# mem_arbiter

==> mem_arbiter/metal_density.png <==
Drawn at 3 px/um. 23 x 24 tiles, from dark purple (low) to yellow (high), scaled to the fullest tile. Values are wire area over tile area, all layers added.
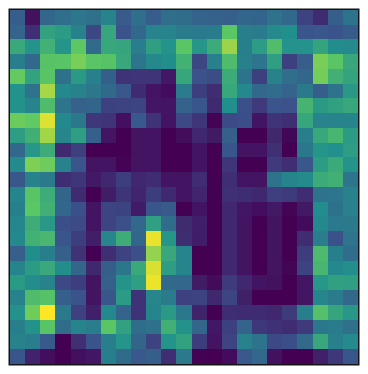

--- src/rtl/mem_arbiter.sv ---
// rtl/mem_arbiter.sv - shares one memory port between the CPU and a DMA requester
// CPU wins contention until it has starved the DMA for STARVE_MAX grants.
module mem_arbiter #(
    parameter int LAT        = 1,
    parameter int STARVE_MAX = 4
) (
    input  logic        clk,
    input  logic        reset,
    input  logic [31:0] cpu_adr,
    input  logic [31:0] cpu_wdata,
    input  logic        cpu_memread,
    input  logic        cpu_memwrite,
    output logic [31:0] cpu_rdata,
    output logic        cpu_stall,
    input  logic        dma_req,
    input  logic        dma_we,
    input  logic [31:0] dma_adr,
    input  logic [31:0] dma_wdata,
    output logic        dma_ack,
    output logic [31:0] dma_rdata,
    output logic [31:0] mem_adr,
    output logic [31:0] mem_wdata,
    output logic        mem_re,
    output logic        mem_we,
    input  logic [31:0] mem_rdata
);

    typedef enum logic [1:0] {
        IDLE     = 2'd0,
        CPU_BUSY = 2'd1,
        DMA_BUSY = 2'd2
    } state_t;

    localparam logic [2:0] LAST   = 3'(LAT - 1);
    localparam logic [7:0] SMAX   = 8'(STARVE_MAX);
    localparam logic       SINGLE = (LAT == 1);

    state_t      state;
    logic [2:0]  cnt;
    logic [7:0]  starve;
    logic [31:0] hold_adr;
    logic [31:0] hold_wdata;
    logic        hold_re;
    logic        hold_we;

    logic cpu_req;
    logic grant_cpu;
    logic grant_dma;
    logic final_beat;
    logic cpu_final;
    logic dma_final;

    assign cpu_req = cpu_memread | cpu_memwrite;

    // Grants are only ever issued from IDLE, so ownership cannot change mid-access.
    assign grant_dma = reset && (state == IDLE) && dma_req && (!cpu_req || (starve == SMAX));
    assign grant_cpu = reset && (state == IDLE) && cpu_req && !grant_dma;

    assign final_beat = (state == IDLE) ? SINGLE : (cnt == LAST);
    assign cpu_final  = final_beat && (grant_cpu || (state == CPU_BUSY));
    assign dma_final  = final_beat && (grant_dma || (state == DMA_BUSY));

    // Busy beats replay the values latched at grant so the access stays stable.
    always_comb begin
        mem_adr   = 32'd0;
        mem_wdata = 32'd0;
        mem_re    = 1'b0;
        mem_we    = 1'b0;
        if (grant_cpu) begin
            mem_adr   = cpu_adr;
            mem_wdata = cpu_wdata;
            mem_re    = cpu_memread;
            mem_we    = cpu_memwrite;
        end else if (grant_dma) begin
            mem_adr   = dma_adr;
            mem_wdata = dma_wdata;
            mem_re    = !dma_we;
            mem_we    = dma_we;
        end else if (reset && (state != IDLE)) begin
            mem_adr   = hold_adr;
            mem_wdata = hold_wdata;
            mem_re    = hold_re;
            mem_we    = hold_we;
        end
    end

    assign cpu_stall = reset && cpu_req && !cpu_final;
    assign dma_ack   = reset && dma_final;
    assign cpu_rdata = reset ? mem_rdata : 32'd0;
    assign dma_rdata = dma_ack ? mem_rdata : 32'd0;

    always_ff @(posedge clk or negedge reset) begin
        if (!reset) begin
            state      <= IDLE;
            cnt        <= 3'd0;
            starve     <= 8'd0;
            hold_adr   <= 32'd0;
            hold_wdata <= 32'd0;
            hold_re    <= 1'b0;
            hold_we    <= 1'b0;
        end else begin
            case (state)
                IDLE: begin
                    if (grant_cpu && dma_req && (starve != SMAX)) begin
                        starve <= starve + 8'd1;
                    end
                    if (grant_dma) begin
                        starve <= 8'd0;
                    end
                    if ((grant_cpu || grant_dma) && !SINGLE) begin
                        state      <= grant_cpu ? CPU_BUSY : DMA_BUSY;
                        cnt        <= 3'd1;
                        hold_adr   <= mem_adr;
                        hold_wdata <= mem_wdata;
                        hold_re    <= mem_re;
                        hold_we    <= mem_we;
                    end
                end
                CPU_BUSY, DMA_BUSY: begin
                    if (cnt == LAST) begin
                        state      <= IDLE;
                        cnt        <= 3'd0;
                        hold_adr   <= 32'd0;
                        hold_wdata <= 32'd0;
                        hold_re    <= 1'b0;
                        hold_we    <= 1'b0;
                    end else begin
                        cnt <= cnt + 3'd1;
                    end
                end
                default: begin
                    state <= IDLE;
                    cnt   <= 3'd0;
                end
            endcase
        end
    end

endmodule

--- config.mk ---
export PLATFORM = sky130hd
export DESIGN_NAME = mem_arbiter
export DESIGN_NICKNAME = d
export VERILOG_FILES = /design/src/rtl/mem_arbiter.sv
export SDC_FILE = /design/constraint.sdc
export NUM_CORES = 1
export LEC_CHECK = 0
export ABC_AREA = 1
export CORE_AREA = 2 2 114 116
export CTS_BUF_LIST = sky130_fd_sc_hd__clkbuf_4 sky130_fd_sc_hd__clkbuf_8 sky130_fd_sc_hd__clkbuf_16
export CTS_CLUSTER_DIAMETER = 150
export DETAILED_ROUTE_END_ITERATION = 6
export DIE_AREA = 0 0 116 118
export PLACE_DENSITY_LB_ADDON = 0.3
export SLEW_MARGIN = 20
export SYNTH_ARGS = -nofsm -noshare
export SYNTH_HDL_FRONTEND = slang
export SYNTH_SLANG_ARGS = --single-unit
--- constraint.sdc ---
create_clock -name clk -period 1.6 [get_ports clk]
set_clock_uncertainty 0.05 [all_clocks]
set_input_delay 0.32 -clock clk [delete_from_list [all_inputs] [get_ports clk]]
set_output_delay 0.32 -clock clk [all_outputs]
set_load 0.02 [all_outputs]
# dmem_port_arbiter

## config.mk

```make
export PLATFORM = sky130hd
export DESIGN_NAME = dmem_port_arbiter
export DESIGN_NICKNAME = d
export VERILOG_FILES = /design/src/rtl/dmem_port_arbiter.sv
export SDC_FILE = /design/constraint.sdc
export NUM_CORES = 1
export LEC_CHECK = 0
export CAP_MARGIN = 20
export CORE_AREA = 2 2 97 99
export CTS_BUF_LIST = sky130_fd_sc_hd__clkbuf_4
export CTS_CLUSTER_DIAMETER = 100
export DETAILED_ROUTE_END_ITERATION = 6
export DIE_AREA = 0 0 99 101
export PLACE_DENSITY = 0.76
export SLEW_MARGIN = 10
export SYNTH_ARGS = -nofsm -noshare
export SYNTH_HDL_FRONTEND = slang
export SYNTH_SLANG_ARGS = --single-unit
```

## constraint.sdc

```tcl
create_clock -name clk -period 4.95 [get_ports clk]
set_clock_uncertainty 0.15 [all_clocks]
set_input_delay 0.7425 -clock clk [delete_from_list [all_inputs] [get_ports clk]]
set_output_delay 0.7425 -clock clk [all_outputs]
set_load 0.05 [all_outputs]
```

## src/rtl/dmem_port_arbiter.sv

```systemverilog
// dmem_port_arbiter: shares the byte-banked data memory between the CPU MEM stage and the debug unit
module dmem_port_arbiter #(
    parameter int ADDR_WIDTH   = 10,
    parameter int STARVE_LIMIT = 8
) (
    input  logic                  clk,
    input  logic                  i_rst_n,
    input  logic [ADDR_WIDTH-1:0] i_cpu_addr,
    input  logic [31:0]           i_cpu_wdata,
    input  logic [1:0]            i_cpu_size,
    input  logic                  i_cpu_wen,
    input  logic                  i_cpu_ren,
    output logic [31:0]           o_cpu_rdata,
    output logic                  o_cpu_stall,
    input  logic                  i_dbg_req,
    input  logic                  i_dbg_we,
    input  logic [ADDR_WIDTH-1:0] i_dbg_addr,
    input  logic [31:0]           i_dbg_wdata,
    input  logic [1:0]            i_dbg_size,
    output logic                  o_dbg_gnt,
    output logic                  o_dbg_rvalid,
    output logic [31:0]           o_dbg_rdata,
    output logic [ADDR_WIDTH-1:0] o_mem_waddr,
    output logic [ADDR_WIDTH-1:0] o_mem_raddr,
    output logic [31:0]           o_mem_din,
    output logic [1:0]            o_mem_size,
    output logic                  o_mem_wen,
    output logic                  o_mem_ren,
    input  logic [31:0]           i_mem_dout
);
    localparam int CW = $clog2(STARVE_LIMIT + 1);
    localparam logic [CW-1:0] LIMIT = CW'(STARVE_LIMIT);

    typedef enum logic [1:0] {IDLE, DBG_ACC, DBG_RSP} state_t;

    state_t        state;
    logic [CW-1:0] starve_cnt;
    logic          cpu_busy;

    assign cpu_busy = i_cpu_wen | i_cpu_ren;

    // Arbitration FSM: debug wins when the CPU is idle or has starved it for STARVE_LIMIT cycles
    always_ff @(posedge clk or negedge i_rst_n) begin
        if (!i_rst_n) begin
            state        <= IDLE;
            starve_cnt   <= '0;
            o_dbg_rvalid <= 1'b0;
            o_dbg_rdata  <= '0;
        end else begin
            o_dbg_rvalid <= 1'b0;
            case (state)
                IDLE: begin
                    if (i_dbg_req && (!cpu_busy || starve_cnt == LIMIT)) begin
                        state      <= DBG_ACC;
                        starve_cnt <= '0;
                    end else begin
                        starve_cnt <= !i_dbg_req ? '0 :
                                      starve_cnt == LIMIT ? starve_cnt : starve_cnt + CW'(1);
                    end
                end
                DBG_ACC: state <= i_dbg_we ? IDLE : DBG_RSP;
                DBG_RSP: begin
                    o_dbg_rdata  <= i_mem_dout;
                    o_dbg_rvalid <= 1'b1;
                    state        <= IDLE;
                end
                default: state <= IDLE;
            endcase
        end
    end

    // Memory port steering; raddr stays on the debug address through DBG_RSP for lane rotation
    always_comb begin
        o_cpu_stall = state != IDLE;
        o_dbg_gnt   = state == DBG_ACC;
        o_cpu_rdata = o_cpu_stall ? '0 : i_mem_dout;
        o_mem_waddr = o_cpu_stall ? i_dbg_addr : i_cpu_addr;
        o_mem_raddr = o_cpu_stall ? i_dbg_addr : i_cpu_addr;
        o_mem_din   = o_cpu_stall ? i_dbg_wdata : i_cpu_wdata;
        o_mem_size  = o_cpu_stall ? i_dbg_size : i_cpu_size;
        o_mem_wen   = o_cpu_stall ? o_dbg_gnt & i_dbg_we : i_cpu_wen;
        o_mem_ren   = o_cpu_stall ? o_dbg_gnt & ~i_dbg_we : i_cpu_ren;
    end
endmodule

```

==> mem_arbiter/wires.png <==
Drawn at 2 px/um.
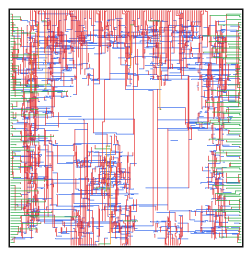
Key: blue = metal 1 [wire length 4370 um]; green = metal 3 [wire length 1250 um]; red = metal 2 [wire length 6720 um]; orange = metal 4 [wire length 207 um]
All-Layer GR Usage: 15.9%
routed length per instance: 13.7 um
Routed WL: 12500 um
routed via count: 3778

About mem_arbiter/metal_density.png:
The fullest tile reaches 0.48. The mean over all tiles is 0.15. 9.2% of the tiles are nearly empty.

==> flow_summary.toml, mem_arbiter <==
# generated from flow reports
[status]
outcome = "finished with violations"
violations = "negative setup slack"

[final_timing]
whs_ps = 158
finalWorstSetupSlack_ps = -786
setup_violations = 101

[synthesis]
synthFlopType = "dfrtp_1"

[detailed_routing]
drt-initial-drc-count = 104
maxUsedRoutingLayer = "met4"

[job]
warnings = 30

[placed_design]
place_ws_ps = -1100

[global_route]
grt_busiest_layer = "met2"

[floorplan]
num_tap_cells = 172

[finish]
sh_seq_area_pct = 3.26

[clocking]
cts.hold.buffers_added = 0

[pwr]
irDropWorstVdd_uv = 336
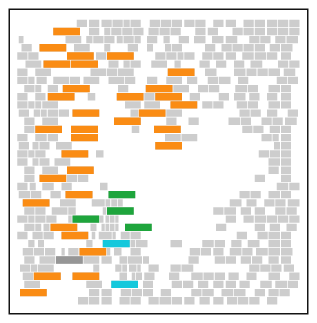
(dmem_port_arbiter/flops_by_reg.png)
Drawn at 3 px/um. Other sequential cells in the stronger gray, the rest of the logic in the fainter gray.
Key: cyan = state [placed flops 2]; green = starve_cnt [placed flops 4]; orange = o_dbg_rdata [placed flops 32]
Another 1 sequential cells are not colored.

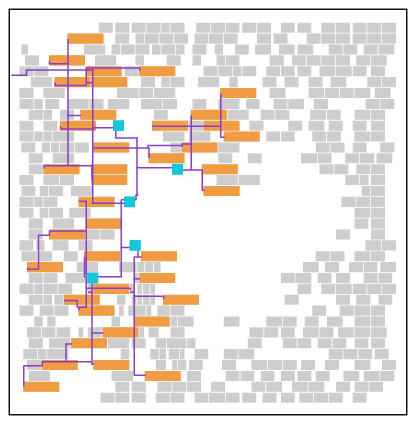
(dmem_port_arbiter/clk_routes.png)
Drawn at 4 px/um.
Key: purple = clock wires [length 492 um]; orange = flip-flops [count 39]; cyan = clock drivers [count 5]
There are 6 routed clock nets.
Clk power: 0.156 mW
Clk pwr share: 9.7%
Skew-Pair Late Insertion Delay: 320 ps

==> flow_summary.toml, dmem_port_arbiter <==
# generated from flow reports
[status]
outcome = "finished clean"

[finish]
finish.instance_area_sq_um = 5020
nFillCells = 765
largest_cell_class = "non-clock buffers"
nNetsFinal = 564
mi_logic_area_sq_um = 1350
insertedDiodeCount = 0
area_growth_syn_to_layout_pct = 98.0

[worst_setup_path]
endpoint = "o_mem_din[27]"
cp.required_ps = 4060
path_buffers = 2

[floorplan]
num_tap_cells = 111
fp.coreArea_sq_um = 8980
num_io_pins = 249

[synthesis]
synth.cellmix.compoundShare_pct = 2.02
xor_area_share_pct = 0
synth-seq-area-share_pct = 38.5
area_leaders = "dfrtp_1, mux2_2, mux2_4"
fp_nets = 331
synthFlopType = "dfrtp_1"

[global_route]
met3_usage_pct = 5.62

[final_timing]
whs_ps = 361
setup_violations = 0
worst_slew_pin_slew_ps = 866
finalWorstSetupSlack_ps = 1080
rsz0062_at_grt = "no"

[clocking]
clkTransAtPathRegs_ps = 120
cts.path.max_buffers = 2

[detailed_routing]
wl_met1_um = 3490
vias_per_cell = 4.44
first_pass_iters = 4

# r_serial_tx

==> src/rtl/r_serial_tx.sv <==
// Asynchronous-serial transmitter: start bit, 8 data bits LSB-first, optional even parity, stop bit.
// Sits downstream of an enabled byte register whose enable is driven by ready.
module r_serial_tx #(
   parameter int CLKS_PER_BIT = 4,
   parameter bit PARITY_EN    = 1'b0
) (
   input  logic       clk,
   input  logic       reset,
   input  logic [7:0] d,
   input  logic       load,
   output logic       ready,
   output logic       txd,
   output logic       busy,
   output logic       done
);

   typedef enum logic [2:0] {IDLE, START, DATA, PARITY, STOP} state_t;

   localparam logic [15:0] CNT_LAST = 16'(CLKS_PER_BIT - 1);

   state_t      state;
   logic [7:0]  shift;
   logic        par_bit;
   logic [2:0]  bit_idx;
   logic [15:0] cnt;
   logic        bit_end;

   assign bit_end = (cnt == CNT_LAST);

   always_ff @(posedge clk) begin
      if (reset) begin
         state   <= IDLE;
         shift   <= 8'd0;
         par_bit <= 1'b0;
         bit_idx <= 3'd0;
         cnt     <= 16'd0;
         txd     <= 1'b1;
         ready   <= 1'b1;
         busy    <= 1'b0;
         done    <= 1'b0;
      end else begin
         done <= 1'b0;
         case (state)
            IDLE: begin
               if (ready && load) begin
                  shift   <= d;
                  par_bit <= ^d;
                  bit_idx <= 3'd0;
                  cnt     <= 16'd0;
                  state   <= START;
                  ready   <= 1'b0;
                  busy    <= 1'b1;
                  txd     <= 1'b0;
               end
            end

            START: begin
               if (bit_end) begin
                  cnt   <= 16'd0;
                  state <= DATA;
                  txd   <= shift[0];
               end else begin
                  cnt <= cnt + 16'd1;
               end
            end

            // txd always carries the bit that the next bit time will present
            DATA: begin
               if (bit_end) begin
                  cnt   <= 16'd0;
                  shift <= {1'b0, shift[7:1]};
                  if (bit_idx == 3'd7) begin
                     if (PARITY_EN) begin
                        state <= PARITY;
                        txd   <= par_bit;
                     end else begin
                        state <= STOP;
                        txd   <= 1'b1;
                     end
                  end else begin
                     bit_idx <= bit_idx + 3'd1;
                     txd     <= shift[1];
                  end
               end else begin
                  cnt <= cnt + 16'd1;
               end
            end

            PARITY: begin
               if (bit_end) begin
                  cnt   <= 16'd0;
                  state <= STOP;
                  txd   <= 1'b1;
               end else begin
                  cnt <= cnt + 16'd1;
               end
            end

            STOP: begin
               if (bit_end) begin
                  cnt   <= 16'd0;
                  state <= IDLE;
                  busy  <= 1'b0;
                  ready <= 1'b1;
                  done  <= 1'b1;
                  txd   <= 1'b1;
               end else begin
                  cnt <= cnt + 16'd1;
               end
            end

            default: begin
               state <= IDLE;
               txd   <= 1'b1;
               ready <= 1'b1;
               busy  <= 1'b0;
            end
         endcase
      end
   end

endmodule

==> config.mk <==
export PLATFORM = sky130hd
export DESIGN_NAME = r_serial_tx
export DESIGN_NICKNAME = d
export VERILOG_FILES = /design/src/rtl/r_serial_tx.sv
export SDC_FILE = /design/constraint.sdc
export NUM_CORES = 1
export LEC_CHECK = 0
export ABC_AREA = 0
export CAP_MARGIN = 15
export CELL_PAD_IN_SITES_DETAIL_PLACEMENT = 1
export CELL_PAD_IN_SITES_GLOBAL_PLACEMENT = 1
export CORE_MARGIN = 2
export CORE_UTILIZATION = 37
export CTS_CLUSTER_SIZE = 20
export DETAILED_ROUTE_END_ITERATION = 8
export GPL_TIMING_DRIVEN = 1
export PLACE_DENSITY_LB_ADDON = 0.08
export SYNTH_ARGS = -nofsm -noshare
export SYNTH_HDL_FRONTEND = slang
export SYNTH_SLANG_ARGS = --single-unit
==> constraint.sdc <==
create_clock -name clk -period 3.3 [get_ports clk]
set_input_delay 0.66 -clock clk [delete_from_list [all_inputs] [get_ports clk]]
set_output_delay 0.66 -clock clk [all_outputs]
set_load 0.01 [all_outputs]
# interrupt_sequencer

==> config.mk <==
export PLATFORM = sky130hd
export DESIGN_NAME = interrupt_sequencer
export DESIGN_NICKNAME = d
export VERILOG_FILES = /design/src/rtl/interrupt_sequencer.sv
export SDC_FILE = /design/constraint.sdc
export NUM_CORES = 1
export LEC_CHECK = 0
export CAP_MARGIN = 20
export CORE_AREA = 2 2 39 41
export CTS_BUF_LIST = sky130_fd_sc_hd__clkbuf_16
export DETAILED_ROUTE_END_ITERATION = 8
export DIE_AREA = 0 0 41 43
export MAX_ROUTING_LAYER = met4
export SETUP_SLACK_MARGIN = 0.5
export SLEW_MARGIN = 5
export SYNTH_ARGS = -nofsm -noshare
export SYNTH_HDL_FRONTEND = slang
export SYNTH_SLANG_ARGS = --single-unit
==> constraint.sdc <==
create_clock -name i_clk -period 1.9 [get_ports i_clk]
set_clock_uncertainty 0.05 [all_clocks]
set_input_delay 0.38 -clock i_clk [delete_from_list [all_inputs] [get_ports i_clk]]
set_output_delay 0.38 -clock i_clk [all_outputs]
set_load 0.02 [all_outputs]
==> src/rtl/interrupt_sequencer.sv <==
// interrupt_sequencer: latches interrupt requests and sequences push-PC, push-flags, vector load and fetch drain.
module interrupt_sequencer #(
  parameter int DRAIN_CYCLES = 3,
  parameter int CNT_W        = 3
) (
  input  logic       i_clk,
  input  logic       i_reset,
  input  logic       i_int_req,
  input  logic       i_branch_busy,
  input  logic       i_mem_busy,
  input  logic       i_rti_done,
  output logic       o_interrupt,
  output logic       o_stall_fetch,
  output logic       o_flush_fetch,
  output logic       o_load_vector,
  output logic       o_in_isr,
  output logic       o_pending,
  output logic [2:0] o_state
);
  typedef enum logic [2:0] {
    ST_IDLE       = 3'd0,
    ST_WAIT       = 3'd1,
    ST_PUSH_PC    = 3'd2,
    ST_PUSH_FLAGS = 3'd3,
    ST_VECTOR     = 3'd4,
    ST_DRAIN      = 3'd5
  } state_e;
  localparam logic [CNT_W-1:0] CNT_LOAD = CNT_W'(DRAIN_CYCLES > 0 ? DRAIN_CYCLES - 1 : 0);
  state_e           state_q, state_d;
  logic             pending_q, pending_d;
  logic             in_isr_q, in_isr_d;
  logic [CNT_W-1:0] cnt_q, cnt_d;
  logic             accept;
  logic             done_next;
  always_comb begin
    accept    = pending_q & ~in_isr_q & ~i_branch_busy & ~i_mem_busy;
    pending_d = (pending_q | i_int_req) & ~((state_q == ST_WAIT) & accept);
    // VECTOR sets in_isr and wins over a coincident rti_done
    in_isr_d  = (state_q == ST_VECTOR) | (in_isr_q & ~i_rti_done);
    done_next = pending_d;
    cnt_d     = cnt_q;
    state_d   = ST_IDLE;
    case (state_q)
      ST_IDLE:       state_d = i_int_req ? ST_WAIT : ST_IDLE;
      ST_WAIT:       state_d = accept ? ST_PUSH_PC : ST_WAIT;
      ST_PUSH_PC:    state_d = ST_PUSH_FLAGS;
      ST_PUSH_FLAGS: state_d = ST_VECTOR;
      ST_VECTOR: begin
        cnt_d   = CNT_LOAD;
        state_d = (DRAIN_CYCLES > 0) ? ST_DRAIN : (done_next ? ST_WAIT : ST_IDLE);
      end
      ST_DRAIN: begin
        cnt_d   = (cnt_q == '0) ? '0 : cnt_q - 1'b1;
        state_d = (cnt_q != '0) ? ST_DRAIN : (done_next ? ST_WAIT : ST_IDLE);
      end
      default:       state_d = ST_IDLE;
    endcase
  end
  always_ff @(posedge i_clk) begin
    if (i_reset) begin
      state_q   <= ST_IDLE;
      pending_q <= 1'b0;
      in_isr_q  <= 1'b0;
      cnt_q     <= '0;
    end else begin
      state_q   <= state_d;
      pending_q <= pending_d;
      in_isr_q  <= in_isr_d;
      cnt_q     <= cnt_d;
    end
  end
  assign o_interrupt   = (state_q == ST_PUSH_PC) | (state_q == ST_PUSH_FLAGS);
  assign o_stall_fetch = o_interrupt | (state_q == ST_DRAIN);
  assign o_flush_fetch = (state_q == ST_PUSH_PC) | (state_q == ST_VECTOR);
  assign o_load_vector = (state_q == ST_VECTOR);
  assign o_in_isr      = in_isr_q;
  assign o_pending     = pending_q;
  assign o_state       = state_q;
endmodule

# instruction_fetch

==> config.mk <==
export PLATFORM = sky130hd
export DESIGN_NAME = instruction_fetch
export DESIGN_NICKNAME = d
export VERILOG_FILES = /design/src/rtl/drfa_pkg.sv /design/src/rtl/fetch_prefetch_buf.sv /design/src/rtl/instruction_fetch.sv
export SDC_FILE = /design/constraint.sdc
export NUM_CORES = 1
export LEC_CHECK = 0
export CORE_ASPECT_RATIO = 2
export CORE_UTILIZATION = 37
export DETAILED_ROUTE_END_ITERATION = 6
export GPL_ROUTABILITY_DRIVEN = 0
export GPL_TIMING_DRIVEN = 1
export PLACE_DENSITY = 0.85
export SLEW_MARGIN = 10
export SYNTH_ARGS = -nofsm -noshare
export SYNTH_HDL_FRONTEND = slang
export SYNTH_HIERARCHICAL = 1
export SYNTH_SLANG_ARGS = --single-unit
==> constraint.sdc <==
create_clock -name clk -period 1.4 [get_ports clk]
set_clock_uncertainty 0.1 [all_clocks]
set_input_delay 0.28 -clock clk [delete_from_list [all_inputs] [get_ports clk]]
set_output_delay 0.28 -clock clk [all_outputs]
set_load 0.05 [all_outputs]
==> src/rtl/drfa_pkg.sv <==
// Shared DRFA CPU definitions: fetch FSM encoding, datapath width defaults, opcode field position.
// Latency: none, types and constants only.
// Backpressure: not applicable.
package drfa_pkg;

    localparam int PC_WIDTH_DEF = 8;
    localparam int IR_WIDTH_DEF = 16;

    // Opcode occupies the top five bits of the instruction word; decode uses the same slice.
    localparam int OPCODE_W   = 5;
    localparam int OPCODE_MSB = IR_WIDTH_DEF - 1;
    localparam int OPCODE_LSB = IR_WIDTH_DEF - OPCODE_W;

    typedef enum logic [1:0] {
        ST_IDLE = 2'd0,
        ST_REQ  = 2'd1,
        ST_DONE = 2'd2
    } fetch_state_e;

    function automatic logic [OPCODE_W-1:0] opcode_of(input logic [IR_WIDTH_DEF-1:0] ir);
        return ir[OPCODE_MSB:OPCODE_LSB];
    endfunction

endpackage

==> src/rtl/fetch_prefetch_buf.sv <==
// One-entry prefetch buffer: holds one instruction word with its address and answers hit lookups.
// Latency: fill visible one edge after fill_vld_i; lookup is combinational on stored state.
// Backpressure: none, always accepts a fill; invalidate wins over a coincident fill.
import drfa_pkg::*;

module fetch_prefetch_buf #(
    parameter int PC_WIDTH = PC_WIDTH_DEF,
    parameter int IR_WIDTH = IR_WIDTH_DEF
) (
    input  logic                clk,
    input  logic                rst_n,
    input  logic                inv_i,
    input  logic                fill_vld_i,
    input  logic [PC_WIDTH-1:0] fill_addr_i,
    input  logic [IR_WIDTH-1:0] fill_dat_i,
    input  logic [PC_WIDTH-1:0] lookup_addr_i,
    output logic                hit_o,
    output logic [IR_WIDTH-1:0] dat_o
);

    logic                vld_q;
    logic [PC_WIDTH-1:0] addr_q;
    logic [IR_WIDTH-1:0] dat_q;

    // Entry storage: a PC load makes the buffered word stale, so invalidate first.
    always_ff @(posedge clk) begin
        if (!rst_n) begin
            vld_q  <= 1'b0;
            addr_q <= '0;
            dat_q  <= '0;
        end else if (inv_i) begin
            vld_q  <= 1'b0;
        end else if (fill_vld_i) begin
            vld_q  <= 1'b1;
            addr_q <= fill_addr_i;
            dat_q  <= fill_dat_i;
        end
    end

    assign hit_o = vld_q && (addr_q == lookup_addr_i);
    assign dat_o = dat_q;

endmodule

==> src/rtl/instruction_fetch.sv <==
// DRFA fetch stage: owns the PC, fetches one word per enable into the IR; optional FETCH_PREFETCH_EN adds a next-word buffer.
// Latency: enable to IR valid is 2 edges with immediate ready (+1 per wait cycle); 1 edge on a prefetch hit.
// Backpressure: request held stable until in_imem_ready; enables arriving while busy are dropped, not queued.
import drfa_pkg::*;

module instruction_fetch #(
    parameter int PC_WIDTH = PC_WIDTH_DEF,
    parameter int IR_WIDTH = IR_WIDTH_DEF
) (
    input  logic                clk,
    input  logic                rst_n,
    input  logic                in_pc_load,
    input  logic [PC_WIDTH-1:0] in_pc_value,
    input  logic                in_pc_inc,
    input  logic                in_ir_enable_read,
    output logic [PC_WIDTH-1:0] out_imem_addr,
    output logic                out_imem_req,
    input  logic [IR_WIDTH-1:0] in_imem_data,
    input  logic                in_imem_ready,
    output logic [IR_WIDTH-1:0] out_ir,
    output logic                out_ir_valid,
    output logic [PC_WIDTH-1:0] out_pc,
    output logic                out_busy
);

    localparam logic [PC_WIDTH-1:0] PC_ONE = {{(PC_WIDTH-1){1'b0}}, 1'b1};

    fetch_state_e        state_q, state_d;
    logic [PC_WIDTH-1:0] pc_q, pc_d;
    logic [PC_WIDTH-1:0] mem_addr_q, mem_addr_d;
    logic [IR_WIDTH-1:0] ir_q, ir_d;
    logic                ir_vld_q, ir_vld_d;
    logic                req_q, req_d;

`ifdef FETCH_PREFETCH_EN
    // Demand address is kept apart from mem_addr because the memory port may be busy with a prefetch.
    logic [PC_WIDTH-1:0] dmd_addr_q, dmd_addr_d;
    logic                pf_q, pf_d;
    logic                pf_abort_q, pf_abort_d;
    logic                buf_fill;
    logic                buf_hit;
    logic [IR_WIDTH-1:0] buf_dat;
    logic [PC_WIDTH-1:0] buf_lookup;

    assign buf_lookup = (state_q == ST_IDLE) ? pc_q : dmd_addr_q;

    fetch_prefetch_buf #(
        .PC_WIDTH (PC_WIDTH),
        .IR_WIDTH (IR_WIDTH)
    ) u_pf_buf (
        .clk           (clk),
        .rst_n         (rst_n),
        .inv_i         (in_pc_load),
        .fill_vld_i    (buf_fill),
        .fill_addr_i   (mem_addr_q),
        .fill_dat_i    (in_imem_data),
        .lookup_addr_i (buf_lookup),
        .hit_o         (buf_hit),
        .dat_o         (buf_dat)
    );
`endif

    // PC next value: load beats increment, increment wraps naturally at the register width.
    always_comb begin
        pc_d = pc_q;
        if (in_pc_load) begin
            pc_d = in_pc_value;
        end else if (in_pc_inc) begin
            pc_d = pc_q + PC_ONE;
        end
    end

    // Fetch FSM next state, memory request and IR update.
    always_comb begin
        state_d    = state_q;
        mem_addr_d = mem_addr_q;
        ir_d       = ir_q;
        ir_vld_d   = ir_vld_q;
        req_d      = req_q;
`ifdef FETCH_PREFETCH_EN
        dmd_addr_d = dmd_addr_q;
        pf_d       = pf_q;
        pf_abort_d = pf_abort_q | (pf_q & in_pc_load);
        buf_fill   = 1'b0;
        // Background prefetch completes independently of the FSM; aborted data is dropped.
        if (pf_q && req_q && in_imem_ready) begin
            req_d      = 1'b0;
            pf_d       = 1'b0;
            pf_abort_d = 1'b0;
            buf_fill   = !pf_abort_q && !in_pc_load;
        end
        case (state_q)
            ST_IDLE: begin
                if (in_ir_enable_read) begin
                    dmd_addr_d = pc_q;
                    ir_vld_d   = 1'b0;
                    state_d    = ST_REQ;
                    if (!pf_q && buf_hit) begin
                        ir_d     = buf_dat;
                        ir_vld_d = 1'b1;
                        state_d  = ST_DONE;
                    end else if (!pf_q) begin
                        req_d      = 1'b1;
                        mem_addr_d = pc_q;
                    end
                end
            end
            ST_REQ: begin
                // With no request outstanding the port was busy with a prefetch: retry lookup, else issue.
                if (!req_q) begin
                    if (buf_hit) begin
                        ir_d     = buf_dat;
                        ir_vld_d = 1'b1;
                        state_d  = ST_DONE;
                    end else begin
                        req_d      = 1'b1;
                        mem_addr_d = dmd_addr_q;
                    end
                end else if (!pf_q && in_imem_ready) begin
                    ir_d     = in_imem_data;
                    ir_vld_d = 1'b1;
                    req_d    = 1'b0;
                    state_d  = ST_DONE;
                end
            end
            default: state_d = ST_IDLE;
        endcase
        // Entering DONE the memory port is free: start fetching the next sequential word.
        if (state_d == ST_DONE && state_q != ST_DONE) begin
            req_d      = 1'b1;
            pf_d       = 1'b1;
            mem_addr_d = dmd_addr_d + PC_ONE;
            pf_abort_d = in_pc_load;
        end
`else
        case (state_q)
            ST_IDLE: begin
                if (in_ir_enable_read) begin
                    mem_addr_d = pc_q;
                    ir_vld_d   = 1'b0;
                    req_d      = 1'b1;
                    state_d    = ST_REQ;
                end
            end
            ST_REQ: begin
                if (in_imem_ready) begin
                    ir_d     = in_imem_data;
                    ir_vld_d = 1'b1;
                    req_d    = 1'b0;
                    state_d  = ST_DONE;
                end
            end
            default: state_d = ST_IDLE;
        endcase
`endif
    end

    // State registers; reset drops any in-flight request and ignores a coincident ready.
    always_ff @(posedge clk) begin
        if (!rst_n) begin
            state_q    <= ST_IDLE;
            pc_q       <= '0;
            mem_addr_q <= '0;
            ir_q       <= '0;
            ir_vld_q   <= 1'b0;
            req_q      <= 1'b0;
`ifdef FETCH_PREFETCH_EN
            dmd_addr_q <= '0;
            pf_q       <= 1'b0;
            pf_abort_q <= 1'b0;
`endif
        end else begin
            state_q    <= state_d;
            pc_q       <= pc_d;
            mem_addr_q <= mem_addr_d;
            ir_q       <= ir_d;
            ir_vld_q   <= ir_vld_d;
            req_q      <= req_d;
`ifdef FETCH_PREFETCH_EN
            dmd_addr_q <= dmd_addr_d;
            pf_q       <= pf_d;
            pf_abort_q <= pf_abort_d;
`endif
        end
    end

    assign out_imem_addr = mem_addr_q;
    assign out_imem_req  = req_q;
    assign out_ir        = ir_q;
    assign out_ir_valid  = ir_vld_q;
    assign out_pc        = pc_q;
    assign out_busy      = (state_q != ST_IDLE);

endmodule


==> screenshots <==
M3 wires.
panel A
Drawn at 4 px/um.
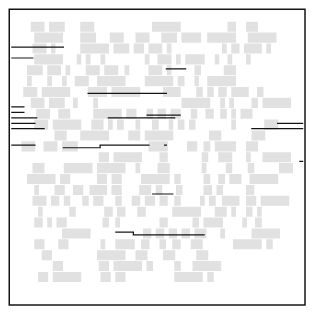
panel B
Drawn at 6 px/um.
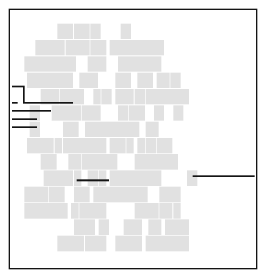
panel C
Drawn at 4 px/um.
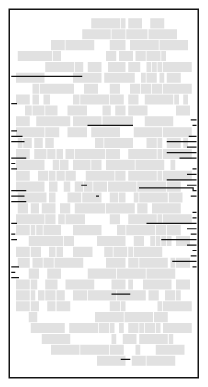
- smallest die: panel B
- panel B = interrupt_sequencer
- panel C = instruction_fetch
- panel A = r_serial_tx

Key to panel A:
The layer holds 3.8% of the routed length. The longest straight run is 19.5 um. 15 nets have wire on it.

==> interrupt_sequencer/wires.png <==
Drawn at 6 px/um.
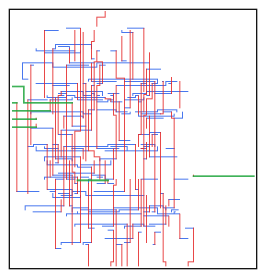
Key: red = metal 2 [wire length 695 um]; green = metal 3 [wire length 42.4 um]; blue = metal 1 [wire length 516 um]

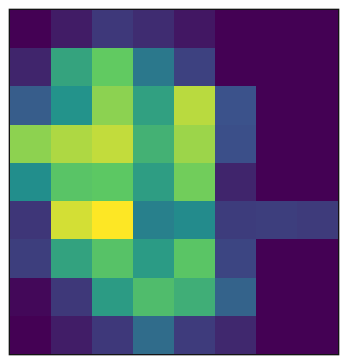
(interrupt_sequencer/metal_density.png)
Drawn at 8 px/um. 8 x 9 tiles, from dark purple (low) to yellow (high), scaled to the fullest tile. Values are wire area over tile area, all layers added.
The fullest tile reaches 0.34. 28% of the tiles are nearly empty. 33% of the tiles are over half the peak. The emptiest ninth of the die: top right.
routed via count: 434
routed length per instance: 14.1 um
All-Layer GR Usage: 15.8%

==> flow_summary.toml, interrupt_sequencer <==
# generated from flow reports
[min_path]
min_from = "cnt_q[2]$_SDFFE_PP0P_"

[detailed_routing]
route.detailed.drc = 0

[synthesis]
synth_cells = 47
fp_nets = 53
synthFlopType = "dfxtp_1"
async_reset_ff_share_pct = 0

[finish]
nNetsFinal = 81
clock_cell_area_share_pct = 9.98
final_common_cell = "buf_4"
finish.instance_area_sq_um = 752
final_util_pct = 54.3

[final_timing]
slew-limit-headroom_pct = 66.7
slew_violations = 0

[worst_setup_path]
cp-start-kind = "register"
regToRegSetupSlack_ps = 520
rr_worst_depth = 5
cp.required_ps = 1470

[placed_design]
place_area_sq_um = 591
place_ws_ps = 207

[status]
outcome = "finished clean"

[pwr]
pwr-share-seq_pct = 29.5
pwr-share-comb_pct = 12.2

[global_route]
grt_pass1_vias = 407
use_met2_pct = 22.2

[clocking]
cts.root.buffer_cell = "clkbuf_16"
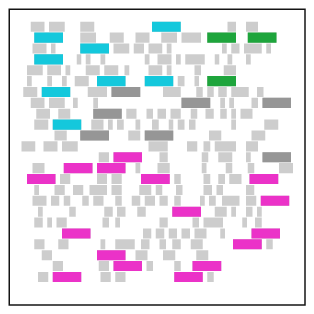
(r_serial_tx/flops_by_reg.png)
Drawn at 4 px/um. Other sequential cells in the stronger gray, the rest of the logic in the fainter gray.
Key: green = bit_idx [placed flops 3]; cyan = shift [placed flops 8]; magenta = cnt [placed flops 16]
Another 7 sequential cells are not colored.
utilization after layout: 43.4%
Seq group: 0.469 mW
Sequential Area: 681 sq um
flop share of the area: 33.4%

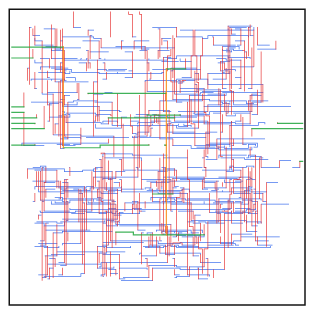
(r_serial_tx/wires.png)
Drawn at 4 px/um.
Key: red = metal 2 [wire length 1940 um]; orange = metal 4 [wire length 66.6 um]; green = metal 3 [wire length 169 um]; blue = metal 1 [wire length 2320 um]

==> flow_summary.toml, r_serial_tx <==
# generated from flow reports
[worst_setup_path]
critical_path_arrival_ps = 2680
worstSetupStartpoint = "cnt[0]$_SDFFE_PP0P_"
critPathCaptureType = "register"

[floorplan]
core.rowCount = 25

[pwr]
maxPowerGroup = "registers"
power_density_nw_per_um2 = 482
p_int_mw = 0.689

[synthesis]
edf_count = 0
ys.flops = 34
async_reset_ff_share_pct = 0
synth.cellmix.compoundShare_pct = 15.5

[finish]
finish.instance_area_sq_um = 2040
largest_cell_class = "logic gates"
nNetsFinal = 232
area_growth_syn_to_layout_pct = 13.9
sh_comb_area_pct = 49.9

[detailed_routing]
post_drt_wl_per_cell_um = 16.5
first_pass_iters = 4

[global_route]
grt_max_degree = 30

[status]
outcome = "finished clean"

[final_timing]
fmax_ghz = 0.391
slew-limit-headroom_pct = 31.7
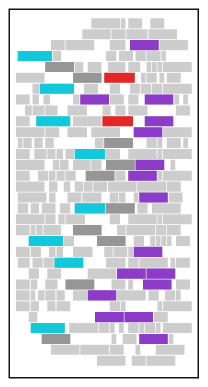
(instruction_fetch/flops_by_reg.png)
Drawn at 4 px/um. Other sequential cells in the stronger gray, the rest of the logic in the fainter gray.
Key: purple = out_ir [placed flops 16]; cyan = out_pc [placed flops 8]; red = state_q [placed flops 2]
utilization after layout: 71.9%
flop share of the area: 26.9%
Sequential Area: 744 sq um
Seq group: 1.14 mW

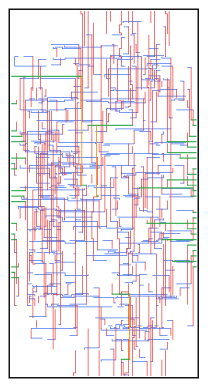
(instruction_fetch/wires.png)
Drawn at 4 px/um.
Key: red = metal 2 [wire length 2140 um]; green = metal 3 [wire length 153 um]; orange = metal 4 [wire length 61.2 um]; blue = metal 1 [wire length 1400 um]

==> flow_summary.toml, instruction_fetch <==
# generated from flow reports
[final_timing]
final_hold_viol_count = 0
setup_violations = 0
fin_tns_setup_ps = 0

[detailed_routing]
ant_nets = 0
drt-initial-drc-count = 13

[worst_setup_path]
path_buffers = 1
cp.required_ps = 1020
crit-reg2reg-capture = "out_pc[7]$_SDFFE_PN0P_"
worstSetupStartpoint = "state_q[1]$_SDFFE_PN0P_"
critical_path_arrival_ps = 990

[finish]
final_common_cell = "buf_12"
insertedDiodeCount = 0
sh_comb_area_pct = 26.3
buf_share_pct = 40.7

[placed_design]
place_area_sq_um = 2640
io_buffer_count = 64

[clocking]
cts.path.max_buffers = 2
clock_sinks = 36
cts.hold.buffers_added = 0

[status]
outcome = "finished clean"

[synthesis]
xor_area_share_pct = 2.35
synth_area_leader_cell = "dfxtp_1"

[global_route]
grt_max_degree = 26

# sram_arbiter

<file path="src/rtl/sram_arb_pkg.sv">
// sram_arb_pkg: shared state, requester and word types for the SRAM arbiter.
package sram_arb_pkg;

    localparam int SRAM_AW = 20;
    localparam int SRAM_DW = 32;

    typedef logic [SRAM_AW-1:0]   SramAddr_t;
    typedef logic [SRAM_DW-1:0]   SramWord_t;
    typedef logic [SRAM_DW/8-1:0] SramBe_t;

    typedef enum logic [2:0] {IDLE, RD, WR_SETUP, WR_PULSE, WR_HOLD, ACK} SramState_t;
    typedef enum logic {PORT_INST, PORT_DATA} Port_t;

    function automatic int max_int(input int a, input int b);
        return a > b ? a : b;
    endfunction

endpackage

</file>
<file path="src/rtl/sram_arb_sel.sv">
// sram_arb_sel: grant selection between instruction and data requesters.
// SRAM_ARB_ROUND_ROBIN_EN gives ties to the port not granted last; otherwise data always wins.
module sram_arb_sel
    import sram_arb_pkg::*;
(
    input  logic clk,
    input  logic rst,
    input  logic inst_req_i,
    input  logic data_req_i,
    input  logic take_i,
    output logic gnt_valid_o,
    output logic gnt_data_o
);

    assign gnt_valid_o = inst_req_i | data_req_i;

`ifdef SRAM_ARB_ROUND_ROBIN_EN
    Port_t last_q;

    always_ff @(posedge clk or negedge rst) begin
        if (!rst) last_q <= PORT_INST;
        else if (take_i) last_q <= gnt_data_o ? PORT_DATA : PORT_INST;
    end

    assign gnt_data_o = data_req_i && (!inst_req_i || last_q == PORT_INST);
`else
    logic unused_sel;
    assign unused_sel = clk ^ rst ^ take_i;
    assign gnt_data_o = data_req_i;
`endif

endmodule

</file>
<file path="src/rtl/sram_arbiter.sv">
// sram_arbiter: shares one asynchronous SRAM between instruction fetch and data ports.
// Define SRAM_ARB_ROUND_ROBIN_EN for alternating grants on ties.
module sram_arbiter
    import sram_arb_pkg::*;
#(
    parameter int ADDR_WIDTH  = 20,
    parameter int DATA_WIDTH  = 32,
    parameter int READ_WAIT   = 2,
    parameter int WRITE_PULSE = 2
) (
    input  logic                    clk,
    input  logic                    rst,
    input  logic                    i_req,
    input  logic [ADDR_WIDTH-1:0]   i_addr,
    output logic                    i_ack,
    output logic [DATA_WIDTH-1:0]   i_rdata,
    input  logic                    d_req,
    input  logic                    d_we,
    input  logic [ADDR_WIDTH-1:0]   d_addr,
    input  logic [DATA_WIDTH-1:0]   d_wdata,
    input  logic [DATA_WIDTH/8-1:0] d_be,
    output logic                    d_ack,
    output logic [DATA_WIDTH-1:0]   d_rdata,
    output logic                    busy,
    output logic [ADDR_WIDTH-1:0]   sram_addr,
    output logic [DATA_WIDTH-1:0]   sram_data_o,
    input  logic [DATA_WIDTH-1:0]   sram_data_i,
    output logic                    sram_data_oe,
    output logic                    sram_ce_n,
    output logic                    sram_oe_n,
    output logic                    sram_we_n,
    output logic [DATA_WIDTH/8-1:0] sram_be_n
);

    localparam int BW = DATA_WIDTH / 8;
    localparam int CW = $clog2(max_int(READ_WAIT, WRITE_PULSE)) + 1;
    localparam logic [CW-1:0] RD_LOAD = CW'(READ_WAIT - 1);
    localparam logic [CW-1:0] WP_LOAD = CW'(WRITE_PULSE - 1);

    SramState_t            state_q, state_d;
    logic [CW-1:0]         cnt_q, cnt_d;
    Port_t                 port_q, port_d;
    logic [ADDR_WIDTH-1:0] addr_q, addr_d;
    logic [DATA_WIDTH-1:0] wdata_q, wdata_d;
    logic [BW-1:0]         be_q, be_d;
    logic [DATA_WIDTH-1:0] i_rdata_q, i_rdata_d, d_rdata_q, d_rdata_d;
    logic                  gnt_valid, gnt_data, take, last_rd, active;

    assign take    = state_q == IDLE && gnt_valid;
    assign last_rd = state_q == RD && cnt_q == '0;

    sram_arb_sel u_sel (
        .clk         (clk),
        .rst         (rst),
        .inst_req_i  (i_req),
        .data_req_i  (d_req),
        .take_i      (take),
        .gnt_valid_o (gnt_valid),
        .gnt_data_o  (gnt_data)
    );

    always_ff @(posedge clk or negedge rst) begin
        if (!rst) begin
            state_q   <= IDLE;
            cnt_q     <= '0;
            port_q    <= PORT_INST;
            addr_q    <= '0;
            wdata_q   <= '0;
            be_q      <= '0;
            i_rdata_q <= '0;
            d_rdata_q <= '0;
        end else begin
            state_q   <= state_d;
            cnt_q     <= cnt_d;
            port_q    <= port_d;
            addr_q    <= addr_d;
            wdata_q   <= wdata_d;
            be_q      <= be_d;
            i_rdata_q <= i_rdata_d;
            d_rdata_q <= d_rdata_d;
        end
    end

    // Phase counter reloads on every state change and saturates at zero.
    always_comb begin
        state_d = state_q;
        case (state_q)
            IDLE:     state_d = !gnt_valid ? IDLE : (gnt_data && d_we) ? WR_SETUP : RD;
            RD:       state_d = cnt_q == '0 ? ACK : RD;
            WR_SETUP: state_d = WR_PULSE;
            WR_PULSE: state_d = cnt_q == '0 ? WR_HOLD : WR_PULSE;
            WR_HOLD:  state_d = ACK;
            ACK:      state_d = IDLE;
            default:  state_d = IDLE;
        endcase
        cnt_d = state_d != state_q ? (state_d == RD ? RD_LOAD : state_d == WR_PULSE ? WP_LOAD : '0)
              : cnt_q != '0 ? cnt_q - CW'(1) : cnt_q;
    end

    always_comb begin
        port_d    = take ? (gnt_data ? PORT_DATA : PORT_INST) : port_q;
        addr_d    = take ? (gnt_data ? d_addr : i_addr) : addr_q;
        wdata_d   = take && gnt_data ? d_wdata : wdata_q;
        be_d      = take ? (gnt_data ? d_be : '1) : be_q;
        i_rdata_d = last_rd && port_q == PORT_INST ? sram_data_i : i_rdata_q;
        d_rdata_d = last_rd && port_q == PORT_DATA ? sram_data_i : d_rdata_q;
    end

    always_comb begin
        active       = state_q inside {RD, WR_SETUP, WR_PULSE, WR_HOLD};
        sram_ce_n    = !active;
        sram_oe_n    = state_q != RD;
        sram_we_n    = state_q != WR_PULSE;
        sram_data_oe = state_q inside {WR_SETUP, WR_PULSE, WR_HOLD};
        sram_be_n    = active ? ~be_q : '1;
        sram_addr    = addr_q;
        sram_data_o  = wdata_q;
        i_ack        = state_q == ACK && port_q == PORT_INST;
        d_ack        = state_q == ACK && port_q == PORT_DATA;
        i_rdata      = i_rdata_q;
        d_rdata      = d_rdata_q;
        busy         = state_q != IDLE;
    end

endmodule

</file>
<file path="config.mk">
export PLATFORM = sky130hd
export DESIGN_NAME = sram_arbiter
export DESIGN_NICKNAME = d
export VERILOG_FILES = /design/src/rtl/sram_arb_pkg.sv /design/src/rtl/sram_arb_sel.sv /design/src/rtl/sram_arbiter.sv
export SDC_FILE = /design/constraint.sdc
export NUM_CORES = 1
export LEC_CHECK = 0
export CAP_MARGIN = 20
export CORE_ASPECT_RATIO = 0.7
export CORE_MARGIN = 1
export CORE_UTILIZATION = 42
export CTS_CLUSTER_SIZE = 24
export DETAILED_ROUTE_END_ITERATION = 16
export PLACE_DENSITY_LB_ADDON = 0.2
export SYNTH_ARGS = -nofsm -noshare
export SYNTH_HDL_FRONTEND = slang
export SYNTH_SLANG_ARGS = --single-unit
</file>
<file path="constraint.sdc">
create_clock -name clk -period 1.94 [get_ports clk]
set_input_delay 0.388 -clock clk [delete_from_list [all_inputs] [get_ports clk]]
set_output_delay 0.388 -clock clk [all_outputs]
set_load 0.02 [all_outputs]
</file>
# if_fetch_unit

File: config.mk
export PLATFORM = sky130hd
export DESIGN_NAME = if_fetch_unit
export DESIGN_NICKNAME = d
export VERILOG_FILES = /design/src/rtl/if_fetch_unit.sv
export SDC_FILE = /design/constraint.sdc
export NUM_CORES = 1
export LEC_CHECK = 0
export ABC_CLOCK_PERIOD_IN_PS = 4890
export CAP_MARGIN = 0
export CORE_UTILIZATION = 40
export DETAILED_ROUTE_END_ITERATION = 12
export HOLD_SLACK_MARGIN = 0.08
export MAX_ROUTING_LAYER = met4
export PLACE_DENSITY_LB_ADDON = 0.15
export SYNTH_ARGS = -nofsm -noshare
export SYNTH_HDL_FRONTEND = slang
export SYNTH_SLANG_ARGS = --single-unit
File: constraint.sdc
create_clock -name clk -period 4.89 [get_ports clk]
set_input_delay 0.978 -clock clk [delete_from_list [all_inputs] [get_ports clk]]
set_output_delay 0.978 -clock clk [all_outputs]
set_load 0.005 [all_outputs]
File: src/rtl/if_fetch_unit.sv
// ---------------------------------------------------------------------------
// if_fetch_unit
//
// Instruction-fetch stage. Holds the fetch PC, reads a synchronous
// instruction ROM with a one-cycle read latency, and buffers returned words
// in a small in-order queue. The queue head is presented to decode as
// {inst, pc, pc+4} over a valid/ready handshake. A redirect from execute
// reloads the fetch PC and squashes everything in flight.
//
// Parameters
//   RESET_PC  fetch PC loaded on reset (word aligned)
//   Q_DEPTH   instruction queue entries (power of two, >= 2)
//   IROM_AW   IROM word-address width; irom_addr = fpc[IROM_AW+1:2]
//
// Ports
//   clk             clock, all state updates on the rising edge
//   rst_n           synchronous reset, active low
//   redirect_valid  execute requests a PC change this cycle
//   redirect_pc     new fetch PC, bits [1:0] are ignored
//   irom_req        IROM read enable this cycle
//   irom_addr       IROM word address
//   irom_rdata      IROM data, valid the cycle after irom_req
//   id_valid        queue head valid to decode
//   id_ready        decode accepts the head this cycle
//   id_inst         head instruction, nop (0x00000013) when id_valid=0
//   id_pc           head PC, 0 when id_valid=0
//   id_pc4          id_pc + 4 (mod 2^32), 0 when id_valid=0
// ---------------------------------------------------------------------------
module if_fetch_unit #(
  parameter logic [31:0] RESET_PC = 32'h0000_0000,
  parameter int          Q_DEPTH  = 2,
  parameter int          IROM_AW  = 14
) (
  input  logic               clk,
  input  logic               rst_n,
  input  logic               redirect_valid,
  input  logic [31:0]        redirect_pc,
  output logic               irom_req,
  output logic [IROM_AW-1:0] irom_addr,
  input  logic [31:0]        irom_rdata,
  output logic               id_valid,
  input  logic               id_ready,
  output logic [31:0]        id_inst,
  output logic [31:0]        id_pc,
  output logic [31:0]        id_pc4
);

  localparam int          PW  = $clog2(Q_DEPTH);
  localparam int          CW  = PW + 1;
  localparam logic [31:0] NOP = 32'h0000_0013;

  typedef enum logic {
    ST_BOOT  = 1'b0,
    ST_FETCH = 1'b1
  } state_t;

  state_t state_reg;
  state_t state_next;

  // Fetch PC and the single outstanding request.
  logic [31:0] fpc_reg;
  logic [31:0] req_pc_reg;
  logic        inflight_reg;
  logic        kill_reg;

  // Circular instruction queue. Entries are plain registers so the head can
  // be presented to decode in the same cycle it becomes valid.
  logic [31:0]   q_inst_reg [Q_DEPTH];
  logic [31:0]   q_pc_reg   [Q_DEPTH];
  logic [PW-1:0] rd_ptr_reg;
  logic [PW-1:0] wr_ptr_reg;
  logic [CW-1:0] count_reg;

  logic          head_valid;
  logic          pop;
  logic          push;
  logic          issue;
  logic [CW:0]   credit_used;

  // Only the word-aligned part of a redirect target is meaningful.
  logic          redirect_lsb_unused;
  assign redirect_lsb_unused = ^redirect_pc[1:0];

  // -------------------------------------------------------------------------
  // Next-state and handshake logic
  // -------------------------------------------------------------------------
  always_comb begin
    state_next  = state_reg;
    head_valid  = 1'b0;
    pop         = 1'b0;
    push        = 1'b0;
    issue       = 1'b0;
    credit_used = '0;

    case (state_reg)
      ST_BOOT:  state_next = ST_FETCH;
      ST_FETCH: state_next = ST_FETCH;
      default:  state_next = ST_BOOT;
    endcase

    // Outputs are forced idle while reset is asserted, whatever the state.
    head_valid = rst_n && (count_reg != '0);
    pop        = head_valid && id_ready;

    // Slots already committed: queued words plus the word returning now,
    // minus the one decode takes this cycle. A new request is only made
    // when its response is guaranteed a free slot next cycle.
    credit_used = {1'b0, count_reg} + (CW + 1)'(inflight_reg) - (CW + 1)'(pop);

    issue = rst_n && (state_reg == ST_FETCH) && !redirect_valid &&
            (credit_used < (CW + 1)'(Q_DEPTH));

    // A response returning during a redirect belongs to the old path, as
    // does one returning in the cycle after a redirect.
    push = inflight_reg && !kill_reg && !redirect_valid;
  end

  // -------------------------------------------------------------------------
  // Control state
  // -------------------------------------------------------------------------
  always_ff @(posedge clk) begin
    if (!rst_n) begin
      state_reg    <= ST_BOOT;
      fpc_reg      <= RESET_PC;
      req_pc_reg   <= '0;
      inflight_reg <= 1'b0;
      kill_reg     <= 1'b0;
      rd_ptr_reg   <= '0;
      wr_ptr_reg   <= '0;
      count_reg    <= '0;
    end else begin
      state_reg    <= state_next;
      inflight_reg <= issue;
      kill_reg     <= redirect_valid;

      if (issue) begin
        fpc_reg    <= fpc_reg + 32'd4;
        req_pc_reg <= fpc_reg;
      end

      if (redirect_valid) begin
        // A pop in this cycle still completes at decode; the queue is
        // discarded regardless, so pointers simply restart.
        fpc_reg    <= {redirect_pc[31:2], 2'b00};
        rd_ptr_reg <= '0;
        wr_ptr_reg <= '0;
        count_reg  <= '0;
      end else begin
        if (push) begin
          wr_ptr_reg <= wr_ptr_reg + 1'b1;
        end
        if (pop) begin
          rd_ptr_reg <= rd_ptr_reg + 1'b1;
        end
        case ({push, pop})
          2'b10:   count_reg <= count_reg + 1'b1;
          2'b01:   count_reg <= count_reg - 1'b1;
          default: count_reg <= count_reg;
        endcase
      end
    end
  end

  // -------------------------------------------------------------------------
  // Queue storage: each entry captures the returning word when it is the
  // write target. No reset is needed since count_reg gates visibility.
  // -------------------------------------------------------------------------
  genvar gi;
  generate
    for (gi = 0; gi < Q_DEPTH; gi++) begin : g_entry
      always_ff @(posedge clk) begin
        if (push && (wr_ptr_reg == PW'(gi))) begin
          q_inst_reg[gi] <= irom_rdata;
          q_pc_reg[gi]   <= req_pc_reg;
        end
      end
    end
  endgenerate

  // -------------------------------------------------------------------------
  // Outputs
  // -------------------------------------------------------------------------
  assign irom_req  = issue;
  assign irom_addr = fpc_reg[IROM_AW+1:2];

  assign id_valid  = head_valid;
  assign id_inst   = head_valid ? q_inst_reg[rd_ptr_reg] : NOP;
  assign id_pc     = head_valid ? q_pc_reg[rd_ptr_reg] : 32'd0;
  assign id_pc4    = head_valid ? (q_pc_reg[rd_ptr_reg] + 32'd4) : 32'd0;

endmodule

# fx_noise_gate

## src/rtl/fx_noise_gate.sv

```systemverilog
// Stereo-linked noise gate with hysteresis, hold timer and ramped Q15 gain.
// Feeds the compressor input; all state advances on sample_en only.
module fx_noise_gate #(
  parameter int DATA_W     = 16,
  parameter int PARAM_W    = 8,
  parameter int HOLD_SCALE = 64
) (
  input  logic                             clk,
  input  logic                             reset_n,
  input  logic signed [1:0][DATA_W-1:0]    audio_in,
  output logic signed [1:0][DATA_W-1:0]    audio_out,
  input  logic        [PARAM_W-1:0]        fx_threshold,
  input  logic        [PARAM_W-1:0]        fx_attack,
  input  logic        [PARAM_W-1:0]        fx_hold,
  input  logic        [PARAM_W-1:0]        fx_release,
  input  logic                             sample_en,
  output logic        [2:0]                gate_state
);

  typedef enum logic [2:0] {
    CLOSED  = 3'd0,
    ATTACK  = 3'd1,
    OPEN    = 3'd2,
    HOLD    = 3'd3,
    RELEASE = 3'd4
  } state_t;

  localparam logic [15:0] UNITY = 16'h7FFF;
  localparam logic signed [31:0] OUT_MAX =
    32'((1 << (DATA_W - 1)) - 1);
  localparam logic signed [31:0] OUT_MIN = -OUT_MAX - 32'sd1;

  state_t      state, state_n;
  logic [15:0] gain, gain_n;
  logic [15:0] hold_cnt, hold_n;

  logic [DATA_W-1:0] abs_l, abs_r, peak;
  logic [DATA_W-1:0] open_thr, close_thr;
  logic [15:0]       att_step, rel_step, hold_load;
  logic [16:0]       att_sum;

  logic signed [31:0]       a_ext [2];
  logic signed [31:0]       g_ext;
  logic signed [31:0]       prod  [2];
  logic signed [31:0]       scaled[2];
  logic signed [DATA_W-1:0] sat_out[2];

  // Most negative input folds to full scale so |x| never wraps.
  function automatic logic [DATA_W-1:0] abs_sat(
    input logic signed [DATA_W-1:0] x
  );
    if (x == {1'b1, {(DATA_W-1){1'b0}}})
      return {1'b0, {(DATA_W-1){1'b1}}};
    else if (x < 0)
      return -x;
    else
      return x;
  endfunction

  always_comb begin
    abs_l     = abs_sat(audio_in[0]);
    abs_r     = abs_sat(audio_in[1]);
    peak      = (abs_l > abs_r) ? abs_l : abs_r;
    open_thr  = DATA_W'({fx_threshold, 7'd0});
    close_thr = open_thr >> 1;
    att_step  = 16'd64 + (16'(fx_attack) << 4);
    rel_step  = 16'd4 + (16'(fx_release) << 2);
    hold_load = 16'(fx_hold) * 16'(HOLD_SCALE);
    att_sum   = {1'b0, gain} + {1'b0, att_step};
  end

  always_comb begin
    state_n = state;
    gain_n  = gain;
    hold_n  = hold_cnt;
    unique case (state)
      CLOSED: begin
        gain_n = '0;
        if (peak >= open_thr)
          state_n = ATTACK;
      end
      ATTACK: begin
        if (att_sum >= {1'b0, UNITY}) begin
          gain_n  = UNITY;
          state_n = OPEN;
        end else begin
          gain_n = att_sum[15:0];
        end
      end
      OPEN: begin
        gain_n = UNITY;
        if (peak < close_thr) begin
          if (fx_hold == '0) begin
            state_n = RELEASE;
          end else begin
            state_n = HOLD;
            hold_n  = hold_load;
          end
        end
      end
      HOLD: begin
        gain_n = UNITY;
        if (peak >= open_thr)
          state_n = OPEN;
        else if (hold_cnt == 16'd1)
          state_n = RELEASE;
        else
          hold_n = hold_cnt - 16'd1;
      end
      RELEASE: begin
        if (peak >= open_thr) begin
          state_n = ATTACK;
        end else if (gain <= rel_step) begin
          gain_n  = '0;
          state_n = CLOSED;
        end else begin
          gain_n = gain - rel_step;
        end
      end
      default: begin
        state_n = CLOSED;
        gain_n  = '0;
      end
    endcase
  end

  // Q15 multiply with the pre-update gain; >>> floors toward -inf.
  always_comb begin
    g_ext = $signed({16'd0, gain});
    for (int c = 0; c < 2; c++) begin
      a_ext[c]  = 32'($signed(audio_in[c]));
      prod[c]   = a_ext[c] * g_ext;
      scaled[c] = prod[c] >>> 15;
      if (scaled[c] > OUT_MAX)
        sat_out[c] = OUT_MAX[DATA_W-1:0];
      else if (scaled[c] < OUT_MIN)
        sat_out[c] = OUT_MIN[DATA_W-1:0];
      else
        sat_out[c] = scaled[c][DATA_W-1:0];
    end
  end

  always_ff @(posedge clk) begin
    if (!reset_n) begin
      state     <= CLOSED;
      gain      <= '0;
      hold_cnt  <= '0;
      audio_out <= '0;
    end else if (sample_en) begin
      state        <= state_n;
      gain         <= gain_n;
      hold_cnt     <= hold_n;
      audio_out[0] <= sat_out[0];
      audio_out[1] <= sat_out[1];
    end
  end

  assign gate_state = state;

endmodule

```

## config.mk

```make
export PLATFORM = sky130hd
export DESIGN_NAME = fx_noise_gate
export DESIGN_NICKNAME = d
export VERILOG_FILES = /design/src/rtl/fx_noise_gate.sv
export SDC_FILE = /design/constraint.sdc
export NUM_CORES = 1
export LEC_CHECK = 0
export CAP_MARGIN = 20
export CELL_PAD_IN_SITES_DETAIL_PLACEMENT = 1
export CELL_PAD_IN_SITES_GLOBAL_PLACEMENT = 2
export CORE_MARGIN = 8
export CORE_UTILIZATION = 43
export CTS_CLUSTER_DIAMETER = 200
export DETAILED_ROUTE_END_ITERATION = 10
export HOLD_SLACK_MARGIN = 0.06
export PLACE_DENSITY = 0.89
export SYNTH_ARGS = -nofsm -noshare
export SYNTH_HDL_FRONTEND = slang
export SYNTH_SLANG_ARGS = --single-unit
```

## constraint.sdc

```tcl
create_clock -name clk -period 16.2 [get_ports clk]
set_input_delay 1.62 -clock clk [delete_from_list [all_inputs] [get_ports clk]]
set_output_delay 1.62 -clock clk [all_outputs]
set_load 0.005 [all_outputs]
```

# dds_sweep_ctrl

[src/rtl/dds_pkg.sv]
// Shared definitions for the DDS frequency-sweep controller: parameter defaults,
// sweep-mode constants and the controller state encoding.
package dds_pkg;

  localparam int unsigned PW_DEF  = 8;
  localparam int unsigned DWW_DEF = 16;

  localparam logic MODE_SINGLE   = 1'b0;
  localparam logic MODE_TRIANGLE = 1'b1;

  typedef enum logic [1:0] {
    ST_IDLE = 2'd0,
    ST_UP   = 2'd1,
    ST_DOWN = 2'd2,
    ST_DONE = 2'd3
  } sweep_state_t;

endpackage

[src/rtl/dds_dwell_timer.sv]
// Dwell down-counter: loads the hold length, counts while enabled and flags
// expiry when it reaches zero.
module dds_dwell_timer
  import dds_pkg::*;
#(
  parameter int unsigned DWW = DWW_DEF
) (
  input  logic           clk,
  input  logic           rst,
  input  logic           load,
  input  logic           en,
  input  logic [DWW-1:0] load_val,
  output logic           expired_c
);

  logic [DWW-1:0] cnt_q;

  // Load has priority so a fresh inc value always starts a full dwell.
  always_ff @(posedge clk) begin
    if (rst) begin
      cnt_q <= '0;
    end else if (load) begin
      cnt_q <= load_val;
    end else if (en && (cnt_q != '0)) begin
      cnt_q <= cnt_q - DWW'(1);
    end
  end

  assign expired_c = en && (cnt_q == '0);

endmodule

[src/rtl/dds_sweep_ctrl.sv]
// Phase-increment sweep controller feeding a DDS accumulator: single up-sweep
// or continuous triangle between a start and stop increment with a per-step dwell.
module dds_sweep_ctrl
  import dds_pkg::*;
#(
  parameter int unsigned PW  = PW_DEF,
  parameter int unsigned DWW = DWW_DEF
) (
  input  logic           clk,
  input  logic           rst,
  input  logic           cfg_valid,
  output logic           cfg_ready,
  input  logic [PW-1:0]  cfg_start,
  input  logic [PW-1:0]  cfg_stop,
  input  logic [PW-1:0]  cfg_step,
  input  logic [DWW-1:0] cfg_dwell,
  input  logic           cfg_mode,
  input  logic           start,
  input  logic           abort,
  output logic [PW-1:0]  inc,
  output logic           inc_valid,
  output logic           busy,
  output logic           done,
  output logic           cfg_err
);

  sweep_state_t   state_q, state_d;
  logic [PW-1:0]  inc_q, inc_d;
  logic           inc_valid_q, inc_valid_d;
  logic           busy_q, busy_d;
  logic           done_q, done_d;
  logic           cfg_err_q, cfg_err_d;
  logic           cfg_loaded_q, cfg_loaded_d;
  logic [PW-1:0]  start_q, start_d;
  logic [PW-1:0]  stop_q, stop_d;
  logic [PW-1:0]  step_q, step_d;
  logic [DWW-1:0] dwell_q, dwell_d;
  logic           mode_q, mode_d;

  logic           accept;
  logic           dwell_load;
  logic           dwell_exp;
  logic           sweeping;

  logic [PW:0]        up_sum;
  logic [PW-1:0]      up_next;
  logic signed [PW:0] dn_diff;
  logic [PW-1:0]      dn_next;

  // Saturating step arithmetic one bit wider than inc so it never wraps.
  assign up_sum  = {1'b0, inc_q} + {1'b0, step_q};
  assign up_next = (up_sum > {1'b0, stop_q}) ? stop_q : up_sum[PW-1:0];
  assign dn_diff = $signed({1'b0, inc_q}) - $signed({1'b0, step_q});
  assign dn_next = (dn_diff < $signed({1'b0, start_q})) ? start_q : dn_diff[PW-1:0];

  assign cfg_ready = (state_q == ST_IDLE);
  assign accept    = cfg_valid && cfg_ready;
  assign sweeping  = (state_q == ST_UP) || (state_q == ST_DOWN);

  dds_dwell_timer #(
    .DWW (DWW)
  ) u_dwell (
    .clk       (clk),
    .rst       (rst),
    .load      (dwell_load),
    .en        (sweeping),
    .load_val  (dwell_q),
    .expired_c (dwell_exp)
  );

  // State, sweep and configuration registers.
  always_ff @(posedge clk) begin
    if (rst) begin
      state_q      <= ST_IDLE;
      inc_q        <= '0;
      inc_valid_q  <= 1'b0;
      busy_q       <= 1'b0;
      done_q       <= 1'b0;
      cfg_err_q    <= 1'b0;
      cfg_loaded_q <= 1'b0;
      start_q      <= '0;
      stop_q       <= '0;
      step_q       <= '0;
      dwell_q      <= '0;
      mode_q       <= 1'b0;
    end else begin
      state_q      <= state_d;
      inc_q        <= inc_d;
      inc_valid_q  <= inc_valid_d;
      busy_q       <= busy_d;
      done_q       <= done_d;
      cfg_err_q    <= cfg_err_d;
      cfg_loaded_q <= cfg_loaded_d;
      start_q      <= start_d;
      stop_q       <= stop_d;
      step_q       <= step_d;
      dwell_q      <= dwell_d;
      mode_q       <= mode_d;
    end
  end

  // Next-state, next-inc and next-output logic.
  always_comb begin
    state_d      = state_q;
    inc_d        = inc_q;
    cfg_err_d    = cfg_err_q;
    cfg_loaded_d = cfg_loaded_q;
    start_d      = start_q;
    stop_d       = stop_q;
    step_d       = step_q;
    dwell_d      = dwell_q;
    mode_d       = mode_q;
    inc_valid_d  = 1'b0;
    busy_d       = 1'b0;
    done_d       = 1'b0;
    dwell_load   = 1'b0;

    if (accept) begin
      start_d      = cfg_start;
      stop_d       = cfg_stop;
      step_d       = cfg_step;
      dwell_d      = cfg_dwell;
      mode_d       = cfg_mode;
      cfg_loaded_d = 1'b1;
      cfg_err_d    = (cfg_step == '0) || (cfg_start > cfg_stop);
    end

    unique case (state_q)
      ST_IDLE: begin
        inc_d = '0;
        // Start is judged against the configuration already held, not one arriving now.
        if (start && cfg_loaded_q && !cfg_err_q) begin
          state_d = ST_UP;
          inc_d   = start_q;
        end
      end
      ST_UP: begin
        if (dwell_exp) begin
          if (inc_q != stop_q) begin
            inc_d = up_next;
          end else if (mode_q == MODE_SINGLE) begin
            state_d = ST_DONE;
          end else begin
            state_d = ST_DOWN;
            inc_d   = dn_next;
          end
        end
      end
      ST_DOWN: begin
        if (dwell_exp) begin
          if (inc_q != start_q) begin
            inc_d = dn_next;
          end else begin
            state_d = ST_UP;
            inc_d   = up_next;
          end
        end
      end
      ST_DONE: begin
        state_d = ST_IDLE;
        inc_d   = '0;
      end
      default: begin
        state_d = ST_IDLE;
        inc_d   = '0;
      end
    endcase

    if (abort) begin
      state_d = ST_IDLE;
      inc_d   = '0;
    end

    inc_valid_d = (state_d == ST_UP) || (state_d == ST_DOWN);
    busy_d      = inc_valid_d;
    done_d      = (state_d == ST_DONE);
    dwell_load  = (state_d != state_q) || (inc_d != inc_q);
  end

  assign inc       = inc_q;
  assign inc_valid = inc_valid_q;
  assign busy      = busy_q;
  assign done      = done_q;
  assign cfg_err   = cfg_err_q;

endmodule

[config.mk]
export PLATFORM = sky130hd
export DESIGN_NAME = dds_sweep_ctrl
export DESIGN_NICKNAME = d
export VERILOG_FILES = /design/src/rtl/dds_pkg.sv /design/src/rtl/dds_dwell_timer.sv /design/src/rtl/dds_sweep_ctrl.sv
export SDC_FILE = /design/constraint.sdc
export NUM_CORES = 1
export LEC_CHECK = 0
export CORE_ASPECT_RATIO = 0.75
export CORE_MARGIN = 2
export CORE_UTILIZATION = 30
export DETAILED_ROUTE_END_ITERATION = 10
export GPL_ROUTABILITY_DRIVEN = 1
export MAX_ROUTING_LAYER = met4
export PLACE_DENSITY = 0.52
export SETUP_SLACK_MARGIN = 0.15
export SLEW_MARGIN = 20
export SYNTH_ARGS = -nofsm -noshare
export SYNTH_HDL_FRONTEND = slang
export SYNTH_SLANG_ARGS = --single-unit
[constraint.sdc]
create_clock -name clk -period 4.4 [get_ports clk]
set_clock_uncertainty 0.15 [all_clocks]
set_input_delay 0.44 -clock clk [delete_from_list [all_inputs] [get_ports clk]]
set_output_delay 0.44 -clock clk [all_outputs]
set_load 0.005 [all_outputs]

## Gallery

Metal layers overlaid.
shot_01.png
Drawn at 2 px/um.
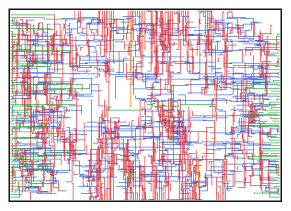
shot_02.png
Drawn at 1.5 px/um.
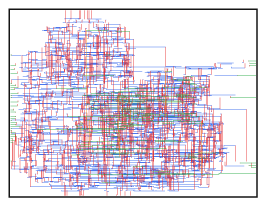
shot_03.png
Drawn at 1 px/um.
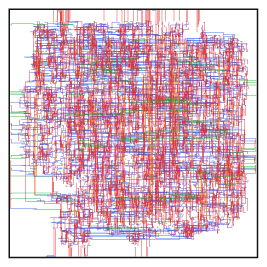
shot_04.png
Drawn at 2 px/um.
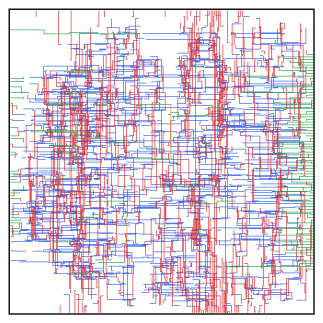
shot_01.png -> sram_arbiter
shot_02.png -> dds_sweep_ctrl
shot_04.png -> if_fetch_unit
shot_03.png -> fx_noise_gate
- smallest die: shot_01.png
- least wire: shot_01.png

==> dds_sweep_ctrl/clk_routes.png <==
Drawn at 2 px/um.
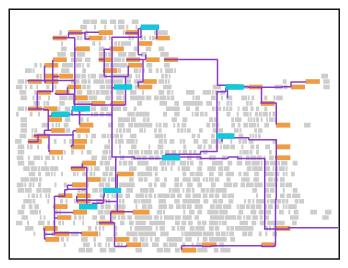
Key: purple = clock wires [length 1230 um]; orange = flip-flops [count 71]; cyan = clock drivers [count 9]
Position of the flops: all over the die. There are 10 routed clock nets.
Skew-Pair Late Insertion Delay: 350 ps
Clk power: 0.754 mW
Clk pwr share: 31.5%

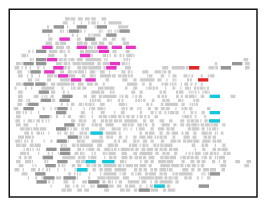
(dds_sweep_ctrl/flops_by_reg.png)
Drawn at 1.5 px/um. Other sequential cells in the stronger gray, the rest of the logic in the fainter gray.
Key: red = state_q [placed flops 2]; magenta = u_dwell.cnt_q [placed flops 16]; cyan = inc [placed flops 8]
utilization after layout: 44.5%
Sequential Area: 1440 sq um

==> flow_summary.toml, dds_sweep_ctrl <==
# generated from flow reports
[status]
outcome = "finished with violations"
violations = "negative setup slack"

[final_timing]
finalWorstSetupSlack_ps = -222
slew_violations = 0
setup_violations = 16
worst_slew_pin_slew_ps = 1090

[detailed_routing]
wl_met3_um = 1670
maxUsedRoutingLayer = "met4"

[pwr]
power_mw = 2.39

[min_path]
min_from = "dwell_q[5]$_SDFFE_PP0P_"
holdPathEnd = "dwell_q[5]$_SDFFE_PP0P_"

[worst_setup_path]
cp-start-kind = "register"
cpMaxStageDelayCell = "dfxtp_4"

[synthesis]
synth_top_area_share_pct = 24.6

[finish]
clock_cell_area_share_pct = 3.57
n_clock_buffer = 10

[global_route]
use_met2_pct = 28.1
grt.met1_usage_pct = 32.0
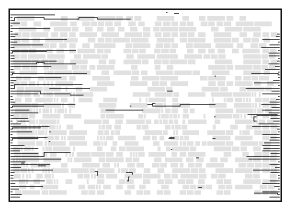
(sram_arbiter/layer_met3.png)
Drawn at 2 px/um.
The layer carries 1310 um of wire. The wires run mostly horizontal. The longest straight run is 37.3 um.

==> flow_summary.toml, sram_arbiter <==
# generated from flow reports
[detailed_routing]
first_pass_iters = 5
wl_met2_um = 6620

[worst_setup_path]
rr_worst_depth = 7
path_buffers = 1
path_cells = "nor2_4 -> xnor2_2 -> nand2_1 -> clkdlybuf4s15_2"
cp_max_fo = 6

[finish]
final_util_pct = 72.2
clock_cell_area_share_pct = 7.37

[job]
warnings = 28

[floorplan]
num_io_pins = 240

[status]
outcome = "finished clean"

[synthesis]
edf_count = 0
fp_nets = 518
ys_top_cells_by_count = "dfrtp_1, nand2_1, mux2_2"
yosysMostFrequentCell = "dfrtp_1"
ys_cells = 404
synthFlopType = "dfrtp_1"
synth.cellmix.compoundShare_pct = 2.63

[clocking]
cts_setup_buffers = 0
cts_buffers = 17

[pwr]
maxPowerGroup = "combinational logic"
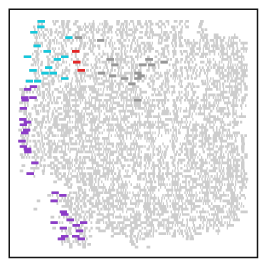
(fx_noise_gate/flops_by_reg.png)
Drawn at 1 px/um. Other sequential cells in the stronger gray, the rest of the logic in the fainter gray.
Key: red = gate_state [placed flops 3]; purple = audio_out [placed flops 32]; cyan = hold_cnt [placed flops 16, where top left]
Another 16 sequential cells are not colored.

==> flow_summary.toml, fx_noise_gate <==
# generated from flow reports
[status]
outcome = "finished clean"

[final_timing]
finalWorstSetupSlack_ps = 6520
period_used_pct = 59.7

[finish]
mi_logic_area_sq_um = 18900
drive_gt1_share_pct = 3.65

[clocking]
postCtsResizedCells = 0

[global_route]
grt_busiest_layer = "met2"

[floorplan]
core.rowCount = 84

[synthesis]
ys_top_cells_by_count = "inv_1, fa_1, nand2_1"
synthFlopType = "dfxtp_1"
ys_top_logic_family = "adder cells"

[worst_setup_path]
cp.depth = 29

[pwr]
p_clk_mw = 0.229

[placed_design]
dp.cells = 3408

[detailed_routing]
wl_met2_um = 35200
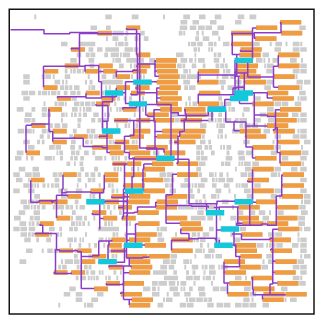
(if_fetch_unit/clk_routes.png)
Drawn at 2 px/um.
Key: cyan = clock drivers [count 17]; orange = flip-flops [count 192]; purple = clock wires [length 2180 um]
There are 18 routed clock nets.

==> flow_summary.toml, if_fetch_unit <==
# generated from flow reports
[finish]
buf_share_pct = 16.3
sh_seq_area_pct = 44.6
mi_logic_area_sq_um = 3460

[final_timing]
finClkSkew_ps = 9.35
fmax_ghz = 0.213

[status]
outcome = "finished clean"

[clocking]
h-tree-depth = 4

[global_route]
grt.met1_usage_pct = 25.6
grt_busiest_layer = "met2"

[worst_setup_path]
slowest_delay_ps = 540
crit_family = "buffers and inverters"

[synthesis]
mux_area_share_pct = 7.51

[detailed_routing]
maxUsedRoutingLayer = "met4"

[min_path]
holdPathEnd = "q_pc_reg[1][17]$_DFFE_PP_"

[pwr]
seq-power_mw = 1.78

# imem_loader

==> imem_loader/flops_by_reg.png <==
Drawn at 3 px/um. Other sequential cells in the stronger gray, the rest of the logic in the fainter gray.
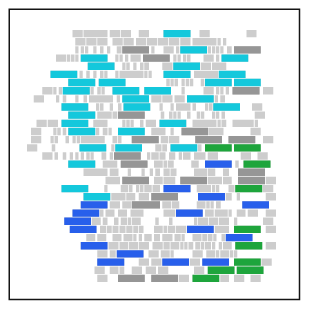

<file path="config.mk">
export PLATFORM = sky130hd
export DESIGN_NAME = imem_loader
export DESIGN_NICKNAME = d
export VERILOG_FILES = /design/src/rtl/imem_loader.sv
export SDC_FILE = /design/constraint.sdc
export NUM_CORES = 1
export LEC_CHECK = 0
export CAP_MARGIN = 10
export CORE_MARGIN = 5
export CORE_UTILIZATION = 45
export DETAILED_ROUTE_END_ITERATION = 16
export HOLD_SLACK_MARGIN = 0.05
export PLACE_DENSITY = 0.83
export SYNTH_ARGS = -nofsm -noshare
export SYNTH_HDL_FRONTEND = slang
export SYNTH_SLANG_ARGS = --single-unit
</file>
<file path="constraint.sdc">
create_clock -name clock -period 2.79 [get_ports clock]
set_clock_uncertainty 0.05 [all_clocks]
set_input_delay 0.279 -clock clock [delete_from_list [all_inputs] [get_ports clock]]
set_output_delay 0.279 -clock clock [all_outputs]
set_load 0.005 [all_outputs]
</file>
<file path="src/rtl/imem_loader.sv">
// Instruction-memory loader: accepts 32-bit words over a valid/ready stream and
// writes each one as four little-endian bytes, then pulses start to release the core.
module imem_loader #(
  parameter int unsigned BASE_ADDR = 4,
  parameter int unsigned ADDR_W    = 10,
  parameter int unsigned MAX_WORDS = 256
) (
  input  logic              clock,
  input  logic              reset,
  input  logic              in_valid,
  output logic              in_ready,
  input  logic [31:0]       in_data,
  input  logic              in_last,
  output logic              mem_we,
  output logic [ADDR_W-1:0] mem_addr,
  output logic [7:0]        mem_wdata,
  output logic              start,
  output logic              busy,
  output logic [15:0]       word_count,
  output logic              err
);

  localparam int unsigned DATA_W = 32;
  localparam int unsigned BYTE_W = 8;
  localparam int unsigned CNT_W  = 16;

  typedef enum logic [2:0] {
    IDLE  = 3'd0,
    WRITE = 3'd1,
    START = 3'd2,
    DONE  = 3'd3,
    ERROR = 3'd4
  } state_t;

  state_t              state_q, state_d;
  logic [1:0]          byte_q, byte_d;
  logic [DATA_W-1:0]   word_q, word_d;
  logic                last_q, last_d;
  logic [CNT_W-1:0]    count_d;
  logic                room;
  logic                in_ready_d, mem_we_d, start_d, busy_d, err_d;
  logic [ADDR_W-1:0]   mem_addr_d;
  logic [BYTE_W-1:0]   mem_wdata_d;

  // Byte address of byte k of word n, wrapping modulo 2^ADDR_W.
  function automatic logic [ADDR_W-1:0] byte_addr(input logic [CNT_W-1:0] n,
                                                  input logic [1:0] k);
    logic [31:0] sum;
    sum = 32'(BASE_ADDR) + {14'd0, n, 2'b00} + {30'd0, k};
    return ADDR_W'(sum);
  endfunction

  // Next-state and next-output decode; all outputs are registered from these values.
  always_comb begin
    state_d     = state_q;
    byte_d      = byte_q;
    word_d      = word_q;
    last_d      = last_q;
    count_d     = word_count;
    mem_we_d    = 1'b0;
    mem_addr_d  = '0;
    mem_wdata_d = '0;
    start_d     = 1'b0;
    room        = 32'(word_count) < MAX_WORDS;

    case (state_q)
      IDLE: begin
        if (in_valid && in_ready) begin
          word_d      = in_data;
          last_d      = in_last;
          byte_d      = 2'd0;
          state_d     = WRITE;
          mem_we_d    = 1'b1;
          mem_addr_d  = byte_addr(word_count, 2'd0);
          mem_wdata_d = in_data[7:0];
        end else if (in_valid && !room) begin
          state_d = ERROR;
        end
      end
      WRITE: begin
        if (byte_q == 2'd3) begin
          count_d = word_count + 16'd1;
          state_d = last_q ? START : IDLE;
          start_d = last_q;
        end else begin
          byte_d      = byte_q + 2'd1;
          mem_we_d    = 1'b1;
          mem_addr_d  = byte_addr(word_count, byte_d);
          mem_wdata_d = word_q[BYTE_W*byte_d +: BYTE_W];
        end
      end
      START:   state_d = DONE;
      DONE:    state_d = DONE;
      ERROR:   state_d = ERROR;
      default: state_d = IDLE;
    endcase

    in_ready_d = (state_d == IDLE) && (32'(count_d) < MAX_WORDS);
    busy_d     = (state_d != IDLE) && (state_d != DONE);
    err_d      = (state_d == ERROR);
  end

  // State, latched word and registered outputs; reset aborts any write in flight.
  always_ff @(posedge clock or posedge reset) begin
    if (reset) begin
      state_q    <= IDLE;
      byte_q     <= 2'd0;
      word_q     <= '0;
      last_q     <= 1'b0;
      word_count <= '0;
      in_ready   <= 1'b1;
      mem_we     <= 1'b0;
      mem_addr   <= '0;
      mem_wdata  <= '0;
      start      <= 1'b0;
      busy       <= 1'b0;
      err        <= 1'b0;
    end else begin
      state_q    <= state_d;
      byte_q     <= byte_d;
      word_q     <= word_d;
      last_q     <= last_d;
      word_count <= count_d;
      in_ready   <= in_ready_d;
      mem_we     <= mem_we_d;
      mem_addr   <= mem_addr_d;
      mem_wdata  <= mem_wdata_d;
      start      <= start_d;
      busy       <= busy_d;
      err        <= err_d;
    end
  end

endmodule

</file>
# sram_slot_arbiter_flat

==> config.mk <==
export PLATFORM = sky130hd
export DESIGN_NAME = sram_slot_arbiter_flat
export DESIGN_NICKNAME = d
export VERILOG_FILES = /design/src/rtl/sram_slot_arbiter_if.sv /design/src/rtl/sram_slot_arbiter.sv /design/src/flat_wrapper.sv
export SDC_FILE = /design/constraint.sdc
export NUM_CORES = 1
export LEC_CHECK = 0
export CORE_MARGIN = 2
export CORE_UTILIZATION = 33
export DETAILED_ROUTE_END_ITERATION = 10
export GPL_ROUTABILITY_DRIVEN = 1
export PLACE_DENSITY = 0.83
export SETUP_SLACK_MARGIN = 0.1
export SYNTH_ARGS = -nofsm -noshare
export SYNTH_HDL_FRONTEND = slang
export SYNTH_SLANG_ARGS = --single-unit
==> constraint.sdc <==
create_clock -name i_clk -period 2.6 [get_ports i_clk]
set_input_delay 0.26 -clock i_clk [delete_from_list [all_inputs] [get_ports i_clk]]
set_output_delay 0.26 -clock i_clk [all_outputs]
set_load 0.005 [all_outputs]
==> src/rtl/sram_slot_arbiter_if.sv <==
// Client and SRAM-side bundle of the shared SRAM slot arbiter.
// The arbiter owns the o_* signals, clients and pins own the i_* signals.
interface sram_slot_arbiter_if #(
    parameter int NUM_CLIENTS = 4,
    parameter int ADDR_W      = 20,
    parameter int DATA_W      = 16
);
    logic                          i_start;
    logic [NUM_CLIENTS-1:0]        i_client_en;
    logic                          i_clr_status;
    logic [NUM_CLIENTS*ADDR_W-1:0] i_addr;
    logic [NUM_CLIENTS-1:0]        i_we_n;
    logic [NUM_CLIENTS*DATA_W-1:0] i_wdata;
    logic [NUM_CLIENTS-1:0]        i_done;

    logic [NUM_CLIENTS-1:0]        o_grant;
    logic [ADDR_W-1:0]             o_sram_addr;
    logic                          o_sram_we_n;
    logic [DATA_W-1:0]             o_sram_wdata;
    logic                          o_sram_drive;
    logic                          o_busy;
    logic                          o_round_done;
    logic                          o_overrun;
    logic [NUM_CLIENTS-1:0]        o_timeout;

    modport slave (
        input  i_start, i_client_en, i_clr_status,
        input  i_addr, i_we_n, i_wdata, i_done,
        output o_grant, o_sram_addr, o_sram_we_n,
        output o_sram_wdata, o_sram_drive,
        output o_busy, o_round_done, o_overrun, o_timeout
    );

    modport master (
        output i_start, i_client_en, i_clr_status,
        output i_addr, i_we_n, i_wdata, i_done,
        input  o_grant, o_sram_addr, o_sram_we_n,
        input  o_sram_wdata, o_sram_drive,
        input  o_busy, o_round_done, o_overrun, o_timeout
    );
endinterface

==> src/rtl/sram_slot_arbiter.sv <==
// Token-ring time-slot arbiter for the shared async SRAM.
// One round per sample: enabled clients own the bus in ascending order.
module sram_slot_arbiter #(
    parameter int NUM_CLIENTS = 4,
    parameter int ADDR_W      = 20,
    parameter int DATA_W      = 16,
    parameter int TURN_GAP    = 1,
    parameter int TIMEOUT     = 32
) (
    input  logic                    i_clk,
    input  logic                    i_rst_n,
    sram_slot_arbiter_if.slave      bus
);
    localparam int IDX_W = $clog2(NUM_CLIENTS);
    localparam int WD_W  = $clog2(TIMEOUT);
    localparam logic [1:0] GAP_INIT =
        (TURN_GAP > 0) ? 2'(TURN_GAP - 1) : 2'd0;
    localparam logic [WD_W-1:0] WD_LAST = WD_W'(TIMEOUT - 1);

    typedef enum logic [1:0] {
        IDLE  = 2'd0,
        GRANT = 2'd1,
        GAP   = 2'd2
    } state_t;

    state_t                 state_q, state_d;
    logic [IDX_W-1:0]       idx_q, idx_d;
    logic [NUM_CLIENTS-1:0] mask_q, mask_d;
    logic [1:0]             gap_q, gap_d;
    logic [WD_W-1:0]        wd_q, wd_d;
    logic [NUM_CLIENTS-1:0] grant_q, grant_d;
    logic                   busy_q, busy_d;
    logic                   rd_q, rd_d;
    logic                   ovr_q, ovr_d;
    logic [NUM_CLIENTS-1:0] to_q, to_d;

    logic [IDX_W-1:0]       low_idx;
    logic                   low_any;
    logic [IDX_W-1:0]       nxt_idx;
    logic                   nxt_any;
    logic                   done_hit;
    logic                   wd_exp;

    // Lowest enabled client at round start, next latched client above idx_q.
    always_comb begin
        low_idx = '0;
        low_any = 1'b0;
        nxt_idx = '0;
        nxt_any = 1'b0;
        for (int k = NUM_CLIENTS - 1; k >= 0; k--) begin
            if (bus.i_client_en[k]) begin
                low_idx = IDX_W'(k);
                low_any = 1'b1;
            end
            if (mask_q[k] && (k > int'(idx_q))) begin
                nxt_idx = IDX_W'(k);
                nxt_any = 1'b1;
            end
        end
    end

    // Round sequencing: slot handover, turnaround gap, watchdog and flags.
    always_comb begin
        state_d  = state_q;
        idx_d    = idx_q;
        mask_d   = mask_q;
        gap_d    = gap_q;
        wd_d     = wd_q;
        grant_d  = grant_q;
        rd_d     = 1'b0;
        ovr_d    = 1'b0;
        to_d     = bus.i_clr_status ? '0 : to_q;
        done_hit = bus.i_done[idx_q];
        wd_exp   = (wd_q == WD_LAST);
        case (state_q)
            IDLE: begin
                if (bus.i_start) begin
                    mask_d = bus.i_client_en;
                    if (low_any) begin
                        state_d = GRANT;
                        idx_d   = low_idx;
                        grant_d = NUM_CLIENTS'(1) << low_idx;
                        wd_d    = '0;
                    end else begin
                        rd_d = 1'b1;
                    end
                end
            end
            GRANT: begin
                ovr_d = bus.i_start;
                if (done_hit || wd_exp) begin
                    // done in the last watchdog cycle is a clean release
                    if (!done_hit) begin
                        to_d[idx_q] = 1'b1;
                    end
                    grant_d = '0;
                    wd_d    = '0;
                    if (nxt_any) begin
                        idx_d = nxt_idx;
                        if (TURN_GAP == 0) begin
                            grant_d = NUM_CLIENTS'(1) << nxt_idx;
                        end else begin
                            state_d = GAP;
                            gap_d   = GAP_INIT;
                        end
                    end else begin
                        state_d = IDLE;
                        rd_d    = 1'b1;
                    end
                end else begin
                    wd_d = wd_q + 1'b1;
                end
            end
            GAP: begin
                ovr_d = bus.i_start;
                if (gap_q == 2'd0) begin
                    state_d = GRANT;
                    grant_d = NUM_CLIENTS'(1) << idx_q;
                    wd_d    = '0;
                end else begin
                    gap_d = gap_q - 2'd1;
                end
            end
            default: begin
                state_d = IDLE;
                grant_d = '0;
            end
        endcase
        busy_d = (state_d != IDLE);
    end

    // State and registered outputs; reset aborts any round in flight.
    always_ff @(posedge i_clk or negedge i_rst_n) begin
        if (!i_rst_n) begin
            state_q <= IDLE;
            idx_q   <= '0;
            mask_q  <= '0;
            gap_q   <= '0;
            wd_q    <= '0;
            grant_q <= '0;
            busy_q  <= 1'b0;
            rd_q    <= 1'b0;
            ovr_q   <= 1'b0;
            to_q    <= '0;
        end else begin
            state_q <= state_d;
            idx_q   <= idx_d;
            mask_q  <= mask_d;
            gap_q   <= gap_d;
            wd_q    <= wd_d;
            grant_q <= grant_d;
            busy_q  <= busy_d;
            rd_q    <= rd_d;
            ovr_q   <= ovr_d;
            to_q    <= to_d;
        end
    end

    logic [ADDR_W-1:0] mux_addr;
    logic [DATA_W-1:0] mux_wdata;
    logic              mux_we_n;
    logic              mux_drive;

    // SRAM pin mux follows the registered grant; idle bus is a safe read.
    always_comb begin
        mux_addr  = '0;
        mux_wdata = '0;
        mux_we_n  = 1'b1;
        mux_drive = 1'b0;
        for (int k = 0; k < NUM_CLIENTS; k++) begin
            if (grant_q[k]) begin
                mux_addr  = bus.i_addr[k*ADDR_W +: ADDR_W];
                mux_wdata = bus.i_wdata[k*DATA_W +: DATA_W];
                mux_we_n  = bus.i_we_n[k];
                mux_drive = ~bus.i_we_n[k];
            end
        end
    end

    assign bus.o_grant      = grant_q;
    assign bus.o_sram_addr  = mux_addr;
    assign bus.o_sram_we_n  = mux_we_n;
    assign bus.o_sram_wdata = mux_wdata;
    assign bus.o_sram_drive = mux_drive;
    assign bus.o_busy       = busy_q;
    assign bus.o_round_done = rd_q;
    assign bus.o_overrun    = ovr_q;
    assign bus.o_timeout    = to_q;
endmodule

==> src/flat_wrapper.sv <==
// flat-port wrapper written by rule: the top's interface ports become plain ports
module sram_slot_arbiter_flat 
#(
    parameter int NUM_CLIENTS = 4,
    parameter int ADDR_W      = 20,
    parameter int DATA_W      = 16,
    parameter int TURN_GAP    = 1,
    parameter int TIMEOUT     = 32
)
  (i_clk, i_rst_n, bus_i_start, bus_i_client_en, bus_i_clr_status, bus_i_addr, bus_i_we_n, bus_i_wdata, bus_i_done, bus_o_grant, bus_o_sram_addr, bus_o_sram_we_n, bus_o_sram_wdata, bus_o_sram_drive, bus_o_busy, bus_o_round_done, bus_o_overrun, bus_o_timeout);
  sram_slot_arbiter_if #(.NUM_CLIENTS(NUM_CLIENTS), .ADDR_W(ADDR_W), .DATA_W(DATA_W)) bus_i ();
  input  logic i_clk;
  input  logic i_rst_n;
  input wire logic [$bits(bus_i.i_start)-1:0] bus_i_start;
  input wire logic [$bits(bus_i.i_client_en)-1:0] bus_i_client_en;
  input wire logic [$bits(bus_i.i_clr_status)-1:0] bus_i_clr_status;
  input wire logic [$bits(bus_i.i_addr)-1:0] bus_i_addr;
  input wire logic [$bits(bus_i.i_we_n)-1:0] bus_i_we_n;
  input wire logic [$bits(bus_i.i_wdata)-1:0] bus_i_wdata;
  input wire logic [$bits(bus_i.i_done)-1:0] bus_i_done;
  output wire logic [$bits(bus_i.o_grant)-1:0] bus_o_grant;
  output wire logic [$bits(bus_i.o_sram_addr)-1:0] bus_o_sram_addr;
  output wire logic [$bits(bus_i.o_sram_we_n)-1:0] bus_o_sram_we_n;
  output wire logic [$bits(bus_i.o_sram_wdata)-1:0] bus_o_sram_wdata;
  output wire logic [$bits(bus_i.o_sram_drive)-1:0] bus_o_sram_drive;
  output wire logic [$bits(bus_i.o_busy)-1:0] bus_o_busy;
  output wire logic [$bits(bus_i.o_round_done)-1:0] bus_o_round_done;
  output wire logic [$bits(bus_i.o_overrun)-1:0] bus_o_overrun;
  output wire logic [$bits(bus_i.o_timeout)-1:0] bus_o_timeout;
  assign bus_i.i_start = bus_i_start;
  assign bus_i.i_client_en = bus_i_client_en;
  assign bus_i.i_clr_status = bus_i_clr_status;
  assign bus_i.i_addr = bus_i_addr;
  assign bus_i.i_we_n = bus_i_we_n;
  assign bus_i.i_wdata = bus_i_wdata;
  assign bus_i.i_done = bus_i_done;
  assign bus_o_grant = bus_i.o_grant;
  assign bus_o_sram_addr = bus_i.o_sram_addr;
  assign bus_o_sram_we_n = bus_i.o_sram_we_n;
  assign bus_o_sram_wdata = bus_i.o_sram_wdata;
  assign bus_o_sram_drive = bus_i.o_sram_drive;
  assign bus_o_busy = bus_i.o_busy;
  assign bus_o_round_done = bus_i.o_round_done;
  assign bus_o_overrun = bus_i.o_overrun;
  assign bus_o_timeout = bus_i.o_timeout;
  sram_slot_arbiter #(.NUM_CLIENTS(NUM_CLIENTS), .ADDR_W(ADDR_W), .DATA_W(DATA_W), .TURN_GAP(TURN_GAP), .TIMEOUT(TIMEOUT)) u_core (.i_clk(i_clk), .i_rst_n(i_rst_n), .bus(bus_i));
endmodule
==> sram_slot_arbiter_flat/flops_by_reg.png <==
Drawn at 3 px/um. Other sequential cells in the stronger gray, the rest of the logic in the fainter gray.
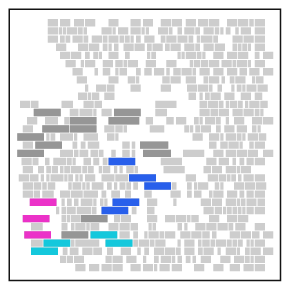
Key: blue = u_core.wd_q [placed flops 5]; cyan = u_core.bus.o_timeout [placed flops 4, where bottom left]; magenta = u_core.mask_q [placed flops 3]
Another 13 sequential cells are not colored.

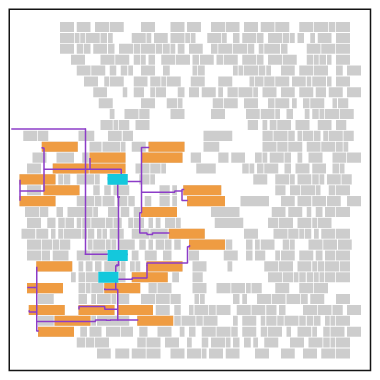
(sram_slot_arbiter_flat/clk_routes.png)
Drawn at 4 px/um.
Key: cyan = clock drivers [count 3]; orange = flip-flops [count 25]; purple = clock wires [length 290 um]
There are 4 routed clock nets.
Skew-Pair Late Insertion Delay: 260 ps
Clk power: 0.224 mW

==> flow_summary.toml, sram_slot_arbiter_flat <==
# generated from flow reports
[finish]
clock_cell_area_share_pct = 0.954
n_all_buffers = 218
num-multi-input-gates = 291
sh_comb_area_pct = 35.4
inv_count = 10

[synthesis]
synthFlopType = "dfrtp_1"
yosys_area_sq_um = 2440
adder_share_pct = 3.59
async_reset_ff_share_pct = 100
area_leaders = "dfrtp_1, a22oi_1, o21ai_0"
ys_top_cells_by_count = "nand2_1, o21ai_0, a21oi_1"
simple_gate_area_share_pct = 22.1

[placed_design]
place_area_sq_um = 4640
dp.cells = 641

[worst_setup_path]
cpMaxStageDelayCell = "dfrtp_4"
cp-start-kind = "register"
regToRegSetupSlack_ps = 370
cp_max_fo = 39

[pwr]
power_mw = 3.92
switchingPower_mw = 1.64
p_int_mw = 2.28

[global_route]
use_met2_pct = 45.3
grt_max_degree = 45
grt_busiest_layer = "met2"

[final_timing]
slew_violations = 0
slew-limit-headroom_pct = 56.1
setup_violations = 0
whs_ps = 347
fmax_ghz = 0.419

[clocking]
cts_buffers = 3
cts_setup_buffers = 0
clock_sinks = 25

[floorplan]
num_tap_cells = 99
fp.coreArea_sq_um = 7210
core.rowCount = 31
die_h_um = 89.9

[detailed_routing]
post_drt_wl_per_cell_um = 16.1
first_pass_iters = 4

[job]
warnings = 29

[status]
outcome = "finished clean"
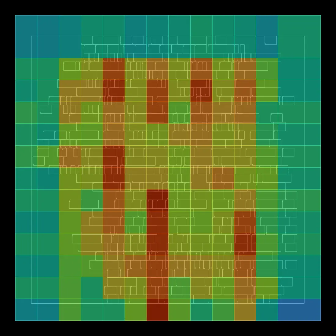
(imem_loader/congestion.png)
All-Layer GR Usage: 17.2%
met2 global-route usage: 28.6%

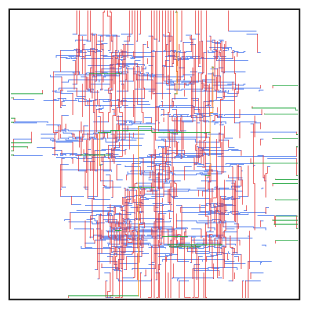
(imem_loader/wires.png)
Drawn at 3 px/um.
Key: red = metal 2 [wire length 3840 um]; green = metal 3 [wire length 276 um]; blue = metal 1 [wire length 3050 um]; orange = metal 4 [wire length 132 um]
routed length per instance: 14.4 um
routed via count: 2451
Routed WL: 7290 um

Notes on imem_loader/flops_by_reg.png above:
Key: blue = word_count [placed flops 16]; green = mem_addr [placed flops 10]; cyan = word_q [placed flops 32]
utilization after layout: 60.4%
flop share of the area: 44.0%
Seq group: 1.71 mW

==> flow_summary.toml, imem_loader <==
# generated from flow reports
[worst_setup_path]
path_buffers = 0
path_cells = "ha_1 -> nand3_2 -> or4_4 -> o21ai_2 -> or4b_1 -> nor4_2"
rr_worst_depth = 6
critical_path_arrival_ps = 2570
critPathCaptureType = "register"

[synthesis]
mux_area_share_pct = 6.02
ys_cells = 328
synth_cell_types = 44

[global_route]
grt_pass1_wl_um = 12100
met3_usage_pct = 2.50
grt_max_degree = 48

[pwr]
comb_power_mw = 1.19
p_clk_mw = 0.779

[clocking]
cts_tree = "built"
cts_buffers = 9
clkTransAtPathRegs_ps = 80

[finish]
n_all_buffers = 81
nNetsFinal = 441
buf_share_pct = 18.4
reg_top3 = "word_q x32, word_count x16, mem_addr x10"

[floorplan]
num_io_pins = 75

[detailed_routing]
maxUsedRoutingLayer = "met4"

[final_timing]
slew-limit-headroom_pct = 56.3
finalWorstSetupSlack_ps = 424
rsz0062_at_grt = "no"

[status]
outcome = "finished clean"

[placed_design]
place_area_sq_um = 4190

# async_wr_frontend

===== src/rtl/async_wr_frontend.sv =====
// rtl/async_wr_frontend.sv - write-domain front end of the async FIFO
// Two-entry skid buffer, rd_ptr synchroniser, fill level and prog_full.
module async_wr_frontend #(
    parameter int DEPTH       = 4,
    parameter int DWIDTH      = 32,
    parameter int SYNC_STAGES = 2,
    parameter int PROG_FULL   = DEPTH - 1,
    localparam int AW         = $clog2(DEPTH)
) (
    input  logic              wr_clk,
    input  logic              rst,
    input  logic [DWIDTH-1:0] s_data,
    input  logic              s_valid,
    output logic              s_ready,
    input  logic [AW:0]       rd_ptr,
    output logic [AW:0]       rd_ptr_wsync,
    input  logic [AW:0]       wr_ptr,
    input  logic              wr_full,
    output logic              wr_en,
    output logic [DWIDTH-1:0] wr_data,
    output logic [AW:0]       wr_level,
    output logic              prog_full
);

    localparam logic [AW+1:0] PROG_FULL_W = (AW+2)'(PROG_FULL);

    function automatic logic [AW:0] gray2bin(input logic [AW:0] g);
        logic [AW:0] b;
        b[AW] = g[AW];
        for (int i = AW - 1; i >= 0; i--) begin
            b[i] = b[i+1] ^ g[i];
        end
        return b;
    endfunction

    // Plain flop chain: the gray encoding makes each stage safe to sample.
    logic [AW:0] sync_q [SYNC_STAGES];

    always_ff @(posedge wr_clk) begin
        if (rst) begin
            for (int i = 0; i < SYNC_STAGES; i++) begin
                sync_q[i] <= '0;
            end
        end else begin
            sync_q[0] <= rd_ptr;
            for (int i = 1; i < SYNC_STAGES; i++) begin
                sync_q[i] <= sync_q[i-1];
            end
        end
    end

    assign rd_ptr_wsync = sync_q[SYNC_STAGES-1];

    logic [DWIDTH-1:0] ent0_q, ent0_d;
    logic [DWIDTH-1:0] ent1_q, ent1_d;
    logic [1:0]        cnt_q, cnt_d;
    logic              s_ready_q;
    logic              push, pop;

    assign push = s_valid & s_ready_q;
    assign pop  = (cnt_q != 2'd0) & ~wr_full;

    // ent0 is always the head; ent1 only holds the second beat when full.
    always_comb begin
        ent0_d = ent0_q;
        ent1_d = ent1_q;
        cnt_d  = cnt_q;
        case ({push, pop})
            2'b10: begin
                if (cnt_q == 2'd0) begin
                    ent0_d = s_data;
                end else begin
                    ent1_d = s_data;
                end
                cnt_d = cnt_q + 2'd1;
            end
            2'b01: begin
                ent0_d = ent1_q;
                cnt_d  = cnt_q - 2'd1;
            end
            2'b11: begin
                if (cnt_q == 2'd2) begin
                    ent0_d = ent1_q;
                    ent1_d = s_data;
                end else begin
                    ent0_d = s_data;
                end
            end
            default: begin
            end
        endcase
    end

    always_ff @(posedge wr_clk) begin
        if (rst) begin
            ent0_q    <= '0;
            ent1_q    <= '0;
            cnt_q     <= 2'd0;
            s_ready_q <= 1'b0;
        end else begin
            ent0_q    <= ent0_d;
            ent1_q    <= ent1_d;
            cnt_q     <= cnt_d;
            s_ready_q <= (cnt_d < 2'd2);
        end
    end

    assign s_ready = s_ready_q;
    assign wr_en   = (cnt_q != 2'd0);
    assign wr_data = ent0_q;

    logic [AW:0]   level_comb;
    logic [AW+1:0] fill_sum;
    logic [AW:0]   level_q;
    logic          prog_full_q;

    // Modulo subtract of the extended pointers absorbs wrap-around.
    assign level_comb = gray2bin(wr_ptr) - gray2bin(rd_ptr_wsync);
    assign fill_sum   = {1'b0, level_comb} + {{AW{1'b0}}, cnt_d};

    always_ff @(posedge wr_clk) begin
        if (rst) begin
            level_q     <= '0;
            prog_full_q <= 1'b0;
        end else begin
            level_q     <= level_comb;
            prog_full_q <= (fill_sum >= PROG_FULL_W);
        end
    end

    assign wr_level  = level_q;
    assign prog_full = prog_full_q;

endmodule


===== config.mk =====
export PLATFORM = sky130hd
export DESIGN_NAME = async_wr_frontend
export DESIGN_NICKNAME = d
export VERILOG_FILES = /design/src/rtl/async_wr_frontend.sv
export SDC_FILE = /design/constraint.sdc
export NUM_CORES = 1
export LEC_CHECK = 0
export CAP_MARGIN = 25
export CORE_MARGIN = 4
export CORE_UTILIZATION = 30
export CTS_BUF_LIST = sky130_fd_sc_hd__clkbuf_2
export DETAILED_ROUTE_END_ITERATION = 10
export DONT_BUFFER_PORTS = 1
export PLACE_DENSITY_LB_ADDON = 0.1
export SYNTH_ARGS = -nofsm -noshare
export SYNTH_HDL_FRONTEND = slang
export SYNTH_SLANG_ARGS = --single-unit

===== constraint.sdc =====
create_clock -name wr_clk -period 4.2 [get_ports wr_clk]
set_input_delay 0.84 -clock wr_clk [delete_from_list [all_inputs] [get_ports wr_clk]]
set_output_delay 0.84 -clock wr_clk [all_outputs]
set_load 0.01 [all_outputs]

# alu_arbiter

<file path="config.mk">
export PLATFORM = sky130hd
export DESIGN_NAME = alu_arbiter
export DESIGN_NICKNAME = d
export VERILOG_FILES = /design/src/rtl/alu_arbiter.sv
export SDC_FILE = /design/constraint.sdc
export NUM_CORES = 2
export LEC_CHECK = 0
export ABC_AREA = 1
export CORE_MARGIN = 5
export CORE_UTILIZATION = 60
export DETAILED_ROUTE_END_ITERATION = 7
export PLACE_DENSITY = 0.81
export SETUP_SLACK_MARGIN = 0.2
export SLEW_MARGIN = 20
export SYNTH_ARGS = -nofsm -noshare
export SYNTH_HDL_FRONTEND = slang
export SYNTH_SLANG_ARGS = --single-unit
</file>
<file path="constraint.sdc">
create_clock -name clk -period 9.6 [get_ports clk]
set_input_delay 1.44 -clock clk [delete_from_list [all_inputs] [get_ports clk]]
set_output_delay 1.44 -clock clk [all_outputs]
set_load 0.005 [all_outputs]
</file>
<file path="src/rtl/alu_arbiter.sv">
// rtl/alu_arbiter.sv - two-requester arbiter in front of one shared multi-cycle ALU
//
// Purpose: accepts one operation at a time from requester A or B (round-robin
// when both are pending), executes it on a single ALU datapath and holds the
// result until the consumer takes it.
//
// Ports:
//   clk, reset                      clock, asynchronous active-high reset
//   i_reqA_valid / i_reqB_valid     requester has an operation pending
//   o_reqA_ready / o_reqB_ready     operation accepted this cycle (combinational)
//   i_reqA_op1/op2, i_reqB_op1/op2  32-bit operands
//   i_reqA_sel / i_reqB_sel         4-bit ALU operation select
//   o_rsp_valid / i_rsp_ready       result handshake
//   o_rsp_id                        result owner (0 = A, 1 = B)
//   o_rsp_data, o_rsp_zflag         result and result-is-zero flag
//   o_busy                          operation in flight (EXEC or RESP)
module alu_arbiter #(
  parameter int MUL_LAT = 3
) (
  input  logic        clk,
  input  logic        reset,
  input  logic        i_reqA_valid,
  input  logic        i_reqB_valid,
  output logic        o_reqA_ready,
  output logic        o_reqB_ready,
  input  logic [31:0] i_reqA_op1,
  input  logic [31:0] i_reqA_op2,
  input  logic [31:0] i_reqB_op1,
  input  logic [31:0] i_reqB_op2,
  input  logic [3:0]  i_reqA_sel,
  input  logic [3:0]  i_reqB_sel,
  output logic        o_rsp_valid,
  input  logic        i_rsp_ready,
  output logic        o_rsp_id,
  output logic [31:0] o_rsp_data,
  output logic        o_rsp_zflag,
  output logic        o_busy
);

  localparam logic [1:0] S_IDLE = 2'd0;
  localparam logic [1:0] S_EXEC = 2'd1;
  localparam logic [1:0] S_RESP = 2'd2;

  localparam logic [3:0] OP_AND = 4'b0000;
  localparam logic [3:0] OP_OR  = 4'b0001;
  localparam logic [3:0] OP_ADD = 4'b0010;
  localparam logic [3:0] OP_MUL = 4'b0011;
  localparam logic [3:0] OP_SUB = 4'b0110;
  localparam logic [3:0] OP_SLT = 4'b0111;

  // Counter reload for a multiply: EXEC lasts until the counter reaches zero.
  localparam logic [3:0] MUL_CNT = 4'(MUL_LAT - 1);

  logic [1:0]  state;
  logic        last_b;      // 1 when B was the most recent grant
  logic [31:0] op1_q;
  logic [31:0] op2_q;
  logic [3:0]  sel_q;
  logic        id_q;
  logic [3:0]  cnt;

  logic        grant_b;
  logic        in_idle;
  logic        accept;
  logic [3:0]  req_sel;
  logic [31:0] alu_res;

  // Contention goes to whoever was not granted last; a lone requester always wins.
  always_comb begin
    grant_b = 1'b0;
    if (i_reqA_valid && i_reqB_valid) begin
      grant_b = ~last_b;
    end else begin
      grant_b = i_reqB_valid;
    end
  end

  // Gating with reset keeps both readies low for the whole reset window.
  assign in_idle      = (state == S_IDLE) && !reset;
  assign o_reqA_ready = in_idle && i_reqA_valid && !grant_b;
  assign o_reqB_ready = in_idle && i_reqB_valid && grant_b;
  assign accept       = o_reqA_ready || o_reqB_ready;
  assign req_sel      = grant_b ? i_reqB_sel : i_reqA_sel;
  assign o_busy       = (state != S_IDLE);

  // Shared datapath works only on latched operands so request ports may change freely.
  always_comb begin
    alu_res = 32'h0;
    case (sel_q)
      OP_AND:  alu_res = op1_q & op2_q;
      OP_OR:   alu_res = op1_q | op2_q;
      OP_ADD:  alu_res = op1_q + op2_q;
      OP_SUB:  alu_res = op1_q - op2_q;
      OP_SLT:  alu_res = {31'b0, (op1_q < op2_q)};
      OP_MUL:  alu_res = op1_q * op2_q;
      default: alu_res = 32'h0;
    endcase
  end

  always_ff @(posedge clk or posedge reset) begin
    if (reset) begin
      state       <= S_IDLE;
      last_b      <= 1'b1;
      op1_q       <= 32'h0;
      op2_q       <= 32'h0;
      sel_q       <= 4'h0;
      id_q        <= 1'b0;
      cnt         <= 4'h0;
      o_rsp_valid <= 1'b0;
      o_rsp_id    <= 1'b0;
      o_rsp_data  <= 32'h0;
      o_rsp_zflag <= 1'b1;
    end else begin
      case (state)
        S_IDLE: begin
          if (accept) begin
            op1_q  <= grant_b ? i_reqB_op1 : i_reqA_op1;
            op2_q  <= grant_b ? i_reqB_op2 : i_reqA_op2;
            sel_q  <= req_sel;
            id_q   <= grant_b;
            last_b <= grant_b;
            cnt    <= (req_sel == OP_MUL) ? MUL_CNT : 4'h0;
            state  <= S_EXEC;
          end
        end
        S_EXEC: begin
          if (cnt == 4'h0) begin
            o_rsp_data  <= alu_res;
            o_rsp_zflag <= (alu_res == 32'h0);
            o_rsp_id    <= id_q;
            state       <= S_RESP;
          end else begin
            cnt <= cnt - 4'h1;
          end
        end
        S_RESP: begin
          // Valid rises one cycle after the result registers, then holds until taken.
          if (!o_rsp_valid) begin
            o_rsp_valid <= 1'b1;
          end else if (i_rsp_ready) begin
            o_rsp_valid <= 1'b0;
            state       <= S_IDLE;
          end
        end
        default: state <= S_IDLE;
      endcase
    end
  end

endmodule

</file>
# frame_arbiter

--- src/rtl/frame_arbiter.sv ---
// Two-requester round-robin byte forwarder feeding a framer: forwards one burst per grant,
// then tracks the framer's left/right padding pulses and a guard interval before re-arbitrating.
module frame_arbiter #(
  parameter int MAX_BYTES    = 20,
  parameter int GUARD_CYCLES = 16
) (
  input  logic       clk,
  input  logic       reset_n,
  input  logic [1:0] req,
  input  logic [7:0] din0,
  input  logic [7:0] din1,
  input  logic       din_valid0,
  input  logic       din_valid1,
  input  logic       indicator,
  output logic [1:0] grant,
  output logic [7:0] dout,
  output logic       dout_valid,
  output logic       busy,
  output logic       frame_done,
  output logic       trunc
);

  localparam int GW = (GUARD_CYCLES > 1) ? $clog2(GUARD_CYCLES) : 1;
  localparam logic [4:0]    MAX_CNT    = 5'(MAX_BYTES);
  localparam logic [GW-1:0] GUARD_LAST = GW'(GUARD_CYCLES - 1);

  typedef enum logic [2:0] {
    S_IDLE,
    S_SEND,
    S_WAIT_LEFT,
    S_WAIT_RIGHT,
    S_GUARD
  } state_t;

  state_t        r_state, w_state_next;
  logic          r_sel, w_sel_next;
  logic          r_last, w_last_next;
  logic [4:0]    r_cnt, w_cnt_next;
  logic [GW-1:0] r_guard, w_guard_next;
  logic [7:0]    r_dout, w_dout_next;
  logic          r_dout_valid, w_dout_valid_next;
  logic          r_trunc, w_trunc_next;

  logic       w_pick;
  logic       w_g_req;
  logic       w_g_valid;
  logic [7:0] w_g_din;
  logic [4:0] w_cnt_inc;

  // On a tie the requester not served last wins; a lone request always wins.
  assign w_pick    = (req == 2'b11) ? ~r_last : req[1];
  assign w_g_req   = r_sel ? req[1] : req[0];
  assign w_g_valid = r_sel ? din_valid1 : din_valid0;
  assign w_g_din   = r_sel ? din1 : din0;
  assign w_cnt_inc = r_cnt + 5'd1;

  always_ff @(posedge clk or negedge reset_n) begin
    if (!reset_n) begin
      r_state      <= S_IDLE;
      r_sel        <= 1'b0;
      r_last       <= 1'b1;
      r_cnt        <= '0;
      r_guard      <= '0;
      r_dout       <= '0;
      r_dout_valid <= 1'b0;
      r_trunc      <= 1'b0;
    end else begin
      r_state      <= w_state_next;
      r_sel        <= w_sel_next;
      r_last       <= w_last_next;
      r_cnt        <= w_cnt_next;
      r_guard      <= w_guard_next;
      r_dout       <= w_dout_next;
      r_dout_valid <= w_dout_valid_next;
      r_trunc      <= w_trunc_next;
    end
  end

  always_comb begin
    w_state_next      = r_state;
    w_sel_next        = r_sel;
    w_last_next       = r_last;
    w_cnt_next        = r_cnt;
    w_guard_next      = r_guard;
    w_dout_next       = 8'h00;
    w_dout_valid_next = 1'b0;
    w_trunc_next      = 1'b0;
    case (r_state)
      S_IDLE: begin
        if (|req) begin
          w_state_next = S_SEND;
          w_sel_next   = w_pick;
          w_last_next  = w_pick;
          w_cnt_next   = '0;
        end
      end
      S_SEND: begin
        // Requester withdrew before sending anything: abandon without a frame.
        if (r_cnt == 5'd0 && !w_g_req) begin
          w_state_next = S_IDLE;
        end else if (w_g_valid) begin
          w_dout_next       = w_g_din;
          w_dout_valid_next = 1'b1;
          w_cnt_next        = w_cnt_inc;
          if (w_cnt_inc == MAX_CNT) begin
            w_trunc_next = 1'b1;
            w_state_next = S_WAIT_LEFT;
          end
        end else if (r_cnt != 5'd0) begin
          w_state_next = S_WAIT_LEFT;
        end
      end
      S_WAIT_LEFT: begin
        if (indicator) w_state_next = S_WAIT_RIGHT;
      end
      S_WAIT_RIGHT: begin
        if (indicator) begin
          w_state_next = S_GUARD;
          w_guard_next = '0;
        end
      end
      S_GUARD: begin
        if (r_guard == GUARD_LAST) begin
          w_state_next = S_IDLE;
        end else begin
          w_guard_next = r_guard + 1'b1;
        end
      end
      default: w_state_next = S_IDLE;
    endcase
  end

  assign grant      = (r_state == S_SEND) ? {r_sel, ~r_sel} : 2'b00;
  assign busy       = (r_state != S_IDLE);
  assign frame_done = (r_state == S_GUARD) && (r_guard == GUARD_LAST);
  assign dout       = r_dout;
  assign dout_valid = r_dout_valid;
  assign trunc      = r_trunc;

endmodule

--- config.mk ---
export PLATFORM = sky130hd
export DESIGN_NAME = frame_arbiter
export DESIGN_NICKNAME = d
export VERILOG_FILES = /design/src/rtl/frame_arbiter.sv
export SDC_FILE = /design/constraint.sdc
export NUM_CORES = 1
export LEC_CHECK = 0
export ABC_AREA = 0
export CAP_MARGIN = 5
export CORE_ASPECT_RATIO = 0.7
export CORE_MARGIN = 5
export CORE_UTILIZATION = 25
export DETAILED_ROUTE_END_ITERATION = 12
export GPL_TIMING_DRIVEN = 0
export SETUP_SLACK_MARGIN = 0.4
export SKIP_LAST_GASP = 1
export SLEW_MARGIN = 20
export SYNTH_ARGS = -nofsm -noshare
export SYNTH_HDL_FRONTEND = slang
export SYNTH_SLANG_ARGS = --single-unit
--- constraint.sdc ---
create_clock -name clk -period 1.89 [get_ports clk]
set_clock_uncertainty 0.05 [all_clocks]
set_input_delay 0.378 -clock clk [delete_from_list [all_inputs] [get_ports clk]]
set_output_delay 0.378 -clock clk [all_outputs]
set_load 0.05 [all_outputs]
# hazard_ctrl_flat

### src/rtl/hazard_ctrl_pkg.sv
// Shared constants for the D-stage hazard controller: field widths, MDU latencies and
// the MIPS SPECIAL-opcode funct codes that identify multiply/divide instructions.
package hazard_ctrl_pkg;

  localparam int unsigned TW_DEF       = 2;
  localparam int unsigned MULT_LAT_DEF = 5;
  localparam int unsigned DIV_LAT_DEF  = 10;
  localparam int unsigned CW_DEF       = 4;

  localparam logic [5:0] OP_SPECIAL = 6'b000000;

  typedef enum logic [5:0] {
    FnMfhi  = 6'h10,
    FnMthi  = 6'h11,
    FnMflo  = 6'h12,
    FnMtlo  = 6'h13,
    FnMult  = 6'h18,
    FnMultu = 6'h19,
    FnDiv   = 6'h1a,
    FnDivu  = 6'h1b
  } md_funct_e;

endpackage

### src/rtl/hazard_ctrl_if.sv
// Pipeline-side bundle of the hazard controller: D-stage sources, E/M destinations,
// MDU start handshake and the stall/MDU status outputs.
interface hazard_ctrl_if
  import hazard_ctrl_pkg::*;
#(
  parameter int unsigned TW = TW_DEF
) ();

  logic [4:0]    D_rs;
  logic [4:0]    D_rt;
  logic          D_rs_used;
  logic          D_rt_used;
  logic [TW-1:0] D_tuse_rs;
  logic [TW-1:0] D_tuse_rt;
  logic          D_md;
  logic [4:0]    E_dst;
  logic [4:0]    M_dst;
  logic [TW-1:0] E_tnew;
  logic [TW-1:0] M_tnew;
  logic          E_md_start;
  logic          E_md_div;
  logic          stall;
  logic          md_busy;
  logic          md_done;
  logic [31:0]   stall_cnt;

  modport master (
    output D_rs, D_rt, D_rs_used, D_rt_used, D_tuse_rs, D_tuse_rt, D_md,
    output E_dst, M_dst, E_tnew, M_tnew, E_md_start, E_md_div,
    input  stall, md_busy, md_done, stall_cnt
  );

  modport slave (
    input  D_rs, D_rt, D_rs_used, D_rt_used, D_tuse_rs, D_tuse_rt, D_md,
    input  E_dst, M_dst, E_tnew, M_tnew, E_md_start, E_md_div,
    output stall, md_busy, md_done, stall_cnt
  );

endinterface

### src/rtl/md_busy_timer.sv
// Multiply/divide unit busy timer: loads the operation latency on an accepted start,
// counts down to zero and pulses done on the cycle after the last busy cycle.
module md_busy_timer
  import hazard_ctrl_pkg::*;
#(
  parameter int unsigned MULT_LAT = MULT_LAT_DEF,
  parameter int unsigned DIV_LAT  = DIV_LAT_DEF,
  parameter int unsigned CW       = CW_DEF
) (
  input  logic clk,
  input  logic reset,
  input  logic start,
  input  logic is_div,
  output logic busy,
  output logic done
);

  logic [CW-1:0] count_q, count_d;
  logic          done_q, done_d;

  always_comb begin
    count_d = count_q;
    if (count_q != '0) begin
      count_d = count_q - CW'(1);
    end else if (start) begin
      // A start while counting is ignored; only an idle unit accepts a new operation.
      count_d = is_div ? CW'(DIV_LAT) : CW'(MULT_LAT);
    end
    done_d = (count_q == CW'(1));
  end

  always_ff @(posedge clk or negedge reset) begin
    if (!reset) begin
      count_q <= '0;
      done_q  <= 1'b0;
    end else begin
      count_q <= count_d;
      done_q  <= done_d;
    end
  end

  assign busy = (count_q != '0);
  assign done = done_q;

endmodule

### src/rtl/hazard_ctrl.sv
// D-stage hazard controller: combinational RAW/MDU stall decision, MDU busy tracking
// and a saturating stall-cycle counter.
module hazard_ctrl
  import hazard_ctrl_pkg::*;
#(
  parameter int unsigned TW       = TW_DEF,
  parameter int unsigned MULT_LAT = MULT_LAT_DEF,
  parameter int unsigned DIV_LAT  = DIV_LAT_DEF,
  parameter int unsigned CW       = CW_DEF
) (
  input  logic         clk,
  input  logic         reset,
  hazard_ctrl_if.slave bus
);

  logic [TW-1:0] tuse_rs, tuse_rt, e_tnew, m_tnew;
  logic          stall_rs, stall_rt, md_stall, stall;
  logic          md_busy, md_done;
  logic [31:0]   stall_cnt_q, stall_cnt_d;

  assign tuse_rs = bus.D_tuse_rs;
  assign tuse_rt = bus.D_tuse_rt;
  assign e_tnew  = bus.E_tnew;
  assign m_tnew  = bus.M_tnew;

  // $0 is never a hazard, so a zero source can never match a "no destination" encoding.
  always_comb begin
    stall_rs = bus.D_rs_used && (bus.D_rs != 5'd0) &&
               (((bus.D_rs == bus.E_dst) && (tuse_rs < e_tnew)) ||
                ((bus.D_rs == bus.M_dst) && (tuse_rs < m_tnew)));
    stall_rt = bus.D_rt_used && (bus.D_rt != 5'd0) &&
               (((bus.D_rt == bus.E_dst) && (tuse_rt < e_tnew)) ||
                ((bus.D_rt == bus.M_dst) && (tuse_rt < m_tnew)));
    md_stall = bus.D_md && (md_busy || bus.E_md_start);
    stall    = stall_rs || stall_rt || md_stall;
  end

  md_busy_timer #(
    .MULT_LAT (MULT_LAT),
    .DIV_LAT  (DIV_LAT),
    .CW       (CW)
  ) u_md_busy_timer (
    .clk    (clk),
    .reset  (reset),
    .start  (bus.E_md_start),
    .is_div (bus.E_md_div),
    .busy   (md_busy),
    .done   (md_done)
  );

  always_comb begin
    stall_cnt_d = stall_cnt_q;
    if (stall && (stall_cnt_q != 32'hFFFF_FFFF)) begin
      stall_cnt_d = stall_cnt_q + 32'd1;
    end
  end

  always_ff @(posedge clk or negedge reset) begin
    if (!reset) begin
      stall_cnt_q <= '0;
    end else begin
      stall_cnt_q <= stall_cnt_d;
    end
  end

  assign bus.stall     = stall;
  assign bus.md_busy   = md_busy;
  assign bus.md_done   = md_done;
  assign bus.stall_cnt = stall_cnt_q;

endmodule

### src/flat_wrapper.sv
// flat-port wrapper written by rule: the top's interface ports become plain ports
module hazard_ctrl_flat import hazard_ctrl_pkg::*;
#(
  parameter int unsigned TW       = TW_DEF,
  parameter int unsigned MULT_LAT = MULT_LAT_DEF,
  parameter int unsigned DIV_LAT  = DIV_LAT_DEF,
  parameter int unsigned CW       = CW_DEF
)
  (clk, reset, bus_D_rs, bus_D_rt, bus_D_rs_used, bus_D_rt_used, bus_D_tuse_rs, bus_D_tuse_rt, bus_D_md, bus_E_dst, bus_M_dst, bus_E_tnew, bus_M_tnew, bus_E_md_start, bus_E_md_div, bus_stall, bus_md_busy, bus_md_done, bus_stall_cnt);
  hazard_ctrl_if #(.TW(TW)) bus_i ();
  input  logic clk;
  input  logic reset;
  input wire logic [$bits(bus_i.D_rs)-1:0] bus_D_rs;
  input wire logic [$bits(bus_i.D_rt)-1:0] bus_D_rt;
  input wire logic [$bits(bus_i.D_rs_used)-1:0] bus_D_rs_used;
  input wire logic [$bits(bus_i.D_rt_used)-1:0] bus_D_rt_used;
  input wire logic [$bits(bus_i.D_tuse_rs)-1:0] bus_D_tuse_rs;
  input wire logic [$bits(bus_i.D_tuse_rt)-1:0] bus_D_tuse_rt;
  input wire logic [$bits(bus_i.D_md)-1:0] bus_D_md;
  input wire logic [$bits(bus_i.E_dst)-1:0] bus_E_dst;
  input wire logic [$bits(bus_i.M_dst)-1:0] bus_M_dst;
  input wire logic [$bits(bus_i.E_tnew)-1:0] bus_E_tnew;
  input wire logic [$bits(bus_i.M_tnew)-1:0] bus_M_tnew;
  input wire logic [$bits(bus_i.E_md_start)-1:0] bus_E_md_start;
  input wire logic [$bits(bus_i.E_md_div)-1:0] bus_E_md_div;
  output wire logic [$bits(bus_i.stall)-1:0] bus_stall;
  output wire logic [$bits(bus_i.md_busy)-1:0] bus_md_busy;
  output wire logic [$bits(bus_i.md_done)-1:0] bus_md_done;
  output wire logic [$bits(bus_i.stall_cnt)-1:0] bus_stall_cnt;
  assign bus_i.D_rs = bus_D_rs;
  assign bus_i.D_rt = bus_D_rt;
  assign bus_i.D_rs_used = bus_D_rs_used;
  assign bus_i.D_rt_used = bus_D_rt_used;
  assign bus_i.D_tuse_rs = bus_D_tuse_rs;
  assign bus_i.D_tuse_rt = bus_D_tuse_rt;
  assign bus_i.D_md = bus_D_md;
  assign bus_i.E_dst = bus_E_dst;
  assign bus_i.M_dst = bus_M_dst;
  assign bus_i.E_tnew = bus_E_tnew;
  assign bus_i.M_tnew = bus_M_tnew;
  assign bus_i.E_md_start = bus_E_md_start;
  assign bus_i.E_md_div = bus_E_md_div;
  assign bus_stall = bus_i.stall;
  assign bus_md_busy = bus_i.md_busy;
  assign bus_md_done = bus_i.md_done;
  assign bus_stall_cnt = bus_i.stall_cnt;
  hazard_ctrl #(.TW(TW), .MULT_LAT(MULT_LAT), .DIV_LAT(DIV_LAT), .CW(CW)) u_core (.clk(clk), .reset(reset), .bus(bus_i));
endmodule
### config.mk
export PLATFORM = sky130hd
export DESIGN_NAME = hazard_ctrl_flat
export DESIGN_NICKNAME = d
export VERILOG_FILES = /design/src/rtl/hazard_ctrl_pkg.sv /design/src/rtl/hazard_ctrl_if.sv /design/src/rtl/md_busy_timer.sv /design/src/rtl/hazard_ctrl.sv /design/src/flat_wrapper.sv
export SDC_FILE = /design/constraint.sdc
export NUM_CORES = 1
export LEC_CHECK = 0
export CORE_ASPECT_RATIO = 0.7
export CORE_MARGIN = 5
export CORE_UTILIZATION = 52
export CTS_BUF_LIST = sky130_fd_sc_hd__clkbuf_8
export DETAILED_ROUTE_END_ITERATION = 16
export PLACE_DENSITY = 0.95
export SLEW_MARGIN = 20
export SYNTH_ARGS = -nofsm -noshare
export SYNTH_HDL_FRONTEND = slang
export SYNTH_HIERARCHICAL = 1
export SYNTH_SLANG_ARGS = --single-unit
### constraint.sdc
create_clock -name clk -period 4.9 [get_ports clk]
set_clock_uncertainty 0.2 [all_clocks]
set_input_delay 0.735 -clock clk [delete_from_list [all_inputs] [get_ports clk]]
set_output_delay 0.735 -clock clk [all_outputs]
set_load 0.1 [all_outputs]
==> alu_arbiter/flops_by_reg.png <==
Drawn at 1 px/um. Other sequential cells in the stronger gray, the rest of the logic in the fainter gray.
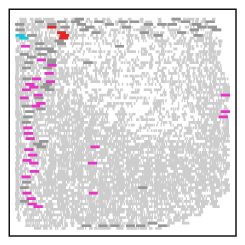
Key: cyan = state [placed flops 2]; red = sel_q [placed flops 4, where top left]; magenta = op1_q [placed flops 32]

==> flow_summary.toml, alu_arbiter <==
# generated from flow reports
[placed_design]
gp_congestion = 1.06
hpwl_um = 77300
place_ws_ps = 2010

[clocking]
cts_buffers = 9
postCtsResizedCells = 0
cts.root.buffer_cell = "clkbuf_16"

[finish]
finish.instance_area_sq_um = 30300
ff_count = 111
nFillCells = 4013
sh_comb_area_pct = 67.6
n_all_buffers = 236
num-multi-input-gates = 2764

[final_timing]
whs_ps = 472
rsz0062_at_grt = "no"
finClkSkew_ps = 20.0
finalWorstSetupSlack_ps = 1780

[worst_setup_path]
cp.depth = 26
cp_max_fo = 21
critical_path_arrival_ps = 8180
crit-reg2reg-capture = "o_rsp_zflag$_DFFE_PP1P_"
slowest_delay_ps = 1040

[synthesis]
ys_top_cells_by_count = "nand2_1, inv_1, fa_1"
ys_top_logic_family = "adder cells"
simple_gate_area_share_pct = 26.3
synth_area_sq_um = 27800
yosys_area_sq_um = 27800
synth_cells = 4057

[global_route]
grt_antenna_before_repair = 1
grtUsageTotal_pct = 37.8
grt_pass1_wl_um = 147000

[detailed_routing]
num_vias = 26400
wl_met3_um = 8960
wl_met1_um = 36700
route.detailed.drc = 0
ant_nets = 0

[status]
outcome = "finished clean"

[floorplan]
die_h_um = 225
core.rowCount = 78

[min_path]
holdPathStages = 2
holdPathEnd = "last_b$_DFFE_PP1P_"
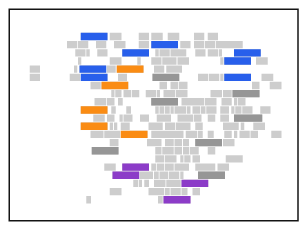
(frame_arbiter/flops_by_reg.png)
Drawn at 3 px/um. Other sequential cells in the stronger gray, the rest of the logic in the fainter gray.
Key: blue = dout [placed flops 8]; purple = r_guard [placed flops 4, where bottom middle]; orange = r_cnt [placed flops 5]

==> flow_summary.toml, frame_arbiter <==
# generated from flow reports
[finish]
largest_reg_flops = 8
drive_gt1_share_pct = 35.7
mi_logic_area_sq_um = 706
sh_seq_area_pct = 28.5
lay_top_cells = "dfrtp_1, clkdlybuf4s50_1, buf_4, nor2_1, clkdlybuf4s15_2"
insertedDiodeCount = 0
num-multi-input-gates = 87
regArea_sq_um = 602

[final_timing]
fin_tns_setup_ps = -44.0
period_needed_ps = 1930
finalWorstSetupSlack_ps = -35.4
slew_violations = 0
setup_violations = 3

[worst_setup_path]
cp_max_fo = 5
critPathCaptureType = "register"
worstSetupStartpoint = "r_cnt[1]$_DFFE_PN0P_"
path_cells = "inv_1 -> ha_2 -> or4b_4 -> o211ai_4 -> buf_6 -> nor2_2 -> a211o_1"

[floorplan]
die_h_um = 70.0
die_area_sq_um = 6710
core.rowCount = 21
fp.coreArea_sq_um = 4890

[synthesis]
async_reset_ff_share_pct = 100
adder_share_pct = 2.92
yosysMostFrequentCell = "dfrtp_1"
synth_area_leader_cell = "dfrtp_1"
mux_area_share_pct = 9.62
yosys_area_sq_um = 1290

[global_route]
grt_pass1_vias = 1243
use_met2_pct = 19.4
grtUsageTotal_pct = 11.1
grt.met1_usage_pct = 13.2

[status]
outcome = "finished with violations"
violations = "negative setup slack"

[detailed_routing]
routed_wl_um = 3440
wl_met3_um = 152
first_pass_iters = 4
post_drt_wl_per_cell_um = 13.7
vias_per_cell = 4.66

[clocking]
clk_latency_ps = 270
cts_buffers = 3

[placed_design]
gp_congestion = 0.802
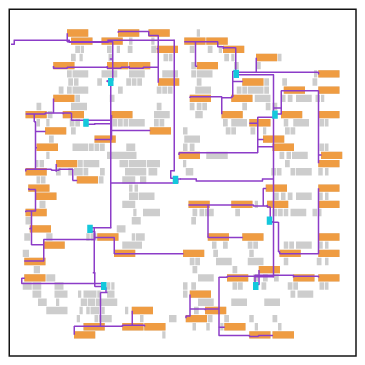
(async_wr_frontend/clk_routes.png)
Drawn at 3 px/um.
Key: purple = clock wires [length 1140 um]; orange = flip-flops [count 77]; cyan = clock drivers [count 9]
Position of the flops: all over the die. There are 10 routed clock nets.
Worst Skew: 22.8 ps
Skew-Pair Late Insertion Delay: 550 ps

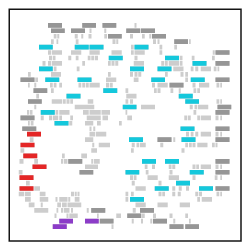
(async_wr_frontend/flops_by_reg.png)
Drawn at 2 px/um. Other sequential cells in the stronger gray, the rest of the logic in the fainter gray.
Key: red = sync_q [placed flops 6]; purple = wr_level [placed flops 3]; cyan = ent1_q [placed flops 32]
Another 36 sequential cells are not colored.
Sequential Area: 1540 sq um
flop share of the area: 43.5%
utilization after layout: 32.2%

==> flow_summary.toml, async_wr_frontend <==
# generated from flow reports
[worst_setup_path]
rr_worst_depth = 13
worstSetupStartpoint = "s_ready$_SDFF_PP0_"
critPathCaptureType = "register"
path_cells = "nand2_1 -> buf_4 -> buf_4 -> ha_1 -> xnor2_1 -> nor2_1 -> xnor2_1 -> inv_1 -> fa_1 -> nand2b_1 -> nand2_1 -> a211oi_1 -> a311oi_1"
cp_max_fo = 20
critical_path_arrival_ps = 3400

[synthesis]
mux_area_share_pct = 0
edf_count = 0
xor_area_share_pct = 2.29
area_leaders = "dfxtp_1, a221oi_2, a21oi_1"
ys_top_cells_by_count = "dfxtp_1, nor2_1"
yosys_area_sq_um = 3440
synth-seq-area-share_pct = 44.8

[finish]
final_common_cell = "dfxtp_1"
lay_top_cells = "dfxtp_1, nor2_1"
clock_cell_area_share_pct = 2.15

[status]
outcome = "finished clean"

[detailed_routing]
wl_met2_um = 4150

[placed_design]
place_area_sq_um = 3470
gp_congestion = 0.675

[final_timing]
period_needed_ps = 2950
worst_slew_pin_slew_ps = 974
rsz0062_at_grt = "no"
setup_violations = 0
fin_tns_setup_ps = 0

[min_path]
holdPathStages = 1
hp-class = "input port to register"
holdPathEnd = "ent1_q[20]$_SDFFE_PP0P_"

[floorplan]
num_io_pins = 83
fp.coreArea_sq_um = 11000
die_area_sq_um = 13300

[global_route]
grt_busiest_layer = "met2"

[clocking]
cts_buffers = 9

[pwr]
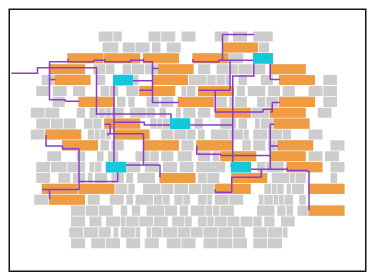
(hazard_ctrl_flat/clk_routes.png)
Drawn at 4 px/um.
Key: purple = clock wires [length 458 um]; orange = flip-flops [count 37]; cyan = clock drivers [count 5]
There are 6 routed clock nets.

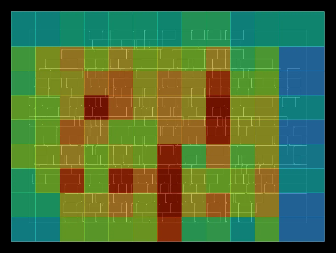
(hazard_ctrl_flat/congestion.png)
routed length per instance: 16.4 um
global route hottest layer: met2
utilization after layout: 70.5%
All-Layer GR Usage: 20.3%

==> flow_summary.toml, hazard_ctrl_flat <==
# generated from flow reports
[final_timing]
fmax_ghz = 0.259
final_hold_viol_count = 0
rsz0062_at_grt = "no"
period_needed_ps = 3860

[synthesis]
ys_cells = 217
ys.flops = 37
synth-seq-area-share_pct = 41.0
mux_area_share_pct = 0.998
synthFlopType = "dfrtp_1"
simple_gate_area_share_pct = 25.3
synth_area_per_cell_sq_um = 10.4

[worst_setup_path]
path_buffers = 2
crit_family = "buffers and inverters"
rr_worst_depth = 7
cp.required_ps = 3960

[finish]
largest_reg_flops = 32
ff_count = 37
instances_no_fill = 340
sh_seq_area_pct = 30.7
nFillCells = 305
regArea_sq_um = 926

[placed_design]
dp.cells = 333
place_ws_ps = 1090
place_area_sq_um = 2930

[detailed_routing]
drt-initial-drc-count = 130
wl_met2_um = 2650
route.detailed.drc = 0
wl_met3_um = 343

[global_route]
grt_pass1_vias = 1942
grt.met1_usage_pct = 27.0

[clocking]
cts.hold.buffers_added = 0

[job]
drv_cap = 0

[min_path]
holdPathStages = 1
holdPathEnd = "u_core/u_md_busy_timer/done$_DFF_PN0_"

[floorplan]
num_io_pins = 70
fp.dieW_um = 88.7

[status]
outcome = "finished clean"

# dlf_dco_nco

==> dlf_dco_nco/congestion.png <==
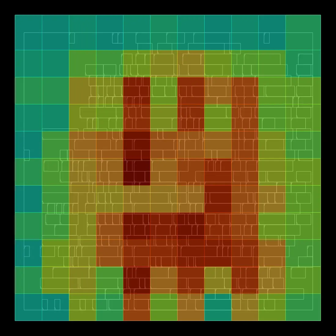

## config.mk

```make
export PLATFORM = sky130hd
export DESIGN_NAME = dlf_dco_nco
export DESIGN_NICKNAME = d
export VERILOG_FILES = /design/src/rtl/dlf_pkg.sv /design/src/rtl/dlf_lock_detect.sv /design/src/rtl/dlf_dco_nco.sv
export SDC_FILE = /design/constraint.sdc
export NUM_CORES = 1
export LEC_CHECK = 0
export CAP_MARGIN = 15
export CORE_MARGIN = 2
export CORE_UTILIZATION = 48
export DETAILED_ROUTE_END_ITERATION = 16
export PLACE_DENSITY = 0.86
export SLEW_MARGIN = 25
export SYNTH_ARGS = -nofsm -noshare
export SYNTH_HDL_FRONTEND = slang
export SYNTH_SLANG_ARGS = --single-unit
```

## constraint.sdc

```tcl
create_clock -name clk -period 1.9 [get_ports clk]
set_input_delay 0.19 -clock clk [delete_from_list [all_inputs] [get_ports clk]]
set_output_delay 0.19 -clock clk [all_outputs]
set_load 0.02 [all_outputs]
```

## src/rtl/dlf_pkg.sv

```systemverilog
// Shared types and helpers for the loop-filter back end (FCW/NCO/DCO stage).
//   CTRL_W_DEF : control word width delivered by the loop filter
//   ACC_W_DEF  : phase accumulator / FCW width
//   ctrl_t     : control word type
//   fcw_t      : frequency control word type
//   sat_add_fcw: center + (ctrl << shift), clamped to the FCW range
package dlf_pkg;

    localparam int unsigned CTRL_W_DEF = 8;
    localparam int unsigned ACC_W_DEF  = 16;

    typedef logic [CTRL_W_DEF-1:0] ctrl_t;
    typedef logic [ACC_W_DEF-1:0]  fcw_t;

    // The sum is formed one bit wider than the FCW so that a carry out is
    // visible and can be turned into a clamp instead of a wrap.
    function automatic fcw_t sat_add_fcw(input fcw_t center, input ctrl_t ctrl,
                                         input int unsigned shift);
        logic [ACC_W_DEF:0] sum;
        sum = {1'b0, center} + ((ACC_W_DEF + 1)'(ctrl) << shift);
        return sum[ACC_W_DEF] ? '1 : sum[ACC_W_DEF-1:0];
    endfunction

endpackage

```

## src/rtl/dlf_lock_detect.sv

```systemverilog
// Lock detector: counts consecutive accepted control samples whose distance
// from the previously captured sample stays within LOCK_TOL.
//   clk, rst : system clock, asynchronous active-high reset
//   sample   : newly presented control word
//   valid    : sample is accepted this cycle
//   prev     : control word captured before this sample
//   locked   : LOCK_CNT consecutive stable samples seen
module dlf_lock_detect
    import dlf_pkg::*;
#(
    parameter int unsigned CTRL_W   = CTRL_W_DEF,
    parameter int unsigned LOCK_TOL = 4,
    parameter int unsigned LOCK_CNT = 16
) (
    input  logic              clk,
    input  logic              rst,
    input  logic [CTRL_W-1:0] sample,
    input  logic              valid,
    input  logic [CTRL_W-1:0] prev,
    output logic              locked
);

    localparam int unsigned CNT_W = $clog2(LOCK_CNT + 1);

    logic [CTRL_W:0]  delta;
    logic [CNT_W-1:0] stable_cnt;
    logic [CNT_W-1:0] stable_nxt;

    // One extra bit so the subtraction never wraps.
    always_comb begin
        delta      = '0;
        stable_nxt = '0;
        if (sample >= prev)
            delta = {1'b0, sample} - {1'b0, prev};
        else
            delta = {1'b0, prev} - {1'b0, sample};
        if (delta <= (CTRL_W + 1)'(LOCK_TOL)) begin
            if (stable_cnt == CNT_W'(LOCK_CNT))
                stable_nxt = stable_cnt;
            else
                stable_nxt = stable_cnt + 1'b1;
        end
    end

    always_ff @(posedge clk or posedge rst) begin
        if (rst) begin
            stable_cnt <= '0;
            locked     <= 1'b0;
        end else if (valid) begin
            stable_cnt <= stable_nxt;
            locked     <= (stable_nxt == CNT_W'(LOCK_CNT));
        end
    end

endmodule

```

## src/rtl/dlf_dco_nco.sv

```systemverilog
// Loop-filter back end: turns the filter control word into an FCW, runs the
// phase accumulator, derives the DCO square wave and the divided feedback
// pulse, and flags lock when the control word settles.
//   clk, rst   : system clock, asynchronous active-high reset
//   ctrl_in    : loop filter output (unsigned)
//   ctrl_valid : ctrl_in carries a new sample
//   freeze     : open-loop hold of FCW and lock state; samples are dropped
//   fcw_out    : registered FCW
//   phase_out  : phase accumulator
//   dco_out    : accumulator MSB
//   fb_pulse   : one-cycle pulse every DIV_N-th DCO rising edge
//   locked     : lock indicator
module dlf_dco_nco
    import dlf_pkg::*;
#(
    parameter int unsigned ACC_W      = ACC_W_DEF,
    parameter int unsigned CTRL_W     = CTRL_W_DEF,
    parameter int unsigned CENTER_FCW = 4096,
    parameter int unsigned GAIN_SHIFT = 2,
    parameter int unsigned DIV_N      = 8,
    parameter int unsigned LOCK_TOL   = 4,
    parameter int unsigned LOCK_CNT   = 16
) (
    input  logic              clk,
    input  logic              rst,
    input  logic [CTRL_W-1:0] ctrl_in,
    input  logic              ctrl_valid,
    input  logic              freeze,
    output logic [ACC_W-1:0]  fcw_out,
    output logic [ACC_W-1:0]  phase_out,
    output logic              dco_out,
    output logic              fb_pulse,
    output logic              locked
);

    localparam int unsigned DIV_W = $clog2(DIV_N);

    logic [CTRL_W-1:0] ctrl_q;
    logic [ACC_W-1:0]  fcw_d;
    logic              accept;
    logic              dco_prev;
    logic              dco_rise;
    logic [DIV_W-1:0]  div_cnt;

    // freeze wins: a sample offered during freeze is simply lost.
    assign accept   = ctrl_valid && !freeze;
    assign fcw_d    = ACC_W'(sat_add_fcw(fcw_t'(CENTER_FCW), ctrl_t'(ctrl_q), GAIN_SHIFT));
    assign dco_out  = phase_out[ACC_W-1];
    assign dco_rise = dco_out && !dco_prev;

    always_ff @(posedge clk or posedge rst) begin
        if (rst) begin
            ctrl_q <= '0;
        end else if (accept) begin
            ctrl_q <= ctrl_in;
        end
    end

    // Registered every cycle; since ctrl_q is held during freeze the FCW holds too.
    always_ff @(posedge clk or posedge rst) begin
        if (rst) begin
            fcw_out <= ACC_W'(CENTER_FCW);
        end else begin
            fcw_out <= fcw_d;
        end
    end

    // Free-running accumulator, wraps naturally; freeze does not stop it.
    always_ff @(posedge clk or posedge rst) begin
        if (rst) begin
            phase_out <= '0;
        end else begin
            phase_out <= phase_out + fcw_out;
        end
    end

    always_ff @(posedge clk or posedge rst) begin
        if (rst) begin
            dco_prev <= 1'b0;
            div_cnt  <= '0;
            fb_pulse <= 1'b0;
        end else begin
            dco_prev <= dco_out;
            fb_pulse <= 1'b0;
            if (dco_rise) begin
                if (div_cnt == DIV_W'(DIV_N - 1)) begin
                    div_cnt  <= '0;
                    fb_pulse <= 1'b1;
                end else begin
                    div_cnt <= div_cnt + 1'b1;
                end
            end
        end
    end

    dlf_lock_detect #(
        .CTRL_W   (CTRL_W),
        .LOCK_TOL (LOCK_TOL),
        .LOCK_CNT (LOCK_CNT)
    ) u_lock (
        .clk    (clk),
        .rst    (rst),
        .sample (ctrl_in),
        .valid  (accept),
        .prev   (ctrl_q),
        .locked (locked)
    );

endmodule

```

# div_sequencer_4bit_flat

--- src/rtl/div_sequencer_4bit_if.sv ---
// Request/result bundle for the 4-bit restoring divider.
// The master drives the request; the slave (the divider) returns status and results.
interface div_sequencer_4bit_if #(
    parameter int WIDTH = 4
);
    logic             START;
    logic [WIDTH-1:0] DIVIDEND;
    logic [WIDTH-1:0] DIVISOR;
    logic             BUSY;
    logic             DONE;
    logic [WIDTH-1:0] QUOTIENT;
    logic [WIDTH-1:0] REMAINDER;
    logic             DIV_BY_ZERO;

    modport master (
        output START, DIVIDEND, DIVISOR,
        input  BUSY, DONE, QUOTIENT, REMAINDER, DIV_BY_ZERO
    );

    modport slave (
        input  START, DIVIDEND, DIVISOR,
        output BUSY, DONE, QUOTIENT, REMAINDER, DIV_BY_ZERO
    );
endinterface

--- src/rtl/div_sequencer_4bit.sv ---
// Sequential restoring divider: one quotient bit per CALC cycle, MSB first.
// Results land on the outputs only on the final CALC edge (or immediately for a zero divisor).
module div_sequencer_4bit #(
    parameter int WIDTH = 4
) (
    input  logic                CLK,
    input  logic                RESET,
    div_sequencer_4bit_if.slave bus
);
    localparam int IDXW = $clog2(WIDTH);

    typedef enum logic [1:0] {
        S_IDLE,
        S_CALC,
        S_DONE
    } state_t;

    state_t           state_q;
    logic [WIDTH-1:0] dvd_q;
    logic [WIDTH-1:0] dvs_q;
    logic [WIDTH-1:0] qw_q;
    logic [WIDTH-1:0] rw_q;
    logic [IDXW-1:0]  idx_q;
    logic [WIDTH-1:0] quo_q;
    logic [WIDTH-1:0] rem_q;
    logic             busy_q;
    logic             done_q;
    logic             dbz_q;

    logic [WIDTH:0]   p_d;
    logic [WIDTH:0]   diff_d;
    logic             borrow_d;
    logic [WIDTH-1:0] rw_d;
    logic [WIDTH-1:0] qw_d;
    logic             step_unused;

    // Restoring step: the borrow of P - divisor decides whether the subtraction is kept.
    always_comb begin
        p_d                 = {rw_q, dvd_q[idx_q]};
        {borrow_d, diff_d}  = {1'b0, p_d} - {2'b00, dvs_q};
        rw_d                = borrow_d ? p_d[WIDTH-1:0] : diff_d[WIDTH-1:0];
        qw_d                = qw_q;
        qw_d[idx_q]         = ~borrow_d;
        // Partial remainder is always below the divisor, so the top difference bit is never needed.
        step_unused         = diff_d[WIDTH];
    end

    always_ff @(posedge CLK) begin
        if (RESET) begin
            state_q <= S_IDLE;
            dvd_q   <= '0;
            dvs_q   <= '0;
            qw_q    <= '0;
            rw_q    <= '0;
            idx_q   <= '0;
            quo_q   <= '0;
            rem_q   <= '0;
            busy_q  <= 1'b0;
            done_q  <= 1'b0;
            dbz_q   <= 1'b0;
        end else begin
            case (state_q)
                S_IDLE: begin
                    done_q <= 1'b0;
                    busy_q <= 1'b0;
                    if (bus.START) begin
                        dvd_q <= bus.DIVIDEND;
                        dvs_q <= bus.DIVISOR;
                        qw_q  <= '0;
                        rw_q  <= '0;
                        idx_q <= IDXW'(WIDTH - 1);
                        dbz_q <= 1'b0;
                        if (bus.DIVISOR == '0) begin
                            quo_q   <= '1;
                            rem_q   <= bus.DIVIDEND;
                            dbz_q   <= 1'b1;
                            done_q  <= 1'b1;
                            state_q <= S_DONE;
                        end else begin
                            busy_q  <= 1'b1;
                            state_q <= S_CALC;
                        end
                    end
                end
                S_CALC: begin
                    qw_q  <= qw_d;
                    rw_q  <= rw_d;
                    idx_q <= idx_q - IDXW'(1);
                    if (idx_q == '0) begin
                        quo_q   <= qw_d;
                        rem_q   <= rw_d;
                        busy_q  <= 1'b0;
                        done_q  <= 1'b1;
                        state_q <= S_DONE;
                    end
                end
                S_DONE: begin
                    done_q  <= 1'b0;
                    state_q <= S_IDLE;
                end
                default: begin
                    state_q <= S_IDLE;
                end
            endcase
        end
    end

    assign bus.BUSY        = busy_q;
    assign bus.DONE        = done_q;
    assign bus.QUOTIENT    = quo_q;
    assign bus.REMAINDER   = rem_q;
    assign bus.DIV_BY_ZERO = dbz_q;
endmodule

--- src/flat_wrapper.sv ---
// flat-port wrapper written by rule: the top's interface ports become plain ports
module div_sequencer_4bit_flat 
#(
    parameter int WIDTH = 4
)
  (CLK, RESET, bus_START, bus_DIVIDEND, bus_DIVISOR, bus_BUSY, bus_DONE, bus_QUOTIENT, bus_REMAINDER, bus_DIV_BY_ZERO);
  div_sequencer_4bit_if #(.WIDTH(WIDTH)) bus_i ();
  input  logic CLK;
  input  logic RESET;
  input wire logic [$bits(bus_i.START)-1:0] bus_START;
  input wire logic [$bits(bus_i.DIVIDEND)-1:0] bus_DIVIDEND;
  input wire logic [$bits(bus_i.DIVISOR)-1:0] bus_DIVISOR;
  output wire logic [$bits(bus_i.BUSY)-1:0] bus_BUSY;
  output wire logic [$bits(bus_i.DONE)-1:0] bus_DONE;
  output wire logic [$bits(bus_i.QUOTIENT)-1:0] bus_QUOTIENT;
  output wire logic [$bits(bus_i.REMAINDER)-1:0] bus_REMAINDER;
  output wire logic [$bits(bus_i.DIV_BY_ZERO)-1:0] bus_DIV_BY_ZERO;
  assign bus_i.START = bus_START;
  assign bus_i.DIVIDEND = bus_DIVIDEND;
  assign bus_i.DIVISOR = bus_DIVISOR;
  assign bus_BUSY = bus_i.BUSY;
  assign bus_DONE = bus_i.DONE;
  assign bus_QUOTIENT = bus_i.QUOTIENT;
  assign bus_REMAINDER = bus_i.REMAINDER;
  assign bus_DIV_BY_ZERO = bus_i.DIV_BY_ZERO;
  div_sequencer_4bit #(.WIDTH(WIDTH)) u_core (.CLK(CLK), .RESET(RESET), .bus(bus_i));
endmodule
--- config.mk ---
export PLATFORM = sky130hd
export DESIGN_NAME = div_sequencer_4bit_flat
export DESIGN_NICKNAME = d
export VERILOG_FILES = /design/src/rtl/div_sequencer_4bit_if.sv /design/src/rtl/div_sequencer_4bit.sv /design/src/flat_wrapper.sv
export SDC_FILE = /design/constraint.sdc
export NUM_CORES = 1
export LEC_CHECK = 0
export ABC_AREA = 1
export CAP_MARGIN = 15
export CELL_PAD_IN_SITES_DETAIL_PLACEMENT = 1
export CELL_PAD_IN_SITES_GLOBAL_PLACEMENT = 2
export CORE_UTILIZATION = 25
export DETAILED_ROUTE_END_ITERATION = 16
export HOLD_SLACK_MARGIN = 0.08
export PLACE_DENSITY = 0.68
export SYNTH_ARGS = -nofsm -noshare
export SYNTH_HDL_FRONTEND = slang
export SYNTH_SLANG_ARGS = --single-unit
--- constraint.sdc ---
create_clock -name CLK -period 4.66 [get_ports CLK]
set_clock_uncertainty 0.15 [all_clocks]
set_input_delay 1.165 -clock CLK [delete_from_list [all_inputs] [get_ports CLK]]
set_output_delay 1.165 -clock CLK [all_outputs]
set_load 0.01 [all_outputs]
==> div_sequencer_4bit_flat/clk_routes.png <==
Drawn at 4 px/um.
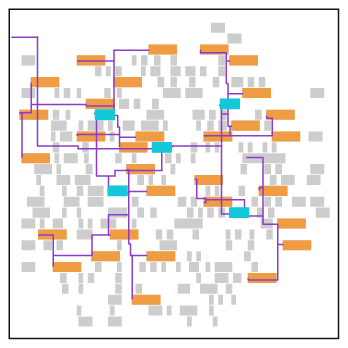
Key: purple = clock wires [length 475 um]; orange = flip-flops [count 31]; cyan = clock drivers [count 5]
There are 6 routed clock nets.
Clk power: 0.275 mW
Clk pwr share: 31.8%
Skew-Pair Late Insertion Delay: 280 ps

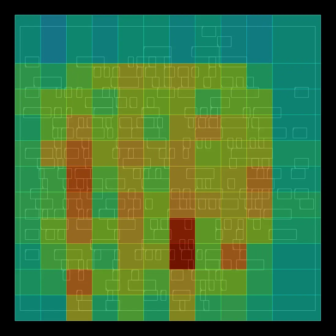
(div_sequencer_4bit_flat/congestion.png)
global route hottest layer: met2
GRT met3 Usage: 3.33%

==> flow_summary.toml, div_sequencer_4bit_flat <==
# generated from flow reports
[synthesis]
ys_cells = 202
edf_count = 0
yosys_area_sq_um = 1600
ys_top_cells_by_count = "dfxtp_1, a21oi_1, nand2_1"
simple_gate_area_share_pct = 21.3
synth_area_per_cell_sq_um = 7.91

[detailed_routing]
ant_nets = 0

[floorplan]
core.rowCount = 28
fp_util_pct = 26.5

[finish]
n_all_buffers = 21
final_util_pct = 33.1
lay_top_cells = "dfxtp_1, a21oi_1, nand2_1, o21ai_0, clkdlybuf4s50_1"
buf_share_pct = 10.6

[clocking]
cts_tree = "built"
h-tree-depth = 2
cts.path.max_buffers = 2

[placed_design]
hpwl_um = 3250

[pwr]
p_leak_nw = 0.792
swShare_pct = 33.8

[worst_setup_path]
endpoint = "u_core.bus.DONE$_SDFFE_PP0P_"
cp.depth = 4
crit_family = "buffers and inverters"
regToRegSetupSlack_ps = 2400

[min_path]
hp-class = "register to register"

[status]
outcome = "finished clean"

[final_timing]
final_hold_viol_count = 0
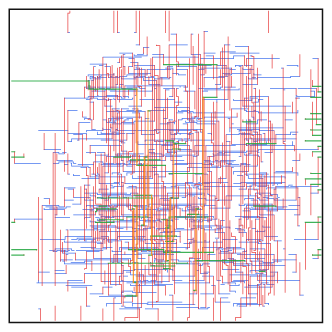
(dlf_dco_nco/wires.png)
Drawn at 4 px/um.
Key: red = metal 2 [wire length 3740 um]; blue = metal 1 [wire length 2700 um]; orange = metal 4 [wire length 230 um]; green = metal 3 [wire length 297 um]
Routed WL: 6970 um
routed length per instance: 16.8 um
All-Layer GR Usage: 21.4%

Notes on dlf_dco_nco/congestion.png above:
met1 Resource Use GR: 26.1%
global route hottest layer: met2
GRT met3 Usage: 4.07%
met2 global-route usage: 37.7%
utilization after layout: 71.5%

==> flow_summary.toml, dlf_dco_nco <==
# generated from flow reports
[status]
outcome = "finished with violations"
violations = "negative setup slack"

[final_timing]
fin_tns_setup_ps = -1670
setup_violations = 10
finalWorstSetupSlack_ps = -225
rsz0062_at_grt = "yes"

[synthesis]
async_reset_ff_share_pct = 100
synth_area_sq_um = 2620
synthFlopType = "dfrtp_1"
mux_area_share_pct = 2.43
xor_area_share_pct = 5.01

[pwr]
pwr-share-comb_pct = 57.8
pwr-share-seq_pct = 29.8
maxPowerGroup = "combinational logic"

[finish]
n_clock_buffer = 5
regArea_sq_um = 1030
instances_no_fill = 414
largest_reg_flops = 14

[placed_design]
gp_congestion = 0.874

[floorplan]
die_h_um = 77.9
fp.dieW_um = 77.9

[min_path]
hp-class = "input port to register"

[worst_setup_path]
rr_worst_depth = 8
crit_top_cell = "nor3_4"
cp.depth = 8
critical_path_arrival_ps = 2320
worstSetupPathType = "register to register"

[clocking]
clk_latency_ps = 310
clkTransAtPathRegs_ps = 80

# fifo_rd_rr_arbiter

==> fifo_rd_rr_arbiter/flops_by_reg.png <==
Drawn at 4 px/um. Other sequential cells in the stronger gray, the rest of the logic in the fainter gray.
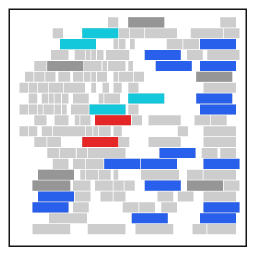

<file path="config.mk">
export PLATFORM = sky130hd
export DESIGN_NAME = fifo_rd_rr_arbiter
export DESIGN_NICKNAME = d
export VERILOG_FILES = /design/src/rtl/fifo_rd_rr_arbiter_pkg.sv /design/src/rtl/fifo_rd_rr_arbiter_rr_pick.sv /design/src/rtl/fifo_rd_rr_arbiter.sv
export SDC_FILE = /design/constraint.sdc
export NUM_CORES = 1
export LEC_CHECK = 0
export ABC_CLOCK_PERIOD_IN_PS = 2050
export CORE_UTILIZATION = 57
export CTS_CLUSTER_SIZE = 24
export DETAILED_ROUTE_END_ITERATION = 6
export DONT_BUFFER_PORTS = 1
export GPL_TIMING_DRIVEN = 1
export PLACE_DENSITY = 0.85
export SYNTH_ARGS = -nofsm -noshare
export SYNTH_HDL_FRONTEND = slang
export SYNTH_SLANG_ARGS = --single-unit
</file>
<file path="constraint.sdc">
create_clock -name clk -period 2.05 [get_ports clk]
set_clock_uncertainty 0.2 [all_clocks]
set_input_delay 0.3075 -clock clk [delete_from_list [all_inputs] [get_ports clk]]
set_output_delay 0.3075 -clock clk [all_outputs]
set_load 0.01 [all_outputs]
</file>
<file path="src/rtl/fifo_rd_rr_arbiter_pkg.sv">
// Shared types for the FIFO read-side round-robin arbiter.
package fifo_rd_rr_arbiter_pkg;

  // Scheduler states: IDLE arbitrates, XFER pops from the granted FIFO.
  typedef enum logic {
    ST_IDLE = 1'b0,
    ST_XFER = 1'b1
  } state_e;

endpackage

</file>
<file path="src/rtl/fifo_rd_rr_arbiter_rr_pick.sv">
// Rotating-priority encoder: returns the first requesting channel found
// when scanning from rr_ptr_i upwards, wrapping from NUM_CH-1 back to 0.
module rr_pick #(
  parameter int NUM_CH = 4,
  parameter int CH_W   = $clog2(NUM_CH)
) (
  input  logic [NUM_CH-1:0] req_i,
  input  logic [CH_W-1:0]   rr_ptr_i,
  output logic [CH_W-1:0]   grant_o,
  output logic              any_o
);

  localparam logic [CH_W:0] N_EXT = (CH_W + 1)'(NUM_CH);

  logic [2*NUM_CH-1:0] req_dbl;
  logic [2*NUM_CH-1:0] req_shift;
  logic [NUM_CH-1:0]   req_rot;
  logic [CH_W-1:0]     offset;
  logic                found;
  logic [CH_W:0]       sum;

  // Rotating a doubled copy puts the rr_ptr channel at bit 0.
  assign req_dbl   = {req_i, req_i};
  assign req_shift = req_dbl >> rr_ptr_i;
  assign req_rot   = req_shift[NUM_CH-1:0];
  assign any_o     = |req_i;

  // Lowest set bit of the rotated vector, then map back to a channel index.
  always_comb begin
    offset = '0;
    found  = 1'b0;
    for (int k = 0; k < NUM_CH; k++) begin
      if (!found && req_rot[k]) begin
        offset = CH_W'(k);
        found  = 1'b1;
      end
    end
    sum = {1'b0, rr_ptr_i} + {1'b0, offset};
    if (sum >= N_EXT) begin
      sum = sum - N_EXT;
    end
    grant_o = sum[CH_W-1:0];
  end

endmodule

</file>
<file path="src/rtl/fifo_rd_rr_arbiter.sv">
// Read-side scheduler for NUM_CH FIFOs sharing one consumer: round-robin
// grants, bursts of up to BURST_MAX words, merged valid/ready output tagged
// with the source channel.
module fifo_rd_rr_arbiter
  import fifo_rd_rr_arbiter_pkg::*;
#(
  parameter int  NUM_CH    = 4,
  parameter int  DATA_W    = 16,
  parameter int  BURST_MAX = 8,
  localparam int CH_W      = $clog2(NUM_CH)
) (
  input  logic                     clk,
  input  logic                     resetn,
  input  logic [NUM_CH-1:0]        ch_en,
  input  logic [NUM_CH-1:0]        fifo_empty,
  output logic [NUM_CH-1:0]        fifo_rd_en,
  input  logic [NUM_CH*DATA_W-1:0] fifo_rd_data,
  output logic                     m_tvalid,
  input  logic                     m_tready,
  output logic [DATA_W-1:0]        m_tdata,
  output logic [CH_W-1:0]          m_tid,
  output logic                     busy
);

  localparam int              CNT_W      = $clog2(BURST_MAX + 1);
  localparam logic [CNT_W-1:0] BURST_FULL = CNT_W'(BURST_MAX);
  localparam logic [CNT_W-1:0] BURST_LAST = CNT_W'(BURST_MAX - 1);
  localparam logic [CH_W-1:0]  CH_LAST    = CH_W'(NUM_CH - 1);

  state_e             state_q, state_d;
  logic [CH_W-1:0]    grant_q, grant_d;
  logic [CH_W-1:0]    rr_ptr_q, rr_ptr_d;
  logic [CNT_W-1:0]   burst_cnt_q, burst_cnt_d;
  logic               m_tvalid_q;
  logic [DATA_W-1:0]  m_tdata_q;
  logic [CH_W-1:0]    m_tid_q;

  logic [NUM_CH-1:0]  req;
  logic [CH_W-1:0]    pick_grant;
  logic               pick_any;
  logic               grant_open;
  logic               pop;
  logic [DATA_W-1:0]  rd_word [NUM_CH];

  assign req = ch_en & ~fifo_empty;

  rr_pick #(
    .NUM_CH (NUM_CH),
    .CH_W   (CH_W)
  ) u_rr_pick (
    .req_i    (req),
    .rr_ptr_i (rr_ptr_q),
    .grant_o  (pick_grant),
    .any_o    (pick_any)
  );

  // A pop needs the granted FIFO readable, room in the output register and
  // burst budget left; rd_data is only trusted on the pop edge.
  assign grant_open = ch_en[grant_q] && !fifo_empty[grant_q];
  assign pop = (state_q == ST_XFER) && grant_open &&
               (!m_tvalid_q || m_tready) && (burst_cnt_q < BURST_FULL);

  generate
    for (genvar gi = 0; gi < NUM_CH; gi++) begin : g_ch
      assign rd_word[gi]    = fifo_rd_data[gi*DATA_W +: DATA_W];
      assign fifo_rd_en[gi] = pop && (grant_q == CH_W'(gi));
    end
  endgenerate

  // Next-state: arbitrate in IDLE, count pops and detect burst end in XFER.
  always_comb begin
    state_d     = state_q;
    grant_d     = grant_q;
    rr_ptr_d    = rr_ptr_q;
    burst_cnt_d = burst_cnt_q;
    case (state_q)
      ST_IDLE: begin
        if (pick_any) begin
          grant_d     = pick_grant;
          burst_cnt_d = '0;
          state_d     = ST_XFER;
        end
      end
      ST_XFER: begin
        if (pop) begin
          burst_cnt_d = burst_cnt_q + 1'b1;
        end
        if ((pop && burst_cnt_q == BURST_LAST) || (!pop && !grant_open)) begin
          state_d  = ST_IDLE;
          rr_ptr_d = (grant_q == CH_LAST) ? '0 : grant_q + 1'b1;
        end
      end
      default: state_d = ST_IDLE;
    endcase
  end

  // Arbitration state registers.
  always_ff @(posedge clk or negedge resetn) begin
    if (!resetn) begin
      state_q     <= ST_IDLE;
      grant_q     <= '0;
      rr_ptr_q    <= '0;
      burst_cnt_q <= '0;
    end else begin
      state_q     <= state_d;
      grant_q     <= grant_d;
      rr_ptr_q    <= rr_ptr_d;
      burst_cnt_q <= burst_cnt_d;
    end
  end

  // Output register: load on pop, clear on handshake, hold while stalled.
  always_ff @(posedge clk or negedge resetn) begin
    if (!resetn) begin
      m_tvalid_q <= 1'b0;
      m_tdata_q  <= '0;
      m_tid_q    <= '0;
    end else if (pop) begin
      m_tvalid_q <= 1'b1;
      m_tdata_q  <= rd_word[grant_q];
      m_tid_q    <= grant_q;
    end else if (m_tvalid_q && m_tready) begin
      m_tvalid_q <= 1'b0;
    end
  end

  assign m_tvalid = m_tvalid_q;
  assign m_tdata  = m_tdata_q;
  assign m_tid    = m_tid_q;
  assign busy     = (state_q == ST_XFER);

endmodule

</file>
# montgomery_encode

--- src/rtl/montgomery_pkg.sv ---
// ---------------------------------------------------------------------------
// montgomery_pkg
// Shared definitions for the Montgomery-domain encoder.
//   DEFAULT_DATA_WIDTH : default operand / modulus width in bits
//   state_t            : encoder FSM state encoding (IDLE, PRE, SHIFT, DONE)
// ---------------------------------------------------------------------------
package montgomery_pkg;

   localparam int DEFAULT_DATA_WIDTH = 8;

   typedef enum logic [1:0] {
      IDLE  = 2'd0,
      PRE   = 2'd1,
      SHIFT = 2'd2,
      DONE  = 2'd3
   } state_t;

endpackage : montgomery_pkg

--- src/rtl/mont_dbl_sub.sv ---
// ---------------------------------------------------------------------------
// mont_dbl_sub
// One modular doubling step: acc_next = (2*acc >= n) ? 2*acc - n : 2*acc.
// Purely combinational.
//   acc      in  [DATA_WIDTH:0]   current residue, expected < n
//   n        in  [DATA_WIDTH-1:0] modulus
//   acc_next out [DATA_WIDTH:0]   doubled residue reduced once by n
// ---------------------------------------------------------------------------
module mont_dbl_sub #(
   parameter int DATA_WIDTH = 8
) (
   input  logic [DATA_WIDTH:0]   acc,
   input  logic [DATA_WIDTH-1:0] n,
   output logic [DATA_WIDTH:0]   acc_next
);

   logic [DATA_WIDTH:0] t;
   logic [DATA_WIDTH:0] n_ext;

   // With acc < n < 2^DATA_WIDTH the doubled value fits in DATA_WIDTH+1
   // bits, and a single conditional subtraction brings it back below n.
   always_comb begin
      n_ext    = {1'b0, n};
      t        = acc << 1;
      acc_next = (t >= n_ext) ? (t - n_ext) : t;
   end

endmodule : mont_dbl_sub

--- src/rtl/montgomery_encode.sv ---
// ---------------------------------------------------------------------------
// montgomery_encode
// Converts x into the Montgomery domain: out = x * 2^k mod N, computed
// sequentially (reduce x below N, then k modular doublings).
// Ports:
//   clk, reset           clock; synchronous active-high reset
//   in_valid / in_ready  request handshake; in_ready is high only in IDLE
//   x, modulant          operand and modulus N, latched on acceptance
//   bit_length           k, the exponent of R = 2^k, latched on acceptance
//   out_valid/out_ready  result handshake; result held until out_ready
//   out, err             result and N==0 flag; both zero unless out_valid
//   dbg_state            current FSM state, for observation only
// Handshake: a transfer happens on a rising edge where valid && ready are
// both high; the producer keeps data stable while valid is high and ready
// is low.
// ---------------------------------------------------------------------------
module montgomery_encode
   import montgomery_pkg::*;
#(
   parameter int DATA_WIDTH = DEFAULT_DATA_WIDTH
) (
   input  logic                  clk,
   input  logic                  reset,
   input  logic                  in_valid,
   output logic                  in_ready,
   input  logic [DATA_WIDTH-1:0] x,
   input  logic [DATA_WIDTH-1:0] modulant,
   input  logic [DATA_WIDTH-1:0] bit_length,
   output logic                  out_valid,
   input  logic                  out_ready,
   output logic [DATA_WIDTH-1:0] out,
   output logic                  err,
   output state_t                dbg_state
);

   state_t                state_q, state_d;
   logic [DATA_WIDTH:0]   acc_q, acc_d;
   logic [DATA_WIDTH-1:0] n_q, n_d;
   logic [DATA_WIDTH-1:0] cnt_q, cnt_d;
   logic                  err_q, err_d;

   logic [DATA_WIDTH:0]   dbl_acc;
   logic [DATA_WIDTH:0]   n_ext;

   assign n_ext = {1'b0, n_q};

   mont_dbl_sub #(
      .DATA_WIDTH (DATA_WIDTH)
   ) u_dbl (
      .acc      (acc_q),
      .n        (n_q),
      .acc_next (dbl_acc)
   );

   always_comb begin
      state_d = state_q;
      acc_d   = acc_q;
      n_d     = n_q;
      cnt_d   = cnt_q;
      err_d   = err_q;
      case (state_q)
         IDLE: begin
            if (in_valid) begin
               acc_d   = {1'b0, x};
               n_d     = modulant;
               cnt_d   = bit_length;
               state_d = PRE;
            end
         end
         PRE: begin
            // Bring x below N by repeated subtraction (one per cycle) so the
            // doubling step always starts from a proper residue.
            if (n_q == '0) begin
               acc_d   = '0;
               err_d   = 1'b1;
               state_d = DONE;
            end else if (acc_q >= n_ext) begin
               acc_d = acc_q - n_ext;
            end else if (cnt_q != '0) begin
               state_d = SHIFT;
            end else begin
               state_d = DONE;
            end
         end
         SHIFT: begin
            // cnt_q is never zero here: PRE only enters SHIFT with cnt != 0
            // and SHIFT leaves on the step that consumes the last count.
            acc_d = dbl_acc;
            cnt_d = cnt_q - 1'b1;
            if (cnt_q == DATA_WIDTH'(1)) begin
               state_d = DONE;
            end
         end
         DONE: begin
            if (out_ready) begin
               err_d   = 1'b0;
               state_d = IDLE;
            end
         end
         default: state_d = IDLE;
      endcase
   end

   always_ff @(posedge clk) begin
      if (reset) begin
         state_q <= IDLE;
         acc_q   <= '0;
         n_q     <= '0;
         cnt_q   <= '0;
         err_q   <= 1'b0;
      end else begin
         state_q <= state_d;
         acc_q   <= acc_d;
         n_q     <= n_d;
         cnt_q   <= cnt_d;
         err_q   <= err_d;
      end
   end

   // Result outputs are gated so they read as zero outside DONE.
   always_comb begin
      in_ready  = (state_q == IDLE);
      out_valid = (state_q == DONE);
      out       = out_valid ? acc_q[DATA_WIDTH-1:0] : '0;
      err       = out_valid ? err_q : 1'b0;
      dbg_state = state_q;
   end

endmodule : montgomery_encode

--- config.mk ---
export PLATFORM = sky130hd
export DESIGN_NAME = montgomery_encode
export DESIGN_NICKNAME = d
export VERILOG_FILES = /design/src/rtl/montgomery_pkg.sv /design/src/rtl/mont_dbl_sub.sv /design/src/rtl/montgomery_encode.sv
export SDC_FILE = /design/constraint.sdc
export NUM_CORES = 1
export LEC_CHECK = 0
export CAP_MARGIN = 30
export CORE_UTILIZATION = 39
export CTS_CLUSTER_SIZE = 8
export DETAILED_ROUTE_END_ITERATION = 16
export GPL_ROUTABILITY_DRIVEN = 0
export SLEW_MARGIN = 10
export SYNTH_ARGS = -nofsm -noshare
export SYNTH_HDL_FRONTEND = slang
export SYNTH_SLANG_ARGS = --single-unit
--- constraint.sdc ---
create_clock -name clk -period 2.74 [get_ports clk]
set_clock_uncertainty 0.15 [all_clocks]
set_input_delay 0.411 -clock clk [delete_from_list [all_inputs] [get_ports clk]]
set_output_delay 0.411 -clock clk [all_outputs]
set_load 0.005 [all_outputs]

## Gallery

Track usage over the die.
image #1
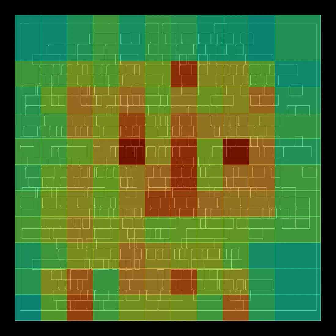
image #2
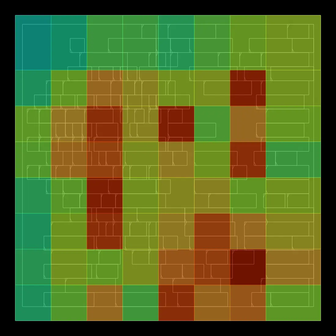
montgomery_encode -> image #1
fifo_rd_rr_arbiter -> image #2

==> montgomery_encode/wires.png <==
Drawn at 3 px/um.
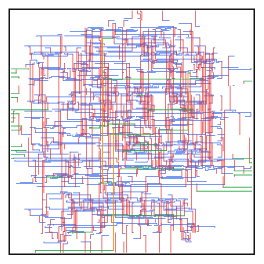
Key: orange = metal 4 [wire length 108 um]; red = metal 2 [wire length 2880 um]; green = metal 3 [wire length 319 um]; blue = metal 1 [wire length 3250 um]

==> flow_summary.toml, montgomery_encode <==
# generated from flow reports
[global_route]
grt_pass1_wl_um = 10700
grt_max_degree = 31
grt_antenna_before_repair = 0
met3_usage_pct = 2.92
grt_busiest_layer = "met2"
grtUsageTotal_pct = 21.1

[synthesis]
synth-seq-area-share_pct = 22.9
ys_cells = 321
yosys_area_sq_um = 2440
synth_cell_types = 58
async_reset_ff_share_pct = 0
ys.flops = 28
synth_cells = 321

[final_timing]
fin_tns_setup_ps = 0
whs_ps = 332
fmax_ghz = 0.383

[placed_design]
io_buffer_count = 40

[pwr]
comb_power_mw = 2.62
pwr-share-seq_pct = 18.9
switchingPower_mw = 1.76

[detailed_routing]
first_pass_iters = 4
maxUsedRoutingLayer = "met4"
route.detailed.drc = 0
num_vias = 2406

[clocking]
cts_buffers = 3

[status]
outcome = "finished clean"

[min_path]
hp-class = "register to register"

[finish]
area_growth_syn_to_layout_pct = 25.0
nFillCells = 588
num-multi-input-gates = 255
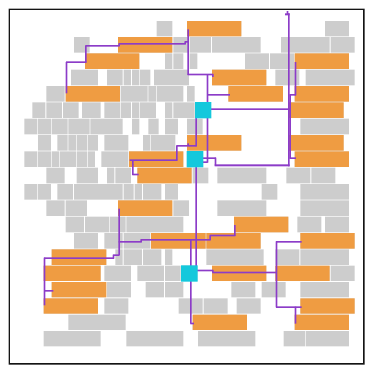
(fifo_rd_rr_arbiter/clk_routes.png)
Drawn at 6 px/um.
Key: cyan = clock drivers [count 3]; orange = flip-flops [count 28]; purple = clock wires [length 285 um]
There are 4 routed clock nets.

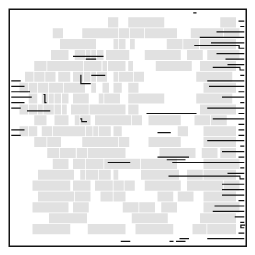
(fifo_rd_rr_arbiter/layer_met3.png)
Drawn at 4 px/um.
The layer carries 306 um of wire. 61 nets have wire on it.
GRT met3 Usage: 3.52%
Routed WL: 4170 um
routed via count: 1288

About fifo_rd_rr_arbiter/flops_by_reg.png:
Key: red = grant_q [placed flops 2]; blue = m_tdata [placed flops 16]; cyan = burst_cnt_q [placed flops 4]

==> flow_summary.toml, fifo_rd_rr_arbiter <==
# generated from flow reports
[worst_setup_path]
critPathCaptureType = "register"
crit_family = "simple AND/OR/NAND/NOR gates"

[final_timing]
setup_violations = 19
finalWorstSetupSlack_ps = -160
final_hold_viol_count = 0
worst_slew_pin_slew_ps = 391

[floorplan]
num_tap_cells = 44

[synthesis]
synth_top_area_share_pct = 38.0
ys_cells = 139
area_leaders = "dfrtp_1, mux4_2, mux2_2"
ys.flops = 28
synthFlopType = "dfrtp_1"
async_reset_ff_share_pct = 100
yosysMostFrequentCell = "dfrtp_1"

[placed_design]
place_area_sq_um = 1890

[pwr]
power_density_nw_per_um2 = 1380

[finish]
n_clock_buffer = 3
sh_seq_area_pct = 34.5

[status]
outcome = "finished with violations"
violations = "negative setup slack"

[detailed_routing]
route.detailed.drc = 0

[clocking]
cts.root.buffer_cell = "clkbuf_4"
cts_setup_buffers = 4
clock_sinks = 28

[job]
warnings = 32

[global_route]
grt_max_degree = 29

# ysyx_24120013_reg_file

===== config.mk =====
export PLATFORM = sky130hd
export DESIGN_NAME = ysyx_24120013_reg_file
export DESIGN_NICKNAME = d
export VERILOG_FILES = /design/src/rtl/ysyx_24120013_reg_file.sv
export SDC_FILE = /design/constraint.sdc
export NUM_CORES = 2
export LEC_CHECK = 0
export ABC_CLOCK_PERIOD_IN_PS = 3600
export CORE_AREA = 5 5 354 356
export CTS_CLUSTER_DIAMETER = 40
export DETAILED_ROUTE_END_ITERATION = 10
export DIE_AREA = 0 0 359 361
export PLACE_DENSITY = 0.69
export SETUP_SLACK_MARGIN = 0.2
export SLEW_MARGIN = 20
export SYNTH_ARGS = -nofsm -noshare
export SYNTH_HDL_FRONTEND = slang
export SYNTH_SLANG_ARGS = --single-unit

===== constraint.sdc =====
create_clock -name clk -period 3.6 [get_ports clk]
set_input_delay 0.72 -clock clk [delete_from_list [all_inputs] [get_ports clk]]
set_output_delay 0.72 -clock clk [all_outputs]
set_load 0.02 [all_outputs]

===== src/rtl/ysyx_24120013_reg_file.sv =====
// General-purpose register file with write bypass and a per-register pending-write
// scoreboard that stalls issue on WAW hazards. x0 is hard-wired to zero.
module ysyx_24120013_reg_file #(
    parameter int DATA_WIDTH = 32,
    parameter int REG_NUM    = 32
) (
    input  logic                  clk,
    input  logic                  rst,
    input  logic                  EXU_wen,
    input  logic [4:0]            EXU_waddr,
    input  logic [DATA_WIDTH-1:0] EXU_wdata,
    input  logic                  iss_valid,
    input  logic [4:0]            iss_rd,
    input  logic [4:0]            raddr1,
    input  logic [4:0]            raddr2,
    output logic [DATA_WIDTH-1:0] rdata1,
    output logic [DATA_WIDTH-1:0] rdata2,
    output logic                  rbusy1,
    output logic                  rbusy2,
    output logic                  iss_ready
);

    logic [DATA_WIDTH-1:0] regs_q [REG_NUM];
    logic [DATA_WIDTH-1:0] regs_d [REG_NUM];
    logic [REG_NUM-1:0]    busy_q;
    logic [REG_NUM-1:0]    busy_d;

    logic wr_hit;
    logic iss_acc;
    logic byp1;
    logic byp2;

    // Indices at or beyond REG_NUM select nothing and read as zero / not busy.
    function automatic logic [DATA_WIDTH-1:0] reg_sel(
        input logic [DATA_WIDTH-1:0] r [REG_NUM],
        input logic [4:0]            a
    );
        logic [DATA_WIDTH-1:0] v;
        v = '0;
        for (int unsigned i = 1; i < REG_NUM; i++) begin
            if (a == 5'(i)) v = r[i];
        end
        return v;
    endfunction

    function automatic logic busy_sel(
        input logic [REG_NUM-1:0] b,
        input logic [4:0]         a
    );
        logic v;
        v = 1'b0;
        for (int unsigned i = 1; i < REG_NUM; i++) begin
            if (a == 5'(i)) v = b[i];
        end
        return v;
    endfunction

    function automatic logic idx_valid(input logic [4:0] a);
        return (a != 5'd0) && (32'(a) < REG_NUM);
    endfunction

    always_comb begin
        // Gating with rst keeps the bypass and stall logic quiet during reset.
        wr_hit    = rst && EXU_wen && idx_valid(EXU_waddr);
        iss_ready = 1'b1;
        if (idx_valid(iss_rd) && busy_sel(busy_q, iss_rd) &&
            !(wr_hit && (EXU_waddr == iss_rd))) begin
            iss_ready = 1'b0;
        end
        iss_acc = rst && iss_valid && iss_ready && idx_valid(iss_rd);
    end

    always_comb begin
        regs_d = regs_q;
        busy_d = busy_q;
        for (int unsigned i = 1; i < REG_NUM; i++) begin
            if (wr_hit && (EXU_waddr == 5'(i))) begin
                regs_d[i] = EXU_wdata;
                busy_d[i] = 1'b0;
            end
            // Applied after the clear so a same-cycle issue leaves the register pending.
            if (iss_acc && (iss_rd == 5'(i))) busy_d[i] = 1'b1;
        end
        regs_d[0] = '0;
        busy_d[0] = 1'b0;
    end

    always_ff @(posedge clk or negedge rst) begin
        if (!rst) begin
            regs_q <= '{default: '0};
            busy_q <= '0;
        end else begin
            regs_q <= regs_d;
            busy_q <= busy_d;
        end
    end

    always_comb begin
        byp1   = wr_hit && (EXU_waddr == raddr1);
        byp2   = wr_hit && (EXU_waddr == raddr2);
        rdata1 = byp1 ? EXU_wdata : reg_sel(regs_q, raddr1);
        rdata2 = byp2 ? EXU_wdata : reg_sel(regs_q, raddr2);
        rbusy1 = byp1 ? 1'b0 : busy_sel(busy_q, raddr1);
        rbusy2 = byp2 ? 1'b0 : busy_sel(busy_q, raddr2);
    end

endmodule

# instruction_fetch_flat

## src/rtl/instruction_fetch_if.sv

```systemverilog
// Fetch-stage bundle: instruction-memory handshake, held instruction towards decode,
// and the retire-time control/datapath inputs that steer the next PC.
interface instruction_fetch_if;
  logic        imem_req;
  logic [31:0] imem_addr;
  logic        imem_ready;
  logic [31:0] imem_rdata;
  logic [31:0] inst;
  logic [5:0]  OpCode;
  logic [5:0]  Funct;
  logic        inst_valid;
  logic        inst_ready;
  logic [31:0] pc_out;
  logic [31:0] pc_plus4;
  logic [1:0]  PCSrc;
  logic        Branch;
  logic        Zero;
  logic [31:0] rs_data;
  logic        err;
  logic [31:0] instret;

  modport master (
    output imem_req, imem_addr, inst, OpCode, Funct, inst_valid,
           pc_out, pc_plus4, err, instret,
    input  imem_ready, imem_rdata, inst_ready, PCSrc, Branch, Zero, rs_data
  );

  modport slave (
    input  imem_req, imem_addr, inst, OpCode, Funct, inst_valid,
           pc_out, pc_plus4, err, instret,
    output imem_ready, imem_rdata, inst_ready, PCSrc, Branch, Zero, rs_data
  );
endinterface

```

## src/rtl/instruction_fetch.sv

```systemverilog
// Program counter and single-outstanding instruction fetch; holds each word for decode
// and computes the next PC from control/ALU inputs on the retire edge.
module instruction_fetch #(
  parameter logic [31:0] RESET_PC = 32'h0000_0000
) (
  input logic               clk,
  input logic               reset,
  instruction_fetch_if.master bus
);

  localparam logic [1:0] ST_RST_WAIT = 2'd0;
  localparam logic [1:0] ST_FETCH    = 2'd1;
  localparam logic [1:0] ST_ISSUE    = 2'd2;
  localparam logic [1:0] ST_HALT     = 2'd3;

  logic [1:0]  state_q, state_d;
  logic [31:0] pc_q, pc_d;
  logic [31:0] inst_q, inst_d;
  logic [31:0] instret_q, instret_d;
  logic        err_q, err_d;

  logic [31:0] pc_plus4_s;
  logic [31:0] next_pc_s;
  logic        misaligned_s;

  function automatic logic [31:0] jump_target(input logic [31:0] pc4, input logic [31:0] word);
    jump_target = {pc4[31:28], word[25:0], 2'b00};
  endfunction

  function automatic logic [31:0] branch_target(input logic [31:0] pc4, input logic [15:0] imm);
    branch_target = pc4 + {{14{imm[15]}}, imm, 2'b00};
  endfunction

  assign pc_plus4_s   = pc_q + 32'd4;
  assign misaligned_s = (bus.PCSrc == 2'b10) && (bus.rs_data[1:0] != 2'b00);

  // Next-PC select; only consumed on the retire edge. PCSrc=11 falls back to sequential/branch.
  always_comb begin
    next_pc_s = pc_plus4_s;
    case (bus.PCSrc)
      2'b01: next_pc_s = jump_target(pc_plus4_s, inst_q);
      2'b10: next_pc_s = bus.rs_data;
      default: begin
        if (bus.Branch && bus.Zero) begin
          next_pc_s = branch_target(pc_plus4_s, inst_q[15:0]);
        end else begin
          next_pc_s = pc_plus4_s;
        end
      end
    endcase
  end

  // Fetch/issue sequencing and architectural state updates.
  always_comb begin
    state_d   = state_q;
    pc_d      = pc_q;
    inst_d    = inst_q;
    instret_d = instret_q;
    err_d     = err_q;
    case (state_q)
      ST_RST_WAIT: begin
        state_d = ST_FETCH;
      end
      ST_FETCH: begin
        if (bus.imem_ready) begin
          inst_d  = bus.imem_rdata;
          state_d = ST_ISSUE;
        end else begin
          state_d = ST_FETCH;
        end
      end
      ST_ISSUE: begin
        if (bus.inst_ready) begin
          instret_d = instret_q + 32'd1;
          pc_d      = next_pc_s;
          if (misaligned_s) begin
            err_d   = 1'b1;
            state_d = ST_HALT;
          end else begin
            state_d = ST_FETCH;
          end
        end else begin
          state_d = ST_ISSUE;
        end
      end
      ST_HALT: begin
        state_d = ST_HALT;
      end
      default: begin
        state_d = ST_RST_WAIT;
      end
    endcase
  end

  // State registers; reset also drops any memory response arriving on the same edge.
  always_ff @(posedge clk) begin
    if (reset) begin
      state_q   <= ST_RST_WAIT;
      pc_q      <= RESET_PC;
      inst_q    <= 32'h0000_0000;
      instret_q <= 32'h0000_0000;
      err_q     <= 1'b0;
    end else begin
      state_q   <= state_d;
      pc_q      <= pc_d;
      inst_q    <= inst_d;
      instret_q <= instret_d;
      err_q     <= err_d;
    end
  end

  assign bus.imem_req   = (state_q == ST_FETCH);
  assign bus.inst_valid = (state_q == ST_ISSUE);
  assign bus.imem_addr  = pc_q;
  assign bus.pc_out     = pc_q;
  assign bus.pc_plus4   = pc_plus4_s;
  assign bus.inst       = inst_q;
  assign bus.OpCode     = inst_q[31:26];
  assign bus.Funct      = inst_q[5:0];
  assign bus.err        = err_q;
  assign bus.instret    = instret_q;

  instruction_fetch_checker u_checker (
    .clk        (clk),
    .reset      (reset),
    .imem_req   (bus.imem_req),
    .imem_ready (bus.imem_ready),
    .imem_addr  (bus.imem_addr),
    .inst_valid (bus.inst_valid),
    .err        (bus.err)
  );

endmodule

// Protocol invariants of the fetch handshake.
module instruction_fetch_checker (
  input logic        clk,
  input logic        reset,
  input logic        imem_req,
  input logic        imem_ready,
  input logic [31:0] imem_addr,
  input logic        inst_valid,
  input logic        err
);

  a_req_valid_exclusive: assert property (@(posedge clk) disable iff (reset)
    !(imem_req && inst_valid));

  a_req_held: assert property (@(posedge clk) disable iff (reset)
    (imem_req && !imem_ready) |=> (imem_req && $stable(imem_addr)));

  a_err_sticky: assert property (@(posedge clk) disable iff (reset)
    err |=> err);

endmodule
```

## src/flat_wrapper.sv

```systemverilog
// flat-port wrapper written by rule: the top's interface ports become plain ports
module instruction_fetch_flat 
#(
  parameter logic [31:0] RESET_PC = 32'h0000_0000
)
  (clk, reset, bus_imem_req, bus_imem_addr, bus_inst, bus_OpCode, bus_Funct, bus_inst_valid, bus_pc_out, bus_pc_plus4, bus_err, bus_instret, bus_imem_ready, bus_imem_rdata, bus_inst_ready, bus_PCSrc, bus_Branch, bus_Zero, bus_rs_data);
  instruction_fetch_if bus_i ();
  input logic clk;
  input logic reset;
  output wire logic [$bits(bus_i.imem_req)-1:0] bus_imem_req;
  output wire logic [$bits(bus_i.imem_addr)-1:0] bus_imem_addr;
  output wire logic [$bits(bus_i.inst)-1:0] bus_inst;
  output wire logic [$bits(bus_i.OpCode)-1:0] bus_OpCode;
  output wire logic [$bits(bus_i.Funct)-1:0] bus_Funct;
  output wire logic [$bits(bus_i.inst_valid)-1:0] bus_inst_valid;
  output wire logic [$bits(bus_i.pc_out)-1:0] bus_pc_out;
  output wire logic [$bits(bus_i.pc_plus4)-1:0] bus_pc_plus4;
  output wire logic [$bits(bus_i.err)-1:0] bus_err;
  output wire logic [$bits(bus_i.instret)-1:0] bus_instret;
  input wire logic [$bits(bus_i.imem_ready)-1:0] bus_imem_ready;
  input wire logic [$bits(bus_i.imem_rdata)-1:0] bus_imem_rdata;
  input wire logic [$bits(bus_i.inst_ready)-1:0] bus_inst_ready;
  input wire logic [$bits(bus_i.PCSrc)-1:0] bus_PCSrc;
  input wire logic [$bits(bus_i.Branch)-1:0] bus_Branch;
  input wire logic [$bits(bus_i.Zero)-1:0] bus_Zero;
  input wire logic [$bits(bus_i.rs_data)-1:0] bus_rs_data;
  assign bus_imem_req = bus_i.imem_req;
  assign bus_imem_addr = bus_i.imem_addr;
  assign bus_inst = bus_i.inst;
  assign bus_OpCode = bus_i.OpCode;
  assign bus_Funct = bus_i.Funct;
  assign bus_inst_valid = bus_i.inst_valid;
  assign bus_pc_out = bus_i.pc_out;
  assign bus_pc_plus4 = bus_i.pc_plus4;
  assign bus_err = bus_i.err;
  assign bus_instret = bus_i.instret;
  assign bus_i.imem_ready = bus_imem_ready;
  assign bus_i.imem_rdata = bus_imem_rdata;
  assign bus_i.inst_ready = bus_inst_ready;
  assign bus_i.PCSrc = bus_PCSrc;
  assign bus_i.Branch = bus_Branch;
  assign bus_i.Zero = bus_Zero;
  assign bus_i.rs_data = bus_rs_data;
  instruction_fetch #(.RESET_PC(RESET_PC)) u_core (.clk(clk), .reset(reset), .bus(bus_i));
endmodule
```

## config.mk

```make
export PLATFORM = sky130hd
export DESIGN_NAME = instruction_fetch_flat
export DESIGN_NICKNAME = d
export VERILOG_FILES = /design/src/rtl/instruction_fetch_if.sv /design/src/rtl/instruction_fetch.sv /design/src/flat_wrapper.sv
export SDC_FILE = /design/constraint.sdc
export NUM_CORES = 1
export LEC_CHECK = 0
export ABC_AREA = 1
export CORE_MARGIN = 1.5
export CORE_UTILIZATION = 30
export DETAILED_ROUTE_END_ITERATION = 7
export PLACE_DENSITY = 0.67
export SLEW_MARGIN = 20
export SYNTH_ARGS = -nofsm -noshare
export SYNTH_HDL_FRONTEND = slang
export SYNTH_SLANG_ARGS = --single-unit
export TNS_END_PERCENT = 50
```

## constraint.sdc

```tcl
create_clock -name clk -period 5.4 [get_ports clk]
set_clock_uncertainty 0.05 [all_clocks]
set_input_delay 0.54 -clock clk [delete_from_list [all_inputs] [get_ports clk]]
set_output_delay 0.54 -clock clk [all_outputs]
set_load 0.02 [all_outputs]
```

==> ysyx_24120013_reg_file/wires.png <==
Drawn at 1 px/um.
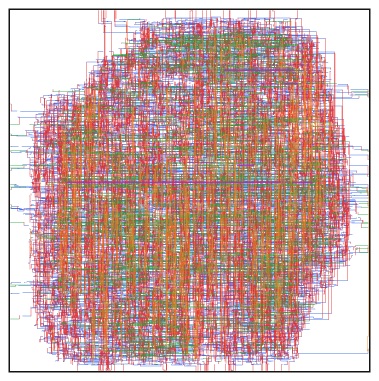
Key: red = metal 2 [wire length 109 mm]; blue = metal 1 [wire length 94.9 mm]; orange = metal 4 [wire length 23.3 mm]; green = metal 3 [wire length 37.0 mm]; purple = metal 5 [wire length 327 um]

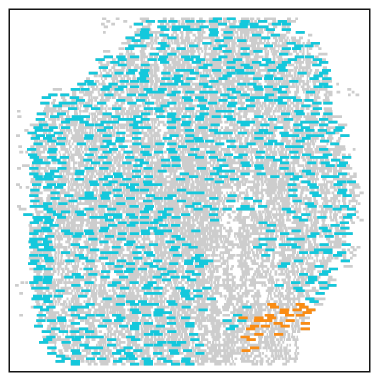
(ysyx_24120013_reg_file/flops_by_reg.png)
Drawn at 1 px/um. Other cells in gray.
Key: cyan = regs_q [placed flops 992, where all over the die]; orange = busy_q [placed flops 31, where bottom right]
Seq group: 14.6 mW
utilization after layout: 64.2%
flop share of the area: 32.9%
Sequential Area: 25600 sq um

==> flow_summary.toml, ysyx_24120013_reg_file <==
# generated from flow reports
[status]
outcome = "finished with violations"
violations = "negative setup slack"

[clocking]
cts.path.max_buffers = 3
cts_tree = "built"
cts_buffers = 151

[synthesis]
xor_area_share_pct = 0.231
yosys_warnings = 0
synth_cells = 5333
synth_area_per_cell_sq_um = 10.7
async_reset_ff_share_pct = 100
synth_area_sq_um = 56900
fp_nets = 5389

[floorplan]
num_io_pins = 123
die_h_um = 361
num_tap_cells = 1625

[detailed_routing]
wl_met3_um = 37000
routed_wl_um = 265000
vias_per_cell = 7.10

[pwr]
pwr-share-seq_pct = 40.1
p_int_mw = 25.5

[finish]
buf_share_pct = 16.4
clock_cell_area_share_pct = 6.55
n_all_buffers = 1158
sh_comb_area_pct = 41.4

[final_timing]
final_hold_viol_count = 0
setup_violations = 51
finalWorstSetupSlack_ps = -189
fmax_ghz = 0.264

[global_route]
grt_antenna_before_repair = 6
grt_pass1_wl_um = 374000
grt_pass1_vias = 54300
met3_usage_pct = 12.7

[worst_setup_path]
cpMaxStageDelayCell = "or4b_4"
cp.depth = 14
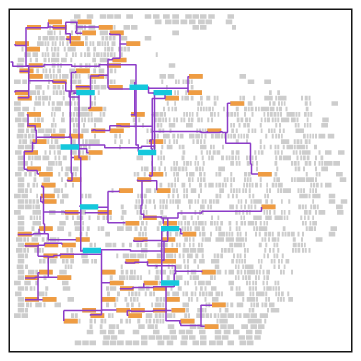
(instruction_fetch_flat/clk_routes.png)
Drawn at 2 px/um.
Key: cyan = clock drivers [count 9]; orange = flip-flops [count 99]; purple = clock wires [length 1620 um]
There are 10 routed clock nets.

==> flow_summary.toml, instruction_fetch_flat <==
# generated from flow reports
[floorplan]
fp_util_pct = 30.4
fp.coreArea_sq_um = 27700
core.rowCount = 61
num_tap_cells = 378

[detailed_routing]
maxUsedRoutingLayer = "met4"
post_drt_wl_per_cell_um = 17.6
routed_wl_um = 35000

[final_timing]
rsz0062_at_grt = "no"

[pwr]
irDropWorstVdd_uv = 159
clockPowerShare_pct = 36.1
p_clk_mw = 0.649

[synthesis]
synth_cells = 1435
area_leaders = "dfxtp_1, nand2_1, inv_1"
synth_top_area_share_pct = 23.5
simple_gate_area_share_pct = 39.1

[placed_design]
io_buffer_count = 246
gp_congestion = 1.00

[worst_setup_path]
endpoint = "u_core.bus.imem_addr[22]$_SDFFE_PP0P_"
cp.depth = 18
worstSetupPathType = "register to register"
crit_top_cell = "nand2_1"

[status]
outcome = "finished clean"

[finish]
area_growth_syn_to_layout_pct = 32.8
n_clock_buffer = 10
nNetsFinal = 1721

[clocking]
cts.path.max_buffers = 2
cts_setup_buffers = 0
clkTransAtPathRegs_ps = 80

[global_route]
grt_busiest_layer = "met2"

[job]
drv_cap = 0

==> screenshots <==
Track usage over the die.
Plate I
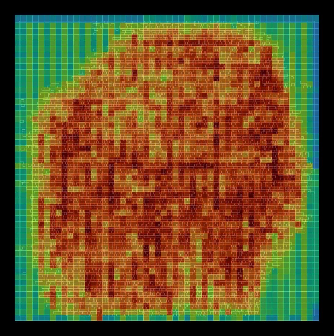
Plate II
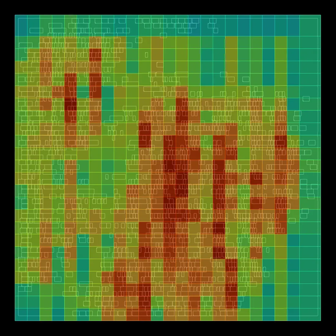
Of these, highest track usage: Plate I
instruction_fetch_flat -> Plate II
ysyx_24120013_reg_file -> Plate I


# bht_access_ctrl_flat

**src/rtl/bht_access_ctrl_if.sv**
```systemverilog
// Fetch/execute/BHT-port signal bundle for the BHT access sequencer.
// master = requester/RAM side, slave = the sequencer itself.
interface bht_access_ctrl_if #(
  parameter int HIST_W = 2,
  parameter int DEPTH  = 4
);
  localparam int CNT_W = $clog2(DEPTH) + 1;

  logic              pred_req;
  logic              pred_ack;
  logic              pred_taken;
  logic              resolve_valid;
  logic              resolve_taken;
  logic              resolve_ack;
  logic              mispredict;
  logic              resolve_err;
  logic              flush;
  logic              bht_en;
  logic              bht_we;
  logic [HIST_W-1:0] bht_idx;
  logic [1:0]        bht_wdata;
  logic [1:0]        bht_rdata;
  logic [HIST_W-1:0] history;
  logic [CNT_W-1:0]  inflight;
  logic              busy;

  modport master (
    output pred_req, resolve_valid, resolve_taken, flush, bht_rdata,
    input  pred_ack, pred_taken, resolve_ack, mispredict, resolve_err,
           bht_en, bht_we, bht_idx, bht_wdata, history, inflight, busy
  );

  modport slave (
    input  pred_req, resolve_valid, resolve_taken, flush, bht_rdata,
    output pred_ack, pred_taken, resolve_ack, mispredict, resolve_err,
           bht_en, bht_we, bht_idx, bht_wdata, history, inflight, busy
  );
endinterface

```
**src/rtl/bht_access_ctrl.sv**
```systemverilog
// Single-port BHT sequencer: lookups, read-modify-write updates, in-order prediction queue, global history.
// Latency: pred_ack and resolve_ack one cycle after acceptance; requests held until acked, full queue stalls pred_req.
module bht_access_ctrl #(
  parameter int HIST_W = 2,
  parameter int DEPTH  = 4
) (
  input logic               clk,
  input logic               reset,
  bht_access_ctrl_if.slave  bus
);
  localparam int PW = $clog2(DEPTH);
  localparam int CW = $clog2(DEPTH) + 1;
  localparam logic [CW-1:0] DEPTH_C = CW'(DEPTH);

  localparam logic [1:0] IDLE   = 2'd0;
  localparam logic [1:0] LOOKUP = 2'd1;
  localparam logic [1:0] UPD_RD = 2'd2;

  logic [1:0]        state, state_nxt;
  logic [HIST_W-1:0] q_idx  [DEPTH];
  logic              q_pred [DEPTH];
  logic [PW-1:0]     head, tail;
  logic [CW-1:0]     count;
  logic [HIST_W-1:0] history_q, lat_idx;

  logic              push, pop, lat_en;
  logic              pred_ack_c, pred_taken_c, resolve_ack_c, mispredict_c, resolve_err_c;
  logic              bht_en_c, bht_we_c, busy_c;
  logic [HIST_W-1:0] bht_idx_c;
  logic [1:0]        bht_wdata_c;

  function automatic logic [1:0] sat_upd(input logic [1:0] c, input logic t);
    if (t) return (c == 2'b11) ? c : c + 2'b01;
    return (c == 2'b00) ? c : c - 2'b01;
  endfunction

  function automatic logic [PW-1:0] ptr_inc(input logic [PW-1:0] p);
    return (p == PW'(DEPTH - 1)) ? '0 : p + PW'(1);
  endfunction

  // Outputs are forced low while reset is held, independent of inputs.
  always_comb begin
    state_nxt     = state;
    push          = 1'b0;
    pop           = 1'b0;
    lat_en        = 1'b0;
    pred_ack_c    = 1'b0;
    pred_taken_c  = 1'b0;
    resolve_ack_c = 1'b0;
    mispredict_c  = 1'b0;
    resolve_err_c = 1'b0;
    bht_en_c      = 1'b0;
    bht_we_c      = 1'b0;
    bht_idx_c     = '0;
    bht_wdata_c   = 2'b00;
    busy_c        = 1'b0;
    if (reset) begin
      busy_c = (state != IDLE);
      case (state)
        IDLE: begin
          if (!bus.flush) begin
            if (bus.resolve_valid && count != '0) begin
              bht_en_c  = 1'b1;
              bht_idx_c = q_idx[head];
              state_nxt = UPD_RD;
            end else if (bus.resolve_valid) begin
              resolve_ack_c = 1'b1;
              resolve_err_c = 1'b1;
            end else if (bus.pred_req && count < DEPTH_C) begin
              bht_en_c  = 1'b1;
              bht_idx_c = history_q;
              lat_en    = 1'b1;
              state_nxt = LOOKUP;
            end
          end
        end
        LOOKUP: begin
          state_nxt = IDLE;
          if (!bus.flush) begin
            pred_ack_c   = 1'b1;
            pred_taken_c = bus.bht_rdata[1];
            push         = 1'b1;
          end
        end
        UPD_RD: begin
          bht_en_c      = 1'b1;
          bht_we_c      = 1'b1;
          bht_idx_c     = q_idx[head];
          bht_wdata_c   = sat_upd(bus.bht_rdata, bus.resolve_taken);
          resolve_ack_c = 1'b1;
          mispredict_c  = (bus.resolve_taken != q_pred[head]);
          pop           = 1'b1;
          state_nxt     = IDLE;
        end
        default: state_nxt = IDLE;
      endcase
    end
  end

  always_ff @(posedge clk or negedge reset) begin
    if (!reset) begin
      state     <= IDLE;
      head      <= '0;
      tail      <= '0;
      count     <= '0;
      history_q <= '0;
      lat_idx   <= '0;
    end else begin
      state <= state_nxt;
      if (lat_en) lat_idx <= history_q;
      if (pop) history_q <= {history_q[HIST_W-2:0], bus.resolve_taken};
      // Flush wins over any same-cycle pop: the queue restarts empty.
      if (bus.flush) begin
        head  <= '0;
        tail  <= '0;
        count <= '0;
      end else begin
        if (push) begin
          tail  <= ptr_inc(tail);
          count <= count + CW'(1);
        end else if (pop) begin
          head  <= ptr_inc(head);
          count <= count - CW'(1);
        end
      end
    end
  end

  always_ff @(posedge clk) begin
    if (push) begin
      q_idx[tail]  <= lat_idx;
      q_pred[tail] <= pred_taken_c;
    end
  end

  assign bus.pred_ack    = pred_ack_c;
  assign bus.pred_taken  = pred_taken_c;
  assign bus.resolve_ack = resolve_ack_c;
  assign bus.mispredict  = mispredict_c;
  assign bus.resolve_err = resolve_err_c;
  assign bus.bht_en      = bht_en_c;
  assign bus.bht_we      = bht_we_c;
  assign bus.bht_idx     = bht_idx_c;
  assign bus.bht_wdata   = bht_wdata_c;
  assign bus.busy        = busy_c;
  assign bus.history     = history_q;
  assign bus.inflight    = count;
endmodule

```
**src/flat_wrapper.sv**
```systemverilog
// flat-port wrapper written by rule: the top's interface ports become plain ports
module bht_access_ctrl_flat 
#(
  parameter int HIST_W = 2,
  parameter int DEPTH  = 4
)
  (clk, reset, bus_pred_req, bus_resolve_valid, bus_resolve_taken, bus_flush, bus_bht_rdata, bus_pred_ack, bus_pred_taken, bus_resolve_ack, bus_mispredict, bus_resolve_err, bus_bht_en, bus_bht_we, bus_bht_idx, bus_bht_wdata, bus_history, bus_inflight, bus_busy);
  bht_access_ctrl_if #(.HIST_W(HIST_W), .DEPTH(DEPTH)) bus_i ();
  input logic clk;
  input logic reset;
  input wire logic [$bits(bus_i.pred_req)-1:0] bus_pred_req;
  input wire logic [$bits(bus_i.resolve_valid)-1:0] bus_resolve_valid;
  input wire logic [$bits(bus_i.resolve_taken)-1:0] bus_resolve_taken;
  input wire logic [$bits(bus_i.flush)-1:0] bus_flush;
  input wire logic [$bits(bus_i.bht_rdata)-1:0] bus_bht_rdata;
  output wire logic [$bits(bus_i.pred_ack)-1:0] bus_pred_ack;
  output wire logic [$bits(bus_i.pred_taken)-1:0] bus_pred_taken;
  output wire logic [$bits(bus_i.resolve_ack)-1:0] bus_resolve_ack;
  output wire logic [$bits(bus_i.mispredict)-1:0] bus_mispredict;
  output wire logic [$bits(bus_i.resolve_err)-1:0] bus_resolve_err;
  output wire logic [$bits(bus_i.bht_en)-1:0] bus_bht_en;
  output wire logic [$bits(bus_i.bht_we)-1:0] bus_bht_we;
  output wire logic [$bits(bus_i.bht_idx)-1:0] bus_bht_idx;
  output wire logic [$bits(bus_i.bht_wdata)-1:0] bus_bht_wdata;
  output wire logic [$bits(bus_i.history)-1:0] bus_history;
  output wire logic [$bits(bus_i.inflight)-1:0] bus_inflight;
  output wire logic [$bits(bus_i.busy)-1:0] bus_busy;
  assign bus_i.pred_req = bus_pred_req;
  assign bus_i.resolve_valid = bus_resolve_valid;
  assign bus_i.resolve_taken = bus_resolve_taken;
  assign bus_i.flush = bus_flush;
  assign bus_i.bht_rdata = bus_bht_rdata;
  assign bus_pred_ack = bus_i.pred_ack;
  assign bus_pred_taken = bus_i.pred_taken;
  assign bus_resolve_ack = bus_i.resolve_ack;
  assign bus_mispredict = bus_i.mispredict;
  assign bus_resolve_err = bus_i.resolve_err;
  assign bus_bht_en = bus_i.bht_en;
  assign bus_bht_we = bus_i.bht_we;
  assign bus_bht_idx = bus_i.bht_idx;
  assign bus_bht_wdata = bus_i.bht_wdata;
  assign bus_history = bus_i.history;
  assign bus_inflight = bus_i.inflight;
  assign bus_busy = bus_i.busy;
  bht_access_ctrl #(.HIST_W(HIST_W), .DEPTH(DEPTH)) u_core (.clk(clk), .reset(reset), .bus(bus_i));
endmodule
```
**config.mk**
```make
export PLATFORM = sky130hd
export DESIGN_NAME = bht_access_ctrl_flat
export DESIGN_NICKNAME = d
export VERILOG_FILES = /design/src/rtl/bht_access_ctrl_if.sv /design/src/rtl/bht_access_ctrl.sv /design/src/flat_wrapper.sv
export SDC_FILE = /design/constraint.sdc
export NUM_CORES = 1
export LEC_CHECK = 0
export ABC_AREA = 1
export CAP_MARGIN = 30
export CORE_ASPECT_RATIO = 0.6
export CORE_MARGIN = 3
export CORE_UTILIZATION = 54
export CTS_BUF_LIST = sky130_fd_sc_hd__clkbuf_8
export CTS_CLUSTER_DIAMETER = 40
export DETAILED_ROUTE_END_ITERATION = 6
export PLACE_DENSITY = 0.82
export SLEW_MARGIN = 10
export SYNTH_ARGS = -nofsm -noshare
export SYNTH_HDL_FRONTEND = slang
export SYNTH_SLANG_ARGS = --single-unit
```
**constraint.sdc**
```tcl
create_clock -name clk -period 2.12 [get_ports clk]
set_input_delay 0.424 -clock clk [delete_from_list [all_inputs] [get_ports clk]]
set_output_delay 0.424 -clock clk [all_outputs]
set_load 0.005 [all_outputs]
```
# powlib_upsizer

==> src/rtl/powlib_upsizer_pkg.sv <==
// Shared helpers for the powlib width-conversion blocks.
package powlib_upsizer_pkg;

   // Ceiling log2, clamped to 1 so a single-lane index still has a bit.
   function automatic int powlib_clogb2(input int value);
      int r;
      r = 0;
      for (int i = 0; i < 31; i++) begin
         if ((1 << i) < value) r = i + 1;
      end
      return (r < 1) ? 1 : r;
   endfunction

endpackage

==> src/rtl/powlib_upsizer.sv <==
// Width upsizer: packs N consecutive W-bit words into one W*N-bit beat,
// with an early flush on inlast that reports the filled lanes in outkeep.
module powlib_upsizer
   import powlib_upsizer_pkg::*;
#(
   parameter int W = 16,
   parameter int N = 4
) (
   input  logic           clk,
   input  logic           rst,
   input  logic [W-1:0]   indata,
   input  logic           invld,
   output logic           inrdy,
   input  logic           inlast,
   output logic [W*N-1:0] outdata,
   output logic           outvld,
   input  logic           outrdy,
   output logic [N-1:0]   outkeep,
   output logic           outlast
);

   logic [W*N-1:0] outdata_q;
   logic [N-1:0]   outkeep_q;
   logic           outlast_q;
   logic           outvld_q;
   logic           inacc;
   logic           outacc;

   // Ready depends only on the output stage, never on invld, so no upstream loop.
   assign inrdy  = rst && (!outvld_q || outrdy);
   assign inacc  = invld && inrdy;
   assign outacc = outvld_q && outrdy;

   assign outdata = outdata_q;
   assign outkeep = outkeep_q;
   assign outlast = outlast_q;
   assign outvld  = outvld_q;

   generate
      if (N > 1) begin : g_pack
         localparam int            IW       = powlib_clogb2(N);
         localparam logic [IW-1:0] LAST_IDX = IW'(N - 1);

         logic [IW-1:0]  idx_q;
         logic [W*N-1:0] acc_q;
         logic [W*N-1:0] acc_d;
         logic [W*N-1:0] beat_d;
         logic [N-1:0]   kacc_q;
         logic [N-1:0]   kacc_d;
         logic           complete;

         assign complete = inlast || (idx_q == LAST_IDX);

         always_comb begin
            // NOTE: every variable gets a default before the loop, so no path leaves one unassigned and no latch is inferred.
            acc_d  = acc_q;
            kacc_d = kacc_q;
            beat_d = '0;
            for (int k = 0; k < N; k++) begin
               if (k == int'(idx_q)) begin
                  acc_d[k*W +: W] = indata;
                  kacc_d[k]       = 1'b1;
               end
               if (k <= int'(idx_q)) beat_d[k*W +: W] = acc_d[k*W +: W];
            end
         end

         always_ff @(posedge clk or negedge rst) begin
            // NOTE: the accumulator is a plain register, not a RAM, so resetting it is cheap and stops a truncated packet leaking into the next beat.
            if (!rst) begin
               idx_q     <= '0;
               acc_q     <= '0;
               kacc_q    <= '0;
               outdata_q <= '0;
               outkeep_q <= '0;
               outlast_q <= 1'b0;
               outvld_q  <= 1'b0;
            end else begin
               // NOTE: non-blocking assignments let the later completion write override this drain, so a new beat replaces the old one with no bubble.
               if (outacc) outvld_q <= 1'b0;
               if (inacc) begin
                  if (complete) begin
                     outdata_q <= beat_d;
                     outkeep_q <= kacc_d;
                     outlast_q <= inlast;
                     outvld_q  <= 1'b1;
                     idx_q     <= '0;
                     acc_q     <= '0;
                     kacc_q    <= '0;
                  end else begin
                     acc_q  <= acc_d;
                     kacc_q <= kacc_d;
                     idx_q  <= idx_q + IW'(1);
                  end
               end
            end
         end
      end else begin : g_slice
         // Single lane: every accepted word completes, giving a one-deep register slice.
         always_ff @(posedge clk or negedge rst) begin
            if (!rst) begin
               outdata_q <= '0;
               outkeep_q <= '0;
               outlast_q <= 1'b0;
               outvld_q  <= 1'b0;
            end else if (inacc) begin
               outdata_q <= indata;
               outkeep_q <= '1;
               outlast_q <= inlast;
               outvld_q  <= 1'b1;
            end else if (outacc) begin
               outvld_q <= 1'b0;
            end
         end
      end
   endgenerate

endmodule

==> config.mk <==
export PLATFORM = sky130hd
export DESIGN_NAME = powlib_upsizer
export DESIGN_NICKNAME = d
export VERILOG_FILES = /design/src/rtl/powlib_upsizer_pkg.sv /design/src/rtl/powlib_upsizer.sv
export SDC_FILE = /design/constraint.sdc
export NUM_CORES = 1
export LEC_CHECK = 0
export ABC_CLOCK_PERIOD_IN_PS = 4480
export CORE_ASPECT_RATIO = 1.1
export CORE_MARGIN = 10
export CORE_UTILIZATION = 35
export DETAILED_ROUTE_END_ITERATION = 6
export PLACE_DENSITY_LB_ADDON = 0.15
export SYNTH_ARGS = -nofsm -noshare
export SYNTH_HDL_FRONTEND = slang
export SYNTH_SLANG_ARGS = --single-unit
==> constraint.sdc <==
create_clock -name clk -period 4.48 [get_ports clk]
set_input_delay 0.448 -clock clk [delete_from_list [all_inputs] [get_ports clk]]
set_output_delay 0.448 -clock clk [all_outputs]
set_load 0.02 [all_outputs]
==> bht_access_ctrl_flat/congestion.png <==
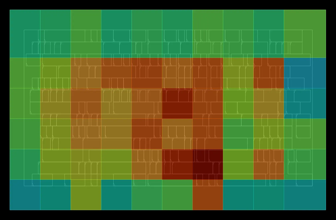
met2 global-route usage: 41.4%
routed length per instance: 14.9 um
met1 Resource Use GR: 31.0%
GRT met3 Usage: 9.11%

==> flow_summary.toml, bht_access_ctrl_flat <==
# generated from flow reports
[synthesis]
area_leaders = "edfxtp_1, dfrtp_1, nand2_1"
edf_count = 12
yosys_area_sq_um = 1390
ys.flops = 25
synth-seq-area-share_pct = 49.2
xor_area_share_pct = 0.628

[worst_setup_path]
cp-start-kind = "register"
cp.depth = 10
crit_top_cell = "nand2_1"
crit_family = "simple AND/OR/NAND/NOR gates"
critPathCaptureType = "output port"
worstSetupPathType = "register to output port"

[detailed_routing]
drt-initial-drc-count = 85
wl_met3_um = 398
num_vias = 1341
first_pass_iters = 4
ant_nets = 0

[clocking]
cts.hold.buffers_added = 0
clk_latency_ps = 270
postCtsResizedCells = 30

[finish]
mi_logic_area_sq_um = 588
n_clock_buffer = 3
ff_count = 25

[status]
outcome = "finished clean"

[min_path]
hp-class = "input port to asynchronous set/reset pin"

[placed_design]
place_area_sq_um = 1810

[pwr]
power_mw = 1.80
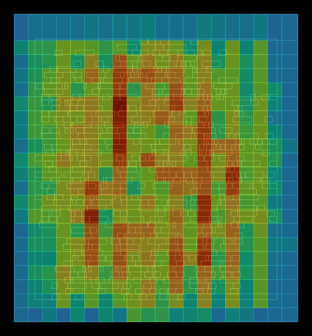
(powlib_upsizer/congestion.png)
global route hottest layer: met2
routed length per instance: 20.9 um
met2 global-route usage: 23.3%
GRT met3 Usage: 5.04%
utilization after layout: 46.4%

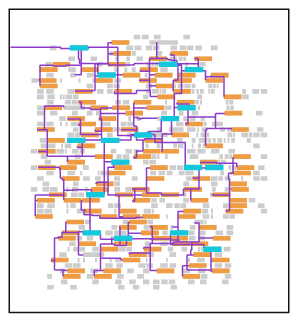
(powlib_upsizer/clk_routes.png)
Drawn at 2 px/um.
Key: orange = flip-flops [count 124]; purple = clock wires [length 1680 um]; cyan = clock drivers [count 17]
There are 18 routed clock nets.
Clk pwr share: 35.9%
Skew-Pair Late Insertion Delay: 410 ps

==> flow_summary.toml, powlib_upsizer <==
# generated from flow reports
[floorplan]
fp_util_pct = 35.9
core.rowCount = 47

[clocking]
h-tree-depth = 4
clkTransAtPathRegs_ps = 60
cts.path.max_buffers = 2

[finish]
inv_count = 3
instances_no_fill = 717
area_growth_syn_to_layout_pct = 29.1
regArea_sq_um = 3100
ff_count = 124
num-multi-input-gates = 261

[synthesis]
synth-seq-area-share_pct = 56.9
synth_top_area_share_pct = 56.9
area_leaders = "dfrtp_1, a22o_1, mux2i_1"
yosysMostFrequentCell = "dfrtp_1"
synth_area_per_cell_sq_um = 12.8
ys_top_logic_family = "AND-OR/OR-AND gates"
ys_cells = 427

[final_timing]
period_needed_ps = 2990
whs_ps = 470

[pwr]
comb_power_mw = 1.04
seq-power_mw = 1.45
power_mw = 3.88
pwr-share-seq_pct = 37.5

[worst_setup_path]
crit_family = "buffers and inverters"
cp-start-kind = "input port"
worstSetupStartpoint = "rst"

[status]
outcome = "finished clean"

[placed_design]
gp_congestion = 0.837

==> screenshots <==
Register map, names as in the netlist.
(a)
Drawn at 4 px/um. Other sequential cells in the stronger gray, the rest of the logic in the fainter gray.
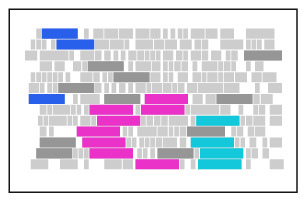
(b)
Drawn at 2 px/um. Other sequential cells in the stronger gray, the rest of the logic in the fainter gray.
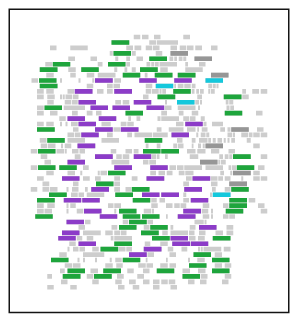
(b): powlib_upsizer
(a): bht_access_ctrl_flat

Key to (b):
Key: cyan = g_pack.kacc_q [placed flops 4]; green = outdata [placed flops 64, where all over the die]; purple = g_pack.acc_q [placed flops 48]
Another 8 sequential cells are not colored.


# clock_display

==> clock_display/wires.png <==
Drawn at 3 px/um.
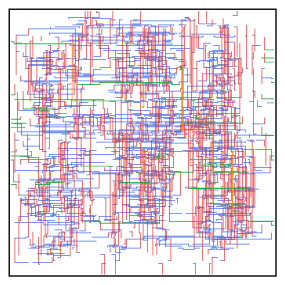

**src/rtl/clock_display.sv**
```systemverilog
// Six-digit multiplexed common-anode display driver (HH MM SS) fed by a binary time-of-day counter.
// Captures a tear-free snapshot per frame, formats 12/24h, converts to BCD and blinks fields while setting.
module clock_display #(
  parameter int SCAN_DIV    = 50000,
  parameter int BLINK_SCANS = 500
) (
  input  logic       clk,
  input  logic       rst,
  input  logic [5:0] sec,
  input  logic [5:0] min,
  input  logic [4:0] hr,
  input  logic       mode12,
  input  logic       blink_min,
  input  logic       blink_hr,
  output logic [6:0] seg_n,
  output logic       dp_n,
  output logic [5:0] an_n,
  output logic       pm
);

  localparam int SW = $clog2(SCAN_DIV);
  localparam int BW = (BLINK_SCANS > 1) ? $clog2(BLINK_SCANS) : 1;

  localparam logic [6:0] SEG_DASH  = 7'h3F;
  localparam logic [6:0] SEG_BLANK = 7'h7F;

  logic [SW-1:0] scan_cnt;
  logic [BW-1:0] blink_cnt;
  logic [2:0]    idx;
  logic          blink_phase;
  logic          primed;
  logic          adv;
  logic          load;

  logic [5:0] s_sec;
  logic [5:0] s_min;
  logic [4:0] s_hr;
  logic       s_mode12;

  logic       sec_ok, min_ok, hr_ok;
  logic [4:0] hr_disp;
  logic [7:0] sec_bcd, min_bcd, hr_bcd;
  logic [3:0] digit;
  logic       dash, lead_blank, blink_off;
  logic [6:0] seg_next;
  logic       dp_next;
  logic [5:0] an_next;
  logic       pm_next;

  function automatic logic [7:0] to_bcd(input logic [5:0] v);
    logic [3:0] t;
    logic [5:0] r;
    if (v >= 6'd50)      begin t = 4'd5; r = v - 6'd50; end
    else if (v >= 6'd40) begin t = 4'd4; r = v - 6'd40; end
    else if (v >= 6'd30) begin t = 4'd3; r = v - 6'd30; end
    else if (v >= 6'd20) begin t = 4'd2; r = v - 6'd20; end
    else if (v >= 6'd10) begin t = 4'd1; r = v - 6'd10; end
    else                 begin t = 4'd0; r = v;          end
    return {t, r[3:0]};
  endfunction

  function automatic logic [6:0] seg_code(input logic [3:0] d);
    logic [6:0] s;
    case (d)
      4'd0:    s = 7'h40;
      4'd1:    s = 7'h79;
      4'd2:    s = 7'h24;
      4'd3:    s = 7'h30;
      4'd4:    s = 7'h19;
      4'd5:    s = 7'h12;
      4'd6:    s = 7'h02;
      4'd7:    s = 7'h78;
      4'd8:    s = 7'h00;
      4'd9:    s = 7'h10;
      default: s = SEG_DASH;
    endcase
    return s;
  endfunction

  assign adv  = (scan_cnt == SW'(SCAN_DIV - 1));
  // Frame boundary load coincides with the idx 5->0 wrap, so a frame never mixes two captures.
  assign load = !primed || (adv && idx == 3'd5);

  always_ff @(posedge clk or posedge rst) begin
    if (rst) begin
      scan_cnt    <= '0;
      idx         <= 3'd0;
      blink_cnt   <= '0;
      blink_phase <= 1'b0;
      primed      <= 1'b0;
    end else begin
      primed <= 1'b1;
      if (adv) begin
        scan_cnt <= '0;
        idx      <= (idx == 3'd5) ? 3'd0 : idx + 3'd1;
        if (blink_cnt == BW'(BLINK_SCANS - 1)) begin
          blink_cnt   <= '0;
          blink_phase <= ~blink_phase;
        end else begin
          blink_cnt <= blink_cnt + BW'(1);
        end
      end else begin
        scan_cnt <= scan_cnt + SW'(1);
      end
    end
  end

  always_ff @(posedge clk or posedge rst) begin
    if (rst) begin
      s_sec    <= 6'd0;
      s_min    <= 6'd0;
      s_hr     <= 5'd0;
      s_mode12 <= 1'b0;
    end else if (load) begin
      s_sec    <= sec;
      s_min    <= min;
      s_hr     <= hr;
      s_mode12 <= mode12;
    end
  end

  always_comb begin
    sec_ok = (s_sec <= 6'd59);
    min_ok = (s_min <= 6'd59);
    hr_ok  = (s_hr <= 5'd23);
    if (!s_mode12)          hr_disp = s_hr;
    else if (s_hr == 5'd0)  hr_disp = 5'd12;
    else if (s_hr > 5'd12)  hr_disp = s_hr - 5'd12;
    else                    hr_disp = s_hr;
    pm_next = s_mode12 && hr_ok && (s_hr >= 5'd12);
    sec_bcd = to_bcd(s_sec);
    min_bcd = to_bcd(s_min);
    hr_bcd  = to_bcd({1'b0, hr_disp});
  end

  always_comb begin
    digit      = 4'd0;
    dash       = 1'b0;
    lead_blank = 1'b0;
    case (idx)
      3'd0: begin digit = sec_bcd[3:0]; dash = !sec_ok; end
      3'd1: begin digit = sec_bcd[7:4]; dash = !sec_ok; end
      3'd2: begin digit = min_bcd[3:0]; dash = !min_ok; end
      3'd3: begin digit = min_bcd[7:4]; dash = !min_ok; end
      3'd4: begin digit = hr_bcd[3:0];  dash = !hr_ok;  end
      3'd5: begin
        digit      = hr_bcd[7:4];
        dash       = !hr_ok;
        lead_blank = s_mode12 && (hr_bcd[7:4] == 4'd0);
      end
      default: ;
    endcase
    blink_off = blink_phase &&
                ((blink_min && (idx == 3'd2 || idx == 3'd3)) ||
                 (blink_hr  && (idx == 3'd4 || idx == 3'd5)));
    if (blink_off)       seg_next = SEG_BLANK;
    else if (dash)       seg_next = SEG_DASH;
    else if (lead_blank) seg_next = SEG_BLANK;
    else                 seg_next = seg_code(digit);
    dp_next = !(!blink_phase && (idx == 3'd2 || idx == 3'd4));
    an_next = ~(6'd1 << idx);
  end

  always_ff @(posedge clk or posedge rst) begin
    if (rst) begin
      seg_n <= SEG_BLANK;
      dp_n  <= 1'b1;
      an_n  <= 6'h3F;
      pm    <= 1'b0;
    end else begin
      seg_n <= seg_next;
      dp_n  <= dp_next;
      an_n  <= an_next;
      pm    <= pm_next;
    end
  end

endmodule

```
**config.mk**
```make
export PLATFORM = sky130hd
export DESIGN_NAME = clock_display
export DESIGN_NICKNAME = d
export VERILOG_FILES = /design/src/rtl/clock_display.sv
export SDC_FILE = /design/constraint.sdc
export NUM_CORES = 1
export LEC_CHECK = 0
export CORE_MARGIN = 1
export CORE_UTILIZATION = 60
export DETAILED_ROUTE_END_ITERATION = 8
export PLACE_DENSITY = 0.82
export SLEW_MARGIN = 20
export SYNTH_ARGS = -nofsm -noshare
export SYNTH_HDL_FRONTEND = slang
export SYNTH_SLANG_ARGS = --single-unit
```
**constraint.sdc**
```tcl
create_clock -name clk -period 11.1 [get_ports clk]
set_input_delay 1.11 -clock clk [delete_from_list [all_inputs] [get_ports clk]]
set_output_delay 1.11 -clock clk [all_outputs]
set_load 0.005 [all_outputs]
```
# instruction_encoder

## src/rtl/enc_pkg.sv

```systemverilog
// Shared types and constants for the instruction encoder: request kinds, FSM states,
// opcode prefixes and field bit positions of the decoder's 32-bit instruction word.
package enc_pkg;

  typedef enum logic [2:0] {
    KIND_ALU_IMM = 3'd0,
    KIND_ALU_REG = 3'd1,
    KIND_CMP     = 3'd2,
    KIND_LOAD    = 3'd3,
    KIND_STORE   = 3'd4,
    KIND_BRANCH  = 3'd5,
    KIND_NOP     = 3'd6,
    KIND_HALT    = 3'd7
  } kind_e;

  typedef enum logic [2:0] {
    ST_IDLE,
    ST_RUN,
    ST_FLUSH,
    ST_DRAIN,
    ST_DONE
  } state_e;

  // Opcode prefix placed in bits [31:29]
  localparam logic [2:0] OP_ALU_IMM = 3'b000;
  localparam logic [2:0] OP_ALU_REG = 3'b010;
  localparam logic [2:0] OP_CMP     = 3'b001;
  localparam logic [2:0] OP_MEM     = 3'b100;
  localparam logic [2:0] OP_BRANCH  = 3'b110;

  localparam int OP_LSB     = 29;
  localparam int CMP_BIT    = 28;
  localparam int FUNC_LSB   = 25;
  localparam int COND_EN_BIT = 26;
  localparam int STORE_BIT  = 25;
  localparam int RD_LSB     = 22;
  localparam int COND_LSB   = 21;
  localparam int RS1_LSB    = 19;
  localparam int RS2_LSB    = 16;
  localparam int IMM_LSB    = 0;

  localparam logic [31:0] NOP_WORD  = 32'hC800_0000;
  localparam logic [31:0] HALT_WORD = 32'hD000_0000;

endpackage

```

## src/rtl/enc_fifo.sv

```systemverilog
// Synchronous DEPTH x WIDTH FIFO with full/empty/count; a push while full is accepted
// when a pop happens in the same cycle. Head reads as zero while empty.
module enc_fifo #(
  parameter int DEPTH = 4,
  parameter int WIDTH = 32,
  localparam int PTR_W = $clog2(DEPTH),
  localparam int CNT_W = PTR_W + 1
) (
  input  logic             clk,
  input  logic             rst,
  input  logic             push,
  input  logic [WIDTH-1:0] push_data,
  input  logic             pop,
  output logic [WIDTH-1:0] head,
  output logic             full,
  output logic             empty,
  output logic [CNT_W-1:0] count
);

  logic [WIDTH-1:0] mem [DEPTH];
  logic [PTR_W-1:0] wr_ptr;
  logic [PTR_W-1:0] rd_ptr;
  logic             do_push;
  logic             do_pop;

  assign empty   = (count == '0);
  assign full    = (count == CNT_W'(DEPTH));
  assign do_pop  = pop & ~empty;
  assign do_push = push & (~full | do_pop);
  assign head    = empty ? '0 : mem[rd_ptr];

  always_ff @(posedge clk) begin
    if (rst) begin
      wr_ptr <= '0;
      rd_ptr <= '0;
      count  <= '0;
    end else begin
      if (do_push) wr_ptr <= wr_ptr + 1'b1;
      if (do_pop)  rd_ptr <= rd_ptr + 1'b1;
      case ({do_push, do_pop})
        2'b10:   count <= count + 1'b1;
        2'b01:   count <= count - 1'b1;
        default: count <= count;
      endcase
    end
  end

  // Storage carries no reset; the zeroed head covers the empty case
  always_ff @(posedge clk) begin
    if (do_push) mem[wr_ptr] <= push_data;
  end

endmodule

```

## src/rtl/instruction_encoder.sv

```systemverilog
// Packs field-level requests into 32-bit instruction words, buffers them and writes them
// to sequential memory addresses, ending each program with HALT. ENC_CHECK_EN enables illegal-request filtering.
module instruction_encoder
  import enc_pkg::*;
#(
  parameter int DEPTH  = 4,
  parameter int ADDR_W = 10
) (
  input  logic              clk,
  input  logic              rst,
  input  logic              start,
  input  logic [ADDR_W-1:0] start_addr,
  input  logic              done,
  input  logic              in_valid,
  output logic              in_ready,
  input  logic [2:0]        in_kind,
  input  logic [2:0]        in_rd,
  input  logic [2:0]        in_rs1,
  input  logic [2:0]        in_rs2,
  input  logic [2:0]        in_func,
  input  logic              in_cond_en,
  input  logic [3:0]        in_cond,
  input  logic [15:0]       in_imm,
  output logic              mem_we,
  input  logic              mem_ready,
  output logic [ADDR_W-1:0] mem_addr,
  output logic [31:0]       mem_wdata,
  output logic              busy,
  output logic              finished,
  output logic              err,
  output logic [ADDR_W:0]   word_count
);

  localparam int CNT_W = $clog2(DEPTH) + 1;

  state_e           state;
  state_e           next_state;
  kind_e            kind;
  logic [31:0]      packed_word;
  logic             illegal;
  logic             accept;
  logic             start_fire;
  logic             push_halt;
  logic             fifo_push;
  logic [31:0]      fifo_push_data;
  logic             fifo_pop;
  logic             fifo_full;
  logic             fifo_empty;
  logic [CNT_W-1:0] fifo_count;

  assign kind       = kind_e'(in_kind);
  assign in_ready   = (state == ST_RUN) & ~fifo_full;
  assign accept     = in_valid & in_ready;
  assign start_fire = start & ((state == ST_IDLE) | (state == ST_DONE));
  assign mem_we     = ~fifo_empty;
  assign fifo_pop   = mem_we & mem_ready;
  assign busy       = (state != ST_IDLE) & (state != ST_DONE);
  assign finished   = (state == ST_DONE);

  always_comb begin
    packed_word = '0;
    packed_word[RD_LSB +: 3]   = in_rd;
    packed_word[RS1_LSB +: 3]  = in_rs1;
    packed_word[RS2_LSB +: 3]  = in_rs2;
    packed_word[IMM_LSB +: 16] = in_imm;
    case (kind)
      KIND_ALU_IMM: begin
        packed_word[OP_LSB +: 3]   = OP_ALU_IMM;
        packed_word[FUNC_LSB +: 3] = in_func;
      end
      KIND_ALU_REG: begin
        packed_word[OP_LSB +: 3]   = OP_ALU_REG;
        packed_word[FUNC_LSB +: 3] = in_func;
      end
      KIND_CMP: begin
        packed_word[OP_LSB +: 3]   = OP_CMP;
        packed_word[CMP_BIT]       = 1'b1;
        packed_word[FUNC_LSB +: 3] = in_func;
      end
      KIND_LOAD: packed_word[OP_LSB +: 3] = OP_MEM;
      KIND_STORE: begin
        packed_word[OP_LSB +: 3] = OP_MEM;
        packed_word[STORE_BIT]   = 1'b1;
      end
      KIND_BRANCH: begin
        packed_word[OP_LSB +: 3]  = OP_BRANCH;
        packed_word[COND_EN_BIT]  = in_cond_en;
        // A conditional branch reuses the register field bits for the condition code
        if (in_cond_en) begin
          packed_word[RS2_LSB +: 9]  = '0;
          packed_word[COND_LSB +: 4] = in_cond;
        end
      end
      KIND_NOP: packed_word = NOP_WORD;
      default:  packed_word = HALT_WORD;
    endcase
  end

`ifdef ENC_CHECK_EN
  logic err_q;

  always_comb begin
    illegal = 1'b0;
    if (kind == KIND_ALU_REG && in_func[2:1] == 2'b00) illegal = 1'b1;
    if (kind == KIND_BRANCH && !in_cond_en && (in_rd != '0 || in_rs1 != '0)) illegal = 1'b1;
    if (kind != KIND_ALU_IMM && kind != KIND_LOAD && kind != KIND_STORE &&
        kind != KIND_BRANCH && in_imm != '0) illegal = 1'b1;
  end

  always_ff @(posedge clk) begin
    if (rst)                     err_q <= 1'b0;
    else if (start_fire)         err_q <= 1'b0;
    else if (accept && illegal)  err_q <= 1'b1;
  end

  assign err = err_q;
`else
  assign illegal = 1'b0;
  assign err     = 1'b0;
`endif

  always_comb begin
    next_state = state;
    push_halt  = 1'b0;
    case (state)
      ST_IDLE, ST_DONE: if (start) next_state = ST_RUN;
      ST_RUN:           if (done) next_state = ST_FLUSH;
      ST_FLUSH: begin
        if (!fifo_full) begin
          push_halt  = 1'b1;
          next_state = ST_DRAIN;
        end
      end
      // Leave on the last pop itself so finished rises the following cycle
      ST_DRAIN: if (fifo_empty || (fifo_count == CNT_W'(1) && fifo_pop)) next_state = ST_DONE;
      default:  next_state = ST_IDLE;
    endcase
  end

  assign fifo_push      = (accept & ~illegal) | push_halt;
  assign fifo_push_data = push_halt ? HALT_WORD : packed_word;

  always_ff @(posedge clk) begin
    if (rst) begin
      state      <= ST_IDLE;
      mem_addr   <= '0;
      word_count <= '0;
    end else begin
      state <= next_state;
      if (start_fire) begin
        mem_addr   <= start_addr;
        word_count <= '0;
      end else if (fifo_pop) begin
        mem_addr <= mem_addr + 1'b1;
        if (word_count != '1) word_count <= word_count + 1'b1;
      end
    end
  end

  enc_fifo #(
    .DEPTH(DEPTH),
    .WIDTH(32)
  ) u_fifo (
    .clk      (clk),
    .rst      (rst),
    .push     (fifo_push),
    .push_data(fifo_push_data),
    .pop      (fifo_pop),
    .head     (mem_wdata),
    .full     (fifo_full),
    .empty    (fifo_empty),
    .count    (fifo_count)
  );

endmodule

```

## config.mk

```make
export PLATFORM = sky130hd
export DESIGN_NAME = instruction_encoder
export DESIGN_NICKNAME = d
export VERILOG_FILES = /design/src/rtl/enc_pkg.sv /design/src/rtl/enc_fifo.sv /design/src/rtl/instruction_encoder.sv
export SDC_FILE = /design/constraint.sdc
export NUM_CORES = 1
export LEC_CHECK = 0
export CORE_ASPECT_RATIO = 0.7
export CORE_MARGIN = 1
export CORE_UTILIZATION = 30
export DETAILED_ROUTE_END_ITERATION = 12
export HOLD_SLACK_MARGIN = 0.15
export MAX_ROUTING_LAYER = met4
export PLACE_DENSITY_LB_ADDON = 0.15
export SETUP_SLACK_MARGIN = 0.3
export SLEW_MARGIN = 10
export SYNTH_ARGS = -nofsm -noshare
export SYNTH_HDL_FRONTEND = slang
export SYNTH_HIERARCHICAL = 1
export SYNTH_SLANG_ARGS = --single-unit
export TNS_END_PERCENT = 30
```

## constraint.sdc

```tcl
create_clock -name clk -period 4.1 [get_ports clk]
set_input_delay 1.23 -clock clk [delete_from_list [all_inputs] [get_ports clk]]
set_output_delay 1.23 -clock clk [all_outputs]
set_load 0.05 [all_outputs]
```

==> instruction_encoder/congestion.png <==
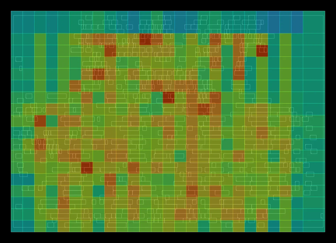
GRT met3 Usage: 3.55%
All-Layer GR Usage: 14.3%

==> flow_summary.toml, instruction_encoder <==
# generated from flow reports
[final_timing]
finalWorstSetupSlack_ps = 383
slew-limit-headroom_pct = 32.4
rsz0062_at_grt = "yes"
fin_tns_setup_ps = 0

[detailed_routing]
post_drt_wl_per_cell_um = 17.3
first_pass_iters = 4
wl_met1_um = 8070

[finish]
insertedDiodeCount = 0
sh_seq_area_pct = 49.4
num-multi-input-gates = 278
clock_cell_area_share_pct = 6.50

[min_path]
hp-class = "register to register"
holdPathEnd = "word_count[1]$_SDFFE_PP0P_"

[synthesis]
ys_top_cells_by_count = "edfxtp_1, nor2b_1, dfxtp_1"
ys.flops = 161

[pwr]
p_clk_mw = 1.59
clockPowerShare_pct = 39.9
power_mw = 3.98

[status]
outcome = "finished clean"

[worst_setup_path]
cp-start-kind = "register"
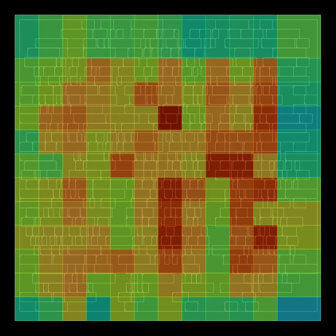
(clock_display/congestion.png)
utilization after layout: 70.1%
routed length per instance: 15.8 um
met2 global-route usage: 44.0%
GRT met3 Usage: 4.85%
All-Layer GR Usage: 26.4%

About clock_display/wires.png:
Key: blue = metal 1 [wire length 4310 um]; green = metal 3 [wire length 412 um]; orange = metal 4 [wire length 172 um]; red = metal 2 [wire length 4660 um]
Routed WL: 9550 um
routed via count: 3713

==> flow_summary.toml, clock_display <==
# generated from flow reports
[finish]
largest_cell_class = "logic gates"
insertedDiodeCount = 0
final_common_cell = "dfrtp_1"
lay_top_cells = "dfrtp_1, nand2_1, clkdlybuf4s50_1, ha_1"

[final_timing]
whs_ps = 462

[pwr]
swShare_pct = 30.1
power_density_nw_per_um2 = 135
pwr-share-seq_pct = 40.3
clockPowerShare_pct = 32.8
p_clk_mw = 0.224

[global_route]
grt_busiest_layer = "met2"
grt.met1_usage_pct = 34.9

[worst_setup_path]
crit-reg2reg-capture = "seg_n[5]$_DFF_PP1_"
crit_top_cell = "inv_1"
slowest_delay_ps = 520

[clocking]
cts_buffers = 9
postCtsResizedCells = 0
cts_tree = "built"

[job]
drv_cap = 0

[status]
outcome = "finished clean"

[floorplan]
num_tap_cells = 99
fp.coreArea_sq_um = 7250

[synthesis]
fp_nets = 531

[min_path]
holdPathEnd = "scan_cnt[0]$_DFF_PP0_"

==> screenshots <==
M3 wires.
picture 1
Drawn at 3 px/um.
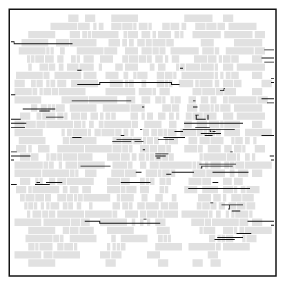
picture 2
Drawn at 1.5 px/um.
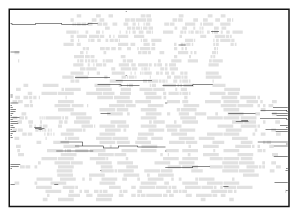
| picture | from |
|---|---|
| picture 2 | instruction_encoder |
| picture 1 | clock_display |


# contour_tracer

==> contour_tracer/flops_by_reg.png <==
Drawn at 2 px/um. Other sequential cells in the stronger gray, the rest of the logic in the fainter gray.
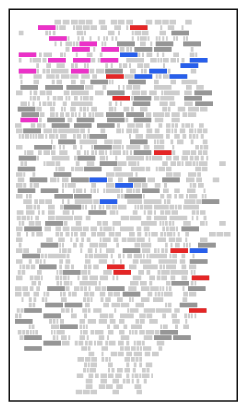

File: config.mk
export PLATFORM = sky130hd
export DESIGN_NAME = contour_tracer
export DESIGN_NICKNAME = d
export VERILOG_FILES = /design/src/rtl/contour_tracer.sv
export SDC_FILE = /design/constraint.sdc
export NUM_CORES = 1
export LEC_CHECK = 0
export CAP_MARGIN = 10
export CORE_ASPECT_RATIO = 1.75
export CORE_MARGIN = 2
export CORE_UTILIZATION = 44
export DETAILED_ROUTE_END_ITERATION = 10
export PLACE_DENSITY = 0.66
export SLEW_MARGIN = 5
export SYNTH_ARGS = -nofsm -noshare
export SYNTH_HDL_FRONTEND = slang
export SYNTH_SLANG_ARGS = --single-unit
File: constraint.sdc
create_clock -name clk -period 7.9 [get_ports clk]
set_input_delay 1.58 -clock clk [delete_from_list [all_inputs] [get_ports clk]]
set_output_delay 1.58 -clock clk [all_outputs]
set_load 0.01 [all_outputs]
File: src/rtl/contour_tracer.sv
// contour_tracer: follows an 8-connected edge contour from a seed pixel, reading an
// edge map with fixed read latency and writing a bin label for every traced pixel.
module contour_tracer #(
  parameter int unsigned IMG_W     = 640,
  parameter int unsigned IMG_H     = 480,
  parameter int unsigned ADDR_W    = 19,
  parameter int unsigned BIN_W     = 3,
  parameter int unsigned EDGE_W    = 3,
  parameter int unsigned MEM_LAT   = 2,
  parameter int unsigned CNT_W     = 12,
  parameter int unsigned MAX_STEPS = 4095
) (
  input  logic              clk,
  input  logic              reset_n,
  input  logic              start,
  input  logic [9:0]        x_start,
  input  logic [8:0]        y_start,
  input  logic [CNT_W-1:0]  pixels_per_bin,
  input  logic [BIN_W-1:0]  num_bins,
  output logic [ADDR_W-1:0] mem_addr,
  input  logic [EDGE_W-1:0] edge_in,
  output logic              wr_en,
  output logic [BIN_W-1:0]  wr_data,
  output logic              busy,
  output logic              done,
  output logic [1:0]        status,
  output logic [CNT_W-1:0]  pixel_count
);

  typedef enum logic [2:0] {StIdle, StWrite, StIssue, StWait, StCheck, StFin} state_e;

  localparam logic [1:0] StatClosed  = 2'd0;
  localparam logic [1:0] StatOpen    = 2'd1;
  localparam logic [1:0] StatTimeout = 2'd2;
  localparam logic [1:0] StatBad     = 2'd3;

  state_e           r_state, w_state_next;
  logic [9:0]       r_cur_x, r_prev_x, r_start_x;
  logic [8:0]       r_cur_y, r_prev_y, r_start_y;
  logic             r_has_prev;
  logic [2:0]       r_dir, r_tried, r_wait;
  logic [CNT_W-1:0] r_ppb, r_bin_cnt, r_pixel_count;
  logic [BIN_W-1:0] r_nbins, r_bin;
  logic [1:0]       r_status;

  logic [11:0]      w_dx, w_dy, w_nx, w_ny;
  logic             w_nb_in, w_nb_prev, w_nb_ok, w_nb_is_start, w_bad_start;
  logic [ADDR_W-1:0] w_addr_cur, w_addr_nb;
  logic [CNT_W-1:0] w_cnt_inc, w_ppb_eff;
  logic [BIN_W-1:0] w_nb_eff;
  logic             w_accept, w_adv, w_move, w_set_status;
  logic [1:0]       w_status_val;

  // Neighbour offset for the current search direction (0=R, clockwise).
  always_comb begin
    w_dx = 12'd0;
    w_dy = 12'd0;
    unique case (r_dir)
      3'd0: w_dx = 12'd1;
      3'd1: begin w_dx = 12'd1;   w_dy = 12'd1;   end
      3'd2: w_dy = 12'd1;
      3'd3: begin w_dx = 12'hFFF; w_dy = 12'd1;   end
      3'd4: w_dx = 12'hFFF;
      3'd5: begin w_dx = 12'hFFF; w_dy = 12'hFFF; end
      3'd6: w_dy = 12'hFFF;
      3'd7: begin w_dx = 12'd1;   w_dy = 12'hFFF; end
      default: ;
    endcase
  end

  // A step off the left/top edge wraps to 0xFFF and fails the bound check.
  assign w_nx          = {2'b00, r_cur_x} + w_dx;
  assign w_ny          = {3'b000, r_cur_y} + w_dy;
  assign w_nb_in       = (32'(w_nx) < IMG_W) && (32'(w_ny) < IMG_H);
  assign w_nb_prev     = r_has_prev && (w_nx[9:0] == r_prev_x) && (w_ny[8:0] == r_prev_y);
  assign w_nb_ok       = w_nb_in && !w_nb_prev;
  assign w_nb_is_start = (w_nx[9:0] == r_start_x) && (w_ny[8:0] == r_start_y);
  assign w_bad_start   = (32'(x_start) >= IMG_W) || (32'(y_start) >= IMG_H);
  assign w_addr_cur    = ADDR_W'(32'(r_cur_y) * IMG_W + 32'(r_cur_x));
  assign w_addr_nb     = ADDR_W'(32'(w_ny[8:0]) * IMG_W + 32'(w_nx[9:0]));
  assign w_cnt_inc     = r_pixel_count + CNT_W'(1);
  assign w_ppb_eff     = (r_ppb == '0) ? CNT_W'(1) : r_ppb;
  assign w_nb_eff      = (r_nbins == '0) ? BIN_W'(1) : r_nbins;

  // State register.
  always_ff @(posedge clk or negedge reset_n) begin
    if (!reset_n) r_state <= StIdle;
    else          r_state <= w_state_next;
  end

  // Next-state logic and datapath control strobes.
  always_comb begin
    w_state_next = r_state;
    w_accept     = 1'b0;
    w_adv        = 1'b0;
    w_move       = 1'b0;
    w_set_status = 1'b0;
    w_status_val = StatClosed;
    unique case (r_state)
      StIdle: begin
        if (start) begin
          w_accept = 1'b1;
          if (w_bad_start) begin
            w_state_next = StFin;
            w_set_status = 1'b1;
            w_status_val = StatBad;
          end else begin
            w_state_next = StWrite;
          end
        end
      end
      StWrite: begin
        if (w_cnt_inc == CNT_W'(MAX_STEPS)) begin
          w_state_next = StFin;
          w_set_status = 1'b1;
          w_status_val = StatTimeout;
        end else begin
          w_state_next = StIssue;
        end
      end
      StIssue: begin
        if (!w_nb_ok) begin
          w_adv = 1'b1;
          if (r_tried == 3'd7) begin
            w_state_next = StFin;
            w_set_status = 1'b1;
            w_status_val = StatOpen;
          end
        end else if (MEM_LAT <= 1) begin
          w_state_next = StCheck;
        end else begin
          w_state_next = StWait;
        end
      end
      StWait: begin
        if (r_wait == 3'(MEM_LAT - 2)) w_state_next = StCheck;
      end
      StCheck: begin
        if (edge_in != '0) begin
          if (w_nb_is_start) begin
            w_state_next = StFin;
            w_set_status = 1'b1;
            w_status_val = StatClosed;
          end else begin
            w_move       = 1'b1;
            w_state_next = StWrite;
          end
        end else begin
          w_adv = 1'b1;
          if (r_tried == 3'd7) begin
            w_state_next = StFin;
            w_set_status = 1'b1;
            w_status_val = StatOpen;
          end else begin
            w_state_next = StIssue;
          end
        end
      end
      StFin:   w_state_next = StIdle;
      default: w_state_next = StIdle;
    endcase
  end

  // Trace datapath: position, search direction, bin labelling and result registers.
  always_ff @(posedge clk or negedge reset_n) begin
    if (!reset_n) begin
      r_cur_x       <= '0;
      r_cur_y       <= '0;
      r_prev_x      <= '0;
      r_prev_y      <= '0;
      r_start_x     <= '0;
      r_start_y     <= '0;
      r_has_prev    <= 1'b0;
      r_dir         <= '0;
      r_tried       <= '0;
      r_wait        <= '0;
      r_ppb         <= '0;
      r_nbins       <= '0;
      r_bin         <= BIN_W'(1);
      r_bin_cnt     <= '0;
      r_pixel_count <= '0;
      r_status      <= StatClosed;
    end else begin
      if (w_accept) begin
        r_start_x     <= x_start;
        r_start_y     <= y_start;
        r_cur_x       <= x_start;
        r_cur_y       <= y_start;
        r_has_prev    <= 1'b0;
        r_ppb         <= pixels_per_bin;
        r_nbins       <= num_bins;
        r_bin         <= BIN_W'(1);
        r_bin_cnt     <= '0;
        r_pixel_count <= '0;
        r_status      <= StatClosed;
      end
      if (r_state == StWrite) begin
        r_pixel_count <= w_cnt_inc;
        if (r_bin_cnt + CNT_W'(1) >= w_ppb_eff) begin
          r_bin_cnt <= '0;
          if (r_bin < w_nb_eff) r_bin <= r_bin + BIN_W'(1);
        end else begin
          r_bin_cnt <= r_bin_cnt + CNT_W'(1);
        end
        // Resume just past the pixel we came from: (d+5) mod 8 via 3-bit wrap.
        r_dir   <= r_has_prev ? r_dir + 3'd5 : 3'd0;
        r_tried <= '0;
      end
      if (w_adv) begin
        r_dir   <= r_dir + 3'd1;
        r_tried <= r_tried + 3'd1;
      end
      if (r_state == StIssue)     r_wait <= '0;
      else if (r_state == StWait) r_wait <= r_wait + 3'd1;
      if (w_move) begin
        r_prev_x   <= r_cur_x;
        r_prev_y   <= r_cur_y;
        r_cur_x    <= w_nx[9:0];
        r_cur_y    <= w_ny[8:0];
        r_has_prev <= 1'b1;
      end
      if (w_set_status) r_status <= w_status_val;
    end
  end

  // Outputs; an invalid neighbour never reaches mem_addr (current pixel shown instead).
  always_comb begin
    mem_addr = '0;
    wr_en    = 1'b0;
    wr_data  = '0;
    done     = 1'b0;
    busy     = (r_state != StIdle);
    unique case (r_state)
      StWrite: begin
        mem_addr = w_addr_cur;
        wr_en    = 1'b1;
        wr_data  = r_bin;
      end
      StIssue, StWait, StCheck: mem_addr = w_nb_ok ? w_addr_nb : w_addr_cur;
      StFin:   done = 1'b1;
      default: ;
    endcase
  end

  assign status      = r_status;
  assign pixel_count = r_pixel_count;

endmodule

# pirdsp_simd_accumulator_flat

<file path="config.mk">
export PLATFORM = sky130hd
export DESIGN_NAME = pirdsp_simd_accumulator_flat
export DESIGN_NICKNAME = d
export VERILOG_FILES = /design/src/rtl/pirdsp_pkg.sv /design/src/rtl/pirdsp_simd_accumulator_if.sv /design/src/rtl/pirdsp_simd_add48.sv /design/src/rtl/pirdsp_simd_accumulator.sv /design/src/flat_wrapper.sv
export SDC_FILE = /design/constraint.sdc
export NUM_CORES = 1
export LEC_CHECK = 0
export CORE_ASPECT_RATIO = 0.5
export CORE_MARGIN = 3
export CORE_UTILIZATION = 45
export DETAILED_ROUTE_END_ITERATION = 7
export DONT_BUFFER_PORTS = 1
export SYNTH_ARGS = -nofsm -noshare
export SYNTH_HDL_FRONTEND = slang
export SYNTH_SLANG_ARGS = --single-unit
</file>
<file path="constraint.sdc">
create_clock -name clk -period 10.3 [get_ports clk]
set_input_delay 1.545 -clock clk [delete_from_list [all_inputs] [get_ports clk]]
set_output_delay 1.545 -clock clk [all_outputs]
set_load 0.03 [all_outputs]
</file>
<file path="src/rtl/pirdsp_pkg.sv">
// Shared definitions for the PIRDSP MAC back end: mode encoding, lane geometry,
// datapath widths and FSM states.
package pirdsp_pkg;

    localparam int PROD_W = 32;
    localparam int ACC_W  = 48;
    localparam int CNT_W  = 8;

    // Adder is built from four 12-bit segments; lane seams fall on segment edges
    localparam int SEG_W   = 12;
    localparam int NUM_SEG = ACC_W / SEG_W;

    localparam int LANES_8  = 2;
    localparam int LANES_4  = 4;
    localparam int LANE_W_8 = 24;
    localparam int LANE_W_4 = 12;
    localparam int PROD_W_8 = 16;
    localparam int PROD_W_4 = 8;

    typedef enum logic [2:0] {
        MODE_16 = 3'b001,
        MODE_8  = 3'b010,
        MODE_4  = 3'b100
    } mode_e;

    typedef enum logic [1:0] {
        ST_IDLE  = 2'd0,
        ST_ACCUM = 2'd1,
        ST_HOLD  = 2'd2
    } state_e;

    function automatic mode_e decode_mode(input logic h2, input logic h1, input logic h0);
        if (h2)      return MODE_4;
        else if (h1) return MODE_8;
        else if (h0) return MODE_16;
        return MODE_16;
    endfunction

endpackage

</file>
<file path="src/rtl/pirdsp_simd_accumulator_if.sv">
// Product-in / result-out bus of the SIMD accumulator.
interface pirdsp_simd_accumulator_if;
    import pirdsp_pkg::*;

    logic              in_valid;
    logic              in_ready;
    logic [PROD_W-1:0] C;
    logic              A_sign;
    logic              B_sign;
    logic              HALF_0;
    logic              HALF_1;
    logic              HALF_2;
    logic [CNT_W-1:0]  len;
    logic              out_valid;
    logic              out_ready;
    logic [ACC_W-1:0]  acc_out;
    logic [2:0]        out_mode;
    logic [3:0]        ovf;

    modport master (
        output in_valid, C, A_sign, B_sign, HALF_0, HALF_1, HALF_2, len, out_ready,
        input  in_ready, out_valid, acc_out, out_mode, ovf
    );

    modport slave (
        input  in_valid, C, A_sign, B_sign, HALF_0, HALF_1, HALF_2, len, out_ready,
        output in_ready, out_valid, acc_out, out_mode, ovf
    );

endinterface

</file>
<file path="src/rtl/pirdsp_simd_add48.sv">
// Lane-partitioned 48-bit adder: extends packed products to lane width and adds
// them to the accumulator with carries killed at lane seams.
module pirdsp_simd_add48
    import pirdsp_pkg::*;
(
    input  mode_e             mode,
    input  logic              sgn,
    input  logic [ACC_W-1:0]  acc,
    input  logic [PROD_W-1:0] prod,
    output logic [ACC_W-1:0]  ext,
    output logic [ACC_W-1:0]  sum,
    output logic [3:0]        lane_ovf
);

    logic [NUM_SEG-1:0]           kill;
    logic [NUM_SEG-1:0][SEG_W:0]  seg;
    logic [NUM_SEG-1:0]           seg_ovf;
    logic                         carry;

    always_comb begin
        ext = '0;
        case (mode)
            MODE_4:
                for (int i = 0; i < LANES_4; i++)
                    ext[LANE_W_4*i +: LANE_W_4] =
                        {{(LANE_W_4-PROD_W_4){sgn & prod[PROD_W_4*i+PROD_W_4-1]}},
                         prod[PROD_W_4*i +: PROD_W_4]};
            MODE_8:
                for (int i = 0; i < LANES_8; i++)
                    ext[LANE_W_8*i +: LANE_W_8] =
                        {{(LANE_W_8-PROD_W_8){sgn & prod[PROD_W_8*i+PROD_W_8-1]}},
                         prod[PROD_W_8*i +: PROD_W_8]};
            default:
                ext = {{(ACC_W-PROD_W){sgn & prod[PROD_W-1]}}, prod};
        endcase
    end

    // Seams at 12 and 36 exist only in 4x4; the seam at 24 in both 8x8 and 4x4
    assign kill = {mode == MODE_4, (mode == MODE_4) || (mode == MODE_8), mode == MODE_4, 1'b1};

    always_comb begin
        seg     = '0;
        sum     = '0;
        seg_ovf = '0;
        carry   = 1'b0;
        for (int k = 0; k < NUM_SEG; k++) begin
            seg[k] = {1'b0, acc[SEG_W*k +: SEG_W]} + {1'b0, ext[SEG_W*k +: SEG_W]}
                   + {{SEG_W{1'b0}}, carry & ~kill[k]};
            carry  = seg[k][SEG_W];
            sum[SEG_W*k +: SEG_W] = seg[k][SEG_W-1:0];
            seg_ovf[k] = sgn ? ((acc[SEG_W*k+SEG_W-1] == ext[SEG_W*k+SEG_W-1]) &&
                                (seg[k][SEG_W-1] != acc[SEG_W*k+SEG_W-1]))
                             : seg[k][SEG_W];
        end
    end

    // Only the segment holding a lane's MSB reports that lane's overflow
    always_comb begin
        case (mode)
            MODE_4:  lane_ovf = seg_ovf;
            MODE_8:  lane_ovf = {2'b00, seg_ovf[3], seg_ovf[1]};
            default: lane_ovf = {3'b000, seg_ovf[3]};
        endcase
    end

endmodule

</file>
<file path="src/rtl/pirdsp_simd_accumulator.sv">
// SIMD MAC back end: accumulates a burst of packed products per lane and holds
// the result on a valid/ready output until consumed.
module pirdsp_simd_accumulator
    import pirdsp_pkg::*;
(
    input  logic                       clk,
    input  logic                       rst_n,
    pirdsp_simd_accumulator_if.slave   bus
);

    state_e           state, state_nxt;
    mode_e            mode_q, mode_in, mode_op;
    logic             sgn_q, sgn_op;
    logic [CNT_W-1:0] len_q, len_eff, cnt, cnt_inc;
    logic [ACC_W-1:0] acc_q, ext, sum;
    logic [3:0]       ovf_q, lane_ovf;
    logic             accept;

    assign mode_in = decode_mode(bus.HALF_2, bus.HALF_1, bus.HALF_0);
    assign len_eff = (bus.len == '0) ? CNT_W'(1) : bus.len;
    assign accept  = bus.in_valid && (state != ST_HOLD);
    assign cnt_inc = cnt + CNT_W'(1);

    // The first beat of a burst is decoded from the live inputs, later ones from the latch
    assign mode_op = (state == ST_IDLE) ? mode_in : mode_q;
    assign sgn_op  = (state == ST_IDLE) ? (bus.A_sign | bus.B_sign) : sgn_q;

    pirdsp_simd_add48 u_add (
        .mode     (mode_op),
        .sgn      (sgn_op),
        .acc      (acc_q),
        .prod     (bus.C),
        .ext      (ext),
        .sum      (sum),
        .lane_ovf (lane_ovf)
    );

    always_ff @(posedge clk or negedge rst_n) begin
        if (!rst_n) state <= ST_IDLE;
        else        state <= state_nxt;
    end

    always_comb begin
        state_nxt = state;
        case (state)
            ST_IDLE:  if (accept) state_nxt = (len_eff == CNT_W'(1)) ? ST_HOLD : ST_ACCUM;
            ST_ACCUM: if (accept && (cnt_inc == len_q)) state_nxt = ST_HOLD;
            ST_HOLD:  if (bus.out_ready) state_nxt = ST_IDLE;
            default:  state_nxt = ST_IDLE;
        endcase
    end

    always_comb begin
        bus.in_ready  = (state != ST_HOLD);
        bus.out_valid = (state == ST_HOLD);
        bus.acc_out   = acc_q;
        bus.ovf       = ovf_q;
        bus.out_mode  = mode_q;
    end

    always_ff @(posedge clk or negedge rst_n) begin
        if (!rst_n) begin
            mode_q <= MODE_16;
            sgn_q  <= 1'b0;
            len_q  <= '0;
            cnt    <= '0;
            acc_q  <= '0;
            ovf_q  <= '0;
        end else if (accept) begin
            if (state == ST_IDLE) begin
                mode_q <= mode_in;
                sgn_q  <= bus.A_sign | bus.B_sign;
                len_q  <= len_eff;
                cnt    <= CNT_W'(1);
                acc_q  <= ext;
                ovf_q  <= '0;
            end else begin
                cnt    <= cnt_inc;
                acc_q  <= sum;
                ovf_q  <= ovf_q | lane_ovf;
            end
        end
    end

endmodule
</file>
<file path="src/flat_wrapper.sv">
// flat-port wrapper written by rule: the top's interface ports become plain ports
module pirdsp_simd_accumulator_flat import pirdsp_pkg::*;
  (clk, rst_n, bus_in_valid, bus_C, bus_A_sign, bus_B_sign, bus_HALF_0, bus_HALF_1, bus_HALF_2, bus_len, bus_out_ready, bus_in_ready, bus_out_valid, bus_acc_out, bus_out_mode, bus_ovf);
  pirdsp_simd_accumulator_if bus_i ();
  input  logic clk;
  input  logic rst_n;
  input wire logic [$bits(bus_i.in_valid)-1:0] bus_in_valid;
  input wire logic [$bits(bus_i.C)-1:0] bus_C;
  input wire logic [$bits(bus_i.A_sign)-1:0] bus_A_sign;
  input wire logic [$bits(bus_i.B_sign)-1:0] bus_B_sign;
  input wire logic [$bits(bus_i.HALF_0)-1:0] bus_HALF_0;
  input wire logic [$bits(bus_i.HALF_1)-1:0] bus_HALF_1;
  input wire logic [$bits(bus_i.HALF_2)-1:0] bus_HALF_2;
  input wire logic [$bits(bus_i.len)-1:0] bus_len;
  input wire logic [$bits(bus_i.out_ready)-1:0] bus_out_ready;
  output wire logic [$bits(bus_i.in_ready)-1:0] bus_in_ready;
  output wire logic [$bits(bus_i.out_valid)-1:0] bus_out_valid;
  output wire logic [$bits(bus_i.acc_out)-1:0] bus_acc_out;
  output wire logic [$bits(bus_i.out_mode)-1:0] bus_out_mode;
  output wire logic [$bits(bus_i.ovf)-1:0] bus_ovf;
  assign bus_i.in_valid = bus_in_valid;
  assign bus_i.C = bus_C;
  assign bus_i.A_sign = bus_A_sign;
  assign bus_i.B_sign = bus_B_sign;
  assign bus_i.HALF_0 = bus_HALF_0;
  assign bus_i.HALF_1 = bus_HALF_1;
  assign bus_i.HALF_2 = bus_HALF_2;
  assign bus_i.len = bus_len;
  assign bus_i.out_ready = bus_out_ready;
  assign bus_in_ready = bus_i.in_ready;
  assign bus_out_valid = bus_i.out_valid;
  assign bus_acc_out = bus_i.acc_out;
  assign bus_out_mode = bus_i.out_mode;
  assign bus_ovf = bus_i.ovf;
  pirdsp_simd_accumulator u_core (.clk(clk), .rst_n(rst_n), .bus(bus_i));
endmodule
</file>
==> contour_tracer/wires.png <==
Drawn at 2 px/um.
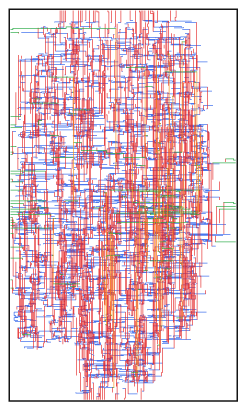
Key: orange = metal 4 [wire length 1530 um]; green = metal 3 [wire length 788 um]; red = metal 2 [wire length 14000 um]; blue = metal 1 [wire length 9650 um]

Notes on contour_tracer/flops_by_reg.png above:
Key: blue = r_cur_x [placed flops 10]; magenta = r_ppb [placed flops 12]; red = r_start_y [placed flops 9]

==> flow_summary.toml, contour_tracer <==
# generated from flow reports
[detailed_routing]
route.detailed.drc = 2

[clocking]
clk_latency_ps = 430

[global_route]
overflow = 0
grt_pass1_vias = 8077

[worst_setup_path]
worstSetupStartpoint = "r_dir[0]$_DFFE_PN0P_"
cp_max_fo = 13

[synthesis]
area_leaders = "dfrtp_1, ha_1, nand2_1"
synth.cellmix.compoundShare_pct = 20.2
simple_gate_area_share_pct = 19.0

[finish]
n_clock_buffer = 21
num-multi-input-gates = 826
area_growth_syn_to_layout_pct = 18.0
clock_cell_area_share_pct = 5.38

[placed_design]
dp.cells = 1338

[final_timing]
fmax_ghz = 0.131

[status]
outcome = "finished with violations"
violations = "design-rule violations"

[floorplan]
die_area_sq_um = 22100
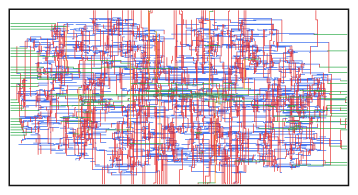
(pirdsp_simd_accumulator_flat/wires.png)
Drawn at 2 px/um.
Key: orange = metal 4 [wire length 288 um]; blue = metal 1 [wire length 8080 um]; green = metal 3 [wire length 1400 um]; red = metal 2 [wire length 7460 um]

==> flow_summary.toml, pirdsp_simd_accumulator_flat <==
# generated from flow reports
[status]
outcome = "finished clean"

[final_timing]
period_used_pct = 88.9

[global_route]
grt_max_degree = 75
grt_antenna_before_repair = 0

[finish]
drive_gt1_share_pct = 5.87
num-multi-input-gates = 593
largest_reg_flops = 48
nNetsFinal = 813

[synthesis]
ys.flops = 74
synth_area_leader_cell = "dfrtp_1"

[worst_setup_path]
worstSetupPathType = "input port to register"
regToRegSetupSlack_ps = 1390

[floorplan]
core.rowCount = 29

[min_path]
holdPathEnd = "u_core.len_q[7]$_DFFE_PN0P_"


==> gallery <==
Clock distribution.
image #1
Drawn at 3 px/um.
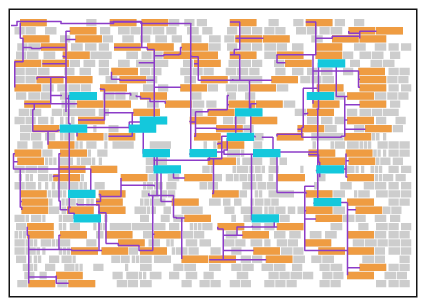
image #2
Drawn at 4 px/um.
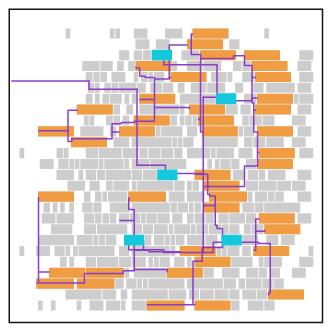
image #3
Drawn at 1.5 px/um.
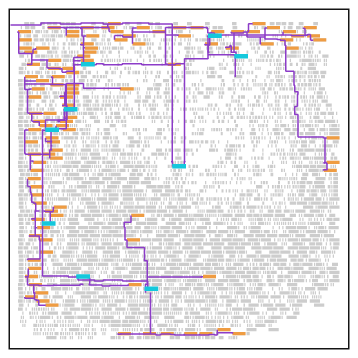
image #4
Drawn at 4 px/um.
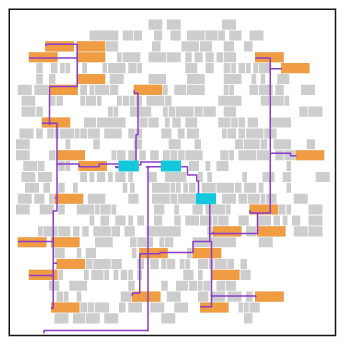
image #5
Drawn at 4 px/um.
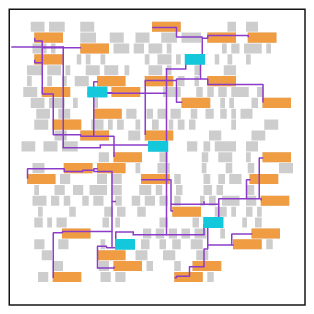
image #6
Drawn at 3 px/um.
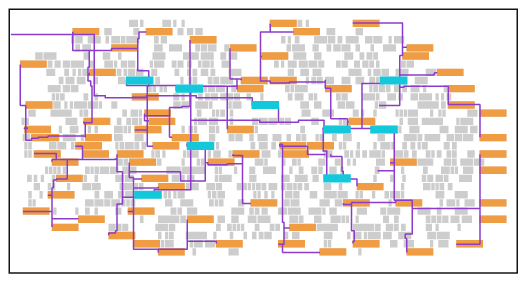
Of these, largest die: image #3
| from | picture |
|---|---|
| sram_arbiter | image #1 |
| r_serial_tx | image #5 |
| montgomery_encode | image #4 |
| dlf_dco_nco | image #2 |
| alu_arbiter | image #3 |
| pirdsp_simd_accumulator_flat | image #6 |


==> screenshots <==
Register map, names as in the netlist.
picture 1
Drawn at 3 px/um. Other sequential cells in the stronger gray, the rest of the logic in the fainter gray.
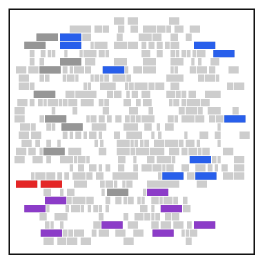
picture 2
Drawn at 1.5 px/um. Other sequential cells in the stronger gray, the rest of the logic in the fainter gray.
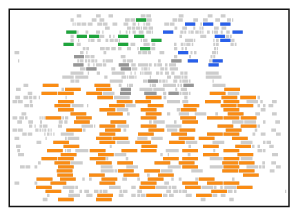
picture 3
Drawn at 2 px/um. Other sequential cells in the stronger gray, the rest of the logic in the fainter gray.
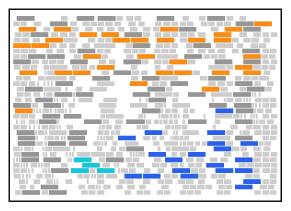
picture 4
Drawn at 2 px/um. Other sequential cells in the stronger gray, the rest of the logic in the fainter gray.
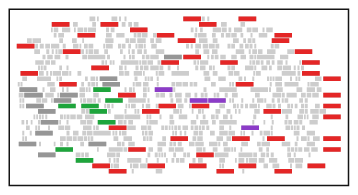
picture 5
Drawn at 2 px/um. Other sequential cells in the stronger gray, the rest of the logic in the fainter gray.
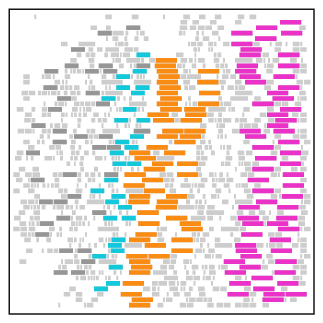
picture 6
Drawn at 3 px/um. Other sequential cells in the stronger gray, the rest of the logic in the fainter gray.
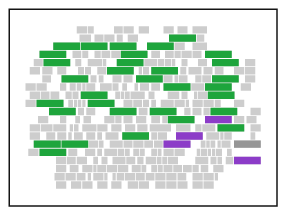
montgomery_encode -> picture 1
pirdsp_simd_accumulator_flat -> picture 4
if_fetch_unit -> picture 5
sram_arbiter -> picture 3
hazard_ctrl_flat -> picture 6
instruction_encoder -> picture 2

Key to picture 3:
Key: blue = sram_addr [placed flops 20]; cyan = be_q [placed flops 4]; orange = d_rdata [placed flops 32, where a band across the top]
Another 70 sequential cells are not colored.

Power and IR drop assume default switching activity.
